==================== exmem_stage
==> exmem_stage/floorplan.png <==
Pins as bars on the die edge. Tap cells in grey.
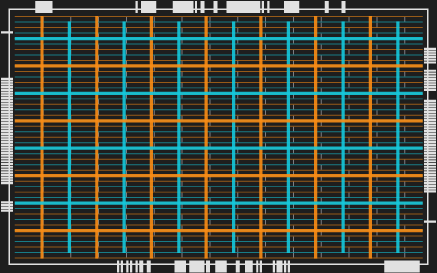
==> exmem_stage/class_map.png <==
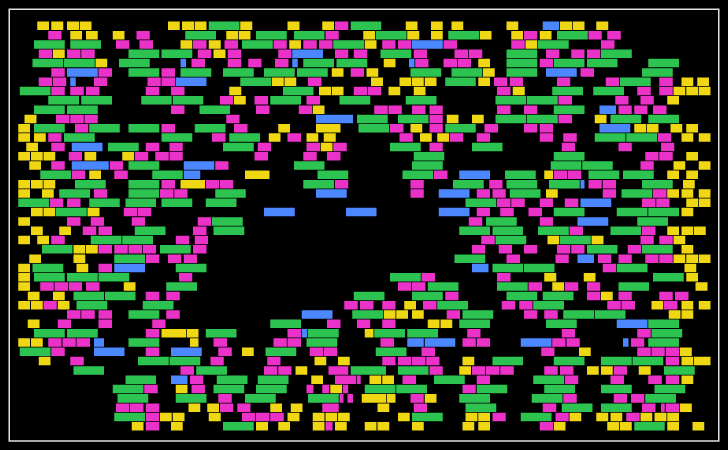
### config.mk
export PLATFORM = sky130hd
export DESIGN_NAME = exmem_stage
export DESIGN_NICKNAME = d
export VERILOG_FILES = /design/src/rtl/rv_pipe_pkg.sv /design/src/rtl/exmem_stage_skid_buffer.sv /design/src/rtl/exmem_stage.sv
export SDC_FILE = /design/constraint.sdc
export NUM_CORES = 1
export LEC_CHECK = 0
export CAP_MARGIN = 20
export CORE_ASPECT_RATIO = 0.6
export CORE_MARGIN = 2
export CORE_UTILIZATION = 38
export DETAILED_ROUTE_END_ITERATION = 8
export SLEW_MARGIN = 20
export SYNTH_ARGS = -nofsm -noshare
export SYNTH_HDL_FRONTEND = slang
export SYNTH_HIERARCHICAL = 1
export SYNTH_SLANG_ARGS = --single-unit
### constraint.sdc
create_clock -name clk -period 3.6 [get_ports clk]
set_input_delay 0.54 -clock clk [delete_from_list [all_inputs] [get_ports clk]]
set_output_delay 0.54 -clock clk [all_outputs]
set_load 0.005 [all_outputs]
### src/rtl/rv_pipe_pkg.sv
// Shared pipeline definitions: EX/MEM payload layout and control-field encodings.
package rv_pipe_pkg;

  localparam int XLEN       = 32;
  localparam int REG_W      = 5;
  localparam int SIZE_CODEW = 3;
  localparam int RES_W      = 2;

  localparam logic [RES_W-1:0] RES_SRC_ALU = 2'd0;
  localparam logic [RES_W-1:0] RES_SRC_MEM = 2'd1;
  localparam logic [RES_W-1:0] RES_SRC_PC4 = 2'd2;

  // Low two bits give the access width, bit 2 marks an unsigned load
  localparam logic [SIZE_CODEW-1:0] SIZE_BYTE  = 3'd0;
  localparam logic [SIZE_CODEW-1:0] SIZE_HALF  = 3'd1;
  localparam logic [SIZE_CODEW-1:0] SIZE_WORD  = 3'd2;
  localparam logic [SIZE_CODEW-1:0] SIZE_BYTEU = 3'd4;
  localparam logic [SIZE_CODEW-1:0] SIZE_HALFU = 3'd5;

  typedef struct packed {
    logic [XLEN-1:0]       aluResult;
    logic [XLEN-1:0]       writeData;
    logic [XLEN-1:0]       pcPlus4;
    logic [REG_W-1:0]      rd;
    logic                  regWrite;
    logic [RES_W-1:0]      resultSrc;
    logic                  memWrite;
    logic [SIZE_CODEW-1:0] sizeSrc;
  } exmem_payload_t;

  function automatic int payloadBits(input int dataW, input int regW,
                                     input int sizeW, input int resW);
    return 3 * dataW + regW + 1 + resW + 1 + sizeW;
  endfunction

endpackage

### src/rtl/exmem_stage_skid_buffer.sv
// Generic two-entry skid buffer: registered ready, main entry drives the output.
module skid_buffer #(
  parameter type payload_t = logic [7:0]
) (
  input  logic     clk,
  input  logic     rst_n,
  input  logic     flush_i,
  input  logic     valid_i,
  output logic     ready_o,
  input  payload_t data_i,
  output logic     valid_o,
  input  logic     ready_i,
  output payload_t data_o
);

  logic     r_mainValid;
  logic     r_skidValid;
  payload_t r_main;
  payload_t r_skid;
  logic     w_inFire;
  logic     w_outFire;

  assign ready_o   = ~r_skidValid;
  assign valid_o   = r_mainValid;
  assign data_o    = r_main;
  assign w_inFire  = valid_i & ~r_skidValid;
  assign w_outFire = r_mainValid & ready_i;

  // Skid only fills when main is stuck, so ready never depends on ready_i
  always_ff @(posedge clk or negedge rst_n) begin
    if (!rst_n) begin
      r_mainValid <= 1'b0;
      r_skidValid <= 1'b0;
      r_main      <= '0;
      r_skid      <= '0;
    end else if (flush_i) begin
      r_mainValid <= 1'b0;
      r_skidValid <= 1'b0;
    end else if (!r_mainValid || w_outFire) begin
      if (r_skidValid) begin
        r_main      <= r_skid;
        r_mainValid <= 1'b1;
        r_skidValid <= 1'b0;
      end else if (w_inFire) begin
        r_main      <= data_i;
        r_mainValid <= 1'b1;
      end else begin
        r_mainValid <= 1'b0;
      end
    end else if (w_inFire) begin
      r_skid      <= data_i;
      r_skidValid <= 1'b1;
    end
  end

endmodule

### src/rtl/exmem_stage.sv
// Elastic EX/MEM pipeline register with skid buffer and flush.
// Optional EXMEM_PERF_EN adds saturating stall/bubble counters.
module exmem_stage
  import rv_pipe_pkg::*;
#(
  parameter int DATA_WIDTH     = 32,
  parameter int REG_ADDR_WIDTH = 5,
  parameter int SIZE_WIDTH     = 3,
  parameter int RES_SRC_WIDTH  = 2
) (
  input  logic                      clk,
  input  logic                      rst,
  input  logic                      valid_i,
  output logic                      ready_o,
  input  logic                      flush_i,
  input  logic [DATA_WIDTH-1:0]     ALUResultE,
  input  logic [DATA_WIDTH-1:0]     WriteDataE,
  input  logic [DATA_WIDTH-1:0]     PCPlus4E,
  input  logic [REG_ADDR_WIDTH-1:0] RdE,
  input  logic                      RegWriteE,
  input  logic [RES_SRC_WIDTH-1:0]  ResultSrcE,
  input  logic                      MemWriteE,
  input  logic [SIZE_WIDTH-1:0]     SizeSrcE,
  output logic                      valid_o,
  input  logic                      ready_i,
  output logic [DATA_WIDTH-1:0]     ALUResultM,
  output logic [DATA_WIDTH-1:0]     WriteDataM,
  output logic [DATA_WIDTH-1:0]     PCPlus4M,
  output logic [REG_ADDR_WIDTH-1:0] RdM,
  output logic [RES_SRC_WIDTH-1:0]  ResultSrcM,
  output logic [SIZE_WIDTH-1:0]     SizeSrcM,
  output logic                      RegWriteM,
  output logic                      MemWriteM
`ifdef EXMEM_PERF_EN
  ,
  output logic [31:0]               stall_cnt,
  output logic [31:0]               bubble_cnt
`endif
);

  typedef struct packed {
    logic [DATA_WIDTH-1:0]     aluResult;
    logic [DATA_WIDTH-1:0]     writeData;
    logic [DATA_WIDTH-1:0]     pcPlus4;
    logic [REG_ADDR_WIDTH-1:0] rd;
    logic                      regWrite;
    logic [RES_SRC_WIDTH-1:0]  resultSrc;
    logic                      memWrite;
    logic [SIZE_WIDTH-1:0]     sizeSrc;
  } payload_t;

  localparam int PAYLOAD_BITS = payloadBits(DATA_WIDTH, REG_ADDR_WIDTH, SIZE_WIDTH, RES_SRC_WIDTH);

  payload_t w_in;
  payload_t w_out;
  logic     w_valid;
  logic     w_ready;

  assign w_in.aluResult = ALUResultE;
  assign w_in.writeData = WriteDataE;
  assign w_in.pcPlus4   = PCPlus4E;
  assign w_in.rd        = RdE;
  assign w_in.regWrite  = RegWriteE;
  assign w_in.resultSrc = ResultSrcE;
  assign w_in.memWrite  = MemWriteE;
  assign w_in.sizeSrc   = SizeSrcE;

  skid_buffer #(
    .payload_t(payload_t)
  ) u_skid (
    .clk    (clk),
    .rst_n  (rst),
    .flush_i(flush_i),
    .valid_i(valid_i),
    .ready_o(w_ready),
    .data_i (w_in),
    .valid_o(w_valid),
    .ready_i(ready_i),
    .data_o (w_out)
  );

  assign ready_o    = w_ready;
  assign valid_o    = w_valid;
  assign ALUResultM = w_out.aluResult;
  assign WriteDataM = w_out.writeData;
  assign PCPlus4M   = w_out.pcPlus4;
  assign RdM        = w_out.rd;
  assign ResultSrcM = w_out.resultSrc;
  assign SizeSrcM   = w_out.sizeSrc;

  // Side-effecting controls are gated so squashed or stale entries never write
  assign RegWriteM  = w_out.regWrite & w_valid;
  assign MemWriteM  = w_out.memWrite & w_valid;

  if (PAYLOAD_BITS != $bits(payload_t)) begin : g_widthMismatch
    $error("exmem_stage payload layout out of sync with rv_pipe_pkg");
  end

`ifdef EXMEM_PERF_EN
  logic [31:0] r_stallCnt;
  logic [31:0] r_bubbleCnt;

  always_ff @(posedge clk or negedge rst) begin
    if (!rst) begin
      r_stallCnt  <= '0;
      r_bubbleCnt <= '0;
    end else begin
      if (w_valid && !ready_i && (r_stallCnt != 32'hFFFF_FFFF))
        r_stallCnt <= r_stallCnt + 32'd1;
      if (!w_valid && ready_i && (r_bubbleCnt != 32'hFFFF_FFFF))
        r_bubbleCnt <= r_bubbleCnt + 32'd1;
    end
  end

  assign stall_cnt  = r_stallCnt;
  assign bubble_cnt = r_bubbleCnt;
`endif

endmodule

==> run_results.csv <==
group,metric,value,unit
outcome,status,"finished clean",
logic_synthesis,most_common_cell,"mux2_2",
logic_synthesis,top_area_cell,"dfrtp_1",
logic_synthesis,ys_area,9370,um^2
logic_synthesis,aoi_share,0.0534,%
placement,dp_hpwl,14100,um
floorplan,core_area,24200,um^2
sta,fin_hold_ws,0.121,ns
power_and_ir_drop,p_seq_share,46.4,%
route,drt_wl_total,21200,um
route,drt_iter0_markers,169,
power_and_ir_drop,leakage,5.27,nW
clock_tree,ctsLongestPathBuffers,3,
route,met1Wirelength,10400,um
power_and_ir_drop,p_sw,1.65,mW
cells_and_area,nClkBuffers,31,
clock_tree,cts_resized,0,
cells_and_area,final_layout_size_suffix_gt1_share,42.1,%
logic_synthesis,adder_share,0,%
sta,slew_headroom,47.1,%
logic_synthesis,yosysWarnings,6,
cells_and_area,flop_area,5460,um^2
grt,grt_busiest_layer,"met2",
cells_and_area,syn2layout_area_growth,35.8,%
floorplan,taps,322,
cells_and_area,final_cells,1146,
critical_path,cp.depth,3,
logic_synthesis,top_cells_by_count,"mux2_2 (294), dfrtp_1 (218), mux2_1 (30)",
critical_path,cp-endpoint,"ready_o",
grt,gr-total-overflow,0,
grt,grt_pass1_vias,6136,
route,drtPass1Iterations,4,
sta,finalClockSkew,0.0113,ns
sta,min_period,2.88,ns
cells_and_area,clock_area_share,6.08,%
cells_and_area,num_antenna_cells,0,
cells_and_area,inv_count,1,
placement,io_buffers,222,
route,vias,5597,
grt,grt_max_degree,97,
placement,gp_congestion,0.749,
critical_path,ff2ff_path_depth,4,
logic_synthesis,synth_cell_type_count,16,
critical_path,r2r-end,"u_skid/data_o[57]",
cells_and_area,comb_share,29.3,%
critical_path,startpoint,"u_skid/r_skidValid",
cells_and_area,nNetsFinal,921,
floorplan,die_w,207,um
clock_tree,cts_hold_buf,0,
critical_path,r2r-start,"u_skid/r_skidValid",
sta,period_used_share,79.9,%
sta,timing.final.ws_setup,0.723,ns
clock_tree,clk_latency,0.50,ns
clock_tree,cts_buffers,22,
cells_and_area,non_clock_buffer_count,231,
power_and_ir_drop,total_power,7.05,mW
power_and_ir_drop,maxPowerGroup,"sequential cells",
worst_hold_path,holdCritPathClass,"input pin to async pin",
clock_tree,clk_pin_slew,0.06,ns
## Picture notes: exmem_stage/floorplan.png
Key: cyan = VDD; orange = VSS
223 signal pins sit on the boundary. 14 straps on met4. The core has 44 rows. 45 met1 rails follow the rows.

## Picture notes: exmem_stage/class_map.png
Key: magenta = remaining logic cells [cells 335]; blue = clock drivers and dummy loads [cells 40]; yellow = remaining buffers and delay cells [cells 231]; green = registers [cells 218]
post-layout util: 52.5%
row cnt: 44
fin area: 12,700 um^2

[worst min-delay path by stage]
stage | startpoint | endpoint | slack (ns)
floorplan | rst | u_skid/data_o[0] | 0.24
global placement | u_skid/data_o[73] | u_skid/data_o[73] | 0.47
detailed placement | u_skid/r_skid[94] | u_skid/r_skid[94] | 0.48
CTS | rst | u_skid/r_skid[82] | 0.15
global route | rst | u_skid/data_o[82] | 0.20
finish | rst | u_skid/r_skid[82] | 0.12
[worst reg2reg max path, stage by stage (launching register included)]
cell and delay [ns]:
dfrtp_4 0.78, nor2_1 0.21, nor3_4 0.22, buf_4 0.49, mux2_2 0.45

==================== mp_booth_host
### config.mk
export PLATFORM = sky130hd
export DESIGN_NAME = mp_booth_host
export DESIGN_NICKNAME = d
export VERILOG_FILES = /design/src/rtl/mp_booth_host.sv
export SDC_FILE = /design/constraint.sdc
export NUM_CORES = 1
export LEC_CHECK = 0
export CELL_PAD_IN_SITES_DETAIL_PLACEMENT = 1
export CELL_PAD_IN_SITES_GLOBAL_PLACEMENT = 2
export CORE_UTILIZATION = 22
export DETAILED_ROUTE_END_ITERATION = 10
export MAX_ROUTING_LAYER = met4
export PLACE_DENSITY_LB_ADDON = 0.1
export SYNTH_ARGS = -nofsm -noshare
export SYNTH_HDL_FRONTEND = slang
export SYNTH_SLANG_ARGS = --single-unit
export TNS_END_PERCENT = 5
### constraint.sdc
create_clock -name i_clk -period 2.35 [get_ports i_clk]
set_input_delay 0.235 -clock i_clk [delete_from_list [all_inputs] [get_ports i_clk]]
set_output_delay 0.235 -clock i_clk [all_outputs]
set_load 0.02 [all_outputs]
### src/rtl/mp_booth_host.sv
// Batch host for a FIFO-style multiplier: streams operand pairs in, turns the
// bus around, then streams product words out. Words are passed through untouched.
module mp_booth_host #(
  parameter int TIMEOUT = 255
) (
  input  logic        i_clk,
  input  logic        i_rst_n,
  input  logic        i_start,
  input  logic [1:0]  i_num_pairs,
  input  logic [15:0] i_in_data,
  input  logic        i_in_valid,
  output logic        o_in_ready,
  output logic [15:0] o_out_data,
  output logic        o_out_valid,
  input  logic        i_out_ready,
  output logic [15:0] o_bus_wdata,
  input  logic [15:0] i_bus_rdata,
  output logic        o_bus_rw,
  output logic        o_bus_en,
  input  logic        i_bus_empty,
  input  logic        i_bus_full,
  output logic        o_busy,
  output logic        o_done,
  output logic        o_err
);

  localparam int TW = (TIMEOUT < 2) ? 1 : $clog2(TIMEOUT + 1);

  typedef enum logic [2:0] {
    S_IDLE, S_WRITE, S_TURN, S_READ, S_DONE, S_ERROR
  } state_t;

  state_t          r_state;
  logic [1:0]      r_np;
  logic [2:0]      r_cnt;
  logic [TW-1:0]   r_tmo;
  logic            r_err;

  logic            w_last;
  logic            w_wr_xfer;
  logic            w_rd_xfer;

  // Batch is 2*(np+1) words each way, so the last word index is {np,1}.
  assign w_last    = (r_cnt == {r_np, 1'b1});
  assign w_wr_xfer = (r_state == S_WRITE) && i_in_valid && !i_bus_full;
  assign w_rd_xfer = (r_state == S_READ) && i_out_ready && !i_bus_empty;

  // Bus strobes are combinational so a word moves on the same edge the
  // upstream/downstream handshake completes; all gate on state, so reset
  // drops them immediately.
  assign o_bus_en    = w_wr_xfer || w_rd_xfer;
  assign o_bus_rw    = (r_state == S_TURN) || (r_state == S_READ);
  assign o_bus_wdata = (r_state == S_WRITE) ? i_in_data : 16'h0000;
  assign o_in_ready  = (r_state == S_WRITE) && !i_bus_full;
  assign o_out_data  = (r_state == S_READ) ? i_bus_rdata : 16'h0000;
  assign o_out_valid = (r_state == S_READ) && !i_bus_empty;
  assign o_busy      = (r_state != S_IDLE);
  assign o_done      = (r_state == S_DONE);
  assign o_err       = r_err;

  always_ff @(posedge i_clk or negedge i_rst_n) begin
    if (!i_rst_n) begin
      r_state <= S_IDLE;
      r_np    <= 2'd0;
      r_cnt   <= 3'd0;
      r_tmo   <= '0;
      r_err   <= 1'b0;
    end else begin
      case (r_state)
        S_IDLE: begin
          if (i_start) begin
            r_np    <= i_num_pairs;
            r_cnt   <= 3'd0;
            r_tmo   <= '0;
            r_err   <= 1'b0;
            r_state <= S_WRITE;
          end
        end
        S_WRITE: begin
          // Full stalls here with no timeout; the word stays on in_data.
          if (w_wr_xfer) begin
            if (w_last) r_state <= S_TURN;
            else        r_cnt   <= r_cnt + 3'd1;
          end
        end
        S_TURN: begin
          r_cnt   <= 3'd0;
          r_tmo   <= '0;
          r_state <= S_READ;
        end
        S_READ: begin
          if (w_rd_xfer) begin
            r_tmo <= '0;
            if (w_last) r_state <= S_DONE;
            else        r_cnt   <= r_cnt + 3'd1;
          end else if (i_bus_empty) begin
            // Only empty cycles count; a result held back by out_ready does not.
            if (r_tmo == TW'(TIMEOUT - 1)) begin
              r_state <= S_ERROR;
              r_err   <= 1'b1;
            end else begin
              r_tmo <= r_tmo + TW'(1);
            end
          end
        end
        S_DONE:  r_state <= S_IDLE;
        S_ERROR: r_state <= S_IDLE;
        default: r_state <= S_IDLE;
      endcase
    end
  end

endmodule
==> mp_booth_host/floorplan.png <==
Pins as bars on the die edge. Tap cells in grey.
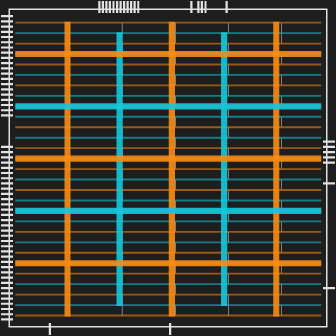
Key: orange = VSS; cyan = VDD
The core has 28 rows. 5 straps on met5. 80 signal pins sit on the boundary. 29 met1 rails follow the rows.
Core Region: 6060 um^2
Max IR drop VDD: 0.361 mV
Die H: 82.2 um
Die X-Extent: 82.2 um

==> run_results.csv <==
group,metric,value,unit
outcome,status,"finished clean",
cells_and_area,non_clock_buffer_count,86,
logic_synthesis,ys_area,1410,um^2
clock_tree,cts.sinks,17,
logic_synthesis,async_flop_share,100,%
placement,dp_slack,0.302,ns
critical_path,critPathBufInv,2,
sta,min_period,2.19,ns
logic_synthesis,ys_sh_simple,38.9,%
route,routedWlPerCell,15.4,um
logic_synthesis,adder_share,2.65,%
cells_and_area,comb_area,893,um^2
sta,rsz0062_at_grt,"no",
logic_synthesis,synth_area,1410,um^2
cells_and_area,fillers,723,
route,vias_per_cell,4.80,
cells_and_area,num_antenna_cells,0,
clock_tree,cts_resized,0,
critical_path,cp.depth,4,
critical_path,worst-path-max-fanout,19,
cells_and_area,logic_gates,129,
sta,timing.final.ws_setup,0.159,ns
power_and_ir_drop,p_comb,1.35,mW
power_and_ir_drop,sw_frac_of_total,44.4,%
critical_path,r2r-start,"r_state[1]",
cells_and_area,clock_area_share,1.94,%
cells_and_area,design_area,2330,um^2
grt,grt_max_degree,20,
logic_synthesis,netlist.area_leader.share,30.1,%
==> mp_booth_host/class_map.png <==
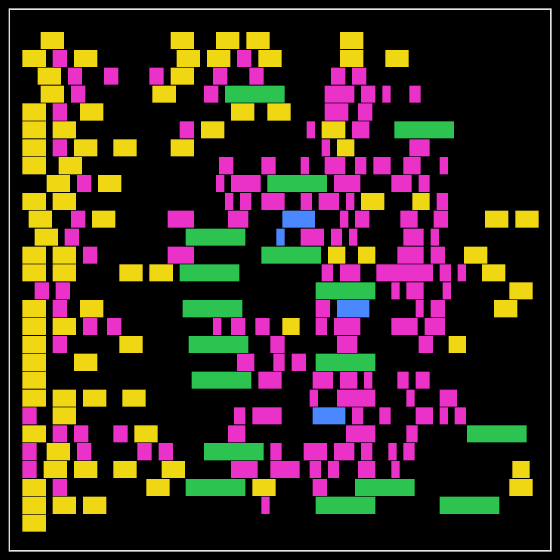
Key: green = registers [cells 17]; yellow = remaining buffers and delay cells [cells 86]; blue = clock drivers and dummy loads [cells 4]; magenta = remaining logic cells [cells 136]

## cell usage in the layout (no fill, tap or decap), types with 2 or more instances in the layout
cell type and n:
a21oi_1 4, ha_1 3, dfrtp_1 17, clkbuf_8 3, a31oi_1 2, xor2_1 2, nor2_1 10, and2_1 18
o21ai_0 6, nand2_1 6, nor3_1 6, clkdlybuf4s50_1 79, inv_1 6, buf_4 7, mux2_2 3, o211ai_1 4
nand2b_1 3, nor2b_1 4, a211o_1 2, nor2_2 2, a221o_1 3, and3_1 18, nand3_1 6

==================== mem_access_unit_flat
**config.mk**
```make
export PLATFORM = sky130hd
export DESIGN_NAME = mem_access_unit_flat
export DESIGN_NICKNAME = d
export VERILOG_FILES = /design/src/rtl/mem_pkg.sv /design/src/rtl/mem_access_unit_if.sv /design/src/rtl/mem_access_unit_dmem_port_fsm.sv /design/src/rtl/mem_access_unit.sv /design/src/flat_wrapper.sv
export SDC_FILE = /design/constraint.sdc
export NUM_CORES = 1
export LEC_CHECK = 0
export ABC_AREA = 0
export CORE_AREA = 2 2 122 124
export DETAILED_ROUTE_END_ITERATION = 16
export DIE_AREA = 0 0 124 126
export PLACE_DENSITY = 0.76
export SKIP_LAST_GASP = 1
export SLEW_MARGIN = 20
export SYNTH_ARGS = -nofsm -noshare
export SYNTH_HDL_FRONTEND = slang
export SYNTH_SLANG_ARGS = --single-unit
```
**constraint.sdc**
```tcl
create_clock -name clk -period 2.9 [get_ports clk]
set_input_delay 0.435 -clock clk [delete_from_list [all_inputs] [get_ports clk]]
set_output_delay 0.435 -clock clk [all_outputs]
set_load 0.005 [all_outputs]
```
**src/rtl/mem_pkg.sv**
```systemverilog
// mem_pkg: shared types and constants for the MEM stage.
// Holds the port FSM state enum, bus widths and alignment helper.
package mem_pkg;

  localparam int ADDR_W = 32;
  localparam int DATA_W = 32;

  localparam logic [1:0] WORD_ALIGN_MASK = 2'b11;

  typedef enum logic [1:0] {
    ST_IDLE,
    ST_BUSY,
    ST_DONE
  } mem_state_t;

  function automatic logic is_misaligned(
    input logic [1:0] a
  );
    return |(a & WORD_ALIGN_MASK);
  endfunction

endpackage

```
**src/rtl/mem_access_unit_if.sv**
```systemverilog
// mem_access_unit_if: data-memory req/ready bus.
// master: unit side (req/we/addr/wdata out); slave: memory side.
interface mem_access_unit_if
  import mem_pkg::*;
#(
  parameter int AW = ADDR_W,
  parameter int DW = DATA_W
);

  logic          dmem_req;
  logic          dmem_we;
  logic [AW-1:0] dmem_addr;
  logic [DW-1:0] dmem_wdata;
  logic          dmem_ready;
  logic [DW-1:0] dmem_rdata;

  modport master (
    output dmem_req,
    output dmem_we,
    output dmem_addr,
    output dmem_wdata,
    input  dmem_ready,
    input  dmem_rdata
  );

  modport slave (
    input  dmem_req,
    input  dmem_we,
    input  dmem_addr,
    input  dmem_wdata,
    output dmem_ready,
    output dmem_rdata
  );

endinterface

```
**src/rtl/mem_access_unit_dmem_port_fsm.sv**
```systemverilog
// dmem_port_fsm: IDLE/BUSY/DONE access sequencer and bus registers.
// Ports: clk, rst, i_acc/i_we/i_addr/i_wdata, bus (master),
// o_stall, o_misalign, o_rdata. Macro: MEM_ALIGN_CHECK_EN.
module dmem_port_fsm
  import mem_pkg::*;
(
  input  logic              clk,
  input  logic              rst,
  input  logic              i_acc,
  input  logic              i_we,
  input  logic [ADDR_W-1:0] i_addr,
  input  logic [DATA_W-1:0] i_wdata,
  mem_access_unit_if.master bus,
  output logic              o_stall,
  output logic              o_misalign,
  output logic [DATA_W-1:0] o_rdata
);

  mem_state_t r_state;
  mem_state_t w_state_nxt;

  logic              w_start;
  logic              w_done;
  logic              w_misalign;
  logic              r_req;
  logic              r_we;
  logic [ADDR_W-1:0] r_addr;
  logic [DATA_W-1:0] r_wdata;
  logic [DATA_W-1:0] r_rdata;

  always_comb begin
    w_state_nxt = r_state;
    w_start     = 1'b0;
    w_done      = 1'b0;
    w_misalign  = 1'b0;
    o_stall     = 1'b0;
    unique case (r_state)
      ST_IDLE: begin
        if (i_acc) begin
`ifdef MEM_ALIGN_CHECK_EN
          w_misalign = is_misaligned(i_addr[1:0]);
`endif
          // a rejected access is dropped without stalling
          if (!w_misalign) begin
            o_stall     = 1'b1;
            w_start     = 1'b1;
            w_state_nxt = ST_BUSY;
          end
        end
      end
      ST_BUSY: begin
        o_stall = 1'b1;
        if (bus.dmem_ready) begin
          w_done      = 1'b1;
          w_state_nxt = ST_DONE;
        end
      end
      ST_DONE: begin
        // never stall here: EX/MEM must advance
        w_state_nxt = ST_IDLE;
      end
      default: begin
        w_state_nxt = ST_IDLE;
      end
    endcase
  end

  always_ff @(posedge clk or posedge rst) begin
    if (rst) begin
      r_state <= ST_IDLE;
    end else begin
      r_state <= w_state_nxt;
    end
  end

  always_ff @(posedge clk or posedge rst) begin
    if (rst) begin
      r_req   <= 1'b0;
      r_we    <= 1'b0;
      r_addr  <= '0;
      r_wdata <= '0;
      r_rdata <= '0;
    end else if (w_start) begin
      r_req   <= 1'b1;
      r_we    <= i_we;
      r_addr  <= i_addr;
      r_wdata <= i_wdata;
    end else if (w_done) begin
      r_req <= 1'b0;
      if (!r_we) begin
        r_rdata <= bus.dmem_rdata;
      end
    end
  end

  assign bus.dmem_req   = r_req;
  assign bus.dmem_we    = r_we;
  assign bus.dmem_addr  = r_addr;
  assign bus.dmem_wdata = r_wdata;
  assign o_misalign     = w_misalign;
  assign o_rdata        = r_rdata;

endmodule

```
**src/rtl/mem_access_unit.sv**
```systemverilog
// mem_access_unit: MEM stage - load/store sequencing, branch resolve.
// Ports: clk, rst, EX/MEM inputs (*_in), dmem bus (master),
// stall, pc_src/pc_target, MEM/WB outputs. Macro: MEM_ALIGN_CHECK_EN.
module mem_access_unit
  import mem_pkg::*;
(
  input  logic              clk,
  input  logic              rst,
  input  logic [31:0]       alu_result_in,
  input  logic [31:0]       branch_target_in,
  input  logic [31:0]       reg_data2_fwd_in,
  input  logic [4:0]        rd_addr_final_in,
  input  logic              zero_flag_in,
  input  logic              branch_in,
  input  logic              mem_read_in,
  input  logic              mem_write_in,
  input  logic              mem_to_reg_in,
  input  logic              reg_write_in,
  mem_access_unit_if.master dmem,
  output logic              mem_stall,
  output logic              pc_src,
  output logic [31:0]       pc_target,
  output logic [31:0]       alu_result_out,
  output logic [4:0]        rd_addr_out,
  output logic              mem_to_reg_out,
  output logic              reg_write_out,
  output logic [DATA_W-1:0] mem_rdata_out,
  output logic              mem_misalign
);

  logic w_acc;
  logic w_stall;
  logic w_misalign;

  assign w_acc = mem_read_in | mem_write_in;

  dmem_port_fsm u_port (
    .clk        (clk),
    .rst        (rst),
    .i_acc      (w_acc),
    .i_we       (mem_write_in),
    .i_addr     (alu_result_in),
    .i_wdata    (reg_data2_fwd_in),
    .bus        (dmem),
    .o_stall    (w_stall),
    .o_misalign (w_misalign),
    .o_rdata    (mem_rdata_out)
  );

  assign mem_stall    = w_stall;
  assign mem_misalign = w_misalign;

  assign pc_src    = branch_in & zero_flag_in;
  assign pc_target = branch_target_in;

  assign alu_result_out = alu_result_in;
  assign rd_addr_out    = rd_addr_final_in;
  assign mem_to_reg_out = mem_to_reg_in;
  // stalled or faulting cycles become bubbles in MEM/WB
  assign reg_write_out  = reg_write_in & ~w_stall & ~w_misalign;

endmodule

```
**src/flat_wrapper.sv**
```systemverilog
// flat-port wrapper written by rule: the top's interface ports become plain ports
module mem_access_unit_flat import mem_pkg::*;
  (clk, rst, alu_result_in, branch_target_in, reg_data2_fwd_in, rd_addr_final_in, zero_flag_in, branch_in, mem_read_in, mem_write_in, mem_to_reg_in, reg_write_in, mem_stall, pc_src, pc_target, alu_result_out, rd_addr_out, mem_to_reg_out, reg_write_out, mem_rdata_out, mem_misalign, dmem_dmem_req, dmem_dmem_we, dmem_dmem_addr, dmem_dmem_wdata, dmem_dmem_ready, dmem_dmem_rdata);
  mem_access_unit_if dmem_i ();
  input  logic clk;
  input  logic rst;
  input  logic [31:0] alu_result_in;
  input  logic [31:0] branch_target_in;
  input  logic [31:0] reg_data2_fwd_in;
  input  logic [4:0] rd_addr_final_in;
  input  logic zero_flag_in;
  input  logic branch_in;
  input  logic mem_read_in;
  input  logic mem_write_in;
  input  logic mem_to_reg_in;
  input  logic reg_write_in;
  output logic mem_stall;
  output logic pc_src;
  output logic [31:0] pc_target;
  output logic [31:0] alu_result_out;
  output logic [4:0] rd_addr_out;
  output logic mem_to_reg_out;
  output logic reg_write_out;
  output logic [DATA_W-1:0] mem_rdata_out;
  output logic mem_misalign;
  output wire logic [$bits(dmem_i.dmem_req)-1:0] dmem_dmem_req;
  output wire logic [$bits(dmem_i.dmem_we)-1:0] dmem_dmem_we;
  output wire logic [$bits(dmem_i.dmem_addr)-1:0] dmem_dmem_addr;
  output wire logic [$bits(dmem_i.dmem_wdata)-1:0] dmem_dmem_wdata;
  input wire logic [$bits(dmem_i.dmem_ready)-1:0] dmem_dmem_ready;
  input wire logic [$bits(dmem_i.dmem_rdata)-1:0] dmem_dmem_rdata;
  assign dmem_dmem_req = dmem_i.dmem_req;
  assign dmem_dmem_we = dmem_i.dmem_we;
  assign dmem_dmem_addr = dmem_i.dmem_addr;
  assign dmem_dmem_wdata = dmem_i.dmem_wdata;
  assign dmem_i.dmem_ready = dmem_dmem_ready;
  assign dmem_i.dmem_rdata = dmem_dmem_rdata;
  mem_access_unit u_core (.clk(clk), .rst(rst), .alu_result_in(alu_result_in), .branch_target_in(branch_target_in), .reg_data2_fwd_in(reg_data2_fwd_in), .rd_addr_final_in(rd_addr_final_in), .zero_flag_in(zero_flag_in), .branch_in(branch_in), .mem_read_in(mem_read_in), .mem_write_in(mem_write_in), .mem_to_reg_in(mem_to_reg_in), .reg_write_in(reg_write_in), .dmem(dmem_i), .mem_stall(mem_stall), .pc_src(pc_src), .pc_target(pc_target), .alu_result_out(alu_result_out), .rd_addr_out(rd_addr_out), .mem_to_reg_out(mem_to_reg_out), .reg_write_out(reg_write_out), .mem_rdata_out(mem_rdata_out), .mem_misalign(mem_misalign));
endmodule
```
==> mem_access_unit_flat/class_map.png <==
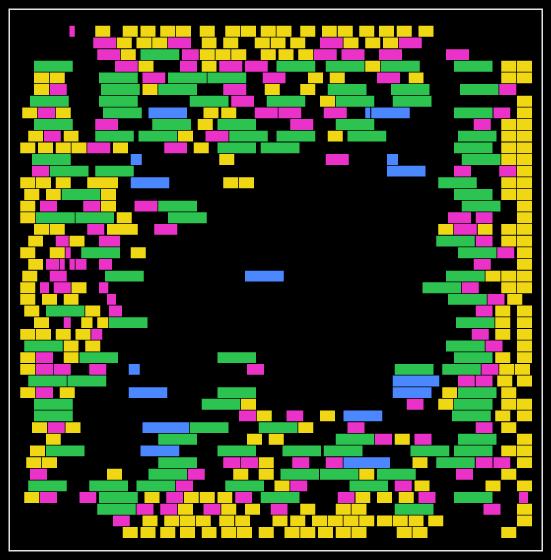
Key: yellow = remaining buffers and delay cells [cells 240]; blue = clock drivers and dummy loads [cells 16]; green = registers [cells 100]; magenta = remaining logic cells [cells 112]
post-layout util: 47.5%
Core Region: 14,300 um^2
fin area: 6790 um^2
row cnt: 44

==> run_results.csv <==
group,metric,value,unit
outcome,status,"finished clean",
critical_path,setup.worst_path.class,"input pin to output port",
clock_tree,cts_tree,"yes",
clock_tree,cts_buffers,9,
floorplan,die_h,126,um
sta,slew_headroom,58.6,%
cells_and_area,largest_class,"registers",
power_and_ir_drop,maxPowerGroup,"combinational cells",
route,routedWlPerCell,15.2,um
cells_and_area,syn2layout_area_growth,51.9,%
grt,grt_max_degree,58,
route,vias,2768,
cells_and_area,clock_area_share,5.03,%
critical_path,critPathArrivalTime,1.91,ns
clock_tree,post_cts_buffers,0,
cells_and_area,logic_gates,111,
power_and_ir_drop,p_comb,2.82,mW
critical_path,worstSetupStartpointType,"input pin",
grt,met2_usage,22.4,%
cells in the mapped netlist:
cell type	number	area [um^2]
nor2b_4	1	13.8
a22o_1	1	8.76
buf_4	72	541
a211oi_1	1	7.51
nor3_1	1	5.00
buf_2	1	5.00
inv_1	1	3.75
and3b_1	1	8.76
nor2b_1	2	12.5
mux2_2	66	743
buf_6	6	67.6
buf_12	3	60.1
o21a_1	1	7.51
conb_1	1	3.75
dfrtp_1	100	2500
nand2b_1	1	6.26
nor2_1	2	7.51
a211o_1	1	8.76
nand2_1	1	3.75
and2_1	1	6.26
mux2_4	30	450

==================== multi_clock_divider
==> multi_clock_divider/congestion_map.png <==
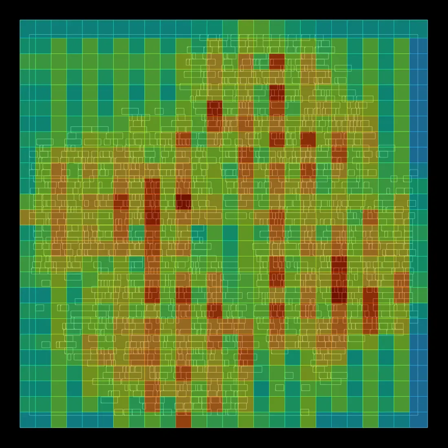
==> multi_clock_divider/class_map.png <==
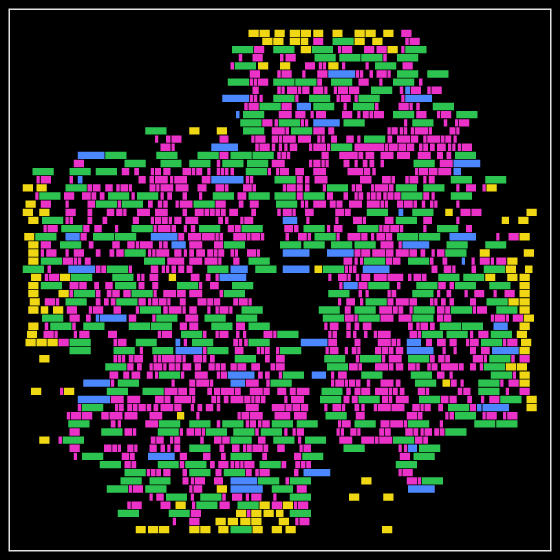
===== config.mk =====
export PLATFORM = sky130hd
export DESIGN_NAME = multi_clock_divider
export DESIGN_NICKNAME = d
export VERILOG_FILES = /design/src/rtl/multi_clock_divider.sv
export SDC_FILE = /design/constraint.sdc
export NUM_CORES = 1
export LEC_CHECK = 0
export CORE_MARGIN = 4
export CORE_UTILIZATION = 40
export DETAILED_ROUTE_END_ITERATION = 10
export GPL_ROUTABILITY_DRIVEN = 0
export PLACE_DENSITY = 0.7
export SYNTH_ARGS = -nofsm -noshare
export SYNTH_HDL_FRONTEND = slang
export SYNTH_SLANG_ARGS = --single-unit

===== constraint.sdc =====
create_clock -name clk -period 5.85 [get_ports clk]
set_input_delay 0.585 -clock clk [delete_from_list [all_inputs] [get_ports clk]]
set_output_delay 0.585 -clock clk [all_outputs]
set_load 0.005 [all_outputs]

===== src/rtl/multi_clock_divider.sv =====
// multi_clock_divider: N-channel programmable 50%-duty clock divider with glitch-free divisor reload
module multi_clock_divider #(
  parameter int CHANNELS = 4,
  parameter int CNT_W    = 20
) (
  input  logic                      clk,
  input  logic                      rst_n,
  input  logic [CHANNELS-1:0]       en,
  input  logic                      sync,
  input  logic [CHANNELS-1:0]       load,
  input  logic [CHANNELS*CNT_W-1:0] div_num,
  output logic [CHANNELS-1:0]       sclk,
  output logic [CHANNELS-1:0]       rise,
  output logic [CHANNELS-1:0]       pend
);
  for (genvar c = 0; c < CHANNELS; c++) begin : g_ch
    logic [CNT_W-1:0] act_div_q, act_div_d, pend_div_q, pend_div_d, cnt_q, cnt_d;
    logic             pend_v_q, pend_v_d, sclk_q, sclk_d, rise_q, rise_d;
    logic             idle, bnd, apply;
    always_comb begin
      idle       = sync | ~en[c] | (act_div_q == '0);
      bnd        = ~idle & (cnt_q >= act_div_q);
      apply      = pend_v_q & (idle | bnd);
      act_div_d  = apply ? pend_div_q : act_div_q;
      pend_div_d = load[c] ? div_num[c*CNT_W +: CNT_W] : pend_div_q;
      pend_v_d   = load[c] | (pend_v_q & ~apply);
      cnt_d      = (idle | bnd) ? '0 : cnt_q + 1'b1;
      // a divisor of 0 taking effect at a boundary parks the clock low without a stray pulse
      sclk_d     = idle ? 1'b0 : bnd ? (~sclk_q & (act_div_d != '0)) : sclk_q;
      rise_d     = sclk_d & ~sclk_q;
    end
    always_ff @(posedge clk) begin
      if (!rst_n) begin
        act_div_q  <= '0;
        pend_div_q <= '0;
        pend_v_q   <= 1'b0;
        cnt_q      <= '0;
        sclk_q     <= 1'b0;
        rise_q     <= 1'b0;
      end else begin
        act_div_q  <= act_div_d;
        pend_div_q <= pend_div_d;
        pend_v_q   <= pend_v_d;
        cnt_q      <= cnt_d;
        sclk_q     <= sclk_d;
        rise_q     <= rise_d;
      end
    end
    assign sclk[c] = sclk_q;
    assign rise[c] = rise_q;
    assign pend[c] = pend_v_q;
  end
endmodule

==> run_results.csv <==
group,metric,value,unit
outcome,status,"finished clean",
sta,setup_viol,0,
logic_synthesis,synthTopCellsByArea,"dfxtp_1 (42%), ha_1 (8.8%), mux2i_1 (8.7%)",
sta,fmax,366,MHz
critical_path,ff2ff_path_depth,7,
cells_and_area,final_layout_size_suffix_gt1_share,4.87,%
cells_and_area,final_cells,1800,
critical_path,setup.worst_path.class,"register to register",
cells_and_area,final-nonclk-buf-share,7.71,%
worst_hold_path,holdPathEnd,"g_ch[2].cnt_q[0]",
route,drtPass1Iterations,5,
critical_path,critPathBufInv,1,
clock_tree,cts_resized,0,
power_and_ir_drop,pg_clk,1.82,mW
logic_synthesis,synthMuxAreaShare,8.66,%
power_and_ir_drop,p_sw,920,uW
critical_path,crit_path_max_incr_delay,0.62,ns
route,drt_wl_total,27200,um
power_and_ir_drop,p_comb,345,uW
About multi_clock_divider/congestion_map.png:
Total GRT Usage: 16.3%
wire per inst: 15.1 um
met3 Usage GRT: 2.83%
post-layout util: 48.5%
gr busiest metal: met2

About multi_clock_divider/class_map.png:
Key: yellow = remaining buffers and delay cells [cells 111]; green = registers [cells 252]; blue = clock drivers and dummy loads [cells 51]; magenta = remaining logic cells [cells 1,002]

-- cell usage in the layout (no fill, tap or decap), types with 7 or more instances in the layout --
cell type,synthesis,routed
nor2_1,188,188
nand3_1,91,91
mux2i_1,103,103
buf_4,12,10
o21ai_0,11,11
clkdlybuf4s50_1,0,101
nand2_1,90,90
and3_1,13,13
a21oi_1,25,25
xor2_1,49,49
nand4_1,35,35
ha_1,84,84
xnor2_1,22,22
o31ai_1,57,57
nor4_1,39,39
inv_1,102,101
a21o_1,7,7
dfxtp_1,252,252
clkbuf_16,0,28
nor3_1,14,14
clkbuf_8,0,9

==================== fp_seq_multiplier
==> fp_seq_multiplier/floorplan.png <==
Pins as bars on the die edge. Tap cells in grey.
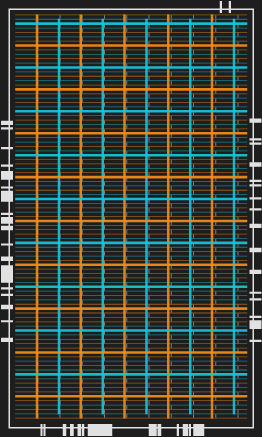
==> fp_seq_multiplier/class_map.png <==
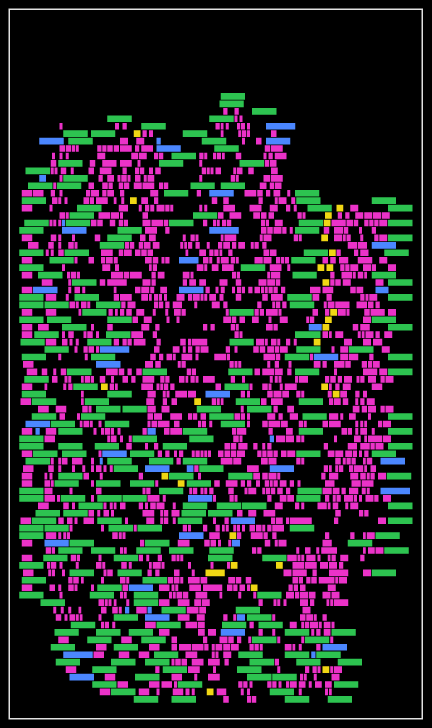
File: src/rtl/fp_pkg.sv
// Shared FP32 types and constants for the sequential multiplier and the divider.
// The multiplier FSM state encoding lives here so benches and checkers can decode it.
package fp_pkg;

    typedef struct packed {
        logic        sign;
        logic [7:0]  exp;
        logic [22:0] frac;
    } fp32_t;

    // Bit order matches the external {invalid, overflow, underflow, inexact} flag bus.
    typedef struct packed {
        logic invalid;
        logic overflow;
        logic underflow;
        logic inexact;
    } fp_flags_t;

    localparam int          FP_BIAS = 127;
    localparam logic [31:0] FP_QNAN = 32'h7FC0_0000;
    localparam logic [31:0] FP_PINF = 32'h7F80_0000;
    localparam logic [31:0] FP_NINF = 32'hFF80_0000;

    typedef enum logic [2:0] {
        S_IDLE   = 3'd0,
        S_UNPACK = 3'd1,
        S_MUL    = 3'd2,
        S_NORM   = 3'd3,
        S_DONE   = 3'd4
    } mul_state_t;

endpackage

File: src/rtl/fp_round_pack.sv
// Combinational normalise/round/pack stage: 48-bit significand product plus biased
// exponent and sign in, packed FP32 and exception flags out (flush-to-zero on underflow).
module fp_round_pack
    import fp_pkg::*;
(
    input  logic [47:0]        i_prod,
    input  logic signed [9:0]  i_exp,
    input  logic               i_sign,
    output logic [31:0]        o_result,
    output fp_flags_t          o_flags
);

    logic [47:0]       w_norm;
    logic signed [9:0] w_exp_n;
    logic [23:0]       w_mant;
    logic              w_guard;
    logic              w_sticky;
    logic              w_round_up;
    logic [24:0]       w_sum;
    logic signed [9:0] w_exp_r;
    logic [23:0]       w_mant_r;

    // A product of two [1,2) significands lies in [1,4): at most one right shift.
    assign w_norm     = i_prod[47] ? i_prod : (i_prod << 1);
    assign w_exp_n    = i_exp + (i_prod[47] ? 10'sd1 : 10'sd0);
    assign w_mant     = w_norm[47:24];
    assign w_guard    = w_norm[23];
    assign w_sticky   = |w_norm[22:0];
    assign w_round_up = w_guard & (w_sticky | w_mant[0]);
    assign w_sum      = {1'b0, w_mant} + {24'd0, w_round_up};
    assign w_exp_r    = w_exp_n + (w_sum[24] ? 10'sd1 : 10'sd0);
    assign w_mant_r   = w_sum[24] ? w_sum[24:1] : w_sum[23:0];

    always_comb begin
        o_result          = {i_sign, w_exp_r[7:0], w_mant_r[22:0]};
        o_flags           = '0;
        o_flags.inexact   = w_guard | w_sticky;
        if (w_exp_r >= 10'sd255) begin
            o_result          = i_sign ? FP_NINF : FP_PINF;
            o_flags.overflow  = 1'b1;
            o_flags.inexact   = 1'b1;
        end else if (w_exp_r <= 10'sd0) begin
            o_result          = {i_sign, 31'd0};
            o_flags.underflow = 1'b1;
            o_flags.inexact   = 1'b1;
        end
    end

endmodule

File: src/rtl/fp_seq_multiplier.sv
// Multi-cycle FP32 multiplier: shift-add significand product, BITS_PER_CYCLE multiplier
// bits per MUL cycle, one operation in flight, valid/ready on both sides.
module fp_seq_multiplier
    import fp_pkg::*;
#(
    parameter int BITS_PER_CYCLE = 1
) (
    input  logic        clk,
    input  logic        rst_n,
    input  logic        in_valid,
    output logic        in_ready,
    input  logic [31:0] a,
    input  logic [31:0] b,
    output logic        out_valid,
    input  logic        out_ready,
    output logic [31:0] out,
    output logic [3:0]  out_flags,
    output mul_state_t  o_dbg_state
);

    localparam int N  = 24 / BITS_PER_CYCLE;
    localparam int CW = $clog2(N + 1);

    // Handshake: a transfer happens on a rising edge where valid && ready are both high.
    // in_ready is high only in IDLE; out_valid is high only in DONE and the result is held
    // unchanged until the consumer takes it.

    mul_state_t        r_state;
    fp32_t             r_a;
    fp32_t             r_b;
    logic              r_sign;
    logic signed [9:0] r_exp;
    logic [47:0]       r_acc;
    logic [47:0]       r_mcand;
    logic [23:0]       r_mplier;
    logic [CW-1:0]     r_cnt;
    logic [31:0]       r_out;
    fp_flags_t         r_flags;
    logic              r_out_valid;

    logic              w_a_zero, w_b_zero, w_a_inf, w_b_inf, w_a_nan, w_b_nan;
    logic              w_special;
    logic              w_sign;
    logic signed [9:0] w_exp_sum;
    logic [31:0]       w_spec_res;
    fp_flags_t         w_spec_flags;
    logic [47:0]       w_pp_sum;
    logic [31:0]       w_rp_result;
    fp_flags_t         w_rp_flags;

    assign w_a_zero  = (r_a.exp == 8'd0);
    assign w_b_zero  = (r_b.exp == 8'd0);
    assign w_a_inf   = (r_a.exp == 8'hFF) && (r_a.frac == 23'd0);
    assign w_b_inf   = (r_b.exp == 8'hFF) && (r_b.frac == 23'd0);
    assign w_a_nan   = (r_a.exp == 8'hFF) && (r_a.frac != 23'd0);
    assign w_b_nan   = (r_b.exp == 8'hFF) && (r_b.frac != 23'd0);
    assign w_special = w_a_zero | w_b_zero | (r_a.exp == 8'hFF) | (r_b.exp == 8'hFF);
    assign w_sign    = r_a.sign ^ r_b.sign;
    assign w_exp_sum = $signed({2'b00, r_a.exp}) + $signed({2'b00, r_b.exp})
                     - $signed(10'(FP_BIAS));

    always_comb begin
        w_spec_res   = {w_sign, 31'd0};
        w_spec_flags = '0;
        if (w_a_nan || w_b_nan || (w_a_inf && w_b_zero) || (w_b_inf && w_a_zero)) begin
            w_spec_res           = FP_QNAN;
            w_spec_flags.invalid = 1'b1;
        end else if (w_a_inf || w_b_inf) begin
            w_spec_res = w_sign ? FP_NINF : FP_PINF;
        end
    end

    // The multiplicand register is pre-shifted each cycle, so partial product k of this
    // cycle is simply the multiplicand shifted by k.
    always_comb begin
        w_pp_sum = '0;
        for (int k = 0; k < BITS_PER_CYCLE; k++) begin
            if (r_mplier[k]) begin
                w_pp_sum = w_pp_sum + (r_mcand << k);
            end
        end
    end

    fp_round_pack u_round_pack (
        .i_prod   (r_acc),
        .i_exp    (r_exp),
        .i_sign   (r_sign),
        .o_result (w_rp_result),
        .o_flags  (w_rp_flags)
    );

    always_ff @(posedge clk or negedge rst_n) begin
        if (!rst_n) begin
            r_state     <= S_IDLE;
            r_a         <= '0;
            r_b         <= '0;
            r_sign      <= 1'b0;
            r_exp       <= '0;
            r_acc       <= '0;
            r_mcand     <= '0;
            r_mplier    <= '0;
            r_cnt       <= '0;
            r_out       <= '0;
            r_flags     <= '0;
            r_out_valid <= 1'b0;
        end else begin
            case (r_state)
                S_IDLE: begin
                    if (in_valid) begin
                        r_a     <= a;
                        r_b     <= b;
                        r_state <= S_UNPACK;
                    end
                end
                S_UNPACK: begin
                    if (w_special) begin
                        r_out       <= w_spec_res;
                        r_flags     <= w_spec_flags;
                        r_out_valid <= 1'b1;
                        r_state     <= S_DONE;
                    end else begin
                        r_sign   <= w_sign;
                        r_exp    <= w_exp_sum;
                        r_acc    <= '0;
                        r_mcand  <= {24'd0, 1'b1, r_a.frac};
                        r_mplier <= {1'b1, r_b.frac};
                        r_cnt    <= CW'(N);
                        r_state  <= S_MUL;
                    end
                end
                S_MUL: begin
                    r_acc    <= r_acc + w_pp_sum;
                    r_mcand  <= r_mcand << BITS_PER_CYCLE;
                    r_mplier <= r_mplier >> BITS_PER_CYCLE;
                    r_cnt    <= r_cnt - CW'(1);
                    if (r_cnt == CW'(1)) begin
                        r_state <= S_NORM;
                    end
                end
                S_NORM: begin
                    r_out       <= w_rp_result;
                    r_flags     <= w_rp_flags;
                    r_out_valid <= 1'b1;
                    r_state     <= S_DONE;
                end
                S_DONE: begin
                    if (out_ready) begin
                        r_out_valid <= 1'b0;
                        r_state     <= S_IDLE;
                    end
                end
                default: begin
                    r_out_valid <= 1'b0;
                    r_state     <= S_IDLE;
                end
            endcase
        end
    end

    assign in_ready    = (r_state == S_IDLE);
    assign out_valid   = r_out_valid;
    assign out         = r_out;
    assign out_flags   = r_flags;
    assign o_dbg_state = r_state;

endmodule

File: config.mk
export PLATFORM = sky130hd
export DESIGN_NAME = fp_seq_multiplier
export DESIGN_NICKNAME = d
export VERILOG_FILES = /design/src/rtl/fp_pkg.sv /design/src/rtl/fp_round_pack.sv /design/src/rtl/fp_seq_multiplier.sv
export SDC_FILE = /design/constraint.sdc
export NUM_CORES = 1
export LEC_CHECK = 0
export CAP_MARGIN = 20
export CORE_ASPECT_RATIO = 1.75
export CORE_MARGIN = 3
export CORE_UTILIZATION = 40
export DETAILED_ROUTE_END_ITERATION = 10
export DONT_BUFFER_PORTS = 1
export MAX_ROUTING_LAYER = met4
export PLACE_DENSITY = 0.61
export SYNTH_ARGS = -nofsm -noshare
export SYNTH_HDL_FRONTEND = slang
export SYNTH_HIERARCHICAL = 1
export SYNTH_SLANG_ARGS = --single-unit
File: constraint.sdc
create_clock -name clk -period 4.49 [get_ports clk]
set_input_delay 0.6735 -clock clk [delete_from_list [all_inputs] [get_ports clk]]
set_output_delay 0.6735 -clock clk [all_outputs]
set_load 0.01 [all_outputs]
==> run_results.csv <==
group,metric,value,unit
cells_and_area,comb_share,50.9,%
logic_synthesis,synthTopCellsByArea,"dfrtp_1 (41%), nand2_1 (7.4%), ha_1 (5.7%)",
critical_path,critPathBufInv,0,
route,drt_wl_total,37900,um
grt,track_usage,19.7,%
sta,min_period,4.19,ns
power_and_ir_drop,p_clk_share,20.2,%
logic_synthesis,synth_area,14600,um^2
cells_and_area,logic_gates,1277,
critical_path,critPathArrivalTime,4.61,ns
power_and_ir_drop,sw_frac_of_total,42.5,%
route,routedWlPerCell,18.1,um
worst_hold_path,holdCritPathClass,"input pin to async pin",
sta,timing.final.ws_setup,0.296,ns
logic_synthesis,synth_cell_type_count,78,
logic_synthesis,syn_nets,1788,
critical_path,worst-path-max-fanout,12,
critical_path,ff2ff_path_depth,16,
grt,grt_max_degree,241,
cells_and_area,syn2layout_area_growth,9.34,%
critical_path,crit_path_max_incr_delay,0.58,ns
critical_path,r2r_slack,0.30,ns
critical_path,path_delay_family,"simple AND/OR/NAND/NOR gates",
logic_synthesis,netlist.area_leader.share,41.1,%
floorplan,num_rows,92,
sta,setup_viol,0,
logic_synthesis,async_flop_share,100,%
power_and_ir_drop,powerSeq,3.89,mW
logic_synthesis,synth_seq_share,41.1,%
clock_tree,cts_buffers,25,
sta,fin_hold_ws,-0.159,ns
critical_path,cp-endpoint,"out[22]",
logic_synthesis,syn_avg_cell_area,8.85,um^2
power_and_ir_drop,p_seq_share,34.4,%
grt,grt_pass1_vias,12000,
grt,met1_usage,22.9,%
cells_and_area,post-route-util,44.3,%
floorplan,core_area,36000,um^2
placement,dp_slack,0.0593,ns
route,drtPass1Iterations,5,
logic_synthesis,ys_sh_xor,4.86,%
floorplan,ioPinCount,109,
sta,hold_violations,240,
cells_and_area,seq_share,37.6,%
outcome,status,"complete, but fails checks",
cells_and_area,largest_class,"combinational gates",
outcome,violations,"hold timing",
clock_tree,clk_latency,0.56,ns
route,highest_layer,"met4",
sta,finalClockSkew,0.0133,ns
route,route.met2.wl,20100,um
route,vias_per_cell,5.62,
## Picture notes: fp_seq_multiplier/floorplan.png
Key: orange = VSS; cyan = VDD
470 tap cells. 93 met1 rails follow the rows. 18 straps on met5. The core has 92 rows.
Die H: 259 um
Die X-Extent: 150 um

## Picture notes: fp_seq_multiplier/class_map.png
Key: magenta = remaining logic cells [cells 1,310]; green = registers [cells 240]; blue = clock drivers and dummy loads [cells 46]; yellow = remaining buffers and delay cells [cells 27]

state kept, by name, indices dropped and copies added (netlist names):
signal / cells
o_dbg_state: 3
out: 32
out_flags: 4
out_valid: 1
r_a: 32
r_acc: 48
r_b: 32
r_cnt: 5
r_exp: 10
r_mcand: 48
r_mplier: 24
r_sign: 1
cell families after synthesis:
logic type / count (synthesis)
AOI/OAI and AO/OA: 411
buffers and inverters: 134
and+or+nand+nor: 629
adders and majority gates: 70
DFF: 240
other: 1
muxes: 84
xor gates and xnor gates: 81

==================== cordic_vector_atan
==> cordic_vector_atan/floorplan.png <==
Pins as bars on the die edge. Tap cells in grey.
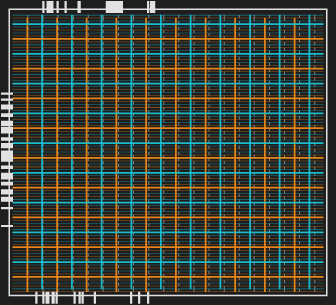
## src/rtl/cordic_vector_atan_pkg.sv

```systemverilog
// Shared constants, state encoding and angle helpers for the vectoring-mode CORDIC.
package cordic_vector_atan_pkg;

  localparam int ANGLE_W    = 32;
  localparam int ANGLE_FRAC = 16;
  localparam int XY_FRAC    = 14;
  localparam int IDX_W      = 5;

  localparam logic signed [ANGLE_W-1:0] DEG180  = 32'sh00B4_0000;
  localparam logic signed [ANGLE_W-1:0] DEGM180 = 32'shFF4C_0000;
  localparam logic signed [ANGLE_W-1:0] DEG360  = 32'sh0168_0000;
  localparam logic [16:0]               INV_K_Q16 = 17'd39797;

  typedef enum logic [1:0] {
    IDLE = 2'd0,
    LOAD = 2'd1,
    ITER = 2'd2,
    DONE = 2'd3
  } state_t;

  // Folds a result that overshot the +/-180 seam back into (-180, 180].
  function automatic logic signed [ANGLE_W-1:0] wrap_angle(input logic signed [ANGLE_W-1:0] z);
    logic signed [ANGLE_W-1:0] r;
    r = z;
    if (z > DEG180)
      r = z - DEG360;
    else if (z <= DEGM180)
      r = z + DEG360;
    return r;
  endfunction

endpackage

```

## src/rtl/xita_tan_lut.sv

```systemverilog
// Registered table of atan(2^-i) in degrees, 16.16 fixed point; one cycle of latency.
module xita_tan_lut
  import cordic_vector_atan_pkg::*;
(
  input  logic                 clk,
  input  logic [IDX_W-1:0]     idx,
  output logic [ANGLE_W-1:0]   theta
);

  always_ff @(posedge clk) begin
    case (idx)
      5'd0:    theta <= 32'd2949120;
      5'd1:    theta <= 32'd1740967;
      5'd2:    theta <= 32'd919879;
      5'd3:    theta <= 32'd466945;
      5'd4:    theta <= 32'd234379;
      5'd5:    theta <= 32'd117304;
      5'd6:    theta <= 32'd58666;
      5'd7:    theta <= 32'd29335;
      5'd8:    theta <= 32'd14668;
      5'd9:    theta <= 32'd7334;
      5'd10:   theta <= 32'd3667;
      5'd11:   theta <= 32'd1833;
      5'd12:   theta <= 32'd917;
      5'd13:   theta <= 32'd458;
      5'd14:   theta <= 32'd229;
      5'd15:   theta <= 32'd115;
      5'd16:   theta <= 32'd57;
      5'd17:   theta <= 32'd29;
      5'd18:   theta <= 32'd14;
      5'd19:   theta <= 32'd7;
      5'd20:   theta <= 32'd4;
      default: theta <= 32'd0;
    endcase
  end

endmodule

```

## src/rtl/cordic_vector_atan.sv

```systemverilog
// Iterative vectoring-mode CORDIC: atan2(y, x) in 16.16 degrees plus vector magnitude.
//   state | meaning
//   IDLE  | waiting for start, outputs hold last result
//   LOAD  | pre-rotate into the right half-plane, present table index 0
//   ITER  | one micro-rotation per cycle, i = 0..N_ITER-1
//   DONE  | register angle/mag, pulse done on the following cycle
module cordic_vector_atan
  import cordic_vector_atan_pkg::*;
#(
  parameter int DATA_W    = 16,
  parameter int N_ITER    = 21,
  parameter int GAIN_COMP = 1
) (
  input  logic                clk,
  input  logic                rst,
  input  logic                start,
  input  logic [DATA_W-1:0]   x_in,
  input  logic [DATA_W-1:0]   y_in,
  output logic                busy,
  output logic                done,
  output logic [ANGLE_W-1:0]  angle,
  output logic [DATA_W+1:0]   mag
);

  // DATA_W+3 integer bits keep the most negative input plus CORDIC gain in range;
  // the fraction bits hold shift truncation well below the angle tolerance.
  localparam int XY_W = DATA_W + 3 + XY_FRAC;
  localparam int MW   = DATA_W + 2;
  localparam logic [IDX_W-1:0] LAST_I = IDX_W'(N_ITER - 1);

  state_t                    state_q, state_d;
  logic [DATA_W-1:0]         x_cap, y_cap, x_cap_d, y_cap_d;
  logic signed [XY_W-1:0]    xq, yq, x_d, y_d;
  logic signed [ANGLE_W-1:0] zq, z_d;
  logic [IDX_W-1:0]          iter_q, iter_d, lut_idx;
  logic                      busy_d, done_d;
  logic [ANGLE_W-1:0]        angle_d;
  logic [MW-1:0]             mag_d;

  logic [ANGLE_W-1:0]        theta;
  logic signed [XY_W-1:0]    x_ext, y_ext, xs, ys;
  logic [XY_W+16:0]          prod;
  logic [MW-1:0]             mag_calc;
  logic                      x_neg;

  xita_tan_lut u_lut (
    .clk   (clk),
    .idx   (lut_idx),
    .theta (theta)
  );

  assign x_neg = x_cap[DATA_W-1];
  assign x_ext = {{3{x_cap[DATA_W-1]}}, x_cap, {XY_FRAC{1'b0}}};
  assign y_ext = {{3{y_cap[DATA_W-1]}}, y_cap, {XY_FRAC{1'b0}}};
  assign xs    = xq >>> iter_q;
  assign ys    = yq >>> iter_q;
  assign prod  = {17'd0, xq} * {{XY_W{1'b0}}, INV_K_Q16};
  assign mag_calc = (GAIN_COMP != 0) ? MW'(prod >> (ANGLE_FRAC + XY_FRAC))
                                     : MW'(xq >> XY_FRAC);

  always_comb begin
    state_d = state_q;
    x_cap_d = x_cap;
    y_cap_d = y_cap;
    x_d     = xq;
    y_d     = yq;
    z_d     = zq;
    iter_d  = iter_q;
    lut_idx = '0;
    busy_d  = busy;
    done_d  = 1'b0;
    angle_d = angle;
    mag_d   = mag;
    case (state_q)
      IDLE: begin
        if (start) begin
          x_cap_d = x_in;
          y_cap_d = y_in;
          busy_d  = 1'b1;
          state_d = LOAD;
        end
      end
      LOAD: begin
        x_d     = x_neg ? -x_ext : x_ext;
        y_d     = x_neg ? -y_ext : y_ext;
        z_d     = x_neg ? (y_cap[DATA_W-1] ? DEGM180 : DEG180) : '0;
        iter_d  = '0;
        state_d = ITER;
      end
      ITER: begin
        // Table is registered, so look one index ahead of the rotation in flight.
        lut_idx = iter_q + 5'd1;
        if (yq[XY_W-1]) begin
          x_d = xq - ys;
          y_d = yq + xs;
          z_d = zq - $signed(theta);
        end else begin
          x_d = xq + ys;
          y_d = yq - xs;
          z_d = zq + $signed(theta);
        end
        if (iter_q == LAST_I) begin
          iter_d  = '0;
          state_d = DONE;
        end else begin
          iter_d = iter_q + 5'd1;
        end
      end
      DONE: begin
        done_d  = 1'b1;
        busy_d  = 1'b0;
        // A vector on the x axis gets an exact answer instead of the converged residue.
        if (y_cap == '0)
          angle_d = x_neg ? DEG180 : '0;
        else
          angle_d = wrap_angle(zq);
        mag_d   = mag_calc;
        state_d = IDLE;
      end
      default: state_d = IDLE;
    endcase
  end

  always_ff @(posedge clk) begin
    if (rst) begin
      state_q <= IDLE;
      x_cap   <= '0;
      y_cap   <= '0;
      xq      <= '0;
      yq      <= '0;
      zq      <= '0;
      iter_q  <= '0;
      busy    <= 1'b0;
      done    <= 1'b0;
      angle   <= '0;
      mag     <= '0;
    end else begin
      state_q <= state_d;
      x_cap   <= x_cap_d;
      y_cap   <= y_cap_d;
      xq      <= x_d;
      yq      <= y_d;
      zq      <= z_d;
      iter_q  <= iter_d;
      busy    <= busy_d;
      done    <= done_d;
      angle   <= angle_d;
      mag     <= mag_d;
    end
  end

endmodule

```

## config.mk

```make
export PLATFORM = sky130hd
export DESIGN_NAME = cordic_vector_atan
export DESIGN_NICKNAME = d
export VERILOG_FILES = /design/src/rtl/cordic_vector_atan_pkg.sv /design/src/rtl/xita_tan_lut.sv /design/src/rtl/cordic_vector_atan.sv
export SDC_FILE = /design/constraint.sdc
export NUM_CORES = 2
export LEC_CHECK = 0
export CORE_ASPECT_RATIO = 0.9
export CORE_MARGIN = 2
export CORE_UTILIZATION = 40
export DETAILED_ROUTE_END_ITERATION = 12
export PLACE_DENSITY = 0.58
export SYNTH_ARGS = -nofsm -noshare
export SYNTH_HDL_FRONTEND = slang
export SYNTH_SLANG_ARGS = --single-unit
```

## constraint.sdc

```tcl
create_clock -name clk -period 14.55 [get_ports clk]
set_input_delay 1.455 -clock clk [delete_from_list [all_inputs] [get_ports clk]]
set_output_delay 1.455 -clock clk [all_outputs]
set_load 0.01 [all_outputs]
```

==> run_results.csv <==
group,metric,value,unit
outcome,status,"finished clean",
run,maxCapViolCount,0,
logic_synthesis,top_cells_by_count,"inv_1 (335), ha_1 (303), a21oi_1 (288)",
logic_synthesis,aoi_share,18.5,%
critical_path,critical_path.cell_chain,"inv_1 -> fa_1 -> fa_1 -> inv_1 -> ha_1 -> ha_1 -> fa_1 -> fa_1 -> ha_1 -> a21oi_1 -> nand2_1 -> o41ai_1 -> o21ai_0 -> o2111ai_1 -> a211oi_1 -> or2_2 -> a31o_2 -> o31a_1 -> or4_1 -> nand3_1",
cells_and_area,top_regs,"xq: 33 flops, yq: 33 flops",
cells_and_area,logic_gates,2638,
floorplan,num_rows,93,
logic_synthesis,synthTopCellsByArea,"fa_1 (16%), dfxtp_1 (14%), ha_1 (13%)",
logic_synthesis,edf_count,0,
cells_and_area,fillers,7277,
cells_and_area,seq_share,13.4,%
grt,grt_pass1_vias,23800,
logic_synthesis,top_area_cell,"fa_1",
critical_path,path_delay_family,"AND-OR/OR-AND gates",
logic_synthesis,synth_stat.cells,3356,
critical_path,critPathArrivalTime,8.59,ns
power_and_ir_drop,leakage,14.3,nW
placement,gp_congestion,0.953,
power_and_ir_drop,pg_clk,681,uW
route,vias_per_cell,5.77,
logic_synthesis,syn_avg_cell_area,8.70,um^2
cells_and_area,comb_share,72.5,%
worst_hold_path,min-delay-start,"angle[23]",
critical_path,cp.required,15.08,ns
grt,grt_first_pass_wirelength,137000,um
logic_synthesis,yosys_most_used_dff,"dfxtp_1",
sta,slew_headroom,23.5,%
power_and_ir_drop,p_seq_share,11.9,%
cells_and_area,inv_count,342,
grt,grt_max_degree,77,
worst_hold_path,holdCritPathClass,"register to register",
logic_synthesis,adder_share,29.4,%
placement,io_buffers,86,
cells_and_area,comb_area,22900,um^2
floorplan,core_area,71900,um^2
placement,dp_hpwl,64800,um
floorplan,core_util_floorplan,40.6,%
cells_and_area,seq_cell_count,211,
critical_path,ff2ff_path_depth,20,
logic_synthesis,synth_cell_type_count,94,
sta,tightest_slew,1.14,ns
route,drtPass1Iterations,6,
cells_and_area,design_area,31600,um^2
logic_synthesis,synthMuxAreaShare,10.2,%
cells_and_area,num_antenna_cells,0,
logic_synthesis,yosysWarnings,0,
power_and_ir_drop,peakVddDrop,0.297,mV
route,routedWlPerCell,19.9,um
critical_path,critPathBufInv,2,
placement,placed_cells,4259,
critical_path,worst-path-max-fanout,12,
power_and_ir_drop,p_clk_share,9.3,%
clock_tree,clk_pin_slew,0.07,ns
clock_tree,cts_hold_buf,0,
floorplan,die_w,289,um
power_and_ir_drop,p_sw,3.89,mW
sta,fmax,124,MHz
critical_path,cp.depth,20,
logic_synthesis,netlist.area_leader.share,16.4,%
cells_and_area,syn2layout_area_growth,8.16,%
route,drc,0,
About cordic_vector_atan/floorplan.png:
Key: orange = VSS; cyan = VDD
950 tap cells. 18 straps on met5. The core has 93 rows. 20 straps on met4.

how the worst min path moves through the flow:
stage	endpoint	cells after the start
global route	angle[14]	2
detailed placement	mag[16]	2
floorplan	x_cap[12]	2
global placement	angle[23]	1
finish	angle[23]	1
CTS	angle[23]	1
metal layers:
metal / vias to the layer above / track usage, %
met1: 12000 / 34.6
li1: 11900 / -
met2: 828 / 33.8
met5: - / 0
met3: 121 / 3.58
met4: 0 / 4.94

==================== booth_radix4_mul_flat
### src/rtl/booth_pkg.sv
// Shared types for the radix-4 Booth multiplier: FSM states, recoded
// partial-product operations and the Booth triplet recoder.
package booth_pkg;

   typedef enum logic [1:0] {IDLE, CALC, DONE} state_e;

   typedef enum logic [2:0] {OP_ZERO, OP_PM, OP_P2M, OP_NM, OP_N2M} booth_op_e;

   // Triplet is {Q[1], Q[0], Qm}; the overlapping bit makes each digit signed.
   function automatic booth_op_e booth_recode(input logic [2:0] bits);
      booth_op_e op;
      case (bits)
         3'b001, 3'b010: op = OP_PM;
         3'b011:         op = OP_P2M;
         3'b100:         op = OP_N2M;
         3'b101, 3'b110: op = OP_NM;
         default:        op = OP_ZERO;
      endcase
      return op;
   endfunction

endpackage

### src/rtl/booth_radix4_mul_if.sv
// Operand-issue and result handshakes of the Booth multiplier.
interface booth_radix4_mul_if #(parameter int WIDTH = 8);

   logic                 in_valid;
   logic                 in_ready;
   logic                 signed_mode;
   logic [WIDTH-1:0]     multiplicand;
   logic [WIDTH-1:0]     multiplier;
   logic                 out_valid;
   logic                 out_ready;
   logic [2*WIDTH-1:0]   product;

   modport master (
      output in_valid, signed_mode, multiplicand, multiplier, out_ready,
      input  in_ready, out_valid, product
   );

   modport slave (
      input  in_valid, signed_mode, multiplicand, multiplier, out_ready,
      output in_ready, out_valid, product
   );

endinterface

### src/rtl/booth_pp_gen.sv
// Combinational partial-product generator: selects 0, +-M or +-2M from the
// recoded Booth operation, sign-extended to the accumulator width.
module booth_pp_gen
   import booth_pkg::*;
#(
   parameter int EW = 10
) (
   input  booth_op_e      op,
   input  logic [EW-1:0]  m,
   output logic [EW+1:0]  pp
);

   logic [EW+1:0] m_ext;

   always_comb begin
      m_ext = {{2{m[EW-1]}}, m};
      pp    = '0;
      case (op)
         OP_PM:   pp = m_ext;
         OP_P2M:  pp = m_ext << 1;
         OP_NM:   pp = -m_ext;
         OP_N2M:  pp = -(m_ext << 1);
         default: pp = '0;
      endcase
   end

endmodule

### src/rtl/booth_radix4_mul.sv
// Sequential radix-4 Booth multiplier retiring two multiplier bits per cycle,
// with valid/ready handshakes on the operand and product sides.
module booth_radix4_mul
   import booth_pkg::*;
#(
   parameter int WIDTH = 8
) (
   input  logic               clk,
   input  logic               rst,
   booth_radix4_mul_if.slave  bus,
   output logic               busy
);

   localparam int EW = WIDTH + 2;
   localparam int AW = EW + 2;
   localparam int N  = EW / 2;
   localparam int CW = $clog2(N + 1);

   if ((WIDTH % 2) != 0 || WIDTH < 4) begin : g_bad_width
      $error("booth_radix4_mul: WIDTH must be even and >= 4");
   end

   state_e          state;
   logic [AW-1:0]   a_reg;
   logic [EW-1:0]   q_reg;
   logic            qm;
   logic [EW-1:0]   m_reg;
   logic [CW-1:0]   count;

   booth_op_e       op;
   logic [AW-1:0]   pp;
   logic [AW-1:0]   a_sum;
   logic [AW-1:0]   a_shift;
   logic [EW-1:0]   q_shift;

   booth_pp_gen #(.EW(EW)) u_pp_gen (
      .op (op),
      .m  (m_reg),
      .pp (pp)
   );

   // One Booth step: add the partial product, then shift {A,Q,Qm} right by two.
   always_comb begin
      op      = booth_recode({q_reg[1:0], qm});
      a_sum   = a_reg + pp;
      a_shift = {{2{a_sum[AW-1]}}, a_sum[AW-1:2]};
      q_shift = {a_sum[1:0], q_reg[EW-1:2]};
   end

   // Signed mode is folded into the operand extension at load time, so the
   // datapath itself never needs to know it.
   always_ff @(posedge clk or posedge rst) begin
      if (rst) begin
         state         <= IDLE;
         a_reg         <= '0;
         q_reg         <= '0;
         qm            <= 1'b0;
         m_reg         <= '0;
         count         <= '0;
         bus.in_ready  <= 1'b1;
         bus.out_valid <= 1'b0;
         bus.product   <= '0;
         busy          <= 1'b0;
      end else begin
         case (state)
            IDLE: begin
               if (bus.in_valid) begin
                  m_reg        <= bus.signed_mode ? {{2{bus.multiplicand[WIDTH-1]}}, bus.multiplicand}
                                                  : {2'b00, bus.multiplicand};
                  q_reg        <= bus.signed_mode ? {{2{bus.multiplier[WIDTH-1]}}, bus.multiplier}
                                                  : {2'b00, bus.multiplier};
                  a_reg        <= '0;
                  qm           <= 1'b0;
                  count        <= '0;
                  bus.in_ready <= 1'b0;
                  busy         <= 1'b1;
                  state        <= CALC;
               end
            end
            CALC: begin
               a_reg <= a_shift;
               q_reg <= q_shift;
               qm    <= q_reg[1];
               count <= count + CW'(1);
               if (count == CW'(N - 1)) begin
                  bus.product   <= {a_shift[2*WIDTH-EW-1:0], q_shift};
                  bus.out_valid <= 1'b1;
                  busy          <= 1'b0;
                  state         <= DONE;
               end
            end
            DONE: begin
               if (bus.out_ready) begin
                  bus.out_valid <= 1'b0;
                  bus.in_ready  <= 1'b1;
                  state         <= IDLE;
               end
            end
            default: state <= IDLE;
         endcase
      end
   end

endmodule

### src/flat_wrapper.sv
// flat-port wrapper written by rule: the top's interface ports become plain ports
module booth_radix4_mul_flat import booth_pkg::*;
#(
   parameter int WIDTH = 8
)
  (clk, rst, busy, bus_in_valid, bus_signed_mode, bus_multiplicand, bus_multiplier, bus_out_ready, bus_in_ready, bus_out_valid, bus_product);
  booth_radix4_mul_if #(.WIDTH(WIDTH)) bus_i ();
  input  logic clk;
  input  logic rst;
  output logic busy;
  input wire logic [$bits(bus_i.in_valid)-1:0] bus_in_valid;
  input wire logic [$bits(bus_i.signed_mode)-1:0] bus_signed_mode;
  input wire logic [$bits(bus_i.multiplicand)-1:0] bus_multiplicand;
  input wire logic [$bits(bus_i.multiplier)-1:0] bus_multiplier;
  input wire logic [$bits(bus_i.out_ready)-1:0] bus_out_ready;
  output wire logic [$bits(bus_i.in_ready)-1:0] bus_in_ready;
  output wire logic [$bits(bus_i.out_valid)-1:0] bus_out_valid;
  output wire logic [$bits(bus_i.product)-1:0] bus_product;
  assign bus_i.in_valid = bus_in_valid;
  assign bus_i.signed_mode = bus_signed_mode;
  assign bus_i.multiplicand = bus_multiplicand;
  assign bus_i.multiplier = bus_multiplier;
  assign bus_i.out_ready = bus_out_ready;
  assign bus_in_ready = bus_i.in_ready;
  assign bus_out_valid = bus_i.out_valid;
  assign bus_product = bus_i.product;
  booth_radix4_mul #(.WIDTH(WIDTH)) u_core (.clk(clk), .rst(rst), .bus(bus_i), .busy(busy));
endmodule
### config.mk
export PLATFORM = sky130hd
export DESIGN_NAME = booth_radix4_mul_flat
export DESIGN_NICKNAME = d
export VERILOG_FILES = /design/src/rtl/booth_pkg.sv /design/src/rtl/booth_radix4_mul_if.sv /design/src/rtl/booth_pp_gen.sv /design/src/rtl/booth_radix4_mul.sv /design/src/flat_wrapper.sv
export SDC_FILE = /design/constraint.sdc
export NUM_CORES = 1
export LEC_CHECK = 0
export CORE_UTILIZATION = 30
export DETAILED_ROUTE_END_ITERATION = 6
export DONT_BUFFER_PORTS = 1
export PLACE_DENSITY = 0.41
export SETUP_SLACK_MARGIN = 0.15
export SLEW_MARGIN = 20
export SYNTH_ARGS = -nofsm -noshare
export SYNTH_HDL_FRONTEND = slang
export SYNTH_HIERARCHICAL = 1
export SYNTH_SLANG_ARGS = --single-unit
export TNS_END_PERCENT = 20
### constraint.sdc
create_clock -name clk -period 4.7 [get_ports clk]
set_input_delay 0.705 -clock clk [delete_from_list [all_inputs] [get_ports clk]]
set_output_delay 0.705 -clock clk [all_outputs]
set_load 0.02 [all_outputs]
==> booth_radix4_mul_flat/floorplan.png <==
Pins as bars on the die edge. Tap cells in grey.
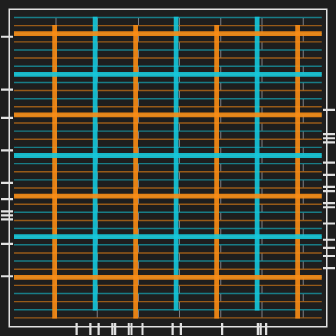
Key: orange = VSS; cyan = VDD
7 straps on met4. 7 straps on met5. The core has 37 rows. 136 tap cells.

==> booth_radix4_mul_flat/class_map.png <==
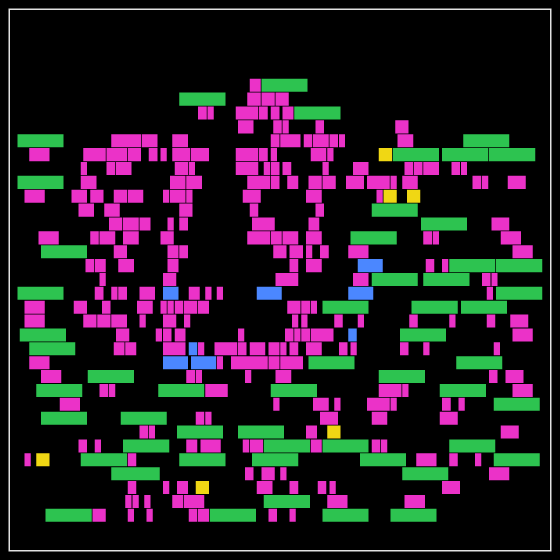
Key: green = registers [cells 54]; blue = clock drivers and dummy loads [cells 8]; magenta = remaining logic cells [cells 264]; yellow = remaining buffers and delay cells [cells 6]

-- layer usage --
| layer | GRT usage [%] | wire length, um |
|---|---|---|
| met1 | 20.1 | 3860 |
| met2 | 22.2 | 3450 |
| met3 | 2.84 | 285 |
| met4 | 3.67 | 53 |
| met5 | 0 | 0 |
-- worst max-delay path, cell delays in order (launching register included) --
cell and delay (ns):
dfrtp_1 0.45, inv_1 0.12, ha_1 0.20, or3b_2 0.55
nor3_1 0.34, nor2_1 0.10, a221o_1 0.37, ha_1 0.36
and3_4 0.23, and4_1 0.19, o21ai_1 0.09, a21boi_0 0.12
or4b_1 0.49, o211ai_2 0.07
==> run_results.csv <==
group,metric,value,unit
outcome,status,"finished clean",
logic_synthesis,async_flop_share,100,%
logic_synthesis,synth_stat.cells,335,
cells_and_area,nClkBuffers,5,
clock_tree,cts.sinks,54,
cells_and_area,final-nonclk-buf-share,1.30,%
clock_tree,cts_buffers,5,
route,drc,0,
placement,gp_congestion,0.801,
run,warnings,27,
logic_synthesis,synth_seq_share,41.8,%
floorplan,ioPinCount,40,
logic_synthesis,yosys_most_used_dff,"dfrtp_1",
cells_and_area,logic_gates,253,
cells_and_area,seq_share,39.1,%
critical_path,r2r-end,"u_core/a_reg[10]",
clock_tree,cts_resized,0,
cells_and_area,comb_area,1760,um^2
sta,fmax,266,MHz

==================== vga_draw_arbiter
## config.mk

```make
export PLATFORM = sky130hd
export DESIGN_NAME = vga_draw_arbiter
export DESIGN_NICKNAME = d
export VERILOG_FILES = /design/src/rtl/vga_draw_arbiter.sv
export SDC_FILE = /design/constraint.sdc
export NUM_CORES = 1
export LEC_CHECK = 0
export CAP_MARGIN = 20
export CORE_MARGIN = 2
export CORE_UTILIZATION = 30
export DETAILED_ROUTE_END_ITERATION = 7
export GPL_TIMING_DRIVEN = 0
export SKIP_CTS_REPAIR_TIMING = 1
export SLEW_MARGIN = 20
export SYNTH_ARGS = -nofsm -noshare
export SYNTH_HDL_FRONTEND = slang
export SYNTH_SLANG_ARGS = --single-unit
```

## constraint.sdc

```tcl
create_clock -name dataclock -period 4.47 [get_ports dataclock]
set_clock_uncertainty 0.2 [all_clocks]
set_input_delay 0.894 -clock dataclock [delete_from_list [all_inputs] [get_ports dataclock]]
set_output_delay 0.894 -clock dataclock [all_outputs]
set_load 0.01 [all_outputs]
```

## src/rtl/vga_draw_arbiter.sv

```systemverilog
// vga_draw_arbiter
//   Shares the frame-buffer Avalon write port between N_REQ drawing clients.
//   Each client asks for a solid rectangle fill. Requests are granted
//   round-robin, the rectangle is clipped to the screen, and the block then
//   streams one pixel write per accepted bus cycle.
//
// Ports
//   dataclock    system clock (the only clock)
//   reset        synchronous, active-high
//   req          per-client level request, held until the matching ack
//   rect_x/y/w/h packed per-client rectangle origin and size
//   rect_colour  packed per-client RGB888 fill colour
//   ack          one-cycle completion pulse per client
//   busy         high whenever the engine is not idle
//   address      frame-buffer word address (y*H_RES + x)
//   writedata    {8'h00, colour}
//   write        write strobe
//   waitrequest  fabric stall; a write is accepted when write=1 and waitrequest=0
module vga_draw_arbiter #(
  parameter int unsigned N_REQ = 3,
  parameter int unsigned H_RES = 160,
  parameter int unsigned V_RES = 120
) (
  input  logic                  dataclock,
  input  logic                  reset,
  input  logic [N_REQ-1:0]      req,
  input  logic [N_REQ*8-1:0]    rect_x,
  input  logic [N_REQ*7-1:0]    rect_y,
  input  logic [N_REQ*8-1:0]    rect_w,
  input  logic [N_REQ*7-1:0]    rect_h,
  input  logic [N_REQ*24-1:0]   rect_colour,
  output logic [N_REQ-1:0]      ack,
  output logic                  busy,
  output logic [15:0]           address,
  output logic [31:0]           writedata,
  output logic                  write,
  input  logic                  waitrequest
);

  localparam int unsigned GW   = (N_REQ > 1) ? $clog2(N_REQ) : 1;
  localparam logic [8:0]  XLIM = 9'(H_RES);
  localparam logic [7:0]  YLIM = 8'(V_RES);
  localparam logic [GW-1:0] LAST = GW'(N_REQ - 1);

  typedef enum logic [1:0] {IDLE, CLIP, WRITE, DONE} state_t;
  state_t state, state_nxt;

  logic [GW-1:0] last_grant, grant, pick, idx;
  logic          found;

  logic [7:0]  x0, w, cur_x;
  logic [6:0]  y0, h, cur_y;
  logic [23:0] colour;
  logic [8:0]  x_end;
  logic [7:0]  y_end;

  logic [7:0]  sel_x, sel_w;
  logic [6:0]  sel_y, sel_h;
  logic [23:0] sel_c;

  logic [8:0]  x_sum, x_end_c;
  logic [7:0]  y_sum, y_end_c;
  logic        empty, accept, row_last, last_pixel;
  logic [15:0] addr_lin;

  // Round-robin search: first set req bit starting at last_grant+1, wrapping.
  always_comb begin
    found = 1'b0;
    pick  = '0;
    idx   = '0;
    for (int unsigned i = 1; i <= N_REQ; i++) begin
      idx = GW'((32'(last_grant) + i) % N_REQ);
      if (!found && req[idx]) begin
        found = 1'b1;
        pick  = idx;
      end
    end
  end

  // Unpack the rectangle fields of the client being granted.
  always_comb begin
    sel_x = '0;
    sel_y = '0;
    sel_w = '0;
    sel_h = '0;
    sel_c = '0;
    for (int unsigned i = 0; i < N_REQ; i++) begin
      if (pick == GW'(i)) begin
        sel_x = rect_x[8*i +: 8];
        sel_y = rect_y[7*i +: 7];
        sel_w = rect_w[8*i +: 8];
        sel_h = rect_h[7*i +: 7];
        sel_c = rect_colour[24*i +: 24];
      end
    end
  end

  // Clip arithmetic is one bit wider than the operands so the sum cannot wrap.
  always_comb begin
    x_sum   = {1'b0, x0} + {1'b0, w};
    y_sum   = {1'b0, y0} + {1'b0, h};
    x_end_c = (x_sum > XLIM) ? XLIM : x_sum;
    y_end_c = (y_sum > YLIM) ? YLIM : y_sum;
    empty   = (w == '0) || (h == '0) || ({1'b0, x0} >= XLIM) || ({1'b0, y0} >= YLIM);
  end

  always_comb begin
    accept     = (state == WRITE) && !waitrequest;
    row_last   = ({1'b0, cur_x} + 9'd1) >= x_end;
    last_pixel = row_last && (({1'b0, cur_y} + 8'd1) == y_end);
    addr_lin   = 16'(cur_y) * 16'(H_RES) + 16'(cur_x);
  end

  always_ff @(posedge dataclock) begin
    if (reset) state <= IDLE;
    else       state <= state_nxt;
  end

  // Bus outputs depend on the state register only, so they stay frozen while
  // waitrequest stalls the WRITE state.
  always_comb begin
    state_nxt = state;
    busy      = (state != IDLE);
    write     = 1'b0;
    address   = '0;
    writedata = '0;
    ack       = '0;
    case (state)
      IDLE:  if (found) state_nxt = CLIP;
      CLIP:  state_nxt = empty ? DONE : WRITE;
      WRITE: begin
        write     = 1'b1;
        address   = addr_lin;
        writedata = {8'h00, colour};
        if (accept && last_pixel) state_nxt = DONE;
      end
      DONE: begin
        for (int unsigned i = 0; i < N_REQ; i++) begin
          if (grant == GW'(i)) ack[i] = 1'b1;
        end
        state_nxt = IDLE;
      end
      default: state_nxt = IDLE;
    endcase
  end

  always_ff @(posedge dataclock) begin
    if (reset) begin
      last_grant <= LAST;
      grant      <= '0;
      x0         <= '0;
      y0         <= '0;
      w          <= '0;
      h          <= '0;
      colour     <= '0;
      x_end      <= '0;
      y_end      <= '0;
      cur_x      <= '0;
      cur_y      <= '0;
    end else begin
      case (state)
        IDLE: begin
          if (found) begin
            grant  <= pick;
            x0     <= sel_x;
            y0     <= sel_y;
            w      <= sel_w;
            h      <= sel_h;
            colour <= sel_c;
          end
        end
        CLIP: begin
          x_end <= x_end_c;
          y_end <= y_end_c;
          cur_x <= x0;
          cur_y <= y0;
        end
        WRITE: begin
          if (accept) begin
            if (!row_last) begin
              cur_x <= cur_x + 8'd1;
            end else begin
              cur_x <= x0;
              cur_y <= cur_y + 7'd1;
            end
          end
        end
        DONE:    last_grant <= grant;
        default: ;
      endcase
    end
  end

endmodule

```

==> vga_draw_arbiter/floorplan.png <==
Pins as bars on the die edge. Tap cells in grey.
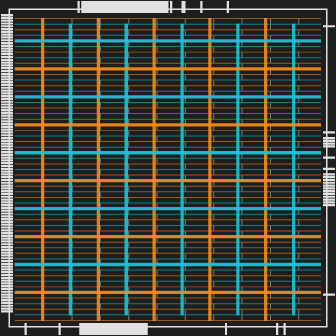
Key: cyan = VDD; orange = VSS
10 straps on met4. 280 tap cells. 10 straps on met5. The core has 54 rows.

==> run_results.csv <==
group,metric,value,unit
sta,timing.final.ws_setup,0.221,ns
route,drtPass1Iterations,4,
grt,antenna_found_initial,0,
power_and_ir_drop,p_sw,1.81,mW
grt,track_usage,17.7,%
sta,fin_hold_ws,0.258,ns
logic_synthesis,synth_stat.cells,836,
route,final_antenna_net_count,0,
power_and_ir_drop,leakage,4.12,nW
logic_synthesis,synth_cell_type_count,62,
logic_synthesis,top_area_cell,"dfxtp_1",
floorplan,num_rows,54,
logic_synthesis,ys_sh_simple,19.8,%
cells_and_area,final_cells,1351,
sta,tightest_slew,0.718,ns
cells_and_area,largest_class,"combinational gates",
power_and_ir_drop,peakVddDrop,0.244,mV
sta,tns,0,ns
critical_path,critPathArrivalTime,3.15,ns
cells_and_area,syn2layout_area_growth,41.9,%
power_and_ir_drop,p_int,2.60,mW
cells_and_area,layout_top_cell,"clkdlybuf4s50_1",
clock_tree,cts_buffers,9,
route,drt_iter0_markers,298,
cells_and_area,seq_cell_count,92,
placement,dp_slack,0.445,ns
power_and_ir_drop,p_seq_share,30.3,%
cells_and_area,post-route-util,43.6,%
floorplan,die_h,154,um
power_and_ir_drop,powerSeq,1.34,mW
power_and_ir_drop,maxPowerGroup,"combinational cells",
power_and_ir_drop,sw_frac_of_total,41.1,%
cells_and_area,fillers,2284,
clock_tree,clk_pin_slew,0.07,ns
critical_path,r2r_slack,1.12,ns
floorplan,chip_area,23600,um^2
outcome,status,"finished clean",
route,routedWlPerCell,15.7,um
logic_synthesis,yosysWarnings,0,
placement,dp_hpwl,17500,um
logic_synthesis,synthTopCellsByArea,"dfxtp_1 (27%), mux2i_1 (8.5%), ha_1 (8.4%)",
placement,placed_cells,1334,
critical_path,crit_path_max_incr_delay,0.53,ns
critical_path,r2r-start,"cur_x[2]",
logic_synthesis,top_cells_by_count,"nor2_1 (147), dfxtp_1 (92), a21oi_1 (75)",
sta,setup_viol,0,
cells_and_area,num_antenna_cells,1,
sta,min_period,4.25,ns
clock_tree,clk_latency,0.35,ns
logic_synthesis,async_flop_share,0,%
cells_and_area,final-nonclk-buf-share,25.9,%
logic_synthesis,yosys_most_used_dff,"dfxtp_1",
critical_path,worstSetupStartpointType,"register",
run,maxCapViolCount,0,
logic_synthesis,netlist.area_leader.share,27.4,%
logic_synthesis,adder_share,9.89,%
cells_and_area,non_clock_buffer_count,273,
cells_and_area,clock_area_share,3.33,%
power_and_ir_drop,total_power,4.42,mW
grt,gr-total-overflow,0,
## registers in the layout (all words and copies together) (netlist names)
signal / count
w: 8
y_end: 8
cur_x: 8
x0: 8
h: 7
y0: 7
last_grant: 2
cur_y: 7
grant: 2
colour: 24
x_end: 9
state: 2
## routing by layer
metal,vias up,part of all wire (%),track usage (%)
li1,3409,-,-
met1,3007,45,22.6
met2,190,47,29.6
met3,18,7.6,4.99
met4,0,1.1,4.02
met5,-,0,0

==================== loadable_down_timer_flat
==> loadable_down_timer_flat/floorplan.png <==
Pins as bars on the die edge. Tap cells in grey.
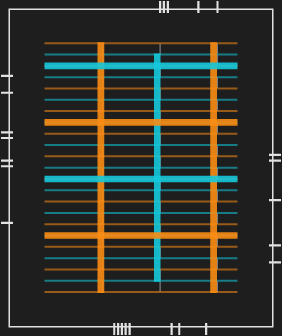
==> loadable_down_timer_flat/class_map.png <==
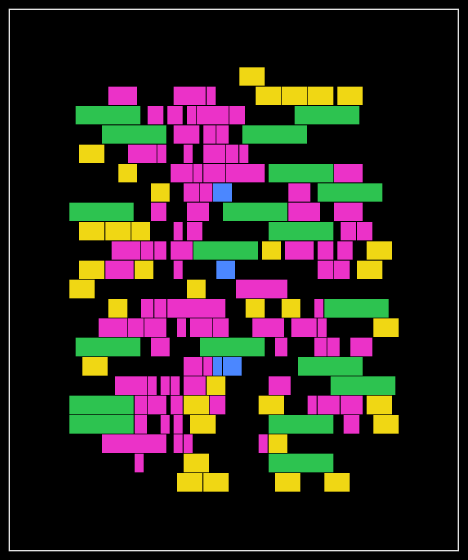
<file path="src/rtl/timer_pkg.sv">
// Shared types for the timer family: FSM state encoding.
package timer_pkg;

  localparam logic [1:0] ST_IDLE  = 2'd0;
  localparam logic [1:0] ST_RUN   = 2'd1;
  localparam logic [1:0] ST_PAUSE = 2'd2;

  typedef enum logic [1:0] {
    IDLE  = ST_IDLE,
    RUN   = ST_RUN,
    PAUSE = ST_PAUSE
  } timer_state_t;

endpackage

</file>
<file path="src/rtl/loadable_down_timer_if.sv">
// Start handshake, control levels and status outputs of loadable_down_timer.
interface loadable_down_timer_if #(
  parameter int W     = 4,
  parameter int EXP_W = 8
);
  logic             start_valid;
  logic             start_ready;
  logic [W-1:0]     start_val;
  logic             reload_en;
  logic             pause;
  logic             abort;
  logic [W-1:0]     count;
  logic             busy;
  logic             expire;
  logic [EXP_W-1:0] expire_cnt;

  modport master (
    output start_valid, start_val, reload_en, pause, abort,
    input  start_ready, count, busy, expire, expire_cnt
  );

  modport slave (
    input  start_valid, start_val, reload_en, pause, abort,
    output start_ready, count, busy, expire, expire_cnt
  );
endinterface

</file>
<file path="src/rtl/sat_counter.sv">
// Purpose: event counter that sticks at all-ones instead of wrapping.
// Latency: count reflects inc one edge later.
// Backpressure: none; inc is ignored once saturated.
module sat_counter #(
  parameter int EXP_W = 8
) (
  input  logic             clk,
  input  logic             rst_or_load,
  input  logic             inc,
  output logic [EXP_W-1:0] cnt
);

  always_ff @(posedge clk or posedge rst_or_load) begin
    if (rst_or_load) begin
      cnt <= '0;
    end else if (inc && (cnt != '1)) begin
      cnt <= cnt + EXP_W'(1);
    end
  end

endmodule

</file>
<file path="src/rtl/loadable_down_timer.sv">
// Purpose: loadable countdown timer, one-shot or auto-reload, with pause/abort.
// Latency: start_val=N accepted at edge 0 gives expire after edge N (zero: after edge 0).
// Backpressure: start_ready only in IDLE with abort low; busy blocks new starts.
module loadable_down_timer
  import timer_pkg::*;
#(
  parameter int W     = 4,
  parameter int EXP_W = 8
) (
  input  logic                 clk,
  input  logic                 rst_or_load,
  loadable_down_timer_if.slave tif
);

  localparam logic [W-1:0] ONE = W'(1);

  timer_state_t state_q, state_nxt;
  logic [W-1:0] count_q, count_nxt;
  logic [W-1:0] reload_q, reload_nxt;
  logic         expire_q, expire_nxt;
  logic         exp_inc;
  logic         start_ready;
  logic         accept;

  assign start_ready = (state_q == IDLE) && !tif.abort;
  assign accept      = tif.start_valid && start_ready;

  always_ff @(posedge clk or posedge rst_or_load) begin
    if (rst_or_load) begin
      state_q  <= IDLE;
      count_q  <= '0;
      reload_q <= '0;
      expire_q <= 1'b0;
    end else begin
      state_q  <= state_nxt;
      count_q  <= count_nxt;
      reload_q <= reload_nxt;
      expire_q <= expire_nxt;
    end
  end

  always_comb begin
    state_nxt  = state_q;
    count_nxt  = count_q;
    reload_nxt = reload_q;
    expire_nxt = 1'b0;
    exp_inc    = 1'b0;

    if (tif.abort) begin
      // Abort beats both a pending start and the final decrement.
      count_nxt = '0;
      state_nxt = IDLE;
    end else begin
      case (state_q)
        IDLE: begin
          if (accept) begin
            count_nxt  = tif.start_val;
            reload_nxt = tif.start_val;
            if (tif.start_val == '0) begin
              expire_nxt = 1'b1;
              exp_inc    = 1'b1;
            end else begin
              state_nxt = tif.pause ? PAUSE : RUN;
            end
          end
        end
        RUN, PAUSE: begin
          if (tif.pause) begin
            state_nxt = PAUSE;
          end else if (count_q > ONE) begin
            count_nxt = count_q - ONE;
            state_nxt = RUN;
          end else if (count_q == ONE) begin
            expire_nxt = 1'b1;
            exp_inc    = 1'b1;
            if (tif.reload_en) begin
              count_nxt = reload_q;
              state_nxt = RUN;
            end else begin
              count_nxt = '0;
              state_nxt = IDLE;
            end
          end else begin
            count_nxt = '0;
            state_nxt = IDLE;
          end
        end
        default: begin
          count_nxt = '0;
          state_nxt = IDLE;
        end
      endcase
    end
  end

  sat_counter #(.EXP_W(EXP_W)) u_exp_cnt (
    .clk         (clk),
    .rst_or_load (rst_or_load),
    .inc         (exp_inc),
    .cnt         (tif.expire_cnt)
  );

  assign tif.start_ready = start_ready;
  assign tif.count       = count_q;
  assign tif.busy        = (state_q != IDLE);
  assign tif.expire      = expire_q;

endmodule

</file>
<file path="src/flat_wrapper.sv">
// flat-port wrapper written by rule: the top's interface ports become plain ports
module loadable_down_timer_flat import timer_pkg::*;
#(
  parameter int W     = 4,
  parameter int EXP_W = 8
)
  (clk, rst_or_load, tif_start_valid, tif_start_val, tif_reload_en, tif_pause, tif_abort, tif_start_ready, tif_count, tif_busy, tif_expire, tif_expire_cnt);
  loadable_down_timer_if #(.W(W), .EXP_W(EXP_W)) tif_i ();
  input  logic clk;
  input  logic rst_or_load;
  input wire logic [$bits(tif_i.start_valid)-1:0] tif_start_valid;
  input wire logic [$bits(tif_i.start_val)-1:0] tif_start_val;
  input wire logic [$bits(tif_i.reload_en)-1:0] tif_reload_en;
  input wire logic [$bits(tif_i.pause)-1:0] tif_pause;
  input wire logic [$bits(tif_i.abort)-1:0] tif_abort;
  output wire logic [$bits(tif_i.start_ready)-1:0] tif_start_ready;
  output wire logic [$bits(tif_i.count)-1:0] tif_count;
  output wire logic [$bits(tif_i.busy)-1:0] tif_busy;
  output wire logic [$bits(tif_i.expire)-1:0] tif_expire;
  output wire logic [$bits(tif_i.expire_cnt)-1:0] tif_expire_cnt;
  assign tif_i.start_valid = tif_start_valid;
  assign tif_i.start_val = tif_start_val;
  assign tif_i.reload_en = tif_reload_en;
  assign tif_i.pause = tif_pause;
  assign tif_i.abort = tif_abort;
  assign tif_start_ready = tif_i.start_ready;
  assign tif_count = tif_i.count;
  assign tif_busy = tif_i.busy;
  assign tif_expire = tif_i.expire;
  assign tif_expire_cnt = tif_i.expire_cnt;
  loadable_down_timer #(.W(W), .EXP_W(EXP_W)) u_core (.clk(clk), .rst_or_load(rst_or_load), .tif(tif_i));
endmodule
</file>
<file path="config.mk">
export PLATFORM = sky130hd
export DESIGN_NAME = loadable_down_timer_flat
export DESIGN_NICKNAME = d
export VERILOG_FILES = /design/src/rtl/timer_pkg.sv /design/src/rtl/loadable_down_timer_if.sv /design/src/rtl/sat_counter.sv /design/src/rtl/loadable_down_timer.sv /design/src/flat_wrapper.sv
export SDC_FILE = /design/constraint.sdc
export NUM_CORES = 1
export LEC_CHECK = 0
export CAP_MARGIN = 5
export CORE_AREA = 8 8 55 68
export DETAILED_ROUTE_END_ITERATION = 10
export DIE_AREA = 0 0 63 76
export HOLD_SLACK_MARGIN = 0.05
export PLACE_DENSITY_LB_ADDON = 0.05
export SYNTH_ARGS = -nofsm -noshare
export SYNTH_HDL_FRONTEND = slang
export SYNTH_SLANG_ARGS = --single-unit
export TNS_END_PERCENT = 5
</file>
<file path="constraint.sdc">
create_clock -name clk -period 2.15 [get_ports clk]
set_input_delay 0.3225 -clock clk [delete_from_list [all_inputs] [get_ports clk]]
set_output_delay 0.3225 -clock clk [all_outputs]
set_load 0.01 [all_outputs]
</file>
==> run_results.csv <==
group,metric,value,unit
grt,grt_first_pass_wirelength,4620,um
critical_path,worstSetupStartpointType,"register",
run,maxCapViolCount,0,
cells_and_area,nClkBuffers,4,
logic_synthesis,yosysWarnings,0,
critical_path,r2r-start,"u_core.tif.count[0]",
critical_path,end_kind,"output port",
placement,io_buffers,24,
cells_and_area,seq_share,31.4,%
logic_synthesis,synth_seq_share,42.6,%
logic_synthesis,postSynthRegisterBits,19,
route,drtPass1Iterations,4,
route,drt_wl_total,2670,um
logic_synthesis,async_flop_share,100,%
sta,period_used_share,95.0,%
sta,maxSlewViolCount,0,
logic_synthesis,syn_inst,108,
cells_and_area,logic_gates,81,
cells_and_area,final_layout_size_suffix_gt1_share,15.2,%
logic_synthesis,syn_nets,123,
logic_synthesis,edf_count,0,
power_and_ir_drop,p_comb,469,uW
floorplan,ioPinCount,25,
outcome,status,"finished clean",
cells_and_area,largest_class,"combinational gates",
critical_path,r2r-end,"u_core.u_exp_cnt.cnt[1]",
power_and_ir_drop,p_seq_share,43.0,%
logic_synthesis,ys_area,1120,um^2
cells_and_area,comb_share,41.1,%
logic_synthesis,ys_sh_xor,3.14,%
placement,dp_slack,-0.174,ns
floorplan,chip_area,4790,um^2
clock_tree,clk_pin_slew,0.10,ns
power_and_ir_drop,p_sw,389,uW
grt,met1_usage,11.7,%
power_and_ir_drop,pwr-share-comb,41.5,%
clock_tree,cts_buffers,3,
cells_and_area,flop_area,475,um^2
About loadable_down_timer_flat/floorplan.png:
Key: cyan = VDD; orange = VSS
The core has 22 rows. 4 straps on met5. 36 tap cells. 23 met1 rails follow the rows.
Die H: 76 um
Core Region: 2780 um^2
Die X-Extent: 63 um
Max IR drop VDD: 0.474 mV

About loadable_down_timer_flat/class_map.png:
Key: yellow = remaining buffers and delay cells [cells 35]; green = registers [cells 19]; blue = clock drivers and dummy loads [cells 4]; magenta = remaining logic cells [cells 87]
post-layout util: 54.5%
row cnt: 22
fin area: 1510 um^2

-- synth_stat cells (all sizes together) (2+ instances only) --
library cell  number  area, um^2
and3               3        18.8
ha                 5        62.6
dfrtp             19         475
nand2b             2        12.5
xnor2              2        17.5
a22o               6        52.6
nand2              8        30.0
nor3               2        10.0
o21ai              5        25.0
nand4              2        12.5
xor2               2        17.5
nor2               9        50.1
inv                6        22.5
a21oi              4        20.0
nand3              3        15.0
nor2b              2        12.5
mux2               7        78.8
or2                4        25.0
-- layer usage --
layer	wire, um	up-vias
li1	-	467
met5	0	-
met3	103	8
met2	1460	22
met1	1030	449
met4	68	0

==================== i2c_master_ctrl
==> i2c_master_ctrl/floorplan.png <==
Pins as bars on the die edge. Tap cells in grey.
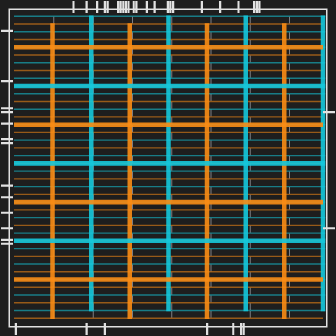
==> i2c_master_ctrl/class_map.png <==
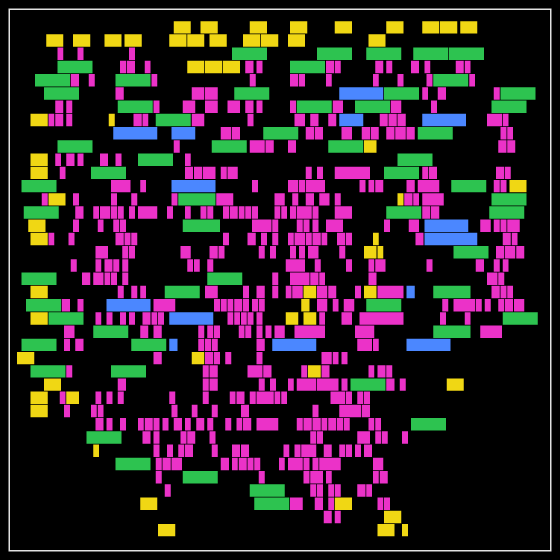
--- config.mk ---
export PLATFORM = sky130hd
export DESIGN_NAME = i2c_master_ctrl
export DESIGN_NICKNAME = d
export VERILOG_FILES = /design/src/rtl/i2c_master_ctrl.sv
export SDC_FILE = /design/constraint.sdc
export NUM_CORES = 1
export LEC_CHECK = 0
export ABC_AREA = 1
export CAP_MARGIN = 5
export CORE_UTILIZATION = 28
export CTS_CLUSTER_DIAMETER = 60
export DETAILED_ROUTE_END_ITERATION = 8
export GPL_TIMING_DRIVEN = 0
export PLACE_DENSITY = 0.44
export SYNTH_ARGS = -nofsm -noshare
export SYNTH_HDL_FRONTEND = slang
export SYNTH_SLANG_ARGS = --single-unit
--- constraint.sdc ---
create_clock -name clk -period 3 [get_ports clk]
set_input_delay 0.6 -clock clk [delete_from_list [all_inputs] [get_ports clk]]
set_output_delay 0.6 -clock clk [all_outputs]
set_load 0.02 [all_outputs]
--- src/rtl/i2c_master_ctrl.sv ---
// i2c_master_ctrl: single-master I2C byte engine with 7-bit addressing.
// Define I2C_MASTER_CTRL_CLK_STRETCH_EN to honour target clock stretching.
module i2c_master_ctrl #(
    parameter int CLK_DIV = 250,
    parameter int LEN_W   = 8
) (
    input  logic             clk,
    input  logic             rst_n,
    input  logic             start_i,
    input  logic             rw_i,
    input  logic [6:0]       addr_i,
    input  logic [LEN_W-1:0] len_i,
    input  logic [7:0]       wdata_i,
    input  logic             wdata_valid_i,
    output logic             wdata_ready_o,
    output logic [7:0]       rdata_o,
    output logic             rdata_valid_o,
    output logic             busy_o,
    output logic             done_o,
    output logic             nack_o,
    output logic             scl_oe_o,
    output logic             sda_oe_o,
    input  logic             scl_i,
    input  logic             sda_i
);

    localparam int CW = (CLK_DIV > 1) ? $clog2(CLK_DIV) : 1;
    localparam logic [CW-1:0] CNT_MAX = CW'(CLK_DIV - 1);
    localparam logic [LEN_W-1:0] ONE = LEN_W'(1);

    typedef enum logic [3:0] {
        S_IDLE,
        S_START,
        S_ADDR,
        S_ADDR_ACK,
        S_WWAIT,
        S_WDATA,
        S_WDATA_ACK,
        S_RDATA,
        S_RDATA_ACK,
        S_STOP
    } state_t;

    state_t           state_q, state_d;
    logic [CW-1:0]    cnt_q, cnt_d;
    logic             phase_q, phase_d;
    logic [2:0]       bit_q, bit_d;
    logic [1:0]       stp_q, stp_d;
    logic [LEN_W-1:0] rem_q, rem_d;
    logic [7:0]       sh_q, sh_d;
    logic [7:0]       rdata_q, rdata_d;
    logic             rw_q, rw_d;
    logic [6:0]       addr_q, addr_d;
    logic             nack_q, nack_d;
    logic             rvalid_q, rvalid_d;

    logic scl_oe_q, scl_oe_d;
    logic sda_oe_q, sda_oe_d;
    logic busy_q, busy_d;
    logic done_q, done_d;
    logic nacko_q, nacko_d;
    logic wready_q, wready_d;

    logic is_bit;
    logic tick;
    logic hold;
    logic adv;
    logic bit_end;

    assign is_bit = (state_q == S_ADDR) || (state_q == S_ADDR_ACK) ||
                    (state_q == S_WDATA) || (state_q == S_WDATA_ACK) ||
                    (state_q == S_RDATA) || (state_q == S_RDATA_ACK);
    assign tick = (cnt_q == CNT_MAX);

`ifdef I2C_MASTER_CTRL_CLK_STRETCH_EN
    // A target holding SCL low freezes the high half until it lets go.
    assign hold = is_bit && phase_q && !scl_i;
`else
    logic unused_scl;
    assign unused_scl = scl_i;
    assign hold = 1'b0;
`endif

    assign adv     = tick && !hold;
    assign bit_end = is_bit && adv && phase_q;

    always_comb begin
        state_d  = state_q;
        cnt_d    = cnt_q;
        phase_d  = phase_q;
        bit_d    = bit_q;
        stp_d    = stp_q;
        rem_d    = rem_q;
        sh_d     = sh_q;
        rdata_d  = rdata_q;
        rw_d     = rw_q;
        addr_d   = addr_q;
        nack_d   = nack_q;
        rvalid_d = 1'b0;

        if (!hold) begin
            cnt_d = tick ? '0 : cnt_q + CW'(1);
        end
        if (is_bit && adv) begin
            phase_d = ~phase_q;
        end

        unique case (state_q)
            S_IDLE: begin
                cnt_d   = '0;
                phase_d = 1'b0;
                bit_d   = '0;
                stp_d   = '0;
                if (start_i) begin
                    rw_d    = rw_i;
                    addr_d  = addr_i;
                    rem_d   = len_i;
                    nack_d  = 1'b0;
                    state_d = S_START;
                end
            end
            S_START: begin
                if (adv) begin
                    sh_d    = {addr_q, rw_q};
                    state_d = S_ADDR;
                end
            end
            S_ADDR, S_WDATA: begin
                if (bit_end) begin
                    sh_d  = {sh_q[6:0], 1'b0};
                    bit_d = bit_q + 3'd1;
                    if (bit_q == 3'd7) begin
                        state_d = (state_q == S_ADDR) ? S_ADDR_ACK
                                                      : S_WDATA_ACK;
                    end
                end
            end
            S_ADDR_ACK: begin
                if (bit_end) begin
                    if (sda_i) begin
                        nack_d  = 1'b1;
                        state_d = S_STOP;
                    end else if (rem_q == '0) begin
                        state_d = S_STOP;
                    end else begin
                        state_d = rw_q ? S_RDATA : S_WWAIT;
                    end
                end
            end
            S_WWAIT: begin
                cnt_d = '0;
                if (wdata_valid_i && wready_q) begin
                    sh_d    = wdata_i;
                    state_d = S_WDATA;
                end
            end
            S_WDATA_ACK: begin
                if (bit_end) begin
                    if (sda_i) begin
                        nack_d  = 1'b1;
                        state_d = S_STOP;
                    end else begin
                        rem_d   = rem_q - ONE;
                        state_d = (rem_q == ONE) ? S_STOP : S_WWAIT;
                    end
                end
            end
            S_RDATA: begin
                if (bit_end) begin
                    sh_d  = {sh_q[6:0], sda_i};
                    bit_d = bit_q + 3'd1;
                    if (bit_q == 3'd7) begin
                        rdata_d  = {sh_q[6:0], sda_i};
                        rvalid_d = 1'b1;
                        state_d  = S_RDATA_ACK;
                    end
                end
            end
            S_RDATA_ACK: begin
                if (bit_end) begin
                    rem_d   = rem_q - ONE;
                    state_d = (rem_q == ONE) ? S_STOP : S_RDATA;
                end
            end
            S_STOP: begin
                if (stp_q == 2'd3) begin
                    state_d = S_IDLE;
                end else if (adv) begin
                    stp_d = stp_q + 2'd1;
                end
            end
            default: begin
                state_d = S_IDLE;
            end
        endcase
    end

    // Outputs are decoded from next-state so the registered copy lines up with state_q.
    always_comb begin
        scl_oe_d = 1'b0;
        sda_oe_d = 1'b0;
        wready_d = 1'b0;
        done_d   = 1'b0;
        nacko_d  = 1'b0;
        busy_d   = (state_d != S_IDLE);
        unique case (state_d)
            S_IDLE: begin
                busy_d = 1'b0;
            end
            S_START: begin
                sda_oe_d = 1'b1;
            end
            S_ADDR, S_WDATA: begin
                scl_oe_d = ~phase_d;
                sda_oe_d = ~sh_d[7];
            end
            S_ADDR_ACK, S_WDATA_ACK, S_RDATA: begin
                scl_oe_d = ~phase_d;
            end
            S_RDATA_ACK: begin
                scl_oe_d = ~phase_d;
                sda_oe_d = (rem_d != ONE);
            end
            S_WWAIT: begin
                scl_oe_d = 1'b1;
                wready_d = 1'b1;
            end
            S_STOP: begin
                scl_oe_d = (stp_d == 2'd0);
                sda_oe_d = (stp_d < 2'd2);
                done_d   = (stp_d == 2'd3);
                nacko_d  = (stp_d == 2'd3) && nack_d;
            end
            default: begin
                busy_d = 1'b0;
            end
        endcase
    end

    always_ff @(posedge clk) begin
        if (!rst_n) begin
            state_q  <= S_IDLE;
            cnt_q    <= '0;
            phase_q  <= 1'b0;
            bit_q    <= '0;
            stp_q    <= '0;
            rem_q    <= '0;
            sh_q     <= '0;
            rdata_q  <= '0;
            rw_q     <= 1'b0;
            addr_q   <= '0;
            nack_q   <= 1'b0;
            rvalid_q <= 1'b0;
            scl_oe_q <= 1'b0;
            sda_oe_q <= 1'b0;
            busy_q   <= 1'b0;
            done_q   <= 1'b0;
            nacko_q  <= 1'b0;
            wready_q <= 1'b0;
        end else begin
            state_q  <= state_d;
            cnt_q    <= cnt_d;
            phase_q  <= phase_d;
            bit_q    <= bit_d;
            stp_q    <= stp_d;
            rem_q    <= rem_d;
            sh_q     <= sh_d;
            rdata_q  <= rdata_d;
            rw_q     <= rw_d;
            addr_q   <= addr_d;
            nack_q   <= nack_d;
            rvalid_q <= rvalid_d;
            scl_oe_q <= scl_oe_d;
            sda_oe_q <= sda_oe_d;
            busy_q   <= busy_d;
            done_q   <= done_d;
            nacko_q  <= nacko_d;
            wready_q <= wready_d;
        end
    end

    assign wdata_ready_o = wready_q;
    assign rdata_o       = rdata_q;
    assign rdata_valid_o = rvalid_q;
    assign busy_o        = busy_q;
    assign done_o        = done_q;
    assign nack_o        = nacko_q;
    assign scl_oe_o      = scl_oe_q;
    assign sda_oe_o      = sda_oe_q;

endmodule

==> run_results.csv <==
group,metric,value,unit
logic_synthesis,async_flop_share,0,%
cells_and_area,fillers,1251,
sta,fmax,361,MHz
clock_tree,cts_hold_buf,0,
logic_synthesis,synth_cell_type_count,34,
floorplan,chip_area,12300,um^2
placement,gp_congestion,0.897,
logic_synthesis,syn_avg_cell_area,6.51,um^2
floorplan,taps,143,
grt,grt_max_degree,11,
logic_synthesis,ys_sh_xor,1.32,%
route,drt_iter0_markers,205,
logic_synthesis,synthTopCellsByArea,"dfxtp_1 (35%), nand2_1 (17%), nor2_1 (6.9%)",
critical_path,cp.required,3.18,ns
clock_tree,clk_pin_slew,0.05,ns
cells_and_area,largest_class,"combinational gates",
logic_synthesis,top_area_cell,"dfxtp_1",
cells_and_area,syn2layout_area_growth,30.3,%
logic_synthesis,aoi_share,14.6,%
logic_synthesis,postSynthRegisterBits,58,
route,met1Wirelength,5060,um
sta,timing.final.ws_setup,0.232,ns
power_and_ir_drop,p_int,1.58,mW
route,routedWlPerCell,14.0,um
outcome,status,"finished clean",
run,warnings,31,
logic_synthesis,syn_nets,551,
critical_path,path_delay_family,"simple AND/OR/NAND/NOR gates",
floorplan,core_util_floorplan,28.9,%
cells_and_area,post-route-util,37.6,%
cells_and_area,final-nonclk-buf-share,11.9,%
clock_tree,ctsHtreeMaxLevel,3,
sta,period_used_share,92.3,%
logic_synthesis,synth_area,3330,um^2
clock_tree,cts_buffers,9,
power_and_ir_drop,maxPowerGroup,"clock",
sta,tightest_slew,0.670,ns
sta,fin_hold_ws,0.457,ns
route,drc,0,
cells_and_area,final_cells,715,
sta,min_period,2.77,ns
clock_tree,root_buffer,"clkbuf_16",
critical_path,end_kind,"register",
logic_synthesis,adder_share,3.76,%
logic_synthesis,top_cells_by_count,"nand2_1 (152), nor2_1 (61), dfxtp_1 (58)",
route,dr_wl_met3,293,um
grt,track_usage,17.3,%
grt,grt_pass1_vias,3358,
route,highest_layer,"met4",
logic_synthesis,synth_seq_share,34.9,%
route,final_antenna_net_count,0,
route,drt_wl_total,10000,um
critical_path,crit_path_max_incr_delay,0.43,ns
clock_tree,cts.sinks,58,
## Picture notes: i2c_master_ctrl/floorplan.png
Key: orange = VSS; cyan = VDD
7 straps on met5. 40 met1 rails follow the rows. The core has 39 rows. 8 straps on met4.
Max IR drop VDD: 0.298 mV
Core Region: 11,500 um^2
Die H: 111 um
Die X-Extent: 111 um

## Picture notes: i2c_master_ctrl/class_map.png
Key: blue = clock drivers and dummy loads [cells 14]; yellow = remaining buffers and delay cells [cells 58]; green = registers [cells 58]; magenta = remaining logic cells [cells 442]
row cnt: 39
Seq/total area: 26.9%

[path summary, 6_finish.rpt]
kind,startpoint,cells after the start,end
setup / recovery,state_q[0],21,sda_oe_o
hold reg to reg,cnt_q[0],1,cnt_q[0]
setup reg to reg,state_q[0],21,sda_oe_o
hold / removal,cnt_q[0],1,cnt_q[0]
[what timing repair did]
item                                    4_1_cts  5_1_grt
buffers inserted                              4        2
pin swaps                                     2        1
endpoints found under the setup margin        6        6
gates resized                                 6       18
[worst reg2reg max path, delay by kind of cell, from the launching register on]
family        cells  cell delay [ns]
fa+ha+maj         1             0.17
buf+inv           4             0.36
flops             1             0.43
simple gates     16             1.68

==================== game_sequencer_flat
==> game_sequencer_flat/floorplan.png <==
Pins as bars on the die edge. Tap cells in grey.
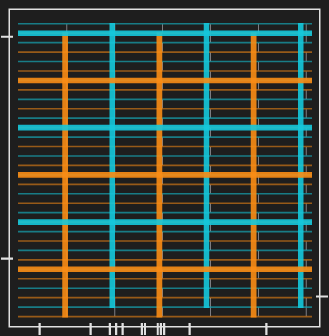
==> game_sequencer_flat/class_map.png <==
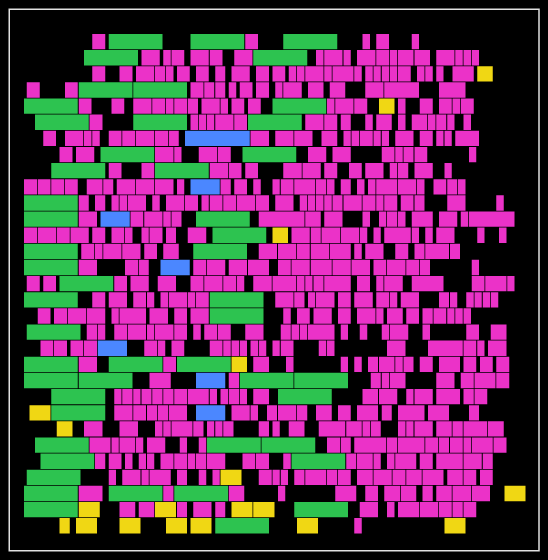
[config.mk]
export PLATFORM = sky130hd
export DESIGN_NAME = game_sequencer_flat
export DESIGN_NICKNAME = d
export VERILOG_FILES = /design/src/rtl/game_pkg.sv /design/src/rtl/game_if.sv /design/src/rtl/game_sequencer_phase_timer.sv /design/src/rtl/game_sequencer.sv /design/src/flat_wrapper.sv
export SDC_FILE = /design/constraint.sdc
export NUM_CORES = 1
export LEC_CHECK = 0
export CORE_AREA = 2 2 87 89
export DETAILED_ROUTE_END_ITERATION = 7
export DIE_AREA = 0 0 89 91
export PLACE_DENSITY = 0.86
export SYNTH_ARGS = -nofsm -noshare
export SYNTH_HDL_FRONTEND = slang
export SYNTH_HIERARCHICAL = 1
export SYNTH_SLANG_ARGS = --single-unit
[constraint.sdc]
create_clock -name clk -period 11.4 [get_ports clk]
set_clock_uncertainty 0.15 [all_clocks]
set_input_delay 2.28 -clock clk [delete_from_list [all_inputs] [get_ports clk]]
set_output_delay 2.28 -clock clk [all_outputs]
set_load 0.02 [all_outputs]
[src/rtl/game_pkg.sv]
// game_pkg: shared types and screen codes for the game sequencer.
//   game_state_t : sequencer FSM states
//   SCR_*        : 6-bit screen codes understood by the matrix display modules
package game_pkg;

  typedef enum logic [2:0] {
    S_IDLE,
    S_CNT3,
    S_CNT2,
    S_CNT1,
    S_GO,
    S_PLAY,
    S_WIN
  } game_state_t;

  localparam logic [5:0] SCR_IDLE    = 6'd0;
  localparam logic [5:0] SCR_GO      = 6'd31;
  localparam logic [5:0] SCR_ONE     = 6'd32;
  localparam logic [5:0] SCR_TWO     = 6'd33;
  localparam logic [5:0] SCR_THREE   = 6'd34;
  localparam logic [5:0] SCR_P1WIN   = 6'd16;
  localparam logic [5:0] SCR_P2WIN   = 6'd30;
  localparam logic [5:0] MULTI_START = 6'd23;
  localparam logic [5:0] SINGLE_WIN  = 6'd14;

endpackage

[src/rtl/game_if.sv]
// game_if: player/control inputs and display-side outputs of the sequencer.
//   master : stimulus side (drives start, mode, presses; reads screen/status)
//   slave  : sequencer side
interface game_if;
  logic       start;
  logic       mode_multi;
  logic       p1_press;
  logic       p2_press;
  logic [5:0] screen;
  logic       multi_sel;
  logic       busy;
  logic       game_over;

  modport master (
    output start, mode_multi, p1_press, p2_press,
    input  screen, multi_sel, busy, game_over
  );

  modport slave (
    input  start, mode_multi, p1_press, p2_press,
    output screen, multi_sel, busy, game_over
  );
endinterface

[src/rtl/game_sequencer_phase_timer.sv]
// phase_timer: clearable up-counter with a terminal-count flag.
//   clk, rst_n : clock, async active-low reset
//   clr        : force count to 0 (takes priority)
//   limit      : period in cycles; count runs 0..limit-1 then wraps
//   tc         : high while count == limit-1
module phase_timer #(
  parameter int unsigned CNT_W = 32
) (
  input  logic             clk,
  input  logic             rst_n,
  input  logic             clr,
  input  logic [CNT_W-1:0] limit,
  output logic             tc
);

  logic [CNT_W-1:0] count;

  assign tc = (count == limit - CNT_W'(1));

  always_ff @(posedge clk or negedge rst_n) begin
    if (!rst_n)      count <= '0;
    else if (clr)    count <= '0;
    else if (tc)     count <= '0;  // wrap lets PLAY reuse it as a periodic decay tick
    else             count <= count + CNT_W'(1);
  end

endmodule

[src/rtl/game_sequencer.sv]
// game_sequencer: countdown / play / win controller for the matrix display.
//   clk, reset : clock, async active-low reset
//   bus        : game_if.slave
//     start, mode_multi, p1_press, p2_press : one-cycle debounced inputs
//     screen    : registered 6-bit screen code
//     multi_sel : registered accepted mode (1 = tug-of-war display)
//     busy      : high outside IDLE
//     game_over : one-cycle pulse on entry to WIN
module game_sequencer
  import game_pkg::*;
#(
  parameter int unsigned TICK_CYCLES  = 10_000_000,
  parameter int unsigned DECAY_CYCLES = 5_000_000,
  parameter int unsigned WIN_HOLD     = 40_000_000,
  parameter int unsigned CNT_W        = 32
) (
  input logic   clk,
  input logic   reset,
  game_if.slave bus
);

  localparam logic [CNT_W-1:0] TICK_L  = CNT_W'(TICK_CYCLES);
  localparam logic [CNT_W-1:0] DECAY_L = CNT_W'(DECAY_CYCLES);
  localparam logic [CNT_W-1:0] HOLD_L  = CNT_W'(WIN_HOLD);

  game_state_t state, state_nx;
  logic [5:0]  pos, pos_nx;
  logic [5:0]  screen, screen_nx;
  logic        msel, msel_nx;
  logic        busy, game_over;

  logic             tmr_clr, tmr_tc;
  logic [CNT_W-1:0] tmr_limit;

  phase_timer #(.CNT_W(CNT_W)) u_timer (
    .clk   (clk),
    .rst_n (reset),
    .clr   (tmr_clr),
    .limit (tmr_limit),
    .tc    (tmr_tc)
  );

  // One timer serves every phase; its period follows the current state.
  always_comb begin
    tmr_limit = TICK_L;
    case (state)
      S_PLAY:  tmr_limit = DECAY_L;
      S_WIN:   tmr_limit = HOLD_L;
      default: tmr_limit = TICK_L;
    endcase
  end

  // Held at zero in IDLE and restarted on every state change.
  assign tmr_clr = (state_nx != state) || (state == S_IDLE);

  always_comb begin
    state_nx  = state;
    pos_nx    = pos;
    screen_nx = screen;
    msel_nx   = msel;
    case (state)
      S_IDLE: begin
        screen_nx = SCR_IDLE;
        if (bus.start) begin
          msel_nx   = bus.mode_multi;
          state_nx  = S_CNT3;
          screen_nx = SCR_THREE;
        end
      end
      S_CNT3: if (tmr_tc) begin state_nx = S_CNT2; screen_nx = SCR_TWO; end
      S_CNT2: if (tmr_tc) begin state_nx = S_CNT1; screen_nx = SCR_ONE; end
      S_CNT1: if (tmr_tc) begin state_nx = S_GO;   screen_nx = SCR_GO;  end
      S_GO: begin
        if (tmr_tc) begin
          state_nx  = S_PLAY;
          pos_nx    = msel ? MULTI_START : 6'd0;
          screen_nx = pos_nx;
        end
      end
      S_PLAY: begin
        if (msel) begin
          if (bus.p1_press && !bus.p2_press)      pos_nx = pos - 6'd1;
          else if (bus.p2_press && !bus.p1_press) pos_nx = pos + 6'd1;
          if (pos_nx == SCR_P1WIN || pos_nx == SCR_P2WIN) state_nx = S_WIN;
        end else begin
          // Timer terminal count is the decay event; a press cancels it.
          if (bus.p1_press && !tmr_tc)                     pos_nx = pos + 6'd1;
          else if (tmr_tc && !bus.p1_press && pos != 6'd0) pos_nx = pos - 6'd1;
          if (pos_nx == SINGLE_WIN) state_nx = S_WIN;
        end
        screen_nx = pos_nx;
      end
      S_WIN: if (tmr_tc) begin state_nx = S_IDLE; screen_nx = SCR_IDLE; end
      default: begin
        state_nx  = S_IDLE;
        screen_nx = SCR_IDLE;
      end
    endcase
  end

  always_ff @(posedge clk or negedge reset) begin
    if (!reset) begin
      state     <= S_IDLE;
      pos       <= '0;
      screen    <= '0;
      msel      <= 1'b0;
      busy      <= 1'b0;
      game_over <= 1'b0;
    end else begin
      state     <= state_nx;
      pos       <= pos_nx;
      screen    <= screen_nx;
      msel      <= msel_nx;
      busy      <= (state_nx != S_IDLE);
      game_over <= (state == S_PLAY) && (state_nx == S_WIN);
    end
  end

  assign bus.screen    = screen;
  assign bus.multi_sel = msel;
  assign bus.busy      = busy;
  assign bus.game_over = game_over;

endmodule

[src/flat_wrapper.sv]
// flat-port wrapper written by rule: the top's interface ports become plain ports
module game_sequencer_flat import game_pkg::*;
#(
  parameter int unsigned TICK_CYCLES  = 10_000_000,
  parameter int unsigned DECAY_CYCLES = 5_000_000,
  parameter int unsigned WIN_HOLD     = 40_000_000,
  parameter int unsigned CNT_W        = 32
)
  (clk, reset, bus_start, bus_mode_multi, bus_p1_press, bus_p2_press, bus_screen, bus_multi_sel, bus_busy, bus_game_over);
  game_if bus_i ();
  input logic clk;
  input logic reset;
  input wire logic [$bits(bus_i.start)-1:0] bus_start;
  input wire logic [$bits(bus_i.mode_multi)-1:0] bus_mode_multi;
  input wire logic [$bits(bus_i.p1_press)-1:0] bus_p1_press;
  input wire logic [$bits(bus_i.p2_press)-1:0] bus_p2_press;
  output wire logic [$bits(bus_i.screen)-1:0] bus_screen;
  output wire logic [$bits(bus_i.multi_sel)-1:0] bus_multi_sel;
  output wire logic [$bits(bus_i.busy)-1:0] bus_busy;
  output wire logic [$bits(bus_i.game_over)-1:0] bus_game_over;
  assign bus_i.start = bus_start;
  assign bus_i.mode_multi = bus_mode_multi;
  assign bus_i.p1_press = bus_p1_press;
  assign bus_i.p2_press = bus_p2_press;
  assign bus_screen = bus_i.screen;
  assign bus_multi_sel = bus_i.multi_sel;
  assign bus_busy = bus_i.busy;
  assign bus_game_over = bus_i.game_over;
  game_sequencer #(.TICK_CYCLES(TICK_CYCLES), .DECAY_CYCLES(DECAY_CYCLES), .WIN_HOLD(WIN_HOLD), .CNT_W(CNT_W)) u_core (.clk(clk), .reset(reset), .bus(bus_i));
endmodule
==> run_results.csv <==
group,metric,value,unit
outcome,status,"finished clean",
logic_synthesis,edf_count,0,
critical_path,crit_path_max_incr_delay,0.88,ns
clock_tree,clk_latency,0.29,ns
placement,io_buffers,14,
logic_synthesis,synth_seq_share,26.6,%
power_and_ir_drop,pg_clk,124,uW
floorplan,num_rows,31,
clock_tree,cts_tree,"yes",
critical_path,r2r_slack,3.32,ns
logic_synthesis,synth_area,4710,um^2
route,drc,0,
grt,track_usage,29.6,%
route,vias_per_cell,6.18,
floorplan,taps,99,
cells_and_area,lay_top_cells,"conb_1 (70), xnor2_1 (51), dfrtp_1 (50)",
logic_synthesis,adder_share,1.33,%
logic_synthesis,top_area_cell,"dfrtp_1",
Notes on game_sequencer_flat/floorplan.png above:
Key: orange = VSS; cyan = VDD
6 straps on met5. 32 met1 rails follow the rows. 6 straps on met4. 15 signal pins sit on the boundary. The core has 31 rows.

Notes on game_sequencer_flat/class_map.png above:
Key: yellow = remaining buffers and delay cells [cells 19]; green = registers [cells 50]; magenta = remaining logic cells [cells 559]; blue = clock drivers and dummy loads [cells 7]

through the flow:
stage | worst slack [ns] | cells | util, % | total power, mW | cell area [um^2]
2_1_floorplan | 5.37 | 643 | - | 0.286 | 4960
3_3_place_gp | 3.94 | 727 | 71.6 | 0.309 | 5110
3_5_place_dp | 3.54 | 727 | 71.6 | 0.313 | 5110
4_1_cts | 3.48 | 734 | 73.2 | 0.438 | 5220
5_1_grt | 2.61 | 734 | 73.2 | 0.460 | 5220
6_report | 3.32 | 734 | 73.2 | 0.438 | 5220

==================== spi_target
### src/rtl/spi_target_pkg.sv
// spi_target_pkg: controller states, word lengths and word formatting shared by the SPI target.
package spi_target_pkg;
    typedef enum logic [1:0] {IDLE, ACTIVE, LOCKOUT} state_e;
    localparam logic [4:0] WORD_8 = 5'd8;
    localparam logic [4:0] WORD_16 = 5'd16;
    function automatic logic [15:0] fit_word(input logic w16, input logic [15:0] w);
        return w16 ? w : {8'h00, w[7:0]};
    endfunction
endpackage

### src/rtl/spi_target_sync_edge.sv
// spi_target_sync_edge: multi-stage input synchronizer with registered rise/fall pulses.
module spi_target_sync_edge #(
    parameter int   SYNC_STAGES = 2,
    parameter logic RESET_VAL   = 1'b0
) (
    input  logic raw_clk,
    input  logic reset,
    input  logic d_in,
    output logic level,
    output logic rise,
    output logic fall
);
    logic [SYNC_STAGES-1:0] sync_q, sync_d;
    logic prev_q, prev_d, rise_q, rise_d, fall_q, fall_d;
    always_comb begin
        sync_d = {sync_q[SYNC_STAGES-2:0], d_in};
        prev_d = sync_q[SYNC_STAGES-1];
        rise_d = sync_q[SYNC_STAGES-1] & ~prev_q;
        fall_d = ~sync_q[SYNC_STAGES-1] & prev_q;
    end
    always_ff @(posedge raw_clk) begin
        if (reset) begin
            sync_q <= {SYNC_STAGES{RESET_VAL}};
            prev_q <= RESET_VAL;
            rise_q <= 1'b0;
            fall_q <= 1'b0;
        end else begin
            sync_q <= sync_d;
            prev_q <= prev_d;
            rise_q <= rise_d;
            fall_q <= fall_d;
        end
    end
    assign level = sync_q[SYNC_STAGES-1];
    assign rise  = rise_q;
    assign fall  = fall_q;
endmodule

### src/rtl/spi_target.sv
// spi_target: mode-0 MSB-first SPI responder with single-word tx buffer and rx holding register.
module spi_target import spi_target_pkg::*; #(
    parameter int SYNC_STAGES = 2
) (
    input  logic        raw_clk,
    input  logic        reset,
    input  logic        width_16,
    input  logic [15:0] tx_data,
    input  logic        tx_load,
    output logic        tx_empty,
    output logic [15:0] rx_data,
    output logic        rx_valid,
    input  logic        rx_ack,
    output logic        overrun,
    input  logic        overrun_clr,
    output logic        busy,
    input  logic        spi_cs_n,
    input  logic        spi_sclk,
    input  logic        spi_mosi,
    output logic        spi_miso,
    output logic        spi_miso_oe
);
    state_e state_q, state_d;
    logic [4:0] cnt_q, cnt_d;
    logic width_q, width_d, reload_q, reload_d, tx_empty_q, tx_empty_d;
    logic rx_valid_q, rx_valid_d, overrun_q, overrun_d;
    logic [15:0] shift_tx_q, shift_tx_d, shift_rx_q, shift_rx_d;
    logic [15:0] tx_buf_q, tx_buf_d, rx_data_q, rx_data_d, tx_next, rx_next;
    logic [SYNC_STAGES-1:0] mosi_q, mosi_d;
    logic cs_s, cs_rise, cs_fall, sclk_s, sclk_rise, sclk_fall, consume;

    spi_target_sync_edge #(.SYNC_STAGES(SYNC_STAGES), .RESET_VAL(1'b1)) u_cs (
        .raw_clk(raw_clk), .reset(reset), .d_in(spi_cs_n),
        .level(cs_s), .rise(cs_rise), .fall(cs_fall)
    );
    spi_target_sync_edge #(.SYNC_STAGES(SYNC_STAGES), .RESET_VAL(1'b0)) u_sclk (
        .raw_clk(raw_clk), .reset(reset), .d_in(spi_sclk),
        .level(sclk_s), .rise(sclk_rise), .fall(sclk_fall)
    );

    always_comb begin
        state_d    = state_q;
        cnt_d      = cnt_q;
        width_d    = width_q;
        reload_d   = reload_q;
        shift_tx_d = shift_tx_q;
        shift_rx_d = shift_rx_q;
        rx_data_d  = rx_data_q;
        rx_valid_d = rx_valid_q & ~rx_ack;
        overrun_d  = overrun_q & ~overrun_clr;
        mosi_d     = {mosi_q[SYNC_STAGES-2:0], spi_mosi};
        tx_next    = tx_empty_q ? 16'h0000 : tx_buf_q;
        rx_next    = {shift_rx_q[14:0], mosi_q[SYNC_STAGES-1]};
        consume    = 1'b0;
        case (state_q)
            // Synchronizer reset values are not trusted: require an idle bus for a full flush.
            LOCKOUT: begin
                cnt_d = (cs_s && !sclk_s) ? cnt_q + 5'd1 : 5'd0;
                if (cs_s && !sclk_s && cnt_q >= 5'(SYNC_STAGES)) begin
                    state_d = IDLE;
                    cnt_d   = 5'd0;
                end
            end
            IDLE: if (cs_fall && !cs_s) begin
                state_d    = ACTIVE;
                width_d    = width_16;
                shift_tx_d = tx_next;
                consume    = 1'b1;
                cnt_d      = 5'd0;
                reload_d   = 1'b0;
            end
            ACTIVE: if (cs_s || cs_rise) begin
                state_d  = IDLE;
                cnt_d    = 5'd0;
                reload_d = 1'b0;
            end else if (sclk_rise) begin
                shift_rx_d = rx_next;
                cnt_d      = cnt_q + 5'd1;
                if (cnt_d == (width_q ? WORD_16 : WORD_8)) begin
                    cnt_d    = 5'd0;
                    reload_d = 1'b1;
                    if (!rx_valid_q || rx_ack) begin
                        rx_data_d  = fit_word(width_q, rx_next);
                        rx_valid_d = 1'b1;
                    end else begin
                        overrun_d = 1'b1;
                    end
                end
            end else if (sclk_fall) begin
                shift_tx_d = reload_q ? tx_next : shift_tx_q << 1;
                consume    = reload_q;
                reload_d   = 1'b0;
            end
            default: state_d = LOCKOUT;
        endcase
        // A load coinciding with consumption wins: consumer already took the old word.
        tx_buf_d   = tx_load ? tx_data : tx_buf_q;
        tx_empty_d = tx_load ? 1'b0 : (consume | tx_empty_q);
    end

    always_ff @(posedge raw_clk) begin
        if (reset) begin
            state_q    <= LOCKOUT;
            cnt_q      <= 5'd0;
            width_q    <= 1'b0;
            reload_q   <= 1'b0;
            shift_tx_q <= 16'h0000;
            shift_rx_q <= 16'h0000;
            tx_buf_q   <= 16'h0000;
            tx_empty_q <= 1'b1;
            rx_data_q  <= 16'h0000;
            rx_valid_q <= 1'b0;
            overrun_q  <= 1'b0;
            mosi_q     <= '0;
        end else begin
            state_q    <= state_d;
            cnt_q      <= cnt_d;
            width_q    <= width_d;
            reload_q   <= reload_d;
            shift_tx_q <= shift_tx_d;
            shift_rx_q <= shift_rx_d;
            tx_buf_q   <= tx_buf_d;
            tx_empty_q <= tx_empty_d;
            rx_data_q  <= rx_data_d;
            rx_valid_q <= rx_valid_d;
            overrun_q  <= overrun_d;
            mosi_q     <= mosi_d;
        end
    end

    assign busy        = (state_q == ACTIVE) && !cs_s;
    assign spi_miso_oe = busy;
    assign spi_miso    = busy && (width_q ? shift_tx_q[15] : shift_tx_q[7]);
    assign tx_empty    = tx_empty_q;
    assign rx_data     = rx_data_q;
    assign rx_valid    = rx_valid_q;
    assign overrun     = overrun_q;
endmodule
### config.mk
export PLATFORM = sky130hd
export DESIGN_NAME = spi_target
export DESIGN_NICKNAME = d
export VERILOG_FILES = /design/src/rtl/spi_target_pkg.sv /design/src/rtl/spi_target_sync_edge.sv /design/src/rtl/spi_target.sv
export SDC_FILE = /design/constraint.sdc
export NUM_CORES = 1
export LEC_CHECK = 0
export CAP_MARGIN = 20
export CORE_MARGIN = 1.5
export CORE_UTILIZATION = 57
export CTS_BUF_LIST = sky130_fd_sc_hd__clkbuf_2 sky130_fd_sc_hd__clkbuf_4 sky130_fd_sc_hd__clkbuf_8
export CTS_CLUSTER_DIAMETER = 120
export CTS_CLUSTER_SIZE = 14
export DETAILED_ROUTE_END_ITERATION = 6
export GPL_TIMING_DRIVEN = 0
export PLACE_DENSITY = 0.89
export SYNTH_ARGS = -nofsm -noshare
export SYNTH_HDL_FRONTEND = slang
export SYNTH_SLANG_ARGS = --single-unit
### constraint.sdc
create_clock -name raw_clk -period 2.6 [get_ports raw_clk]
set_clock_uncertainty 0.2 [all_clocks]
set_input_delay 0.39 -clock raw_clk [delete_from_list [all_inputs] [get_ports raw_clk]]
set_output_delay 0.39 -clock raw_clk [all_outputs]
set_load 0.02 [all_outputs]
==> spi_target/floorplan.png <==
Pins as bars on the die edge. Tap cells in grey.
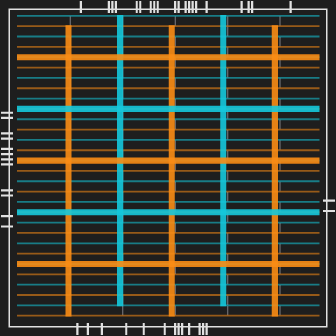
Key: cyan = VDD; orange = VSS
47 signal pins sit on the boundary. 77 tap cells. 5 straps on met5.
Max IR drop VDD: 0.484 mV
Die H: 83.1 um
Core Region: 6280 um^2

==> spi_target/class_map.png <==
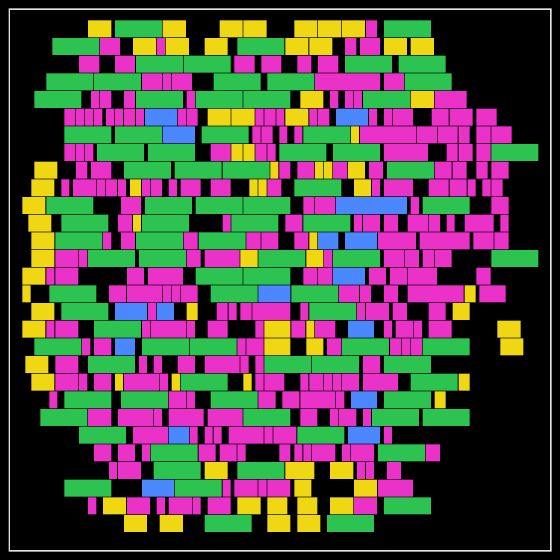
Key: green = registers [cells 87]; blue = clock drivers and dummy loads [cells 16]; magenta = remaining logic cells [cells 254]; yellow = remaining buffers and delay cells [cells 74]
Seq/total area: 39.3%
fin area: 4430 um^2

==> run_results.csv <==
group,metric,value,unit
outcome,status,"finished clean",
placement,gp_congestion,0.827,
logic_synthesis,top_area_cell,"dfxtp_1",
critical_path,cp_common_cell,"clkbuf_1",
power_and_ir_drop,leakage,1.54,nW
worst_hold_path,holdCritPathClass,"register to register",
critical_path,startpoint,"reset",
logic_synthesis,async_flop_share,0,%
sta,hold_violations,0,
logic_synthesis,ys_area,3660,um^2
logic_synthesis,netlist.area_leader.share,47.6,%
logic_synthesis,most_common_cell,"dfxtp_1",
cells_and_area,comb_share,39.5,%
power_and_ir_drop,pg_clk,1.01,mW
route,vias_per_cell,5.84,
power_and_ir_drop,p_comb,355,uW
sta,rsz0062_at_grt,"no",
critical_path,ff2ff_path_depth,6,
placement,dp_hpwl,5560,um
logic_synthesis,ys_sh_simple,18.8,%
power_and_ir_drop,maxPowerGroup,"sequential cells",
cells_and_area,final_cells,508,
grt,track_usage,25.1,%
logic_synthesis,top_cells_by_count,"dfxtp_1 (87), nand2_1 (51), nor2_1 (34)",
route,final_antenna_net_count,0,
power_and_ir_drop,powerSeq,1.42,mW
clock_tree,cts_resized,3,
run,maxCapViolCount,0,
clock_tree,cts.sinks,87,
clock_tree,root_buffer,"clkbuf_8",
worst register-to-register path: stages (launching register included):
cell and delay, ns:
dfxtp_1 0.53, ha_1 0.30, and2_1 0.39, nand4_1 0.30
nor4b_4 0.33, buf_4 0.20, a22o_1 0.14
metal layers:
| layer | vias up | global-route usage, % | part of all wire, % |
|---|---|---|---|
| met3 | 10 | 4.47 | 3.8 |
| met4 | 0 | 10.5 | 1.8 |
| li1 | 1440 | - | - |
| met1 | 1448 | 33.4 | 46 |
| met5 | - | 0 | 0 |
| met2 | 71 | 40.5 | 49 |

==================== armleocpu_fetch_flat
$ cat src/rtl/armleocpu_fetch_if.sv
// Fetch-stage bus bundle: instruction-memory port, cache flush and the fetch/decode handshake.
// The master modport is the fetch side. The slave modport is the memory/decode environment.
interface armleocpu_fetch_if;
    localparam int ARMLEOCPU_D2F_CMD_WIDTH = 2;

    logic        mem_req_valid;
    logic        mem_req_ready;
    logic [31:0] mem_req_addr;
    logic        mem_resp_valid;
    logic [31:0] mem_resp_data;
    logic [1:0]  mem_resp_error;

    logic        cache_flush;
    logic        cache_flush_done;

    logic [31:0] f2d_instr;
    logic        f2d_instr_valid;
    logic [31:0] f2d_pc;
    logic [1:0]  f2d_fetch_error;

    logic                               d2f_ready;
    logic [ARMLEOCPU_D2F_CMD_WIDTH-1:0] d2f_cmd;
    logic [31:0]                        d2f_branchtarget;

    modport master (
        output mem_req_valid, mem_req_addr, cache_flush,
        output f2d_instr, f2d_instr_valid, f2d_pc, f2d_fetch_error,
        input  mem_req_ready, mem_resp_valid, mem_resp_data, mem_resp_error,
        input  cache_flush_done, d2f_ready, d2f_cmd, d2f_branchtarget
    );

    modport slave (
        input  mem_req_valid, mem_req_addr, cache_flush,
        input  f2d_instr, f2d_instr_valid, f2d_pc, f2d_fetch_error,
        output mem_req_ready, mem_resp_valid, mem_resp_data, mem_resp_error,
        output cache_flush_done, d2f_ready, d2f_cmd, d2f_branchtarget
    );
endinterface

$ cat src/rtl/armleocpu_fetch.sv
// ArmleoCPU instruction fetch: one outstanding memory read, a registered f2d output,
// and branch/flush redirects from decode that kill any fetch still in flight.
module armleocpu_fetch #(
    parameter logic [31:0] RESET_VECTOR = 32'h0000_2000,
    parameter logic [31:0] NOP_INSTR    = 32'h0000_0013
) (
    input  logic                 clk,
    input  logic                 rst,
    armleocpu_fetch_if.master    bus
);
    typedef enum logic [2:0] {
        S_REQ   = 3'd0,
        S_WAIT  = 3'd1,
        S_HOLD  = 3'd2,
        S_STALL = 3'd3,
        S_FLUSH = 3'd4
    } state_t;

    state_t      r_state;
    logic [31:0] r_pc;
    logic [31:0] r_req_addr;
    logic        r_kill;
    logic        r_flush_pending;
    logic [31:0] r_f2d_instr;
    logic [31:0] r_f2d_pc;
    logic [1:0]  r_f2d_error;
    logic        r_f2d_valid;

    logic        w_cmd_branch;
    logic        w_cmd_flush;
    logic        w_cmd;
    logic [31:0] w_target;
    logic [31:0] w_pc_plus4;
    logic        w_accept;
    logic [1:0]  w_resp_error;

    assign w_cmd_branch = (bus.d2f_cmd == 2'b01);
    assign w_cmd_flush  = (bus.d2f_cmd == 2'b10);
    assign w_cmd        = w_cmd_branch || w_cmd_flush;
    assign w_target     = {bus.d2f_branchtarget[31:2], 2'b00};
    assign w_pc_plus4   = r_pc + 32'd4;
    assign w_accept     = bus.mem_req_valid && bus.mem_req_ready;
    // Code 11 is folded into access fault so decode only ever sees 00/01/10.
    assign w_resp_error = (bus.mem_resp_error == 2'b11) ? 2'b01 : bus.mem_resp_error;

    assign bus.mem_req_valid   = (r_state == S_REQ) && !rst;
    assign bus.mem_req_addr    = r_req_addr;
    assign bus.cache_flush     = (r_state == S_FLUSH) && !rst;
    assign bus.f2d_instr       = r_f2d_instr;
    assign bus.f2d_instr_valid = r_f2d_valid;
    assign bus.f2d_pc          = r_f2d_pc;
    assign bus.f2d_fetch_error = r_f2d_error;

    always_ff @(posedge clk) begin
        if (rst) begin
            r_state         <= S_REQ;
            r_pc            <= RESET_VECTOR;
            r_req_addr      <= RESET_VECTOR;
            r_kill          <= 1'b0;
            r_flush_pending <= 1'b0;
            r_f2d_instr     <= NOP_INSTR;
            r_f2d_pc        <= RESET_VECTOR;
            r_f2d_error     <= 2'b00;
            r_f2d_valid     <= 1'b0;
        end else begin
            if (w_cmd) begin
                r_pc <= w_target;
            end
            case (r_state)
                S_REQ: begin
                    // A request already on the bus must stay stable, so it is only marked dead.
                    if (w_cmd) begin
                        r_kill <= 1'b1;
                        if (w_cmd_flush) begin
                            r_flush_pending <= 1'b1;
                        end
                    end
                    if (w_accept) begin
                        r_state <= S_WAIT;
                    end
                end
                S_WAIT: begin
                    if (bus.mem_resp_valid) begin
                        if (w_cmd) begin
                            r_kill     <= 1'b0;
                            r_req_addr <= w_target;
                            if (w_cmd_flush || r_flush_pending) begin
                                r_flush_pending <= 1'b0;
                                r_state         <= S_FLUSH;
                            end else begin
                                r_state <= S_REQ;
                            end
                        end else if (r_kill) begin
                            r_kill     <= 1'b0;
                            r_req_addr <= r_pc;
                            if (r_flush_pending) begin
                                r_flush_pending <= 1'b0;
                                r_state         <= S_FLUSH;
                            end else begin
                                r_state <= S_REQ;
                            end
                        end else begin
                            r_f2d_instr <= (w_resp_error == 2'b00) ? bus.mem_resp_data : NOP_INSTR;
                            r_f2d_pc    <= r_req_addr;
                            r_f2d_error <= w_resp_error;
                            r_f2d_valid <= 1'b1;
                            r_state     <= S_HOLD;
                        end
                    end else if (w_cmd) begin
                        r_kill <= 1'b1;
                        if (w_cmd_flush) begin
                            r_flush_pending <= 1'b1;
                        end
                    end
                end
                S_HOLD, S_STALL: begin
                    if (w_cmd) begin
                        r_f2d_valid <= 1'b0;
                        if (w_cmd_branch) begin
                            r_req_addr <= w_target;
                            r_state    <= S_REQ;
                        end else begin
                            r_state <= S_FLUSH;
                        end
                    end else if ((r_state == S_HOLD) && bus.d2f_ready) begin
                        r_f2d_valid <= 1'b0;
                        if (r_f2d_error == 2'b00) begin
                            r_pc       <= w_pc_plus4;
                            r_req_addr <= w_pc_plus4;
                            r_state    <= S_REQ;
                        end else begin
                            r_state <= S_STALL;
                        end
                    end
                end
                S_FLUSH: begin
                    // A redirect arriving alongside done keeps the flush up one more round.
                    if (!w_cmd && bus.cache_flush_done) begin
                        r_req_addr <= r_pc;
                        r_state    <= S_REQ;
                    end
                end
                default: begin
                    r_state <= S_REQ;
                end
            endcase
        end
    end
endmodule

$ cat src/flat_wrapper.sv
// flat-port wrapper written by rule: the top's interface ports become plain ports
module armleocpu_fetch_flat 
#(
    parameter logic [31:0] RESET_VECTOR = 32'h0000_2000,
    parameter logic [31:0] NOP_INSTR    = 32'h0000_0013
)
  (clk, rst, bus_mem_req_valid, bus_mem_req_addr, bus_cache_flush, bus_f2d_instr, bus_f2d_instr_valid, bus_f2d_pc, bus_f2d_fetch_error, bus_mem_req_ready, bus_mem_resp_valid, bus_mem_resp_data, bus_mem_resp_error, bus_cache_flush_done, bus_d2f_ready, bus_d2f_cmd, bus_d2f_branchtarget);
  armleocpu_fetch_if bus_i ();
  input  logic clk;
  input  logic rst;
  output wire logic [$bits(bus_i.mem_req_valid)-1:0] bus_mem_req_valid;
  output wire logic [$bits(bus_i.mem_req_addr)-1:0] bus_mem_req_addr;
  output wire logic [$bits(bus_i.cache_flush)-1:0] bus_cache_flush;
  output wire logic [$bits(bus_i.f2d_instr)-1:0] bus_f2d_instr;
  output wire logic [$bits(bus_i.f2d_instr_valid)-1:0] bus_f2d_instr_valid;
  output wire logic [$bits(bus_i.f2d_pc)-1:0] bus_f2d_pc;
  output wire logic [$bits(bus_i.f2d_fetch_error)-1:0] bus_f2d_fetch_error;
  input wire logic [$bits(bus_i.mem_req_ready)-1:0] bus_mem_req_ready;
  input wire logic [$bits(bus_i.mem_resp_valid)-1:0] bus_mem_resp_valid;
  input wire logic [$bits(bus_i.mem_resp_data)-1:0] bus_mem_resp_data;
  input wire logic [$bits(bus_i.mem_resp_error)-1:0] bus_mem_resp_error;
  input wire logic [$bits(bus_i.cache_flush_done)-1:0] bus_cache_flush_done;
  input wire logic [$bits(bus_i.d2f_ready)-1:0] bus_d2f_ready;
  input wire logic [$bits(bus_i.d2f_cmd)-1:0] bus_d2f_cmd;
  input wire logic [$bits(bus_i.d2f_branchtarget)-1:0] bus_d2f_branchtarget;
  assign bus_mem_req_valid = bus_i.mem_req_valid;
  assign bus_mem_req_addr = bus_i.mem_req_addr;
  assign bus_cache_flush = bus_i.cache_flush;
  assign bus_f2d_instr = bus_i.f2d_instr;
  assign bus_f2d_instr_valid = bus_i.f2d_instr_valid;
  assign bus_f2d_pc = bus_i.f2d_pc;
  assign bus_f2d_fetch_error = bus_i.f2d_fetch_error;
  assign bus_i.mem_req_ready = bus_mem_req_ready;
  assign bus_i.mem_resp_valid = bus_mem_resp_valid;
  assign bus_i.mem_resp_data = bus_mem_resp_data;
  assign bus_i.mem_resp_error = bus_mem_resp_error;
  assign bus_i.cache_flush_done = bus_cache_flush_done;
  assign bus_i.d2f_ready = bus_d2f_ready;
  assign bus_i.d2f_cmd = bus_d2f_cmd;
  assign bus_i.d2f_branchtarget = bus_d2f_branchtarget;
  armleocpu_fetch #(.RESET_VECTOR(RESET_VECTOR), .NOP_INSTR(NOP_INSTR)) u_core (.clk(clk), .rst(rst), .bus(bus_i));
endmodule
$ cat config.mk
export PLATFORM = sky130hd
export DESIGN_NAME = armleocpu_fetch_flat
export DESIGN_NICKNAME = d
export VERILOG_FILES = /design/src/rtl/armleocpu_fetch_if.sv /design/src/rtl/armleocpu_fetch.sv /design/src/flat_wrapper.sv
export SDC_FILE = /design/constraint.sdc
export NUM_CORES = 1
export LEC_CHECK = 0
export ABC_CLOCK_PERIOD_IN_PS = 4350
export CORE_ASPECT_RATIO = 1.4
export CORE_MARGIN = 3
export CORE_UTILIZATION = 53
export CTS_CLUSTER_DIAMETER = 50
export DETAILED_ROUTE_END_ITERATION = 8
export PLACE_DENSITY_LB_ADDON = 0.25
export SYNTH_ARGS = -nofsm -noshare
export SYNTH_HDL_FRONTEND = slang
export SYNTH_SLANG_ARGS = --single-unit
$ cat constraint.sdc
create_clock -name clk -period 4.35 [get_ports clk]
set_clock_uncertainty 0.1 [all_clocks]
set_input_delay 0.87 -clock clk [delete_from_list [all_inputs] [get_ports clk]]
set_output_delay 0.87 -clock clk [all_outputs]
set_load 0.01 [all_outputs]
==> armleocpu_fetch_flat/floorplan.png <==
Pins as bars on the die edge. Tap cells in grey.
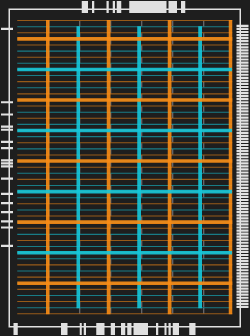
Key: cyan = VDD; orange = VSS
175 signal pins sit on the boundary. 9 straps on met5. 49 met1 rails follow the rows. 7 straps on met4. The core has 48 rows.
Die H: 141 um
Max IR drop VDD: 0.248 mV
Die X-Extent: 102 um
Core Region: 12,500 um^2

==> armleocpu_fetch_flat/class_map.png <==
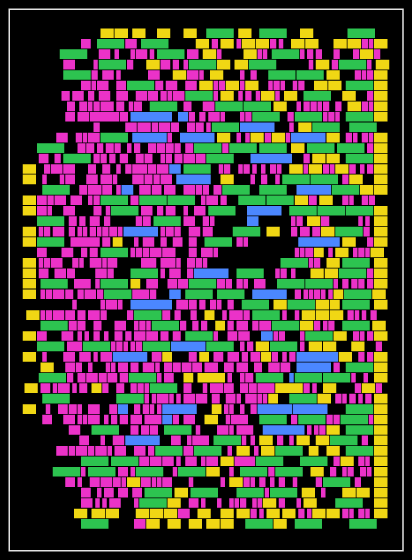
Key: green = registers [cells 136]; blue = clock drivers and dummy loads [cells 32]; yellow = remaining buffers and delay cells [cells 188]; magenta = remaining logic cells [cells 658]
post-layout util: 74.0%
fin area: 9250 um^2

==> run_results.csv <==
group,metric,value,unit
cells_and_area,seq_share,29.4,%
critical_path,r2r-end,"u_core.r_pc[24]",
clock_tree,cts_hold_buf,0,
sta,hold_violations,0,
critical_path,critPathBufInv,2,
route,met1Wirelength,8720,um
logic_synthesis,ys_area,6870,um^2
cells_and_area,comb_share,40.6,%
power_and_ir_drop,pwr-share-comb,21.0,%
power_and_ir_drop,leakage,3.04,nW
logic_synthesis,postSynthRegisterBits,136,
power_and_ir_drop,total_power,4.00,mW
grt,track_usage,29.1,%
floorplan,core_util_floorplan,55.0,%
grt,antenna_found_initial,0,
critical_path,crit_path_max_incr_delay,0.62,ns
floorplan,num_rows,48,
route,drtPass1Iterations,6,
clock_tree,cts_buffers,17,
run,warnings,30,
logic_synthesis,synth_seq_share,39.6,%
route,vias,7148,
grt,met2_usage,48.6,%
power_and_ir_drop,maxPowerGroup,"clock",
route,drt_wl_total,21700,um
cells_and_area,clock_area_share,7.31,%
cells_and_area,lay_top_cells,"clkdlybuf4s50_1 (171), dfxtp_1 (136), nand2_1 (132)",
clock_tree,ctsLongestPathBuffers,2,
grt,use_met3,7.52,%
logic_synthesis,synthTopCellsByArea,"dfxtp_1 (40%), nand2_1 (7.2%), a21oi_1 (5.5%)",
logic_synthesis,syn_nets,957,
sta,min_period,3.23,ns
logic_synthesis,syn_inst,879,
critical_path,cp.depth,4,
critical_path,worstSetupStartpointType,"register",
cells_and_area,num_antenna_cells,0,
logic_synthesis,synth_cell_type_count,62,
logic_synthesis,top_area_cell,"dfxtp_1",
grt,grt_first_pass_wirelength,33600,um
sta,tightest_slew,0.843,ns
cells_and_area,inv_count,11,
cells_and_area,seq_cell_count,136,
outcome,status,"finished clean",
grt,grt_max_degree,67,
floorplan,chip_area,14400,um^2
cells_and_area,comb_area,3760,um^2
placement,dp_slack,0.805,ns
grt,grt_pass1_vias,6581,
clock_tree,cts.sinks,136,
clock_tree,cts_resized,0,
power_and_ir_drop,pwr_density_cell,433,nW/um^2
floorplan,taps,150,
cells_and_area,fillers,980,
critical_path,worst-path-max-fanout,15,
cells_and_area,non_clock_buffer_count,188,
cells_and_area,final-nonclk-buf-share,20.2,%
sta,fin_hold_ws,0.347,ns
worst_hold_path,min-delay-start,"u_core.bus.f2d_instr[19]",
grt,met1_usage,36.2,%
power_and_ir_drop,pg_clk,1.64,mW
route,dr_wl_met3,1980,um
sta,setup_viol,0,
worst_hold_path,holdPathStages,2,
-- metrics by stage --
| stage | instance area [um^2] | std cells |
|---|---|---|
| after CTS | 9250 | 1164 |
| final | 9250 | 1164 |
| after floorplan | 6870 | 879 |
| after global routing | 9250 | 1164 |
| after detailed placement | 8570 | 1132 |
| after global placement | 8570 | 1132 |
-- kinds of logic after synthesis --
logic type	after synthesis	synth area share, %
AND-OR/OR-AND	239	22.8
multiplexers	1	0.164
buffers and inverters	96	5.88
XOR/XNOR	40	5.10
flip-flops	136	39.6
adder cells (fa/ha/maj)	4	0.729
AND/OR/NAND/NOR	363	25.6

==================== nn_layer_engine
$ cat src/rtl/nn_layer_engine.sv
// Fully-connected layer engine: per neuron, bias plus an N-term signed MAC over
// ROM-fed inputs and weights, then round, optional ReLU, saturate, and one strobe.
module nn_layer_engine #(
    parameter int N    = 16,
    parameter int M    = 4,
    parameter int W    = 16,
    parameter int FRAC = 8,
    localparam int XA  = (N > 1) ? $clog2(N) : 1,
    localparam int WA  = (N * M > 1) ? $clog2(N * M) : 1,
    localparam int BA  = (M > 1) ? $clog2(M) : 1
) (
    input  logic          clk,
    input  logic          rst,
    input  logic          start,
    input  logic          relu_en,
    output logic [XA-1:0] x_addr,
    input  logic [W-1:0]  x_data,
    output logic [WA-1:0] w_addr,
    input  logic [W-1:0]  w_data,
    output logic [BA-1:0] b_addr,
    input  logic [W-1:0]  b_data,
    output logic [W-1:0]  out,
    output logic [BA-1:0] out_idx,
    output logic          out_valid,
    output logic          done,
    output logic          ready
);
    localparam int ACCW = 2 * W + $clog2(N) + 1;
    localparam logic signed [ACCW-1:0] HALF = ACCW'((64'd1 << FRAC) >> 1);
    localparam logic signed [ACCW-1:0] MAXV = ACCW'({1'b0, {(W-1){1'b1}}});
    localparam logic signed [ACCW-1:0] MINV = ~MAXV;

    typedef enum logic [1:0] {S_IDLE, S_BIAS, S_MAC, S_OUT} state_t;

    state_t                 state, state_nx;
    logic [BA-1:0]          j;
    logic [XA-1:0]          k;
    logic                   relu_q;
    logic                   accept;
    logic                   k_last, j_last;
    logic [WA-1:0]          row_base;
    logic signed [ACCW-1:0] acc;

    logic signed [W-1:0]    xs, ws, bs;
    logic signed [2*W-1:0]  prod;
    logic signed [ACCW-1:0] prod_e, bias_e, rnd, clip;

    assign k_last   = (k == XA'(N - 1));
    assign j_last   = (j == BA'(M - 1));
    assign row_base = WA'(32'(j) * 32'(N));

    assign ready = (state == S_IDLE);
    assign done  = out_valid && (out_idx == BA'(M - 1));

    // ---------------- FSM ----------------
    always_ff @(posedge clk or negedge rst) begin
        if (!rst) state <= S_IDLE;
        else      state <= state_nx;
    end

    // With start held, the last OUT chains straight into the next run's BIAS.
    always_comb begin
        state_nx = state;
        accept   = 1'b0;
        case (state)
            S_IDLE: if (start) begin
                state_nx = S_BIAS;
                accept   = 1'b1;
            end
            S_BIAS: state_nx = S_MAC;
            S_MAC:  if (k_last) state_nx = S_OUT;
            S_OUT: begin
                if (!j_last) begin
                    state_nx = S_BIAS;
                end else if (start) begin
                    state_nx = S_BIAS;
                    accept   = 1'b1;
                end else begin
                    state_nx = S_IDLE;
                end
            end
            default: state_nx = S_IDLE;
        endcase
    end

    // ROM addresses lead the data by one cycle: BIAS fetches element 0 and the
    // bias, each MAC cycle fetches the element consumed in the following one.
    always_comb begin
        x_addr = '0;
        w_addr = '0;
        b_addr = '0;
        case (state)
            S_BIAS: begin
                w_addr = row_base;
                b_addr = j;
            end
            S_MAC: if (!k_last) begin
                x_addr = k + XA'(1);
                w_addr = row_base + WA'(k) + WA'(1);
            end
            default: ;
        endcase
    end

    // ---------------- datapath ----------------
    assign xs     = x_data;
    assign ws     = w_data;
    assign bs     = b_data;
    assign prod   = xs * ws;
    assign prod_e = ACCW'(prod);
    assign bias_e = ACCW'(bs) <<< FRAC;

    always_comb begin
        rnd  = (acc + HALF) >>> FRAC;
        clip = rnd;
        if (relu_q && rnd[ACCW-1]) clip = '0;
        if (clip > MAXV)      clip = MAXV;
        else if (clip < MINV) clip = MINV;
    end

    always_ff @(posedge clk or negedge rst) begin
        if (!rst) begin
            j         <= '0;
            k         <= '0;
            acc       <= '0;
            relu_q    <= 1'b0;
            out       <= '0;
            out_idx   <= '0;
            out_valid <= 1'b0;
        end else begin
            out_valid <= 1'b0;
            if (accept) relu_q <= relu_en;
            case (state)
                S_BIAS: k <= '0;
                S_MAC: begin
                    acc <= ((k == '0) ? bias_e : acc) + prod_e;
                    k   <= k + XA'(1);
                end
                S_OUT: begin
                    out       <= clip[W-1:0];
                    out_idx   <= j;
                    out_valid <= 1'b1;
                    j         <= j_last ? '0 : j + BA'(1);
                end
                default: ;
            endcase
        end
    end

endmodule
$ cat config.mk
export PLATFORM = sky130hd
export DESIGN_NAME = nn_layer_engine
export DESIGN_NICKNAME = d
export VERILOG_FILES = /design/src/rtl/nn_layer_engine.sv
export SDC_FILE = /design/constraint.sdc
export NUM_CORES = 1
export LEC_CHECK = 0
export CORE_ASPECT_RATIO = 0.75
export CORE_MARGIN = 3
export CORE_UTILIZATION = 25
export CTS_CLUSTER_DIAMETER = 80
export DETAILED_ROUTE_END_ITERATION = 8
export GPL_TIMING_DRIVEN = 1
export PLACE_DENSITY = 0.48
export SYNTH_ARGS = -nofsm -noshare
export SYNTH_HDL_FRONTEND = slang
export SYNTH_SLANG_ARGS = --single-unit
$ cat constraint.sdc
create_clock -name clk -period 7.2 [get_ports clk]
set_input_delay 1.08 -clock clk [delete_from_list [all_inputs] [get_ports clk]]
set_output_delay 1.08 -clock clk [all_outputs]
set_load 0.01 [all_outputs]
==> nn_layer_engine/floorplan.png <==
Pins as bars on the die edge. Tap cells in grey.
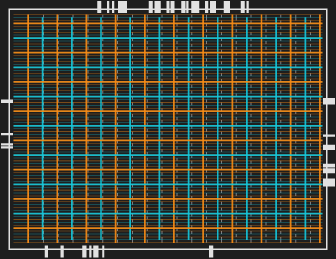
Key: cyan = VDD; orange = VSS
800 tap cells. 85 signal pins sit on the boundary. 79 met1 rails follow the rows.

==> nn_layer_engine/class_map.png <==
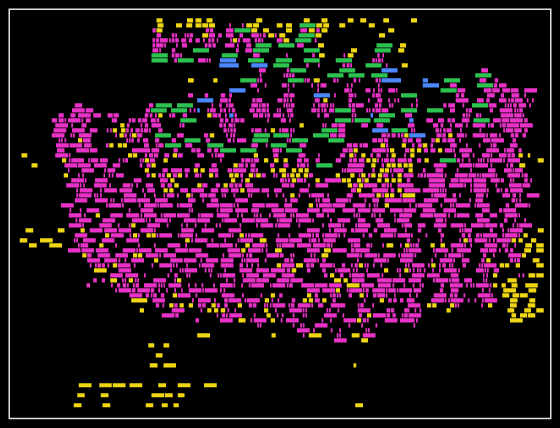
Key: green = registers [cells 65]; magenta = remaining logic cells [cells 1,568]; blue = clock drivers and dummy loads [cells 16]; yellow = remaining buffers and delay cells [cells 314]

==> nn_layer_engine/clock_wires.png <==
The bar under the picture is 100 um long.
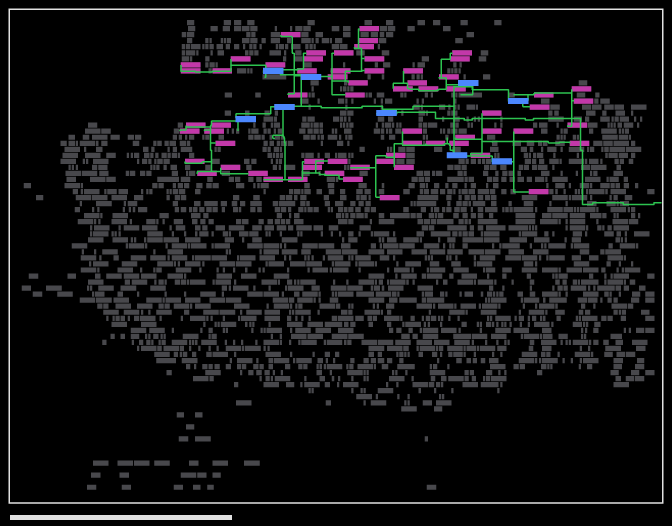
Key: blue = clock-net drivers [count 9]; green = clock wires [length 1,160 um]; magenta = flip-flops [count 65]
There are 10 routed clock nets.

-- final timing paths --
| check | startpoint | endpoint | slack, ns | cells after the start |
|---|---|---|---|---|
| worst max register to register | k[0] | acc[36] | 0.57 | 22 |
| worst max-delay path | x_data[4] | acc[26] | 0.13 | 24 |
| min in group asynchronous | rst | acc[6] | 0.93 | 2 |
| worst min register to register | acc[1] | acc[1] | 0.50 | 1 |
| worst min-delay path | acc[1] | acc[1] | 0.50 | 1 |
| max in group asynchronous | rst | k[1] | 5.67 | 2 |
==> run_results.csv <==
group,metric,value,unit
cells_and_area,layout_top_cell,"inv_1",
placement,dp_hpwl,35600,um
cells_and_area,seq_cell_count,65,
sta,period_used_share,98.2,%
logic_synthesis,syn_inst,1695,
cells_and_area,flop_area,1630,um^2
clock_tree,post_cts_buffers,6,
critical_path,crit_path_max_incr_delay,0.58,ns
critical_path,cp_common_cell,"fa_1",
clock_tree,ctsLongestPathBuffers,2,
grt,grt_max_degree,66,
logic_synthesis,ys_sh_simple,15.4,%
floorplan,chip_area,65200,um^2
cells_and_area,logic_gates,1179,
outcome,status,"finished clean",
clock_tree,cts.sinks,65,
route,route.met2.wl,19400,um
logic_synthesis,edf_count,0,
route,final_antenna_net_count,0,

==================== sampler_ctrl
==> sampler_ctrl/floorplan.png <==
Pins as bars on the die edge. Tap cells in grey.
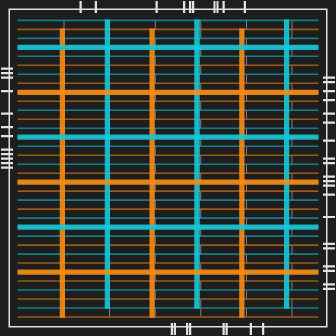
==> sampler_ctrl/congestion_map.png <==
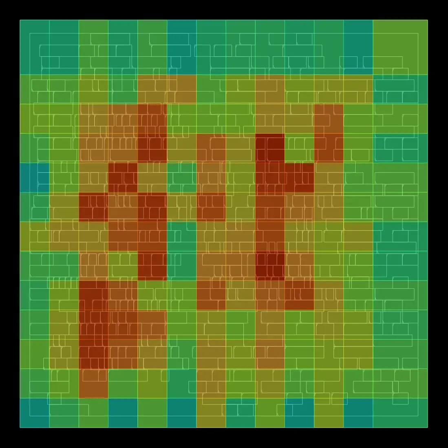
==> sampler_ctrl/layers.png <==
The bar under the picture is 20 um long.
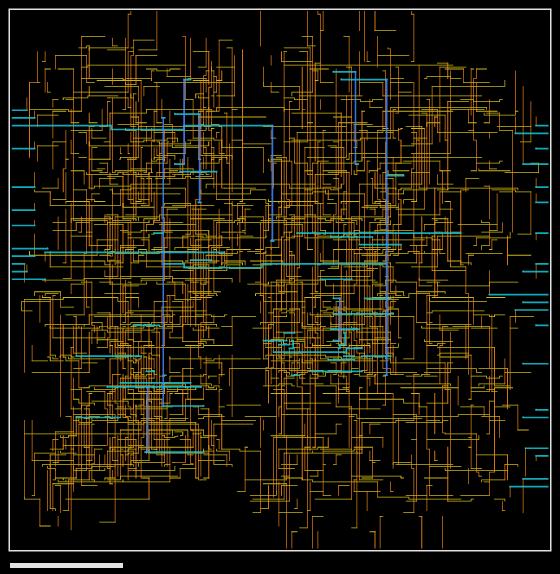
### src/rtl/sampler_ctrl.sv
// Capture controller producing write strobes and addresses for a sample RAM.
// Optional pre-trigger ring capture is enabled by defining SAMPLER_PRETRIG_EN.
module sampler_ctrl #(
  parameter int ADDR_WIDTH  = 16,
  parameter int DEPTH       = 65536,
  parameter int DECIM_WIDTH = 8,
  parameter int PRETRIG     = 0
) (
  input  logic                   iClock,
  input  logic                   iReset_n,
  input  logic                   iStartSignal,
  input  logic                   iTrigger,
  input  logic                   iAbort,
  input  logic                   iContinuous,
  input  logic [DECIM_WIDTH-1:0] iDecim,
  output logic                   oWriteEnable,
  output logic [ADDR_WIDTH-1:0]  oAddress,
  output logic                   oArmed,
  output logic                   oBusy,
  output logic                   oFinished,
  output logic [ADDR_WIDTH-1:0]  oStartAddress
);

  localparam int CNT_WIDTH = ADDR_WIDTH + 1;
`ifdef SAMPLER_PRETRIG_EN
  localparam int PRE_KEPT = PRETRIG;
`else
  // Without the pre-trigger ring nothing is kept before the trigger.
  localparam int PRE_KEPT = 0 * PRETRIG;
`endif
  localparam logic [ADDR_WIDTH-1:0] LAST_ADDR    = ADDR_WIDTH'(DEPTH - 1);
  localparam logic [CNT_WIDTH-1:0]  DEPTH_W      = CNT_WIDTH'(DEPTH);
  localparam logic [CNT_WIDTH-1:0]  PRE_W        = CNT_WIDTH'(PRE_KEPT);
  localparam logic [CNT_WIDTH-1:0]  WRITE_TARGET = CNT_WIDTH'(DEPTH - PRE_KEPT);

  typedef enum logic [1:0] {IDLE, ARMED, CAPTURE} stateT;

  stateT                  state, stateNext;
  logic [DECIM_WIDTH-1:0] decimLatched, decimLatchedNext;
  logic [DECIM_WIDTH-1:0] decimCount, decimCountNext, decimStep;
  logic                   contLatched, contLatchedNext;
  logic [ADDR_WIDTH-1:0]  addrPtr, addrPtrNext;
  logic [ADDR_WIDTH-1:0]  pendingStart, pendingStartNext;
  logic [CNT_WIDTH-1:0]   writeCount, writeCountNext;
  logic                   writeEnableNext, armedNext, busyNext, finishedNext;
  logic [ADDR_WIDTH-1:0]  addressNext, startAddressNext;
  logic                   sampleTick, preReady;
`ifdef SAMPLER_PRETRIG_EN
  logic [CNT_WIDTH-1:0]   preCount, preCountNext;
`endif

  function automatic logic [ADDR_WIDTH-1:0] incAddr(input logic [ADDR_WIDTH-1:0] a);
    return (a == LAST_ADDR) ? '0 : a + 1'b1;
  endfunction

  // Oldest kept sample: step back PRE_KEPT slots around the ring.
  function automatic logic [ADDR_WIDTH-1:0] backOff(input logic [ADDR_WIDTH-1:0] a);
    logic [CNT_WIDTH-1:0] diff;
    diff = {1'b0, a} + DEPTH_W - PRE_W;
    if (diff >= DEPTH_W) diff = diff - DEPTH_W;
    return diff[ADDR_WIDTH-1:0];
  endfunction

  assign sampleTick = (decimCount == '0);
  assign decimStep  = (decimCount == decimLatched) ? '0 : decimCount + 1'b1;
`ifdef SAMPLER_PRETRIG_EN
  assign preReady = (preCount == PRE_W);
`else
  assign preReady = 1'b1;
`endif

  always_comb begin
    // NOTE: every signal gets a default first so no path leaves it unassigned (no latches).
    stateNext        = state;
    decimLatchedNext = decimLatched;
    decimCountNext   = decimCount;
    contLatchedNext  = contLatched;
    addrPtrNext      = addrPtr;
    pendingStartNext = pendingStart;
    writeCountNext   = writeCount;
    writeEnableNext  = 1'b0;
    addressNext      = oAddress;
    armedNext        = oArmed;
    busyNext         = oBusy;
    finishedNext     = 1'b0;
    startAddressNext = oStartAddress;
`ifdef SAMPLER_PRETRIG_EN
    preCountNext     = preCount;
`endif

    if (iAbort) begin
      stateNext = IDLE;
      armedNext = 1'b0;
      busyNext  = 1'b0;
    end else begin
      unique case (state)
        IDLE: begin
          if (iStartSignal) begin
            stateNext        = ARMED;
            decimLatchedNext = iDecim;
            contLatchedNext  = iContinuous;
            decimCountNext   = '0;
            addrPtrNext      = '0;
            armedNext        = 1'b1;
            busyNext         = 1'b1;
`ifdef SAMPLER_PRETRIG_EN
            preCountNext     = '0;
`endif
          end
        end

        ARMED: begin
          if (iTrigger && preReady) begin
            stateNext        = CAPTURE;
            decimCountNext   = '0;
            writeCountNext   = '0;
            pendingStartNext = backOff(addrPtr);
            armedNext        = 1'b0;
          end
`ifdef SAMPLER_PRETRIG_EN
          else begin
            decimCountNext = decimStep;
            if (sampleTick) begin
              writeEnableNext = 1'b1;
              addressNext     = addrPtr;
              addrPtrNext     = incAddr(addrPtr);
              if (preCount != PRE_W) preCountNext = preCount + 1'b1;
            end
          end
`endif
        end

        CAPTURE: begin
          if (writeCount == WRITE_TARGET) begin
            finishedNext     = 1'b1;
            startAddressNext = pendingStart;
            if (contLatched) begin
              stateNext      = ARMED;
              armedNext      = 1'b1;
              decimCountNext = '0;
`ifdef SAMPLER_PRETRIG_EN
              preCountNext   = '0;
`endif
            end else begin
              stateNext = IDLE;
              busyNext  = 1'b0;
            end
          end else begin
            decimCountNext = decimStep;
            if (sampleTick) begin
              writeEnableNext = 1'b1;
              addressNext     = addrPtr;
              addrPtrNext     = incAddr(addrPtr);
              writeCountNext  = writeCount + 1'b1;
            end
          end
        end

        default: stateNext = IDLE;
      endcase
    end
  end

  always_ff @(posedge iClock or negedge iReset_n) begin
    if (!iReset_n) begin
      state         <= IDLE;
      decimLatched  <= '0;
      decimCount    <= '0;
      contLatched   <= 1'b0;
      addrPtr       <= '0;
      pendingStart  <= '0;
      writeCount    <= '0;
      oWriteEnable  <= 1'b0;
      oAddress      <= '0;
      oArmed        <= 1'b0;
      oBusy         <= 1'b0;
      oFinished     <= 1'b0;
      oStartAddress <= '0;
`ifdef SAMPLER_PRETRIG_EN
      preCount      <= '0;
`endif
    end else begin
      // NOTE: non-blocking so every register samples the pre-edge values.
      state         <= stateNext;
      decimLatched  <= decimLatchedNext;
      decimCount    <= decimCountNext;
      contLatched   <= contLatchedNext;
      addrPtr       <= addrPtrNext;
      pendingStart  <= pendingStartNext;
      writeCount    <= writeCountNext;
      oWriteEnable  <= writeEnableNext;
      oAddress      <= addressNext;
      oArmed        <= armedNext;
      oBusy         <= busyNext;
      oFinished     <= finishedNext;
      oStartAddress <= startAddressNext;
`ifdef SAMPLER_PRETRIG_EN
      preCount      <= preCountNext;
`endif
    end
  end

endmodule

### config.mk
export PLATFORM = sky130hd
export DESIGN_NAME = sampler_ctrl
export DESIGN_NICKNAME = d
export VERILOG_FILES = /design/src/rtl/sampler_ctrl.sv
export SDC_FILE = /design/constraint.sdc
export NUM_CORES = 1
export LEC_CHECK = 0
export ABC_AREA = 0
export ABC_CLOCK_PERIOD_IN_PS = 4200
export CAP_MARGIN = 40
export CORE_MARGIN = 2
export CORE_UTILIZATION = 60
export DETAILED_ROUTE_END_ITERATION = 16
export PLACE_DENSITY = 0.86
export RECOVER_POWER = 50
export REMOVE_ABC_BUFFERS = 1
export SYNTH_ARGS = -nofsm -noshare
export SYNTH_HDL_FRONTEND = slang
export SYNTH_SLANG_ARGS = --single-unit
### constraint.sdc
create_clock -name iClock -period 4.2 [get_ports iClock]
set_input_delay 0.84 -clock iClock [delete_from_list [all_inputs] [get_ports iClock]]
set_output_delay 0.84 -clock iClock [all_outputs]
set_load 0.02 [all_outputs]
==> run_results.csv <==
group,metric,value,unit
worst_hold_path,min-delay-start,"pendingStart[0]",
critical_path,worst_path_max_delay_cell,"and4b_1",
floorplan,ioPinCount,50,
cells_and_area,largest_register,"writeCount",
critical_path,end_kind,"register",
sta,maxSlewViolCount,0,
route,met1Wirelength,4220,um
outcome,status,"finished clean",
critical_path,worst-path-max-fanout,17,
clock_tree,cts_tree,"yes",
floorplan,taps,105,
critical_path,critPathBufInv,1,
logic_synthesis,synth_seq_share,51.7,%
floorplan,core_area,8180,um^2
logic_synthesis,netlist.area_leader.share,51.7,%
route,drtPass1Iterations,5,
sta,slew_headroom,41.9,%
cells_and_area,nNetsFinal,520,
cells_and_area,comb_area,2290,um^2
sta,rsz0062_at_grt,"no",
logic_synthesis,postSynthRegisterBits,104,
grt,use_met3,3.40,%
sta,min_period,2.86,ns
route,vias_per_cell,6.12,
cells_and_area,flop_area,2600,um^2
critical_path,critPathArrivalTime,3.12,ns
placement,dp_hpwl,6760,um
placement,dp_slack,1.09,ns
logic_synthesis,ys_area,5040,um^2
sta,hold_violations,0,
cells_and_area,design_area,5790,um^2
cells_and_area,largest_reg_flops,17,
critical_path,ff2ff_path_depth,6,
placement,placed_cells,590,
cells_and_area,layout_top_cell,"dfrtp_1",
clock_tree,cts_buffers,9,
sta,timing.final.ws_setup,1.34,ns
grt,gr-total-overflow,0,
power_and_ir_drop,pwr_density_cell,410,nW/um^2
clock_tree,ctsHtreeMaxLevel,3,
power_and_ir_drop,total_power,2.37,mW
logic_synthesis,yosys_most_used_dff,"dfrtp_1",
cells_and_area,lay_top_cells,"dfrtp_1 (104), mux2_2 (56), nand3_1 (37)",
cells_and_area,final_layout_size_suffix_gt1_share,16.8,%
floorplan,chip_area,9140,um^2
Notes on sampler_ctrl/floorplan.png above:
Key: orange = VSS; cyan = VDD
34 met1 rails follow the rows. The core has 33 rows. 6 straps on met4. 50 signal pins sit on the boundary.

Notes on sampler_ctrl/congestion_map.png above:
Total GRT Usage: 23.1%
wire per inst: 16.2 um
post-layout util: 70.8%
gr busiest metal: met2

Notes on sampler_ctrl/layers.png above:
Key: cyan = M3 [wire length 471 um]; blue = M4 [wire length 190 um]; yellow = M1 [wire length 4,220 um]; orange = M2 [wire length 4,920 um]
via count: 3,705
final wirelength: 9800 um

-- cell families (layout without fill, tap and decap cells) --
logic type                 Yosys count  after routing  share of synthesized area, %
adders and majority gates           10             10                          2.48
DFF                                104            104                          51.7
xor gates and xnor gates            12             12                          2.09
muxes                               59             59                          13.1
buffers and inverters               33             84                          2.91
and+or+nand+nor                    163            163                          18.1
AOI/OAI and AO/OA                   68             68                          9.62
-- power breakdown --
| part | internal, mW | switching [mW] |
|---|---|---|
| clock | 0.222 | 0.356 |
| combinational | 0.275 | 0.345 |
| sequential | 1.10 | 0.0792 |

==================== load_seq_ctrl_flat
[config.mk]
export PLATFORM = sky130hd
export DESIGN_NAME = load_seq_ctrl_flat
export DESIGN_NICKNAME = d
export VERILOG_FILES = /design/src/rtl/load_seq_ctrl_if.sv /design/src/rtl/load_seq_ctrl.sv /design/src/flat_wrapper.sv
export SDC_FILE = /design/constraint.sdc
export NUM_CORES = 1
export LEC_CHECK = 0
export ABC_CLOCK_PERIOD_IN_PS = 5800
export CAP_MARGIN = 30
export CORE_MARGIN = 2
export CORE_UTILIZATION = 40
export CTS_CLUSTER_DIAMETER = 30
export DETAILED_ROUTE_END_ITERATION = 7
export PLACE_DENSITY = 0.72
export SLEW_MARGIN = 25
export SYNTH_ARGS = -nofsm -noshare
export SYNTH_HDL_FRONTEND = slang
export SYNTH_SLANG_ARGS = --single-unit
[constraint.sdc]
create_clock -name clk -period 5.8 [get_ports clk]
set_clock_uncertainty 0.15 [all_clocks]
set_input_delay 1.45 -clock clk [delete_from_list [all_inputs] [get_ports clk]]
set_output_delay 1.45 -clock clk [all_outputs]
set_load 0.05 [all_outputs]
[src/rtl/load_seq_ctrl_if.sv]
// Parameter-word stream into the load sequencer and the write bus it drives
// towards the conv-unit weight and bias memories.
interface load_seq_ctrl_if #(
  parameter int DATA_WIDTH      = 32,
  parameter int ADDRESS_BITS    = 15,
  parameter int NUMBER_OF_UNITS = 2
);
  logic                       in_valid;
  logic [DATA_WIDTH-1:0]      in_data;
  logic                       in_ready;
  logic [DATA_WIDTH-1:0]      riscv_data;
  logic [ADDRESS_BITS-1:0]    riscv_address;
  logic [NUMBER_OF_UNITS-1:0] wm_enable_write;
  logic [NUMBER_OF_UNITS-1:0] bm_enable_write;

  // Parameter source side: offers words, observes the memory writes.
  modport master (
    output in_valid, in_data,
    input  in_ready, riscv_data, riscv_address, wm_enable_write, bm_enable_write
  );

  // Sequencer side.
  modport slave (
    input  in_valid, in_data,
    output in_ready, riscv_data, riscv_address, wm_enable_write, bm_enable_write
  );
endinterface

[src/rtl/load_seq_ctrl.sv]
// Streams parameter words into each conv unit's weight memory then bias
// memory, unit by unit, and kicks off the first layer once all are loaded.
module load_seq_ctrl #(
  parameter int DATA_WIDTH        = 32,
  parameter int ADDRESS_BITS      = 15,
  parameter int KERNAL_SIZE       = 5,
  parameter int NUMBER_OF_FILTERS = 16,
  parameter int NUMBER_OF_UNITS   = 2
) (
  input  logic              clk,
  input  logic              reset,
  input  logic              load_start,
  input  logic              abort,
  load_seq_ctrl_if.slave    bus,
  output logic              busy,
  output logic              load_done,
  output logic              start_to_next
);

  localparam int WM_WORDS  = KERNAL_SIZE * KERNAL_SIZE * NUMBER_OF_FILTERS * 3;
  localparam int BM_WORDS  = NUMBER_OF_FILTERS;
  localparam int MAX_WORDS = (WM_WORDS > BM_WORDS) ? WM_WORDS : BM_WORDS;
  localparam int WORD_W    = (MAX_WORDS > 1) ? $clog2(MAX_WORDS) : 1;
  localparam int UNIT_W    = (NUMBER_OF_UNITS > 1) ? $clog2(NUMBER_OF_UNITS) : 1;

  localparam logic [WORD_W-1:0] WM_LAST   = WORD_W'(WM_WORDS - 1);
  localparam logic [WORD_W-1:0] BM_LAST   = WORD_W'(BM_WORDS - 1);
  localparam logic [UNIT_W-1:0] UNIT_LAST = UNIT_W'(NUMBER_OF_UNITS - 1);

  typedef enum logic [1:0] {
    IDLE    = 2'd0,
    LOAD_WM = 2'd1,
    LOAD_BM = 2'd2,
    DONE    = 2'd3
  } state_e;

  state_e                     state_q, state_d;
  logic [UNIT_W-1:0]          unit_cnt_q, unit_cnt_d;
  logic [WORD_W-1:0]          word_cnt_q, word_cnt_d;
  logic [DATA_WIDTH-1:0]      data_q, data_d;
  logic [ADDRESS_BITS-1:0]    addr_q, addr_d;
  logic [NUMBER_OF_UNITS-1:0] wm_en_q, wm_en_d;
  logic [NUMBER_OF_UNITS-1:0] bm_en_q, bm_en_d;
  logic                       start_q, start_d;

  logic                       loading;
  logic                       accept;
  logic [NUMBER_OF_UNITS-1:0] unit_onehot;

  assign loading     = (state_q == LOAD_WM) || (state_q == LOAD_BM);
  // Abort closes the handshake in the same cycle so an offered beat is lost.
  assign bus.in_ready = loading && !abort;
  assign accept       = bus.in_ready && bus.in_valid;
  assign unit_onehot  = NUMBER_OF_UNITS'(1) << unit_cnt_q;

  // NOTE: every signal gets its default first so no path through the
  // case/if tree leaves a variable unassigned and infers a latch.
  always_comb begin
    state_d    = state_q;
    unit_cnt_d = unit_cnt_q;
    word_cnt_d = word_cnt_q;
    data_d     = data_q;
    addr_d     = addr_q;
    wm_en_d    = '0;
    bm_en_d    = '0;
    start_d    = 1'b0;

    if (accept) begin
      data_d = bus.in_data;
      addr_d = ADDRESS_BITS'(word_cnt_q);
    end

    if (abort) begin
      state_d    = IDLE;
      unit_cnt_d = '0;
      word_cnt_d = '0;
    end else begin
      unique case (state_q)
        IDLE, DONE: begin
          if (load_start) begin
            state_d    = LOAD_WM;
            unit_cnt_d = '0;
            word_cnt_d = '0;
          end
        end

        LOAD_WM: begin
          if (accept) begin
            wm_en_d = unit_onehot;
            if (word_cnt_q == WM_LAST) begin
              state_d    = LOAD_BM;
              word_cnt_d = '0;
            end else begin
              word_cnt_d = word_cnt_q + WORD_W'(1);
            end
          end
        end

        LOAD_BM: begin
          if (accept) begin
            bm_en_d = unit_onehot;
            if (word_cnt_q == BM_LAST) begin
              word_cnt_d = '0;
              if (unit_cnt_q != UNIT_LAST) begin
                state_d    = LOAD_WM;
                unit_cnt_d = unit_cnt_q + UNIT_W'(1);
              end else begin
                state_d = DONE;
                start_d = 1'b1;
              end
            end else begin
              word_cnt_d = word_cnt_q + WORD_W'(1);
            end
          end
        end

        default: state_d = IDLE;
      endcase
    end
  end

  // NOTE: sequential state uses non-blocking assignments so every register
  // samples the pre-edge values regardless of statement order.
  always_ff @(posedge clk) begin
    if (!reset) begin
      state_q    <= IDLE;
      unit_cnt_q <= '0;
      word_cnt_q <= '0;
      data_q     <= '0;
      addr_q     <= '0;
      wm_en_q    <= '0;
      bm_en_q    <= '0;
      start_q    <= 1'b0;
    end else begin
      state_q    <= state_d;
      unit_cnt_q <= unit_cnt_d;
      word_cnt_q <= word_cnt_d;
      data_q     <= data_d;
      addr_q     <= addr_d;
      wm_en_q    <= wm_en_d;
      bm_en_q    <= bm_en_d;
      start_q    <= start_d;
    end
  end

  assign bus.riscv_data      = data_q;
  assign bus.riscv_address   = addr_q;
  assign bus.wm_enable_write = wm_en_q;
  assign bus.bm_enable_write = bm_en_q;
  assign busy                = loading;
  assign load_done           = (state_q == DONE);
  // Registered on the LOAD_BM -> DONE transition, so high only on DONE entry.
  assign start_to_next       = start_q;

  a_one_strobe: assert property (@(posedge clk) disable iff (!reset)
    $onehot0({wm_en_q, bm_en_q}));

  a_strobe_needs_beat: assert property (@(posedge clk) disable iff (!reset)
    (|{wm_en_q, bm_en_q}) |-> $past(accept));

  a_start_in_done: assert property (@(posedge clk) disable iff (!reset)
    start_q |-> (state_q == DONE));

  a_unit_range: assert property (@(posedge clk) disable iff (!reset)
    unit_cnt_q <= UNIT_LAST);

endmodule

[src/flat_wrapper.sv]
// flat-port wrapper written by rule: the top's interface ports become plain ports
module load_seq_ctrl_flat 
#(
  parameter int DATA_WIDTH        = 32,
  parameter int ADDRESS_BITS      = 15,
  parameter int KERNAL_SIZE       = 5,
  parameter int NUMBER_OF_FILTERS = 16,
  parameter int NUMBER_OF_UNITS   = 2
)
  (clk, reset, load_start, abort, busy, load_done, start_to_next, bus_in_valid, bus_in_data, bus_in_ready, bus_riscv_data, bus_riscv_address, bus_wm_enable_write, bus_bm_enable_write);
  load_seq_ctrl_if #(.DATA_WIDTH(DATA_WIDTH), .ADDRESS_BITS(ADDRESS_BITS), .NUMBER_OF_UNITS(NUMBER_OF_UNITS)) bus_i ();
  input  logic clk;
  input  logic reset;
  input  logic load_start;
  input  logic abort;
  output logic busy;
  output logic load_done;
  output logic start_to_next;
  input wire logic [$bits(bus_i.in_valid)-1:0] bus_in_valid;
  input wire logic [$bits(bus_i.in_data)-1:0] bus_in_data;
  output wire logic [$bits(bus_i.in_ready)-1:0] bus_in_ready;
  output wire logic [$bits(bus_i.riscv_data)-1:0] bus_riscv_data;
  output wire logic [$bits(bus_i.riscv_address)-1:0] bus_riscv_address;
  output wire logic [$bits(bus_i.wm_enable_write)-1:0] bus_wm_enable_write;
  output wire logic [$bits(bus_i.bm_enable_write)-1:0] bus_bm_enable_write;
  assign bus_i.in_valid = bus_in_valid;
  assign bus_i.in_data = bus_in_data;
  assign bus_in_ready = bus_i.in_ready;
  assign bus_riscv_data = bus_i.riscv_data;
  assign bus_riscv_address = bus_i.riscv_address;
  assign bus_wm_enable_write = bus_i.wm_enable_write;
  assign bus_bm_enable_write = bus_i.bm_enable_write;
  load_seq_ctrl #(.DATA_WIDTH(DATA_WIDTH), .ADDRESS_BITS(ADDRESS_BITS), .KERNAL_SIZE(KERNAL_SIZE), .NUMBER_OF_FILTERS(NUMBER_OF_FILTERS), .NUMBER_OF_UNITS(NUMBER_OF_UNITS)) u_core (.clk(clk), .reset(reset), .load_start(load_start), .abort(abort), .bus(bus_i), .busy(busy), .load_done(load_done), .start_to_next(start_to_next));
endmodule
==> load_seq_ctrl_flat/congestion_map.png <==
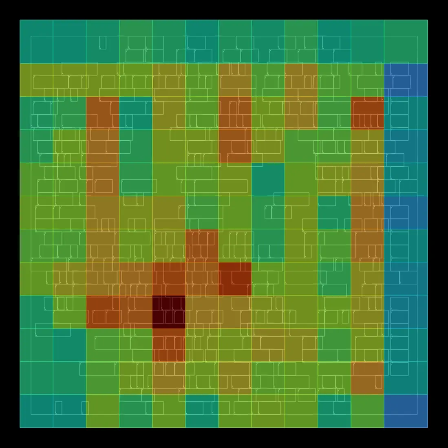
gr busiest metal: met2
met1 Resource Use GR: 21.4%

==> run_results.csv <==
group,metric,value,unit
outcome,status,"finished clean",
critical_path,cp.required,4.20,ns
route,drt_iter0_markers,109,
clock_tree,cts_hold_buf,0,
critical_path,critPathArrivalTime,2.85,ns
logic_synthesis,synthMuxAreaShare,0.382,%
critical_path,end_kind,"output port",
route,drtPass1Iterations,4,
logic_synthesis,adder_share,2.39,%
grt,met2_usage,29.6,%
logic_synthesis,synth_seq_share,47.3,%
cells_and_area,final-nonclk-buf-share,23.6,%
critical_path,critPathBufInv,2,
critical_path,setup.worst_path.class,"input pin to output port",
cells_and_area,lay_top_cells,"nand2_1 (102), clkdlybuf4s50_1 (87), dfxtp_1 (62)",
critical_path,cp_common_cell,"clkdlybuf4s50_1",
clock_tree,cts_buffers,9,
cells_and_area,syn2layout_area_growth,43.2,%
sta,hold_violations,0,
cells_and_area,fillers,564,
grt,use_met3,6.42,%
grt,grt_max_degree,53,
cells_and_area,final_cells,481,
logic_synthesis,synth_stat.cells,318,
clock_tree,cts_tree,"yes",
clock_tree,cts.sinks,62,
sta,min_period,4.45,ns
clock_tree,root_buffer,"clkbuf_8",
cells_and_area,comb_share,33.9,%
cells_and_area,inv_count,7,
cells_and_area,seq_share,33.1,%
route,met1Wirelength,2740,um
grt,grt_pass1_vias,2328,
grt,antenna_found_initial,0,
logic_synthesis,synth_cell_type_count,46,
floorplan,core_util_floorplan,41.3,%
route,drc,0,
floorplan,chip_area,7220,um^2
logic_synthesis,yosys_most_used_dff,"dfxtp_1",
clock_tree,clk_latency,0.33,ns
critical_path,r2r-end,"u_core.word_cnt_q[10]",
power_and_ir_drop,pg_clk,437,uW
logic_synthesis,ys_sh_xor,0,%
route,dr_wl_met3,372,um
worst_hold_path,holdPathStages,2,
clock_tree,ctsLongestPathBuffers,2,
critical_path,path_delay_family,"buffers and inverters",
sta,rsz0062_at_grt,"no",
route,routedWlPerCell,12.9,um
cells_and_area,final_layout_size_suffix_gt1_share,6.44,%
logic_synthesis,edf_count,0,
route,final_antenna_net_count,0,
critical_path,cp.depth,3,
critical_path,startpoint,"abort",
logic_synthesis,syn_inst,318,
cells_and_area,nNetsFinal,441,
power_and_ir_drop,p_comb,95.2,uW
critical_path,worst-path-max-fanout,4,
floorplan,num_rows,29,
==> load_seq_ctrl_flat/floorplan.png <==
Pins as bars on the die edge. Tap cells in grey.
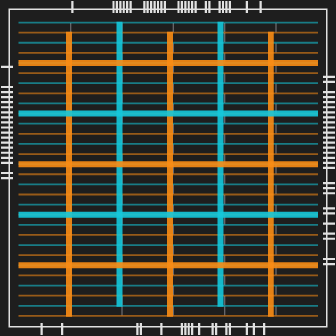
Key: orange = VSS; cyan = VDD
5 straps on met4. 92 signal pins sit on the boundary. 77 tap cells. 30 met1 rails follow the rows. 5 straps on met5.
Die H: 85.0 um
Die X-Extent: 85.0 um
Max IR drop VDD: 0.197 mV
Core Region: 6350 um^2

==> through the flow <==
stage / setup slack [ns] / area [um^2] / hold slack [ns] / total power, mW / utilization [%]
after floorplan: 2.10 / 2630 / 0.315 / 0.497 / -
after CTS: 1.35 / 3750 / 0.315 / 0.978 / 59.1
after global placement: 1.37 / 3520 / 0.300 / 0.537 / 55.4
after detailed placement: 1.35 / 3520 / 0.307 / 0.538 / 55.4
after global routing: 1.31 / 3750 / 0.337 / 1.01 / 59.1
final: 1.35 / 3750 / 0.310 / 0.965 / 59.1

==================== layer_seq_ctrl
==> layer_seq_ctrl/layers.png <==
The bar under the picture is 20 um long.
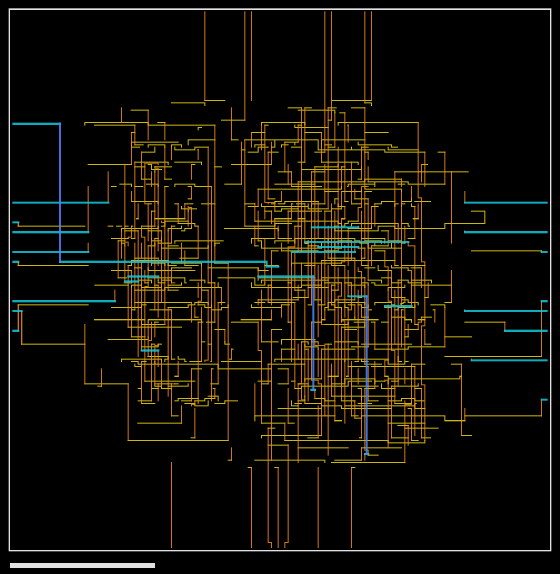
==> layer_seq_ctrl/congestion_map.png <==
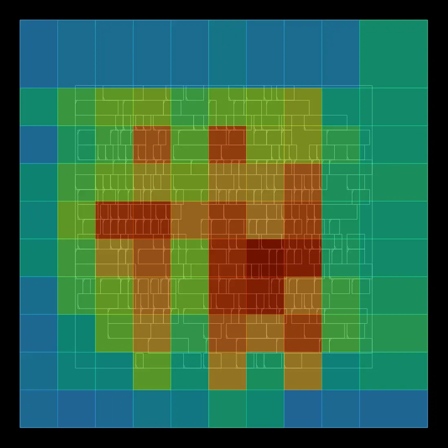
==> layer_seq_ctrl/clock_wires.png <==
The bar under the picture is 20 um long.
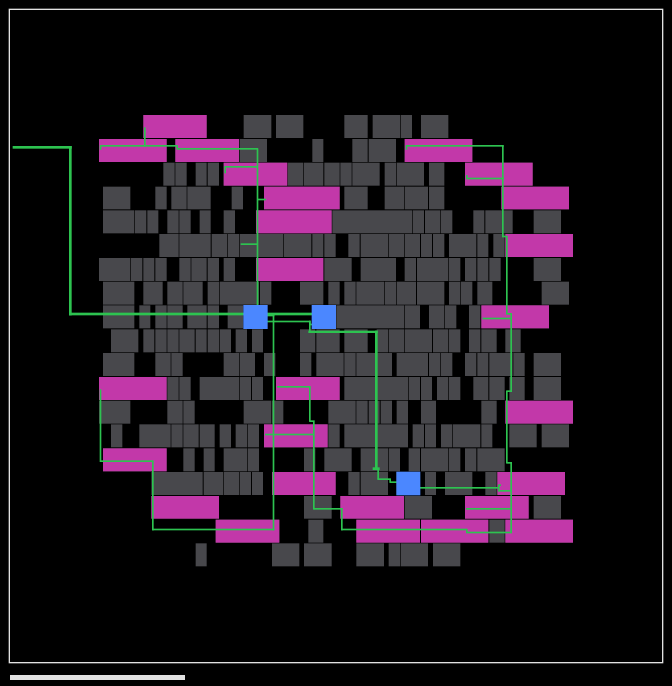
<file path="src/rtl/layer_seq_ctrl.sv">
// Sequences NUM_LAYERS layer engines in order behind one start/busy/done handshake.
// Optional per-layer watchdog with an ERROR state is enabled by defining LAYER_SEQ_WATCHDOG_EN.
module layer_seq_ctrl #(
  parameter int NUM_LAYERS = 3,
  parameter int IDX_W      = 2,
  parameter int TIMEOUT    = 64,
  parameter int CNT_W      = 16
) (
  input  logic                  clk,
  input  logic                  rst,
  input  logic                  start,
  input  logic                  abort,
  output logic                  busy,
  output logic                  done,
  output logic [NUM_LAYERS-1:0] layer_start,
  input  logic [NUM_LAYERS-1:0] layer_done,
  output logic [IDX_W-1:0]      cur_layer,
  output logic [CNT_W-1:0]      run_cycles,
  output logic                  err
);

  typedef enum logic [2:0] {
    S_IDLE   = 3'd0,
    S_LAUNCH = 3'd1,
    S_WAIT   = 3'd2,
    S_FINISH = 3'd3,
    S_ERROR  = 3'd4
  } state_t;

  localparam logic [IDX_W-1:0] LAST_IDX = IDX_W'(NUM_LAYERS - 1);

  state_t           state;
  state_t           state_nxt;
  logic [IDX_W-1:0] layer_nxt;
  logic             cur_done;
  logic             run_accept;

`ifdef LAYER_SEQ_WATCHDOG_EN
  localparam int WD_W = $clog2(TIMEOUT + 1);
  logic [WD_W-1:0] wd_cnt;
  logic            wd_expired;

  assign wd_expired = (wd_cnt == WD_W'(TIMEOUT - 1));
`endif

  assign cur_done   = layer_done[cur_layer];
  assign run_accept = (state_nxt == S_LAUNCH) && (state == S_IDLE || state == S_ERROR);

  always_comb begin
    state_nxt = state;
    layer_nxt = cur_layer;
    case (state)
      S_IDLE: begin
        if (start) begin
          state_nxt = S_LAUNCH;
          layer_nxt = '0;
        end
      end
      S_LAUNCH: begin
        if (abort) begin
          state_nxt = S_IDLE;
          layer_nxt = '0;
        end else begin
          state_nxt = S_WAIT;
        end
      end
      S_WAIT: begin
        if (abort) begin
          state_nxt = S_IDLE;
          layer_nxt = '0;
        end else if (cur_done) begin
          if (cur_layer == LAST_IDX) begin
            state_nxt = S_FINISH;
          end else begin
            state_nxt = S_LAUNCH;
            layer_nxt = cur_layer + IDX_W'(1);
          end
        end
`ifdef LAYER_SEQ_WATCHDOG_EN
        else if (wd_expired) begin
          state_nxt = S_ERROR;
        end
`endif
      end
      S_FINISH: begin
        state_nxt = S_IDLE;
      end
`ifdef LAYER_SEQ_WATCHDOG_EN
      S_ERROR: begin
        if (abort) begin
          state_nxt = S_IDLE;
          layer_nxt = '0;
        end else if (start) begin
          state_nxt = S_LAUNCH;
          layer_nxt = '0;
        end
      end
`endif
      default: begin
        state_nxt = S_IDLE;
        layer_nxt = '0;
      end
    endcase
  end

  // Outputs are decoded from the next state so every port comes straight from a flop.
  always_ff @(posedge clk) begin
    if (rst) begin
      state       <= S_IDLE;
      busy        <= 1'b0;
      done        <= 1'b0;
      layer_start <= '0;
      cur_layer   <= '0;
      run_cycles  <= '0;
    end else begin
      state       <= state_nxt;
      cur_layer   <= layer_nxt;
      busy        <= (state_nxt == S_LAUNCH) || (state_nxt == S_WAIT);
      done        <= (state_nxt == S_FINISH);
      layer_start <= (state_nxt == S_LAUNCH) ? (NUM_LAYERS'(1) << layer_nxt) : '0;
      if (run_accept) begin
        run_cycles <= '0;
      end else if (busy && (run_cycles != {CNT_W{1'b1}})) begin
        run_cycles <= run_cycles + CNT_W'(1);
      end
    end
  end

`ifdef LAYER_SEQ_WATCHDOG_EN
  always_ff @(posedge clk) begin
    if (rst) begin
      wd_cnt <= '0;
      err    <= 1'b0;
    end else begin
      err <= (state_nxt == S_ERROR);
      if (state == S_LAUNCH) begin
        wd_cnt <= '0;
      end else if (state == S_WAIT) begin
        wd_cnt <= wd_cnt + WD_W'(1);
      end
    end
  end
`else
  assign err = 1'b0;
`endif

endmodule

</file>
<file path="config.mk">
export PLATFORM = sky130hd
export DESIGN_NAME = layer_seq_ctrl
export DESIGN_NICKNAME = d
export VERILOG_FILES = /design/src/rtl/layer_seq_ctrl.sv
export SDC_FILE = /design/constraint.sdc
export NUM_CORES = 1
export LEC_CHECK = 0
export ABC_AREA = 1
export CORE_MARGIN = 10
export CORE_UTILIZATION = 51
export CTS_CLUSTER_DIAMETER = 50
export DETAILED_ROUTE_END_ITERATION = 10
export PLACE_DENSITY = 0.78
export SETUP_SLACK_MARGIN = 0.3
export SYNTH_ARGS = -nofsm -noshare
export SYNTH_HDL_FRONTEND = slang
export SYNTH_SLANG_ARGS = --single-unit
</file>
<file path="constraint.sdc">
create_clock -name clk -period 1.9 [get_ports clk]
set_input_delay 0.19 -clock clk [delete_from_list [all_inputs] [get_ports clk]]
set_output_delay 0.19 -clock clk [all_outputs]
set_load 0.05 [all_outputs]
</file>
==> run_results.csv <==
group,metric,value,unit
outcome,status,"finished clean",
critical_path,cp-endpoint,"run_cycles[0]",
sta,fmax,651,MHz
clock_tree,ctsLongestPathBuffers,2,
critical_path,critPathArrivalTime,1.35,ns
grt,grt_pass1_vias,1366,
power_and_ir_drop,p_seq_share,59.5,%
logic_synthesis,edf_count,0,
critical_path,worst_path_max_delay_cell,"dlygate4sd2_1",
logic_synthesis,async_flop_share,0,%
cells_and_area,nNetsFinal,266,
logic_synthesis,adder_share,2.48,%
cells_and_area,syn2layout_area_growth,29.1,%
power_and_ir_drop,sw_frac_of_total,24.8,%
logic_synthesis,syn_inst,216,
logic_synthesis,synth_area,1520,um^2
route,route.met2.wl,1850,um
run,warnings,27,
logic_synthesis,synthMuxAreaShare,0,%
logic_synthesis,yosys_most_used_dff,"dfxtp_1",
logic_synthesis,yosysWarnings,0,
About layer_seq_ctrl/layers.png:
Key: orange = M2 [wire length 1,850 um]; yellow = M1 [wire length 1,490 um]; cyan = M3 [wire length 198 um]; blue = M4 [wire length 56.4 um]
via count: 1,442
wire per inst: 12.5 um

About layer_seq_ctrl/congestion_map.png:
post-layout util: 69.8%
gr busiest metal: met2
met3 Usage GRT: 3.99%
met1 Resource Use GR: 14.0%
Total GRT Usage: 13.1%

About layer_seq_ctrl/clock_wires.png:
Key: magenta = flip-flops [count 26]; blue = clock-net drivers [count 3]; green = clock wires [length 336 um]
There are 4 routed clock nets.
Late-Pin Clk Latency: 0.33 ns
P_clk: 281 uW
Clk network pwr share: 30.1%

[registers in the layout (all words and copies together) (netlist names)]
signal / flops
run_cycles: 16
done: 1
layer_start: 3
state: 3
cur_layer: 2
busy: 1
[layout make-up]
cell class              instances  area, um^2
fillers                       237         847
clock buffers                   4        36.3
repair buffers                 37         330
flip-flops and latches         26         544
inverters                      32         125
multi-input cells             156         883
well taps                      31        38.8
[timing repair]
item / in CTS / in global routing
endpoints found under the setup margin: 24 / 17
resized: 25 / 8
cloned: 0 / 1
pin swaps: 0 / 3
buffers inserted: 0 / 6

==================== multicycle_control_flat
==> multicycle_control_flat/floorplan.png <==
Pins as bars on the die edge. Tap cells in grey.
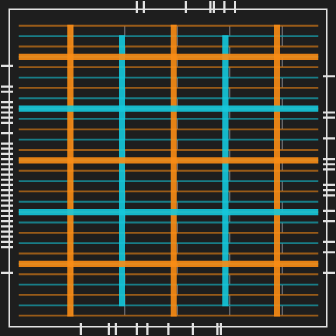
==> multicycle_control_flat/class_map.png <==
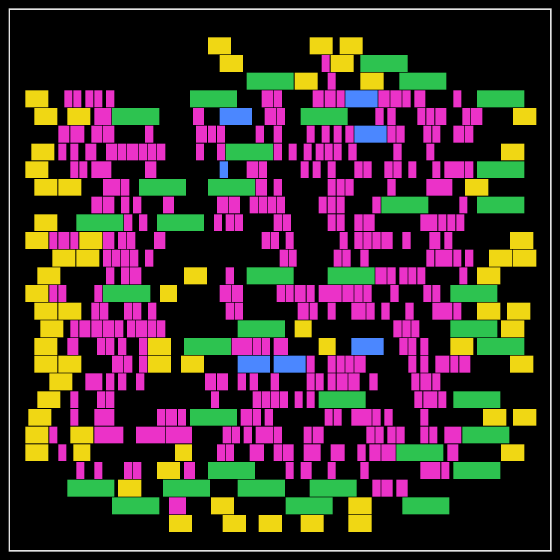
==> multicycle_control_flat/clock_wires.png <==
The bar under the picture is 20 um long.
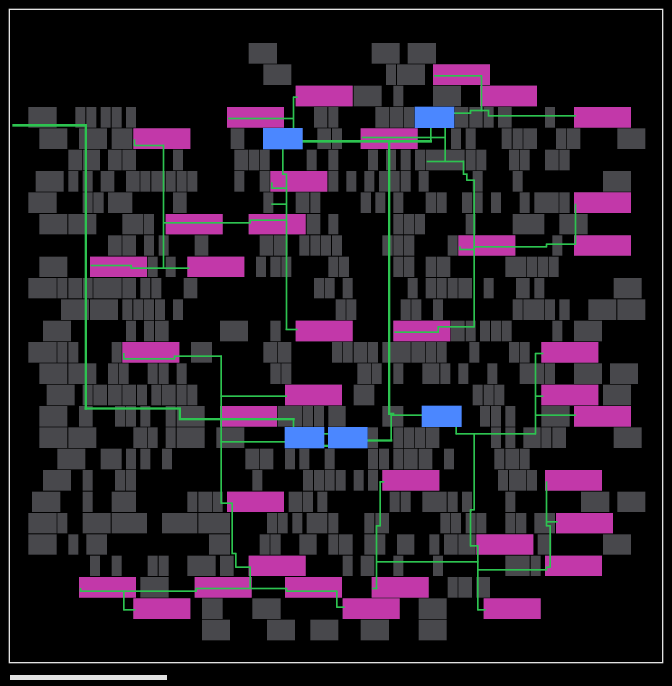
File: config.mk
export PLATFORM = sky130hd
export DESIGN_NAME = multicycle_control_flat
export DESIGN_NICKNAME = d
export VERILOG_FILES = /design/src/rtl/multicycle_control_if.sv /design/src/rtl/multicycle_control.sv /design/src/flat_wrapper.sv
export SDC_FILE = /design/constraint.sdc
export NUM_CORES = 1
export LEC_CHECK = 0
export ABC_AREA = 1
export CAP_MARGIN = 20
export CORE_MARGIN = 2
export CORE_UTILIZATION = 35
export CTS_CLUSTER_SIZE = 20
export DETAILED_ROUTE_END_ITERATION = 7
export GPL_TIMING_DRIVEN = 1
export SYNTH_ARGS = -nofsm -noshare
export SYNTH_HDL_FRONTEND = slang
export SYNTH_SLANG_ARGS = --single-unit
File: constraint.sdc
create_clock -name clk -period 2.7 [get_ports clk]
set_input_delay 0.54 -clock clk [delete_from_list [all_inputs] [get_ports clk]]
set_output_delay 0.54 -clock clk [all_outputs]
set_load 0.005 [all_outputs]
File: src/rtl/multicycle_control_if.sv
// Control bus between the multicycle MIPS control FSM and its datapath.
// The master is the FSM; the slave is the datapath consuming the enables.
interface multicycle_control_if #(
   parameter int CNT_W = 32
);
   logic [5:0]       opcode;
   logic             mem_ready;
   logic             PCWrite;
   logic             PCWriteCond;
   logic             IorD;
   logic             MemRead;
   logic             MemWrite;
   logic             IRWrite;
   logic             MemtoReg;
   logic             RegDst;
   logic             RegWrite;
   logic             ALUSrcA;
   logic [1:0]       ALUSrcB;
   logic [1:0]       ALUOp;
   logic [1:0]       PCSource;
   logic             illegal_op;
   logic [3:0]       state;
   logic [CNT_W-1:0] instr_count;

   modport master (
      input  opcode, mem_ready,
      output PCWrite, PCWriteCond, IorD, MemRead, MemWrite,
      output IRWrite, MemtoReg, RegDst, RegWrite, ALUSrcA,
      output ALUSrcB, ALUOp, PCSource, illegal_op, state,
      output instr_count
   );

   modport slave (
      output opcode, mem_ready,
      input  PCWrite, PCWriteCond, IorD, MemRead, MemWrite,
      input  IRWrite, MemtoReg, RegDst, RegWrite, ALUSrcA,
      input  ALUSrcB, ALUOp, PCSource, illegal_op, state,
      input  instr_count
   );
endinterface

File: src/rtl/multicycle_control.sv
// Main control FSM for the multicycle MIPS datapath with memory stall,
// illegal-opcode pulse and retired-instruction counter.
module multicycle_control #(
   parameter int CNT_W = 32
) (
   input  logic clk,
   input  logic reset,
   multicycle_control_if.master bus
);
   localparam logic [3:0] S_FETCH  = 4'd0;
   localparam logic [3:0] S_DECODE = 4'd1;
   localparam logic [3:0] S_MEMADR = 4'd2;
   localparam logic [3:0] S_MEMRD  = 4'd3;
   localparam logic [3:0] S_MEMWB  = 4'd4;
   localparam logic [3:0] S_MEMWR  = 4'd5;
   localparam logic [3:0] S_EXEC   = 4'd6;
   localparam logic [3:0] S_ALUWB  = 4'd7;
   localparam logic [3:0] S_BRANCH = 4'd8;
   localparam logic [3:0] S_JUMP   = 4'd9;
   localparam logic [3:0] S_ADDIEX = 4'd10;
   localparam logic [3:0] S_ADDIWB = 4'd11;

   logic [3:0]       state_q, state_d;
   logic [CNT_W-1:0] cnt_q, cnt_d;
   logic             ill_q, ill_d;
   logic             retire;

   logic op_lw, op_sw, op_r, op_beq, op_j, op_addi;

   assign op_lw   = bus.opcode == 6'b100011;
   assign op_sw   = bus.opcode == 6'b101011;
   assign op_r    = bus.opcode == 6'b000000;
   assign op_beq  = bus.opcode == 6'b000100;
   assign op_j    = bus.opcode == 6'b000010;
   assign op_addi = bus.opcode == 6'b001000;

   always_comb begin
      state_d = S_FETCH;
      ill_d   = 1'b0;
      retire  = 1'b0;
      case (state_q)
         S_FETCH:
            state_d = bus.mem_ready ? S_DECODE : S_FETCH;
         S_DECODE: begin
            unique case (1'b1)
               op_lw, op_sw: state_d = S_MEMADR;
               op_r:         state_d = S_EXEC;
               op_beq:       state_d = S_BRANCH;
               op_j:         state_d = S_JUMP;
               op_addi:      state_d = S_ADDIEX;
               default: begin
                  state_d = S_FETCH;
                  ill_d   = 1'b1;
               end
            endcase
         end
         S_MEMADR:
            state_d = op_lw ? S_MEMRD : S_MEMWR;
         S_MEMRD:
            state_d = bus.mem_ready ? S_MEMWB : S_MEMRD;
         S_MEMWB:
            retire = 1'b1;
         S_MEMWR: begin
            state_d = bus.mem_ready ? S_FETCH : S_MEMWR;
            retire  = bus.mem_ready;
         end
         S_EXEC:
            state_d = S_ALUWB;
         S_ALUWB, S_BRANCH, S_JUMP, S_ADDIWB:
            retire = 1'b1;
         S_ADDIEX:
            state_d = S_ADDIWB;
         default:
            state_d = S_FETCH;
      endcase
      cnt_d = cnt_q + CNT_W'(retire);
   end

   always_ff @(posedge clk) begin
      if (!reset) begin
         state_q <= S_FETCH;
         cnt_q   <= '0;
         ill_q   <= 1'b0;
      end else begin
         state_q <= state_d;
         cnt_q   <= cnt_d;
         ill_q   <= ill_d;
      end
   end

   logic       pc_wr, pc_wr_c, iord, mem_rd, mem_wr, ir_wr;
   logic       m2r, reg_dst, reg_wr, src_a;
   logic [1:0] src_b, alu_op, pc_src;

   always_comb begin
      pc_wr   = 1'b0;
      pc_wr_c = 1'b0;
      iord    = 1'b0;
      mem_rd  = 1'b0;
      mem_wr  = 1'b0;
      ir_wr   = 1'b0;
      m2r     = 1'b0;
      reg_dst = 1'b0;
      reg_wr  = 1'b0;
      src_a   = 1'b0;
      src_b   = 2'b00;
      alu_op  = 2'b00;
      pc_src  = 2'b00;
      case (state_q)
         S_FETCH: begin
            mem_rd = 1'b1;
            src_b  = 2'b01;
            pc_wr  = bus.mem_ready;
            ir_wr  = bus.mem_ready;
         end
         S_DECODE:
            src_b = 2'b11;
         S_MEMADR, S_ADDIEX: begin
            src_a = 1'b1;
            src_b = 2'b10;
         end
         S_MEMRD: begin
            mem_rd = 1'b1;
            iord   = 1'b1;
         end
         S_MEMWB: begin
            reg_wr = 1'b1;
            m2r    = 1'b1;
         end
         S_MEMWR: begin
            mem_wr = 1'b1;
            iord   = 1'b1;
         end
         S_EXEC: begin
            src_a  = 1'b1;
            alu_op = 2'b10;
         end
         S_ALUWB: begin
            reg_wr  = 1'b1;
            reg_dst = 1'b1;
         end
         S_BRANCH: begin
            src_a   = 1'b1;
            alu_op  = 2'b01;
            pc_wr_c = 1'b1;
            pc_src  = 2'b01;
         end
         S_JUMP: begin
            pc_wr  = 1'b1;
            pc_src = 2'b10;
         end
         S_ADDIWB:
            reg_wr = 1'b1;
         default: ;
      endcase
      // Reset kills every side-effecting enable in the same cycle.
      if (!reset) begin
         pc_wr   = 1'b0;
         pc_wr_c = 1'b0;
         mem_rd  = 1'b0;
         mem_wr  = 1'b0;
         ir_wr   = 1'b0;
         reg_wr  = 1'b0;
      end
   end

   assign bus.PCWrite     = pc_wr;
   assign bus.PCWriteCond = pc_wr_c;
   assign bus.IorD        = iord;
   assign bus.MemRead     = mem_rd;
   assign bus.MemWrite    = mem_wr;
   assign bus.IRWrite     = ir_wr;
   assign bus.MemtoReg    = m2r;
   assign bus.RegDst      = reg_dst;
   assign bus.RegWrite    = reg_wr;
   assign bus.ALUSrcA     = src_a;
   assign bus.ALUSrcB     = src_b;
   assign bus.ALUOp       = alu_op;
   assign bus.PCSource    = pc_src;
   assign bus.illegal_op  = ill_q;
   assign bus.state       = state_q;
   assign bus.instr_count = cnt_q;
endmodule

File: src/flat_wrapper.sv
// flat-port wrapper written by rule: the top's interface ports become plain ports
module multicycle_control_flat 
#(
   parameter int CNT_W = 32
)
  (clk, reset, bus_opcode, bus_mem_ready, bus_PCWrite, bus_PCWriteCond, bus_IorD, bus_MemRead, bus_MemWrite, bus_IRWrite, bus_MemtoReg, bus_RegDst, bus_RegWrite, bus_ALUSrcA, bus_ALUSrcB, bus_ALUOp, bus_PCSource, bus_illegal_op, bus_state, bus_instr_count);
  multicycle_control_if #(.CNT_W(CNT_W)) bus_i ();
  input  logic clk;
  input  logic reset;
  input wire logic [$bits(bus_i.opcode)-1:0] bus_opcode;
  input wire logic [$bits(bus_i.mem_ready)-1:0] bus_mem_ready;
  output wire logic [$bits(bus_i.PCWrite)-1:0] bus_PCWrite;
  output wire logic [$bits(bus_i.PCWriteCond)-1:0] bus_PCWriteCond;
  output wire logic [$bits(bus_i.IorD)-1:0] bus_IorD;
  output wire logic [$bits(bus_i.MemRead)-1:0] bus_MemRead;
  output wire logic [$bits(bus_i.MemWrite)-1:0] bus_MemWrite;
  output wire logic [$bits(bus_i.IRWrite)-1:0] bus_IRWrite;
  output wire logic [$bits(bus_i.MemtoReg)-1:0] bus_MemtoReg;
  output wire logic [$bits(bus_i.RegDst)-1:0] bus_RegDst;
  output wire logic [$bits(bus_i.RegWrite)-1:0] bus_RegWrite;
  output wire logic [$bits(bus_i.ALUSrcA)-1:0] bus_ALUSrcA;
  output wire logic [$bits(bus_i.ALUSrcB)-1:0] bus_ALUSrcB;
  output wire logic [$bits(bus_i.ALUOp)-1:0] bus_ALUOp;
  output wire logic [$bits(bus_i.PCSource)-1:0] bus_PCSource;
  output wire logic [$bits(bus_i.illegal_op)-1:0] bus_illegal_op;
  output wire logic [$bits(bus_i.state)-1:0] bus_state;
  output wire logic [$bits(bus_i.instr_count)-1:0] bus_instr_count;
  assign bus_i.opcode = bus_opcode;
  assign bus_i.mem_ready = bus_mem_ready;
  assign bus_PCWrite = bus_i.PCWrite;
  assign bus_PCWriteCond = bus_i.PCWriteCond;
  assign bus_IorD = bus_i.IorD;
  assign bus_MemRead = bus_i.MemRead;
  assign bus_MemWrite = bus_i.MemWrite;
  assign bus_IRWrite = bus_i.IRWrite;
  assign bus_MemtoReg = bus_i.MemtoReg;
  assign bus_RegDst = bus_i.RegDst;
  assign bus_RegWrite = bus_i.RegWrite;
  assign bus_ALUSrcA = bus_i.ALUSrcA;
  assign bus_ALUSrcB = bus_i.ALUSrcB;
  assign bus_ALUOp = bus_i.ALUOp;
  assign bus_PCSource = bus_i.PCSource;
  assign bus_illegal_op = bus_i.illegal_op;
  assign bus_state = bus_i.state;
  assign bus_instr_count = bus_i.instr_count;
  multicycle_control #(.CNT_W(CNT_W)) u_core (.clk(clk), .reset(reset), .bus(bus_i));
endmodule
==> run_results.csv <==
group,metric,value,unit
outcome,status,"finished clean",
clock_tree,cts_tree,"yes",
route,drc,0,
floorplan,die_w,83.0,um
clock_tree,cts_resized,0,
critical_path,setup.worst_path.class,"input pin to output port",
cells_and_area,comb_share,42.3,%
route,vias_per_cell,4.89,
sta,tns,0,ns
cells_and_area,clock_area_share,2.88,%
cells_and_area,comb_area,1270,um^2
grt,grt_first_pass_wirelength,10400,um
cells_and_area,largest_reg_flops,32,
sta,slew_headroom,77.3,%
worst_hold_path,holdPathStages,2,
route,drt_wl_total,6280,um
logic_synthesis,ys_sh_xor,2.40,%
sta,period_used_share,93.1,%
critical_path,r2r-end,"u_core.bus.instr_count[24]",
floorplan,core_util_floorplan,36.5,%
cells_and_area,final-nonclk-buf-share,21.6,%
critical_path,critPathArrivalTime,1.97,ns
cells_and_area,syn2layout_area_growth,37.1,%
power_and_ir_drop,pwr_density_cell,340,nW/um^2
logic_synthesis,top_cells_by_count,"nand2_1 (107), nor2_1 (85), inv_1 (42)",
power_and_ir_drop,p_seq_share,53.9,%
## Picture notes: multicycle_control_flat/floorplan.png
Key: cyan = VDD; orange = VSS
5 straps on met5. 62 signal pins sit on the boundary.
Max IR drop VDD: 0.197 mV
Core Region: 5990 um^2

## Picture notes: multicycle_control_flat/class_map.png
Key: green = registers [cells 37]; yellow = remaining buffers and delay cells [cells 66]; blue = clock drivers and dummy loads [cells 7]; magenta = remaining logic cells [cells 326]
row cnt: 28
post-layout util: 50.0%
Seq/total area: 24.7%
fin area: 3000 um^2

## Picture notes: multicycle_control_flat/clock_wires.png
Key: blue = clock-net drivers [count 5]; green = clock wires [length 574 um]; magenta = flip-flops [count 37]
There are 6 routed clock nets. Position of the flops: widely spread.
Late-Pin Clk Latency: 0.29 ns
Clk network pwr share: 39.1%
P_clk: 398 uW
Worst Skew: 0.00458 ns

==> metrics by stage <==
stage | total power [mW] | hold WS [ns] | setup slack, ns
2_1_floorplan | 0.593 | 0.468 | 0.697
3_3_place_gp | 0.633 | 0.464 | 0.169
3_5_place_dp | 0.633 | 0.472 | 0.150
4_1_cts | 1.03 | 0.485 | 0.165
5_1_grt | 1.07 | 0.514 | 0.0716
6_report | 1.02 | 0.485 | 0.185
==> worst max-delay path, stage by stage <==
cell             delay [ns]
clkdlybuf4s50_1        0.48
clkinv_1               0.20
nor3_1                 0.23
clkdlybuf4s50_1        0.53

==================== mult_div_unit
==> mult_div_unit/floorplan.png <==
Pins as bars on the die edge. Tap cells in grey.
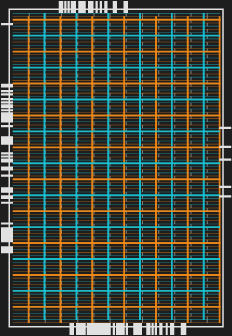
===== config.mk =====
export PLATFORM = sky130hd
export DESIGN_NAME = mult_div_unit
export DESIGN_NICKNAME = d
export VERILOG_FILES = /design/src/rtl/mult_div_unit_pkg.sv /design/src/rtl/mult_div_unit_step.sv /design/src/rtl/mult_div_unit.sv
export SDC_FILE = /design/constraint.sdc
export NUM_CORES = 1
export LEC_CHECK = 0
export CORE_ASPECT_RATIO = 1.5
export CORE_MARGIN = 2
export CORE_UTILIZATION = 38
export CTS_CLUSTER_DIAMETER = 100
export DETAILED_ROUTE_END_ITERATION = 6
export SLEW_MARGIN = 30
export SYNTH_ARGS = -nofsm -noshare
export SYNTH_HDL_FRONTEND = slang
export SYNTH_HIERARCHICAL = 1
export SYNTH_SLANG_ARGS = --single-unit
export TNS_END_PERCENT = 5

===== constraint.sdc =====
create_clock -name clk -period 7.3 [get_ports clk]
set_clock_uncertainty 0.15 [all_clocks]
set_input_delay 1.095 -clock clk [delete_from_list [all_inputs] [get_ports clk]]
set_output_delay 1.095 -clock clk [all_outputs]
set_load 0.02 [all_outputs]

===== src/rtl/mult_div_unit_pkg.sv =====
// Shared encodings for the EX-stage iterative multiply/divide engine.
// Provides op/state enums and small op-decoding helpers.
package mult_div_unit_pkg;

    localparam int MD_OP_W = 2;

    typedef enum logic [MD_OP_W-1:0] {
        MD_OP_MULT  = 2'b00,
        MD_OP_MULTU = 2'b01,
        MD_OP_DIV   = 2'b10,
        MD_OP_DIVU  = 2'b11
    } md_op_e;

    typedef enum logic [2:0] {
        MD_ST_IDLE,
        MD_ST_PREP,
        MD_ST_CALC,
        MD_ST_FIX,
        MD_ST_DONE
    } md_state_e;

    function automatic logic op_is_signed(input md_op_e o);
        return ~o[0];
    endfunction

    function automatic logic op_is_div(input md_op_e o);
        return o[1];
    endfunction

endpackage


===== src/rtl/mult_div_unit_step.sv =====
// One combinational radix-2 iteration: shift-add multiply or restoring divide.
// Ports: div_i selects divide, acc_i/opnd_i/cnt_i in, acc_o/cnt_o next values.
module mult_div_unit_step #(
    parameter int WIDTH = 32,
    parameter int CNT_W = $clog2(WIDTH) + 1
) (
    input  logic               div_i,
    input  logic [2*WIDTH-1:0] acc_i,
    input  logic [WIDTH-1:0]   opnd_i,
    input  logic [CNT_W-1:0]   cnt_i,
    output logic [2*WIDTH-1:0] acc_o,
    output logic [CNT_W-1:0]   cnt_o
);

    logic [WIDTH:0]   sum;
    logic [WIDTH:0]   rem_sh;
    logic [WIDTH-1:0] rem_sub;
    logic             ge;

    // Multiply: acc = {hi, multiplier}; add multiplicand into hi, shift right.
    assign sum = {1'b0, acc_i[2*WIDTH-1:WIDTH]}
               + (acc_i[0] ? {1'b0, opnd_i} : {(WIDTH+1){1'b0}});

    // Divide: acc = {remainder, dividend/quotient}; shift left, trial subtract.
    // The difference is below 2^WIDTH whenever it is kept, so WIDTH bits do.
    assign rem_sh  = acc_i[2*WIDTH-1:WIDTH-1];
    assign ge      = rem_sh >= {1'b0, opnd_i};
    assign rem_sub = rem_sh[WIDTH-1:0] - opnd_i;

    always_comb begin
        acc_o = {sum, acc_i[WIDTH-1:1]};
        if (div_i) begin
            if (ge) acc_o = {rem_sub, acc_i[WIDTH-2:0], 1'b1};
            else    acc_o = {rem_sh[WIDTH-1:0], acc_i[WIDTH-2:0], 1'b0};
        end
    end

    assign cnt_o = cnt_i + CNT_W'(1);

endmodule


===== src/rtl/mult_div_unit.sv =====
// Iterative MULT/MULTU/DIV/DIVU engine; result {hi,lo} valid while done=1.
// Ports: clk, rst(async high), start, flush, op, operand_1/2 -> busy, done,
// result, div_by_zero. Option: MULT_DIV_FAST_MUL_EN = single-cycle multiply.
module mult_div_unit
    import mult_div_unit_pkg::*;
#(
    parameter  int WIDTH = 32,
    localparam int CNT_W = $clog2(WIDTH) + 1
) (
    input  logic               clk,
    input  logic               rst,
    input  logic               start,
    input  logic               flush,
    input  logic [1:0]         op,
    input  logic [WIDTH-1:0]   operand_1,
    input  logic [WIDTH-1:0]   operand_2,
    output logic               busy,
    output logic               done,
    output logic [2*WIDTH-1:0] result,
    output logic               div_by_zero
);

    md_state_e          state_q, state_d;
    md_op_e             op_q, op_d;
    logic [WIDTH-1:0]   a_q, a_d, b_q, b_d, m_q, m_d;
    logic [2*WIDTH-1:0] acc_q, acc_d, res_q, res_d, step_acc;
    logic [CNT_W-1:0]   cnt_q, cnt_d, step_cnt;
    logic               qs_q, qs_d, rs_q, rs_d, dbz_q, dbz_d;
    logic [WIDTH-1:0]   mag_a, mag_b, q_lo, r_hi;
    logic               sgn;

    mult_div_unit_step #(.WIDTH(WIDTH), .CNT_W(CNT_W)) u_step (
        .div_i  (op_is_div(op_q)),
        .acc_i  (acc_q),
        .opnd_i (m_q),
        .cnt_i  (cnt_q),
        .acc_o  (step_acc),
        .cnt_o  (step_cnt)
    );

    assign sgn   = op_is_signed(op_q);
    assign mag_a = (sgn && a_q[WIDTH-1]) ? -a_q : a_q;
    assign mag_b = (sgn && b_q[WIDTH-1]) ? -b_q : b_q;
    assign q_lo  = qs_q ? -acc_q[WIDTH-1:0] : acc_q[WIDTH-1:0];
    assign r_hi  = rs_q ? -acc_q[2*WIDTH-1:WIDTH] : acc_q[2*WIDTH-1:WIDTH];

    always_comb begin
        state_d = state_q;
        op_d    = op_q;
        a_d     = a_q;
        b_d     = b_q;
        m_d     = m_q;
        acc_d   = acc_q;
        cnt_d   = cnt_q;
        qs_d    = qs_q;
        rs_d    = rs_q;
        res_d   = res_q;
        dbz_d   = dbz_q;
        unique case (state_q)
            MD_ST_IDLE, MD_ST_DONE: begin
                state_d = MD_ST_IDLE;
                if (start) begin
                    state_d = MD_ST_PREP;
                    op_d    = md_op_e'(op);
                    a_d     = operand_1;
                    b_d     = operand_2;
                end
            end
            MD_ST_PREP: begin
                m_d     = mag_b;
                acc_d   = {{WIDTH{1'b0}}, mag_a};
                cnt_d   = '0;
                qs_d    = sgn & (a_q[WIDTH-1] ^ b_q[WIDTH-1]);
                rs_d    = sgn & a_q[WIDTH-1];
                state_d = MD_ST_CALC;
`ifdef MULT_DIV_FAST_MUL_EN
                if (!op_is_div(op_q)) begin
                    acc_d   = {{WIDTH{1'b0}}, mag_a} * {{WIDTH{1'b0}}, mag_b};
                    state_d = MD_ST_FIX;
                end
`endif
            end
            MD_ST_CALC: begin
                acc_d = step_acc;
                cnt_d = step_cnt;
                if (cnt_q == CNT_W'(WIDTH - 1)) state_d = MD_ST_FIX;
            end
            MD_ST_FIX: begin
                state_d = MD_ST_DONE;
                dbz_d   = 1'b0;
                if (!op_is_div(op_q)) begin
                    res_d = qs_q ? -acc_q : acc_q;
                end else if (b_q == '0) begin
                    // Divide by zero reports the raw dividend, no sign fix.
                    res_d = {a_q, {WIDTH{1'b1}}};
                    dbz_d = 1'b1;
                end else begin
                    res_d = {r_hi, q_lo};
                end
            end
            default: state_d = MD_ST_IDLE;
        endcase
        if (flush) begin
            state_d = MD_ST_IDLE;
            res_d   = res_q;
            dbz_d   = dbz_q;
        end
    end

    always_ff @(posedge clk or posedge rst) begin
        if (rst) begin
            state_q <= MD_ST_IDLE;
            op_q    <= MD_OP_MULT;
            a_q     <= '0;
            b_q     <= '0;
            m_q     <= '0;
            acc_q   <= '0;
            cnt_q   <= '0;
            qs_q    <= 1'b0;
            rs_q    <= 1'b0;
            res_q   <= '0;
            dbz_q   <= 1'b0;
        end else begin
            state_q <= state_d;
            op_q    <= op_d;
            a_q     <= a_d;
            b_q     <= b_d;
            m_q     <= m_d;
            acc_q   <= acc_d;
            cnt_q   <= cnt_d;
            qs_q    <= qs_d;
            rs_q    <= rs_d;
            res_q   <= res_d;
            dbz_q   <= dbz_d;
        end
    end

    assign busy        = (state_q == MD_ST_PREP) || (state_q == MD_ST_CALC)
                      || (state_q == MD_ST_FIX);
    assign done        = (state_q == MD_ST_DONE);
    assign result      = res_q;
    assign div_by_zero = dbz_q;

endmodule


==> run_results.csv <==
group,metric,value,unit
cells_and_area,comb_share,54.0,%
logic_synthesis,adder_share,5.06,%
logic_synthesis,yosysWarnings,6,
clock_tree,clk_latency,0.58,ns
power_and_ir_drop,p_int,4.68,mW
clock_tree,ctsLongestPathBuffers,3,
cells_and_area,largest_class,"combinational gates",
logic_synthesis,top_cells_by_count,"dfrtp_1 (238), nand2_1 (175), nor2_1 (170)",
critical_path,startpoint,"acc_q[0]",
clock_tree,cts.sinks,238,
cells_and_area,logic_gates,1637,
route,final_antenna_net_count,0,
logic_synthesis,top_area_cell,"dfrtp_1",
critical_path,worst-path-max-fanout,36,
power_and_ir_drop,leakage,8.46,nW
logic_synthesis,postSynthRegisterBits,238,
logic_synthesis,ys_sh_simple,17.9,%
logic_synthesis,edf_count,0,
grt,use_met3,2.92,%
placement,dp_slack,2.80,ns
outcome,status,"finished clean",
sta,hold_violations,0,
cells_and_area,seq_cell_count,238,
cells_and_area,seq_share,29.0,%
cells_and_area,fillers,4686,
route,vias,16900,
## Picture notes: mult_div_unit/floorplan.png
Key: cyan = VDD; orange = VSS
594 tap cells. 98 met1 rails follow the rows. 19 straps on met5. 13 straps on met4. The core has 97 rows.

[worst paths after layout]
path	to	slack, ns	cells after the start
setup reg to reg	acc_q[63]	3.02	13
hold reg to reg	div_by_zero	0.34	2
hold / removal	div_by_zero	0.34	2
max in group asynchronous	op_q[1]	5.21	4
setup / recovery	acc_q[63]	3.02	13
min in group asynchronous	acc_q[30]	0.71	2
[state kept, by name, indices dropped and copies added (netlist names)]
name / cells
a_q: 32
m_q: 32
b_q: 32
qs_q: 1
cnt_q: 6
result: 64
acc_q: 64
op_q: 2
rs_q: 1
div_by_zero: 1
state_q: 3

==================== fall_step_scheduler
==> fall_step_scheduler/floorplan.png <==
Pins as bars on the die edge. Tap cells in grey.
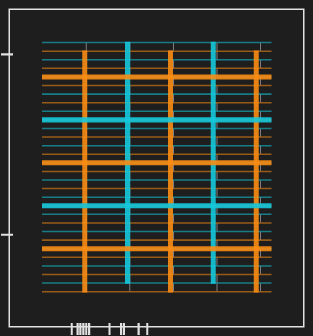
==> fall_step_scheduler/class_map.png <==
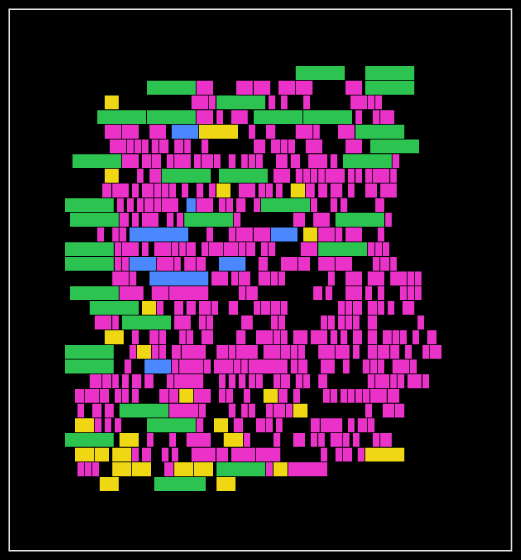
==> fall_step_scheduler/clock_wires.png <==
The bar under the picture is 20 um long.
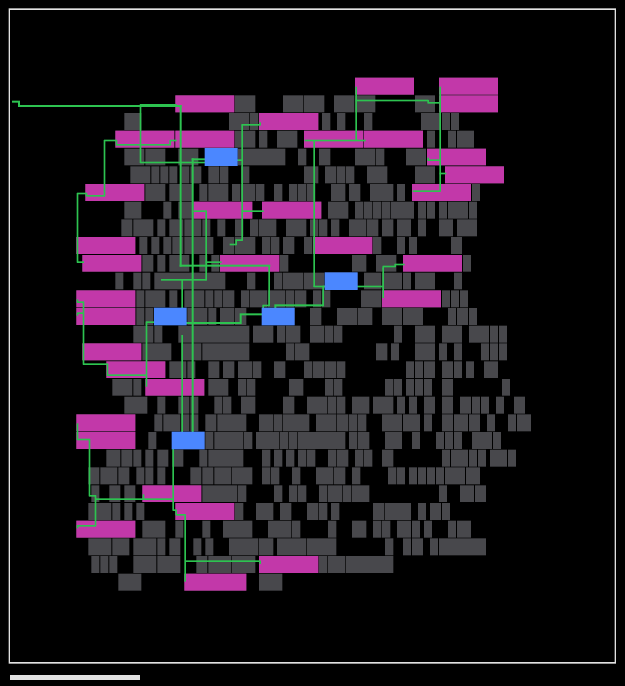
<file path="config.mk">
export PLATFORM = sky130hd
export DESIGN_NAME = fall_step_scheduler
export DESIGN_NICKNAME = d
export VERILOG_FILES = /design/src/rtl/sky_stacker_pkg.sv /design/src/rtl/step_period_lut.sv /design/src/rtl/fall_step_scheduler.sv
export SDC_FILE = /design/constraint.sdc
export NUM_CORES = 1
export LEC_CHECK = 0
export ABC_AREA = 1
export CORE_ASPECT_RATIO = 1.1
export CORE_MARGIN = 10
export CORE_UTILIZATION = 50
export DETAILED_ROUTE_END_ITERATION = 12
export PLACE_DENSITY = 0.75
export SYNTH_ARGS = -nofsm -noshare
export SYNTH_HDL_FRONTEND = slang
export SYNTH_SLANG_ARGS = --single-unit
</file>
<file path="constraint.sdc">
create_clock -name master_clk -period 2.89 [get_ports master_clk]
set_input_delay 0.578 -clock master_clk [delete_from_list [all_inputs] [get_ports master_clk]]
set_output_delay 0.578 -clock master_clk [all_outputs]
set_load 0.05 [all_outputs]
</file>
<file path="src/rtl/sky_stacker_pkg.sv">
// Shared definitions for the Sky-Stacker timing blocks: lifecycle state
// encoding, level field defaults and the short divider values used when
// SKY_STACKER_SIM_FAST_EN is defined.
package sky_stacker_pkg;

    // Level field defaults
    localparam int LVL_W_DEF      = 3;
    localparam int NUM_LEVELS_DEF = 8;

    // Divider values substituted for short simulations
    localparam int FAST_BASE_DIV  = 16;
    localparam int FAST_MIN_DIV   = 2;

    // Game lifecycle states; encoding is visible on the state port
    typedef enum logic [1:0] {
        ST_IDLE   = 2'd0,
        ST_RUN    = 2'd1,
        ST_PAUSED = 2'd2,
        ST_DONE   = 2'd3
    } sched_state_e;

endpackage

</file>
<file path="src/rtl/step_period_lut.sv">
// Step period per difficulty level: BASE_DIV halved once per level,
// clamped below at MIN_DIV. Purely combinational so the display can reuse
// it for a speed indicator.
module step_period_lut #(
    parameter int BASE_DIV = 50000000,
    parameter int MIN_DIV  = 3125000,
    parameter int CNT_W    = 26,
    parameter int LVL_W    = 3
) (
    input  logic [LVL_W-1:0] level,
    output logic [CNT_W-1:0] period
);

    localparam logic [CNT_W-1:0] BASE_VAL = CNT_W'(BASE_DIV);
    localparam logic [CNT_W-1:0] MIN_VAL  = CNT_W'(MIN_DIV);

    logic [CNT_W-1:0] shifted_s;

    // Halve the base period per level, never going below the floor
    always_comb begin
        shifted_s = BASE_VAL >> level;
        if (shifted_s < MIN_VAL) begin
            period = MIN_VAL;
        end else begin
            period = shifted_s;
        end
    end

endmodule

</file>
<file path="src/rtl/fall_step_scheduler.sv">
// Sky-Stacker fall/step scheduler: produces a one-cycle step_en at each
// step boundary of the current level's period and sequences the
// IDLE -> RUN <-> PAUSED -> DONE lifecycle.
// Build option: SKY_STACKER_SIM_FAST_EN replaces BASE_DIV/MIN_DIV with the
// short package values (16 / 2); timing rules and priorities are unchanged.
module fall_step_scheduler
    import sky_stacker_pkg::*;
#(
    parameter int BASE_DIV   = 50000000,
    parameter int MIN_DIV    = 3125000,
    parameter int NUM_LEVELS = NUM_LEVELS_DEF,
    parameter int CNT_W      = 26,
    parameter int LVL_W      = LVL_W_DEF
) (
    input  logic             master_clk,
    input  logic             rst_n,
    input  logic             start,
    input  logic             pause,
    input  logic             level_up,
    input  logic             game_over,
    output logic             step_en,
    output logic [LVL_W-1:0] level,
    output logic [1:0]       state,
    output logic             running
);

`ifdef SKY_STACKER_SIM_FAST_EN
    localparam bit SIM_FAST = 1'b1;
`else
    localparam bit SIM_FAST = 1'b0;
`endif

    localparam int EFF_BASE_DIV = SIM_FAST ? FAST_BASE_DIV : BASE_DIV;
    localparam int EFF_MIN_DIV  = SIM_FAST ? FAST_MIN_DIV  : MIN_DIV;

    localparam logic [CNT_W-1:0] CNT_ZERO = {CNT_W{1'b0}};
    localparam logic [CNT_W-1:0] CNT_ONE  = {{(CNT_W-1){1'b0}}, 1'b1};
    localparam logic [LVL_W-1:0] LVL_ZERO = {LVL_W{1'b0}};
    localparam logic [LVL_W-1:0] LVL_ONE  = {{(LVL_W-1){1'b0}}, 1'b1};
    localparam logic [LVL_W-1:0] LVL_MAX  = LVL_W'(NUM_LEVELS - 1);

    sched_state_e     state_r;
    sched_state_e     state_nxt_s;
    logic [CNT_W-1:0] cnt_r;
    logic [CNT_W-1:0] cnt_nxt_s;
    logic [LVL_W-1:0] level_r;
    logic [LVL_W-1:0] level_nxt_s;
    logic [LVL_W-1:0] level_inc_s;
    logic             step_en_r;
    logic             step_nxt_s;
    logic             running_r;
    logic [CNT_W-1:0] period_s;
    logic             terminal_s;

    step_period_lut #(
        .BASE_DIV (EFF_BASE_DIV),
        .MIN_DIV  (EFF_MIN_DIV),
        .CNT_W    (CNT_W),
        .LVL_W    (LVL_W)
    ) u_period (
        .level    (level_r),
        .period   (period_s)
    );

    // Terminal count of the current period and saturating next level
    always_comb begin
        terminal_s = (cnt_r == (period_s - CNT_ONE));
        if (level_r == LVL_MAX) begin
            level_inc_s = level_r;
        end else begin
            level_inc_s = level_r + LVL_ONE;
        end
    end

    // Lifecycle transitions plus counter/level/step decisions; game_over
    // dominates, then pause, then normal counting with level_up
    always_comb begin
        state_nxt_s = state_r;
        cnt_nxt_s   = cnt_r;
        level_nxt_s = level_r;
        step_nxt_s  = 1'b0;
        case (state_r)
            ST_IDLE: begin
                if (start) begin
                    state_nxt_s = ST_RUN;
                    cnt_nxt_s   = CNT_ZERO;
                    level_nxt_s = LVL_ZERO;
                end else begin
                    state_nxt_s = ST_IDLE;
                end
            end
            ST_RUN: begin
                if (game_over) begin
                    state_nxt_s = ST_DONE;
                end else if (pause) begin
                    state_nxt_s = ST_PAUSED;
                end else begin
                    if (terminal_s) begin
                        step_nxt_s = 1'b1;
                        cnt_nxt_s  = CNT_ZERO;
                    end else begin
                        cnt_nxt_s  = cnt_r + CNT_ONE;
                    end
                    // A level change restarts the period at the new rate
                    if (level_up) begin
                        cnt_nxt_s   = CNT_ZERO;
                        level_nxt_s = level_inc_s;
                    end else begin
                        level_nxt_s = level_r;
                    end
                end
            end
            ST_PAUSED: begin
                if (game_over) begin
                    state_nxt_s = ST_DONE;
                end else if (pause) begin
                    state_nxt_s = ST_RUN;
                end else begin
                    state_nxt_s = ST_PAUSED;
                end
            end
            ST_DONE: begin
                if (start) begin
                    state_nxt_s = ST_IDLE;
                end else begin
                    state_nxt_s = ST_DONE;
                end
            end
            default: begin
                state_nxt_s = ST_IDLE;
                cnt_nxt_s   = CNT_ZERO;
                level_nxt_s = LVL_ZERO;
            end
        endcase
    end

    // State, counter, level and registered outputs
    always_ff @(posedge master_clk or negedge rst_n) begin
        if (!rst_n) begin
            state_r   <= ST_IDLE;
            cnt_r     <= CNT_ZERO;
            level_r   <= LVL_ZERO;
            step_en_r <= 1'b0;
            running_r <= 1'b0;
        end else begin
            state_r   <= state_nxt_s;
            cnt_r     <= cnt_nxt_s;
            level_r   <= level_nxt_s;
            step_en_r <= step_nxt_s;
            running_r <= (state_nxt_s == ST_RUN);
        end
    end

    assign step_en = step_en_r;
    assign level   = level_r;
    assign state   = state_r;
    assign running = running_r;

endmodule
</file>
==> run_results.csv <==
group,metric,value,unit
outcome,status,"finished clean",
logic_synthesis,synth_area,2920,um^2
clock_tree,clk_latency,0.29,ns
critical_path,cp-endpoint,"cnt_r[15]",
logic_synthesis,async_flop_share,100,%
clock_tree,root_buffer,"clkbuf_8",
cells_and_area,syn2layout_area_growth,15.7,%
critical_path,setup.worst_path.class,"register to register",
cells_and_area,seq_cell_count,33,
sta,setup_viol,0,
cells_and_area,nClkBuffers,5,
power_and_ir_drop,p_seq_share,17.4,%
cells_and_area,largest_class,"combinational gates",
logic_synthesis,yosys_most_used_dff,"dfrtp_1",
power_and_ir_drop,p_sw,1.69,mW
clock_tree,cts_hold_buf,0,
Notes on fall_step_scheduler/floorplan.png above:
Key: cyan = VDD; orange = VSS
5 straps on met5. 5 straps on met4.
Die X-Extent: 92.8 um
Max IR drop VDD: 0.687 mV
Die H: 100 um
Core Region: 5730 um^2

Notes on fall_step_scheduler/class_map.png above:
Key: magenta = remaining logic cells [cells 382]; green = registers [cells 33]; yellow = remaining buffers and delay cells [cells 27]; blue = clock drivers and dummy loads [cells 8]

Notes on fall_step_scheduler/clock_wires.png above:
Key: blue = clock-net drivers [count 5]; magenta = flip-flops [count 33]; green = clock wires [length 504 um]
There are 6 routed clock nets.

power by group through the flow:
stage	clock, mW	combinational (mW)	sequential (mW)
after floorplan	0	1.45	0.725
after global placement	0	2.06	0.579
after detailed placement	0	2.07	0.583
after CTS	0.534	2.08	0.574
after global routing	0.555	2.45	0.589
final	0.529	2.21	0.579
logic make-up after synthesis:
kind of cell,after synthesis,synth area share (%)
AND-OR/OR-AND,51,12.2
XOR/XNOR,33,9.91
adder cells (fa/ha/maj),9,3.86
buffers and inverters,62,8.93
flip-flops,33,28.3
AND/OR/NAND/NOR,236,36.8

==================== wishbone_reg_slave
$ cat src/rtl/wishbone_reg_slave.sv
// wishbone_reg_slave: Wishbone slave register file with CONTROL, STATUS, ID,
// XFER_CNT and SCRATCH registers and a configurable number of wait states
// before each acknowledge.
// Optional feature macro: WB_REG_SLAVE_INT_EN enables INT_EN / INT_PEND and the
// wbs_int_o interrupt; when undefined the interrupt logic is absent.
module wishbone_reg_slave #(
  parameter int          ADDR_WIDTH  = 3,
  parameter int          WAIT_STATES = 1,
  parameter logic [31:0] ID_VALUE    = 32'h00001EAF
) (
  input  logic        clk,
  input  logic        rst,
  input  logic [31:0] wbs_adr_i,
  input  logic [31:0] wbs_dat_i,
  output logic [31:0] wbs_dat_o,
  input  logic        wbs_stb_i,
  input  logic        wbs_cyc_i,
  input  logic        wbs_we_i,
  input  logic        wbs_msk_i,
  input  logic [3:0]  wbs_sel_i,
  output logic        wbs_ack_o,
  output logic        wbs_int_o
);

  localparam int NUM_REGS = 2 ** ADDR_WIDTH;

  localparam logic [ADDR_WIDTH-1:0] IDX_CTRL    = ADDR_WIDTH'(0);
  localparam logic [ADDR_WIDTH-1:0] IDX_STATUS  = ADDR_WIDTH'(1);
  localparam logic [ADDR_WIDTH-1:0] IDX_ID      = ADDR_WIDTH'(2);
  localparam logic [ADDR_WIDTH-1:0] IDX_XFER    = ADDR_WIDTH'(3);
  localparam logic [ADDR_WIDTH-1:0] IDX_SCRATCH = ADDR_WIDTH'(4);

  // Wait counter start value; unused (held at 0) when there are no wait states.
  localparam logic [3:0] CNT_INIT = (WAIT_STATES == 0) ? 4'd0 : 4'(WAIT_STATES - 1);

  typedef enum logic [1:0] {
    S_IDLE,
    S_WAIT,
    S_ACK,
    S_HOLD
  } state_e;

  state_e state_q, state_d;
  logic [3:0] cnt_q, cnt_d;
  logic       req;
  logic       commit;

  // Captured request fields.
  logic [31:0] adr_q, dat_q;
  logic        we_q;
  logic [3:0]  sel_q;

  // Register file.
  logic [31:0] ctrl_q;
  logic [31:0] xfer_q;
  logic [31:0] scratch_q [NUM_REGS];
  logic [31:0] dat_o_q;
  logic        int_pend;

  // Fields of the request being committed.
  logic [31:0]           cur_adr, cur_dat;
  logic                  cur_we;
  logic [3:0]            cur_sel;
  logic [ADDR_WIDTH-1:0] cur_idx;
  logic                  in_range;
  logic [31:0]           rd_val;
  logic [31:0]           ctrl_wdata;
  logic                  wr_ctrl, wr_scratch;

  // The mask input carries no meaning for this register file.
  logic unused_msk;
  assign unused_msk = wbs_msk_i;

  assign req = wbs_stb_i & wbs_cyc_i;

  function automatic logic [31:0] merge_bytes(input logic [31:0] old_v,
                                              input logic [31:0] new_v,
                                              input logic [3:0]  be);
    logic [31:0] res;
    for (int b = 0; b < 4; b++) begin
      res[8*b +: 8] = be[b] ? new_v[8*b +: 8] : old_v[8*b +: 8];
    end
    return res;
  endfunction

  // State and wait-counter registers.
  // NOTE: sequential state uses non-blocking assignments so every flop samples
  // pre-edge values regardless of the order the always_ff blocks run in.
  always_ff @(posedge clk or posedge rst) begin
    if (rst) begin
      state_q <= S_IDLE;
      cnt_q   <= 4'd0;
    end else begin
      state_q <= state_d;
      cnt_q   <= cnt_d;
    end
  end

  // Next-state logic; commit marks the edge that enters ACK.
  // NOTE: every variable gets a default before the case so no path leaves a
  // value unassigned, which would otherwise infer a latch.
  always_comb begin
    state_d = state_q;
    cnt_d   = cnt_q;
    commit  = 1'b0;
    case (state_q)
      S_IDLE: begin
        if (req) begin
          if (WAIT_STATES == 0) begin
            state_d = S_ACK;
            commit  = 1'b1;
          end else begin
            state_d = S_WAIT;
            cnt_d   = CNT_INIT;
          end
        end
      end
      S_WAIT: begin
        if (!req) begin
          state_d = S_IDLE;
        end else if (cnt_q == 4'd0) begin
          state_d = S_ACK;
          commit  = 1'b1;
        end else begin
          cnt_d = cnt_q - 4'd1;
        end
      end
      S_ACK:   state_d = S_HOLD;
      S_HOLD:  if (!wbs_stb_i) state_d = S_IDLE;
      default: state_d = S_IDLE;
    endcase
  end

  // Request capture in IDLE.
  always_ff @(posedge clk or posedge rst) begin
    if (rst) begin
      adr_q <= '0;
      dat_q <= '0;
      we_q  <= 1'b0;
      sel_q <= '0;
    end else if (state_q == S_IDLE && req) begin
      adr_q <= wbs_adr_i;
      dat_q <= wbs_dat_i;
      we_q  <= wbs_we_i;
      sel_q <= wbs_sel_i;
    end
  end

  // With no wait states the commit happens on the capture edge itself, so the
  // live bus fields are used while still in IDLE.
  always_comb begin
    if (state_q == S_IDLE) begin
      cur_adr = wbs_adr_i;
      cur_dat = wbs_dat_i;
      cur_we  = wbs_we_i;
      cur_sel = wbs_sel_i;
    end else begin
      cur_adr = adr_q;
      cur_dat = dat_q;
      cur_we  = we_q;
      cur_sel = sel_q;
    end
    cur_idx  = cur_adr[ADDR_WIDTH-1:0];
    in_range = (cur_adr[31:ADDR_WIDTH] == '0);
  end

  // Read mux; out-of-range addresses return zero.
  always_comb begin
    rd_val = '0;
    if (in_range) begin
      if (cur_idx >= IDX_SCRATCH) begin
        rd_val = scratch_q[cur_idx];
      end else begin
        case (cur_idx)
          IDX_CTRL:   rd_val = ctrl_q;
          IDX_STATUS: rd_val = {31'b0, int_pend};
          IDX_ID:     rd_val = ID_VALUE;
          IDX_XFER:   rd_val = xfer_q;
          default:    rd_val = '0;
        endcase
      end
    end
  end

  // Write decode and CONTROL write data.
  always_comb begin
    wr_ctrl    = commit & cur_we & in_range & (cur_idx == IDX_CTRL);
    wr_scratch = commit & cur_we & in_range & (cur_idx >= IDX_SCRATCH);
    ctrl_wdata = merge_bytes(ctrl_q, cur_dat, cur_sel);
`ifndef WB_REG_SLAVE_INT_EN
    ctrl_wdata[0] = 1'b0;
`endif
  end

  // Register file, transfer counter and registered read data.
  // NOTE: the scratch array is reset entry by entry because its reset value is
  // architecturally visible; a plain RAM without reset would read garbage.
  always_ff @(posedge clk or posedge rst) begin
    if (rst) begin
      ctrl_q  <= '0;
      xfer_q  <= '0;
      dat_o_q <= '0;
      for (int i = 0; i < NUM_REGS; i++) begin
        scratch_q[i] <= '0;
      end
    end else if (commit) begin
      xfer_q  <= xfer_q + 32'd1;
      dat_o_q <= rd_val;
      if (wr_ctrl) begin
        ctrl_q <= ctrl_wdata;
      end
      if (wr_scratch) begin
        scratch_q[cur_idx] <= merge_bytes(scratch_q[cur_idx], cur_dat, cur_sel);
      end
    end
  end

`ifdef WB_REG_SLAVE_INT_EN
  logic pend_q, int_q;
  logic pend_set, pend_clr;

  assign pend_set = wr_scratch & ctrl_q[0];
  assign pend_clr = commit & cur_we & in_range & (cur_idx == IDX_STATUS) &
                    cur_sel[0] & cur_dat[0];
  assign int_pend = pend_q;

  // Pending flag (set wins over clear) and registered interrupt output.
  always_ff @(posedge clk or posedge rst) begin
    if (rst) begin
      pend_q <= 1'b0;
      int_q  <= 1'b0;
    end else begin
      pend_q <= pend_set | (pend_q & ~pend_clr);
      int_q  <= pend_q & ctrl_q[0];
    end
  end

  assign wbs_int_o = int_q;
`else
  assign int_pend  = 1'b0;
  assign wbs_int_o = 1'b0;
`endif

  assign wbs_ack_o = (state_q == S_ACK);
  assign wbs_dat_o = dat_o_q;

endmodule

$ cat config.mk
export PLATFORM = sky130hd
export DESIGN_NAME = wishbone_reg_slave
export DESIGN_NICKNAME = d
export VERILOG_FILES = /design/src/rtl/wishbone_reg_slave.sv
export SDC_FILE = /design/constraint.sdc
export NUM_CORES = 1
export LEC_CHECK = 0
export ABC_AREA = 1
export CAP_MARGIN = 40
export CORE_UTILIZATION = 30
export CTS_CLUSTER_DIAMETER = 50
export DETAILED_ROUTE_END_ITERATION = 12
export SYNTH_ARGS = -nofsm -noshare
export SYNTH_HDL_FRONTEND = slang
export SYNTH_SLANG_ARGS = --single-unit
export TNS_END_PERCENT = 10
$ cat constraint.sdc
create_clock -name clk -period 19.05 [get_ports clk]
set_input_delay 2.8575 -clock clk [delete_from_list [all_inputs] [get_ports clk]]
set_output_delay 2.8575 -clock clk [all_outputs]
set_load 0.01 [all_outputs]
==> wishbone_reg_slave/floorplan.png <==
Pins as bars on the die edge. Tap cells in grey.
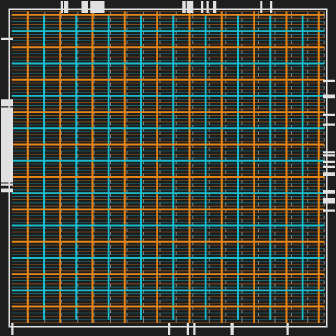
Key: orange = VSS; cyan = VDD
19 straps on met5. 19 straps on met4. 931 tap cells. 108 signal pins sit on the boundary. 97 met1 rails follow the rows.
Core Region: 68,600 um^2
Die H: 265 um

==> wishbone_reg_slave/class_map.png <==
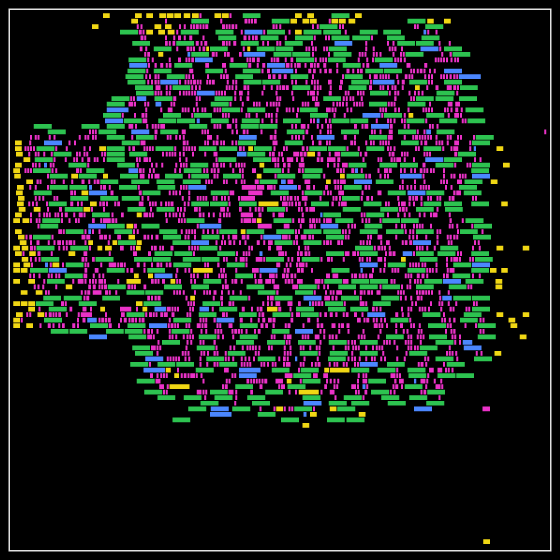
Key: magenta = remaining logic cells [cells 2,109]; yellow = remaining buffers and delay cells [cells 143]; green = registers [cells 426]; blue = clock drivers and dummy loads [cells 88]
row cnt: 96
fin area: 24,000 um^2
post-layout util: 35.0%
Seq/total area: 44.4%

-- kinds of logic after synthesis --
group	after synthesis
buffers and inverters	527
adders and majority gates	2
AOI/OAI and AO/OA	134
other	1
DFF	426
and+or+nand+nor	1671
xor gates and xnor gates	31
-- registers in the layout (all words and copies together), names as in the netlist, 4 cells and up, named ones only --
register / cells
dat_q: 32
cnt_q: 4
xfer_q: 32
wbs_dat_o: 32
ctrl_q: 31
sel_q: 4
scratch_q: 256
adr_q: 32
-- routing by layer --
metal,vias up,global-route usage (%)
met5,-,0
met4,2,5.03
met3,86,2.83
met2,462,23.6
li1,8232,-
met1,7740,24.6
==> run_results.csv <==
group,metric,value,unit
route,highest_layer,"met5",
route,vias,16500,
critical_path,end_kind,"register",
power_and_ir_drop,peakVddDrop,0.0752,mV
power_and_ir_drop,p_clk_share,28.4,%
critical_path,r2r-start,"state_q[0]",
logic_synthesis,ys_sh_simple,33.5,%
logic_synthesis,synth_seq_share,51.3,%
critical_path,worst_path_max_delay_cell,"nand3_1",
outcome,status,"finished clean",
route,final_antenna_net_count,0,
logic_synthesis,ys_area,20800,um^2
cells_and_area,nClkBuffers,62,
grt,grt_max_degree,103,
worst_hold_path,holdCritPathClass,"register to register",
grt,antenna_found_initial,2,
route,route.met2.wl,23500,um
clock_tree,clk_latency,0.60,ns
logic_synthesis,synth_cell_type_count,40,
cells_and_area,final_cells,3698,
cells_and_area,syn2layout_area_growth,15.6,%
clock_tree,cts.sinks,426,
floorplan,die_w,265,um
cells_and_area,inv_count,270,
cells_and_area,final_layout_size_suffix_gt1_share,6.44,%
route,drt_iter0_markers,1641,
power_and_ir_drop,p_int,2.06,mW
critical_path,critical_path.cell_chain,"clkdlybuf4s50_1 -> nand2_1 -> o21ai_4 -> buf_4 -> inv_2 -> nor3_1 -> nand3_1 -> buf_4 -> nand2_1 -> nand2_1",
logic_synthesis,syn_nets,2868,
critical_path,critPathArrivalTime,6.26,ns
cells_and_area,logic_gates,1839,

==================== match_4
===== src/rtl/match4_pkg.sv =====
// ----------------------------------------------------------------------------
// match4_pkg
// Shared definitions for the match_4 majority voter:
//   - synchronizer depth default and legal limits
//   - count_t: 2-bit count of asserted voters (0..3)
//   - helper functions for the vote, count and unanimity
// ----------------------------------------------------------------------------
package match4_pkg;

    localparam int unsigned SYNC_STAGES_DEFAULT = 2;
    localparam int unsigned SYNC_STAGES_MIN     = 2;
    localparam int unsigned SYNC_STAGES_MAX     = 4;

    typedef logic [1:0] count_t;

    // Sum of three single-bit voters; 2 bits is enough because the maximum is 3.
    function automatic count_t count3(input logic a, input logic b, input logic c);
        return count_t'({1'b0, a}) + count_t'({1'b0, b}) + count_t'({1'b0, c});
    endfunction

    function automatic logic majority3(input logic a, input logic b, input logic c);
        return (a & b) | (a & c) | (b & c);
    endfunction

    function automatic logic unanimous3(input logic a, input logic b, input logic c);
        return (a & b & c) | (~a & ~b & ~c);
    endfunction

endpackage


===== src/rtl/match_4_sync.sv =====
// ----------------------------------------------------------------------------
// sync_2ff
// Single-bit synchronizer chain, STAGES flops deep, asynchronous active-high
// reset to 0.
// Ports:
//   clk  - destination clock
//   rst  - asynchronous active-high reset, clears the whole chain
//   d    - asynchronous input bit
//   q    - synchronized output (last stage of the chain)
// ----------------------------------------------------------------------------
module sync_2ff
    import match4_pkg::*;
#(
    parameter int unsigned STAGES = SYNC_STAGES_DEFAULT
) (
    input  logic clk,
    input  logic rst,
    input  logic d,
    output logic q
);

    generate
        if (STAGES < SYNC_STAGES_MIN || STAGES > SYNC_STAGES_MAX) begin : g_bad_stages
            $fatal(1, "sync_2ff: STAGES=%0d outside legal range", STAGES);
        end
    endgenerate

    logic [STAGES-1:0] chain;

    always_ff @(posedge clk or posedge rst) begin
        if (rst) begin
            chain <= '0;
        end else begin
            chain <= {chain[STAGES-2:0], d};
        end
    end

    assign q = chain[STAGES-1];

endmodule


===== src/rtl/match_4.sv =====
// ----------------------------------------------------------------------------
// match_4
// Three-input majority voter with synchronized inputs and registered outputs.
// Parameters:
//   SYNC_STAGES - depth of each input synchronizer (2..4)
// Ports:
//   clk   - system clock, rising edge
//   rst   - asynchronous active-high reset, clears every flop
//   A,B,C - voter inputs, asynchronous to clk
//   Y     - registered majority (>=2 synchronized voters high)
//   ONES  - registered count of high synchronized voters (0..3)
//   UNAN  - registered: all three synchronized voters equal
//   CHG   - one-cycle pulse on each change of Y
// ----------------------------------------------------------------------------
module match_4
    import match4_pkg::*;
#(
    parameter int unsigned SYNC_STAGES = SYNC_STAGES_DEFAULT
) (
    input  logic       clk,
    input  logic       rst,
    input  logic       A,
    input  logic       B,
    input  logic       C,
    output logic       Y,
    output logic [1:0] ONES,
    output logic       UNAN,
    output logic       CHG
);

    generate
        if (SYNC_STAGES < SYNC_STAGES_MIN || SYNC_STAGES > SYNC_STAGES_MAX) begin : g_bad_stages
            $fatal(1, "match_4: SYNC_STAGES=%0d outside legal range 2..4", SYNC_STAGES);
        end
    endgenerate

    logic   a;
    logic   b;
    logic   c;
    logic   y_next;
    count_t ones_next;
    logic   unan_next;
    logic   chg_next;

    sync_2ff #(.STAGES(SYNC_STAGES)) u_sync_a (.clk(clk), .rst(rst), .d(A), .q(a));
    sync_2ff #(.STAGES(SYNC_STAGES)) u_sync_b (.clk(clk), .rst(rst), .d(B), .q(b));
    sync_2ff #(.STAGES(SYNC_STAGES)) u_sync_c (.clk(clk), .rst(rst), .d(C), .q(c));

    always_comb begin
        y_next    = majority3(a, b, c);
        ones_next = count3(a, b, c);
        unan_next = unanimous3(a, b, c);
        // Compared against the registered Y, so CHG rises in the same cycle
        // as the new Y value and lasts one cycle.
        chg_next  = y_next ^ Y;
    end

    always_ff @(posedge clk or posedge rst) begin
        if (rst) begin
            Y    <= 1'b0;
            ONES <= '0;
            UNAN <= 1'b0;
            CHG  <= 1'b0;
        end else begin
            Y    <= y_next;
            ONES <= ones_next;
            UNAN <= unan_next;
            CHG  <= chg_next;
        end
    end

endmodule


===== config.mk =====
export PLATFORM = sky130hd
export DESIGN_NAME = match_4
export DESIGN_NICKNAME = d
export VERILOG_FILES = /design/src/rtl/match4_pkg.sv /design/src/rtl/match_4_sync.sv /design/src/rtl/match_4.sv
export SDC_FILE = /design/constraint.sdc
export NUM_CORES = 1
export LEC_CHECK = 0
export ABC_AREA = 1
export CAP_MARGIN = 20
export CORE_AREA = 10 10 47 49
export CTS_BUF_LIST = sky130_fd_sc_hd__clkbuf_16
export DETAILED_ROUTE_END_ITERATION = 6
export DIE_AREA = 0 0 57 59
export PLACE_DENSITY = 0.6
export REMOVE_ABC_BUFFERS = 1
export SLEW_MARGIN = 20
export SYNTH_ARGS = -nofsm -noshare
export SYNTH_HDL_FRONTEND = slang
export SYNTH_SLANG_ARGS = --single-unit

===== constraint.sdc =====
create_clock -name clk -period 1.2 [get_ports clk]
set_input_delay 0.18 -clock clk [delete_from_list [all_inputs] [get_ports clk]]
set_output_delay 0.18 -clock clk [all_outputs]
set_load 0.05 [all_outputs]

==> match_4/floorplan.png <==
Pins as bars on the die edge. Tap cells in grey.
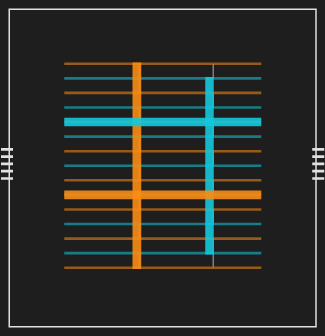
Key: orange = VSS; cyan = VDD
2 straps on met5. The core has 14 rows.
Die H: 59 um
Max IR drop VDD: 0.801 mV
Die X-Extent: 57 um
Core Region: 1400 um^2

==> match_4/class_map.png <==
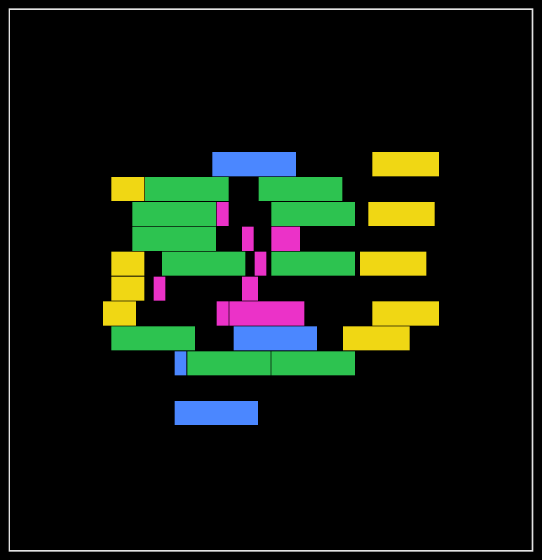
Key: yellow = remaining buffers and delay cells [cells 9]; magenta = remaining logic cells [cells 8]; green = registers [cells 10]; blue = clock drivers and dummy loads [cells 4]
Seq/total area: 46.0%
row cnt: 14

## worst reg2reg max path: stages, from the launching register on
cell and delay, ns:
dfrtp_1 0.41, fa_2 0.41, xor2_1 0.16
## flip-flops by register name (all words and copies together), names as in the netlist
register / cells
ONES: 2
u_sync_a.chain: 2
u_sync_b.chain: 2
u_sync_c.chain: 2
CHG: 1
UNAN: 1
## timing repair
action	in CTS	in global routing
setup buffers	0	0
resized	0	1
endpoints found under the setup margin	0	1
## cells by family after synthesis
kind of cell	count (synthesis)
xor gates and xnor gates	1
adders and majority gates	1
buffers and inverters	3
DFF	10
and+or+nand+nor	4
==> run_results.csv <==
group,metric,value,unit
sta,fin_hold_ws,0.208,ns
logic_synthesis,edf_count,0,
placement,gp_congestion,0.607,
floorplan,taps,16,
cells_and_area,lay_top_cells,"dfrtp_1 (10), buf_12 (5), clkdlybuf4s50_1 (4)",
outcome,status,"finished clean",
sta,slew_headroom,76.7,%
clock_tree,cts_hold_buf,0,
logic_synthesis,synthMuxAreaShare,0,%
cells_and_area,nClkBuffers,3,
critical_path,critPathArrivalTime,1.22,ns
logic_synthesis,netlist.area_leader.share,80.6,%
grt,grt_max_degree,11,
grt,antenna_found_initial,0,
clock_tree,ctsHtreeMaxLevel,1,
placement,io_buffers,9,
route,dr_wl_met3,77,um
power_and_ir_drop,pwr_density_cell,2090,nW/um^2
clock_tree,root_buffer,"clkbuf_16",
sta,finalClockSkew,0.00150,ns
cells_and_area,seq_cell_count,10,
logic_synthesis,top_cells_by_count,"dfrtp_1 (10), inv_1 (2), nand2_1 (2)",
critical_path,critPathBufInv,0,
logic_synthesis,ys_area,310,um^2
route,drtPass1Iterations,1,
cells_and_area,logic_gates,6,
grt,use_met3,3.86,%
logic_synthesis,yosys_most_used_dff,"dfrtp_1",
power_and_ir_drop,powerSeq,387,uW
power_and_ir_drop,p_sw,253,uW
cells_and_area,design_area,544,um^2
critical_path,cp.required,1.31,ns
power_and_ir_drop,p_int,885,uW
cells_and_area,num_antenna_cells,0,
cells_and_area,fillers,142,
floorplan,chip_area,3360,um^2
cells_and_area,non_clock_buffer_count,9,
logic_synthesis,syn_inst,19,
logic_synthesis,aoi_share,0,%
critical_path,worstSetupStartpointType,"register",
logic_synthesis,synth_cell_type_count,8,
grt,met2_usage,5.89,%
sta,period_used_share,92.7,%
logic_synthesis,synth_stat.cells,19,

==================== vga_scan_timing
==> vga_scan_timing/floorplan.png <==
Pins as bars on the die edge. Tap cells in grey.
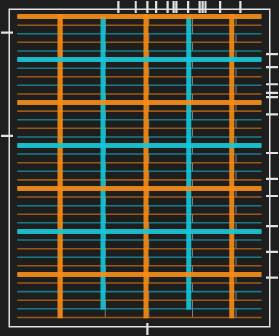
==> vga_scan_timing/class_map.png <==
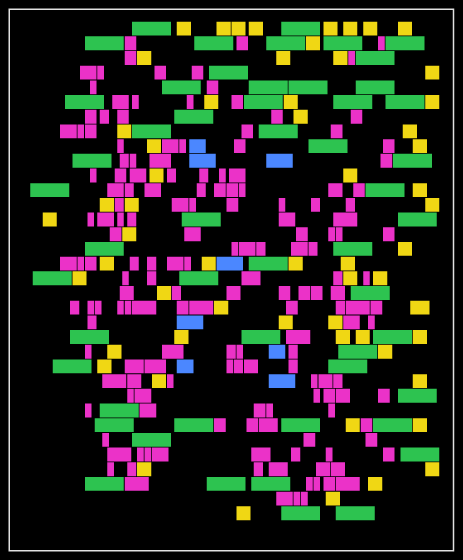
==> vga_scan_timing/clock_wires.png <==
The bar under the picture is 20 um long.
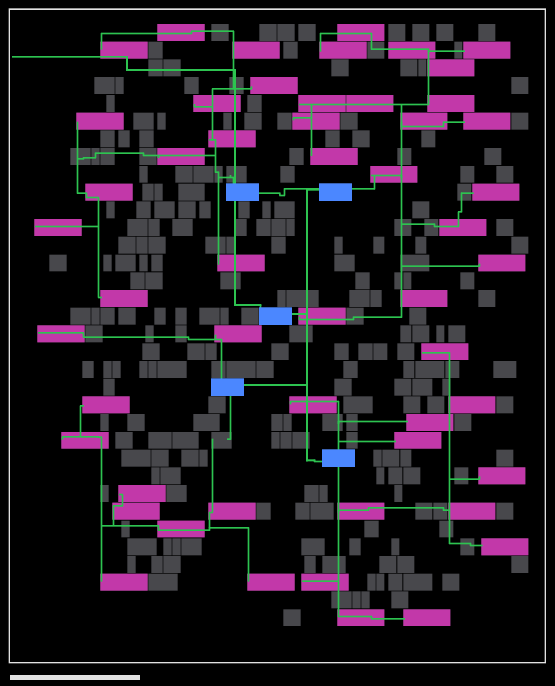
File: src/rtl/vga_scan_timing.sv
// vga_scan_timing: raster counters for the snake display path, with
// registered sync, blanking, coordinate and pixel-strobe outputs.
module vga_scan_timing #(
  parameter int CLK_DIV  = 2,
  parameter int H_ACTIVE = 640,
  parameter int H_FP     = 16,
  parameter int H_SYNC   = 96,
  parameter int H_BP     = 48,
  parameter int V_ACTIVE = 480,
  parameter int V_FP     = 10,
  parameter int V_SYNC   = 2,
  parameter int V_BP     = 33
) (
  input  logic        clk,
  input  logic        rst,
  output logic        vga_hs,
  output logic        vga_vs,
  output logic        vga_de,
  output logic [10:0] vga_xpos,
  output logic [9:0]  vga_ypos,
  output logic        pix_ce,
  output logic        frame_start
);

  localparam int H_TOTAL = H_ACTIVE + H_FP + H_SYNC + H_BP;
  localparam int V_TOTAL = V_ACTIVE + V_FP + V_SYNC + V_BP;

  localparam logic [3:0]  DIV_LAST = 4'(CLK_DIV - 1);
  localparam logic [10:0] H_LAST   = 11'(H_TOTAL - 1);
  localparam logic [10:0] H_VIS    = 11'(H_ACTIVE);
  localparam logic [10:0] HS_BEG   = 11'(H_ACTIVE + H_FP);
  localparam logic [10:0] HS_END   = 11'(H_ACTIVE + H_FP + H_SYNC - 1);
  localparam logic [9:0]  V_LAST   = 10'(V_TOTAL - 1);
  localparam logic [9:0]  V_VIS    = 10'(V_ACTIVE);
  localparam logic [9:0]  VS_BEG   = 10'(V_ACTIVE + V_FP);
  localparam logic [9:0]  VS_END   = 10'(V_ACTIVE + V_FP + V_SYNC - 1);

  logic [3:0]  div_cnt;
  logic [10:0] h_cnt;
  logic [9:0]  v_cnt;
  logic        tick;
  logic        line_wrap;
  logic        frame_wrap;
  logic        fresh;

  logic        hs_n;
  logic        vs_n;
  logic        de;
  logic        origin;

  assign tick       = (div_cnt == DIV_LAST);
  assign line_wrap  = (h_cnt == H_LAST);
  assign frame_wrap = (v_cnt == V_LAST);

  // Pixel divider and raster counters; fresh marks that the counters
  // hold a new pixel position (always true right after reset).
  always_ff @(posedge clk) begin
    if (rst) begin
      div_cnt <= '0;
      h_cnt   <= '0;
      v_cnt   <= '0;
      fresh   <= 1'b1;
    end else begin
      div_cnt <= tick ? '0 : div_cnt + 4'd1;
      fresh   <= tick;
      if (tick) begin
        if (line_wrap) begin
          h_cnt <= '0;
          v_cnt <= frame_wrap ? '0 : v_cnt + 10'd1;
        end else begin
          h_cnt <= h_cnt + 11'd1;
        end
      end
    end
  end

  // Combinational decode of the current raster position.
  always_comb begin
    hs_n   = 1'b1;
    vs_n   = 1'b1;
    de     = 1'b0;
    origin = 1'b0;
    if ((h_cnt >= HS_BEG) && (h_cnt <= HS_END)) begin
      hs_n = 1'b0;
    end
    if ((v_cnt >= VS_BEG) && (v_cnt <= VS_END)) begin
      vs_n = 1'b0;
    end
    de     = (h_cnt < H_VIS) && (v_cnt < V_VIS);
    origin = (h_cnt == 11'd0) && (v_cnt == 10'd0);
  end

  // Output register stage: every output lags the counters by one clk.
  always_ff @(posedge clk) begin
    if (rst) begin
      vga_hs      <= 1'b1;
      vga_vs      <= 1'b1;
      vga_de      <= 1'b0;
      vga_xpos    <= '0;
      vga_ypos    <= '0;
      pix_ce      <= 1'b0;
      frame_start <= 1'b0;
    end else begin
      vga_hs      <= hs_n;
      vga_vs      <= vs_n;
      vga_de      <= de;
      vga_xpos    <= de ? h_cnt : '0;
      vga_ypos    <= de ? v_cnt : '0;
      pix_ce      <= fresh;
      frame_start <= fresh && origin;
    end
  end

endmodule

File: config.mk
export PLATFORM = sky130hd
export DESIGN_NAME = vga_scan_timing
export DESIGN_NICKNAME = d
export VERILOG_FILES = /design/src/rtl/vga_scan_timing.sv
export SDC_FILE = /design/constraint.sdc
export NUM_CORES = 1
export LEC_CHECK = 0
export CAP_MARGIN = 40
export CELL_PAD_IN_SITES_DETAIL_PLACEMENT = 0
export CELL_PAD_IN_SITES_GLOBAL_PLACEMENT = 2
export CORE_AREA = 2 2 80 98
export DETAILED_ROUTE_END_ITERATION = 8
export DIE_AREA = 0 0 82 100
export PLACE_DENSITY_LB_ADDON = 0.1
export SYNTH_ARGS = -nofsm -noshare
export SYNTH_HDL_FRONTEND = slang
export SYNTH_SLANG_ARGS = --single-unit
export TNS_END_PERCENT = 100
File: constraint.sdc
create_clock -name clk -period 2.1 [get_ports clk]
set_input_delay 0.315 -clock clk [delete_from_list [all_inputs] [get_ports clk]]
set_output_delay 0.315 -clock clk [all_outputs]
set_load 0.1 [all_outputs]
==> run_results.csv <==
group,metric,value,unit
power_and_ir_drop,p_seq_share,55.3,%
placement,dp_hpwl,4080,um
outcome,status,"finished clean",
sta,setup_viol,0,
sta,fmax,501,MHz
clock_tree,cts_tree,"yes",
floorplan,num_rows,35,
critical_path,r2r_slack,0.10,ns
clock_tree,root_buffer,"clkbuf_8",
route,dr_wl_met3,157,um
logic_synthesis,yosysWarnings,0,
route,highest_layer,"met4",
critical_path,cp.required,2.31,ns
logic_synthesis,yosys_most_used_dff,"dfxtp_1",
cells_and_area,flop_area,1040,um^2
sta,tns,0,ns
logic_synthesis,ys_sh_xor,4.54,%
cells_and_area,final_cells,376,
floorplan,die_w,82,um
cells_and_area,fillers,771,
About vga_scan_timing/floorplan.png:
Key: cyan = VDD; orange = VSS
5 straps on met4. 28 signal pins sit on the boundary. 92 tap cells. 7 straps on met5. The core has 35 rows.
Core Region: 7360 um^2
Die H: 100 um
Max IR drop VDD: 0.307 mV

About vga_scan_timing/class_map.png:
Key: green = registers [cells 52]; magenta = remaining logic cells [cells 166]; blue = clock drivers and dummy loads [cells 8]; yellow = remaining buffers and delay cells [cells 58]

About vga_scan_timing/clock_wires.png:
Key: green = clock wires [length 738 um]; magenta = flip-flops [count 52]; blue = clock-net drivers [count 5]
Position of the flops: widely spread. There are 6 routed clock nets.
Late-Pin Clk Latency: 0.31 ns
Clk network pwr share: 33.3%
Worst Skew: 0.00866 ns

[registers in the layout, indices dropped and copies added, names as in the netlist]
signal       flops
div_cnt          4
frame_start      1
fresh            1
h_cnt           11
pix_ce           1
v_cnt           10
vga_de           1
vga_hs           1
vga_vs           1
vga_xpos        11
vga_ypos        10
[worst reg2reg max path, stage by stage (launching register included)]
cell     delay, ns
dfxtp_1       0.34
inv_1         0.06
ha_1          0.18
or4bb_1       0.51
o41a_1        0.44
a221o_1       0.38


==> screenshots <==
Wiring by layer.
picture 1
The bar under the picture is 20 um long.
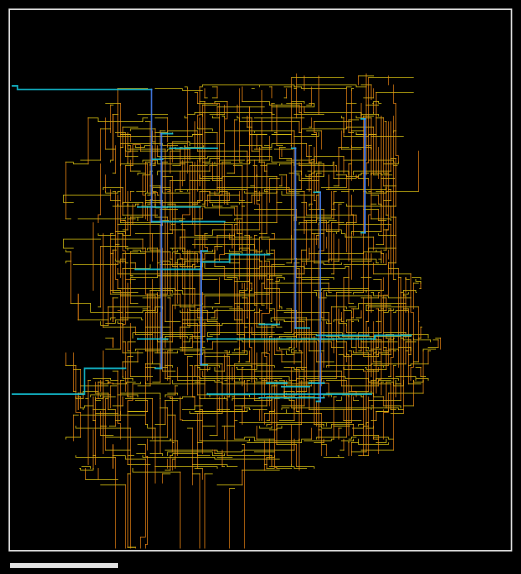
picture 2
The bar under the picture is 100 um long.
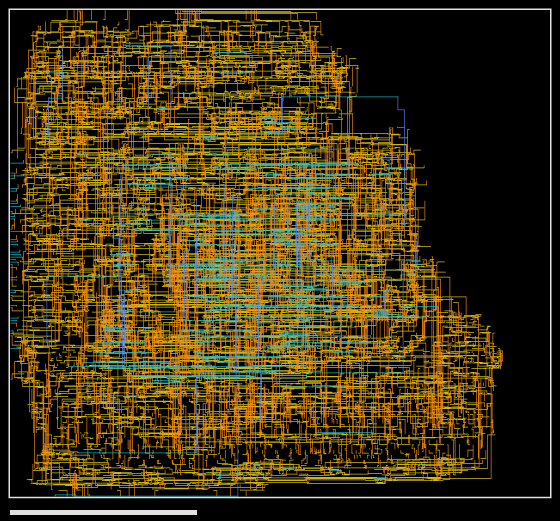
picture 3
The bar under the picture is 20 um long.
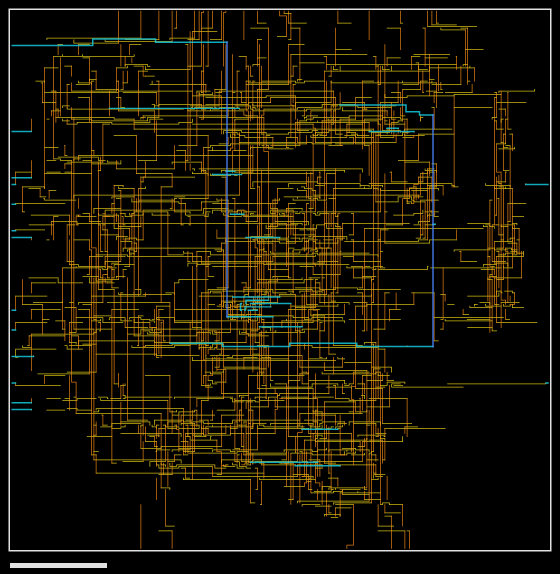
picture 4
The bar under the picture is 50 um long.
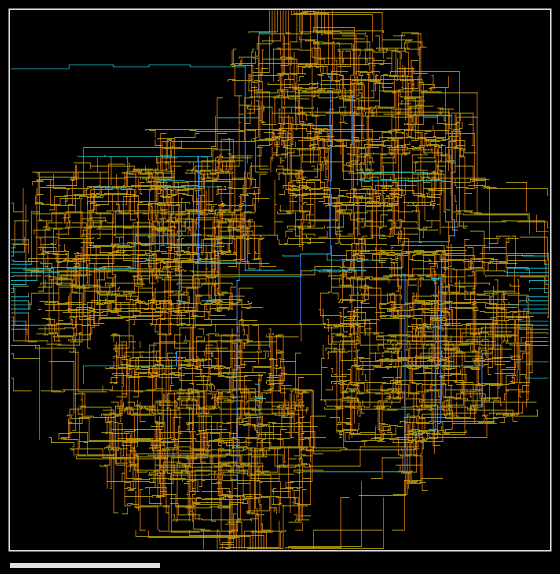
picture 5
The bar under the picture is 20 um long.
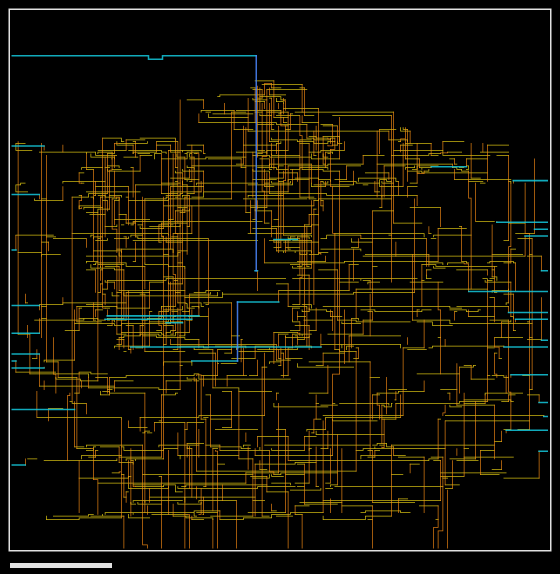
picture 6
The bar under the picture is 50 um long.
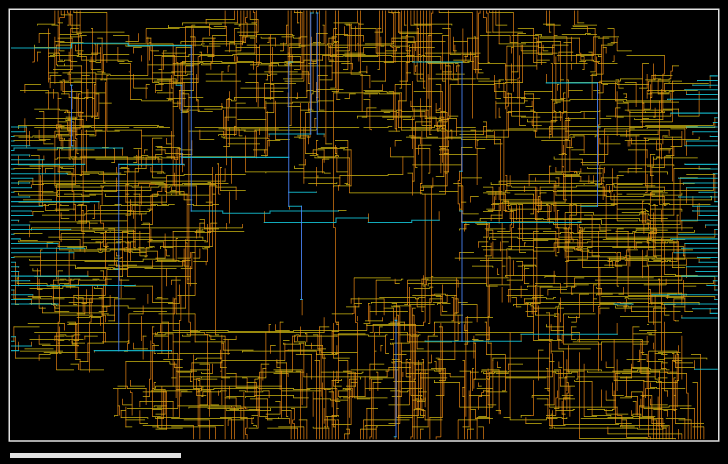
booth_radix4_mul_flat -> picture 5
fall_step_scheduler -> picture 1
multi_clock_divider -> picture 4
cordic_vector_atan -> picture 2
i2c_master_ctrl -> picture 3
exmem_stage -> picture 6
- largest die: picture 2
- smallest die: picture 1

Key to picture 3:
Key: yellow = M1 [wire length 5,060 um]; blue = M4 [wire length 104 um]; cyan = M3 [wire length 294 um]; orange = M2 [wire length 4,560 um]

Power figures rest on the tool's default switching activity, not on a simulated workload.
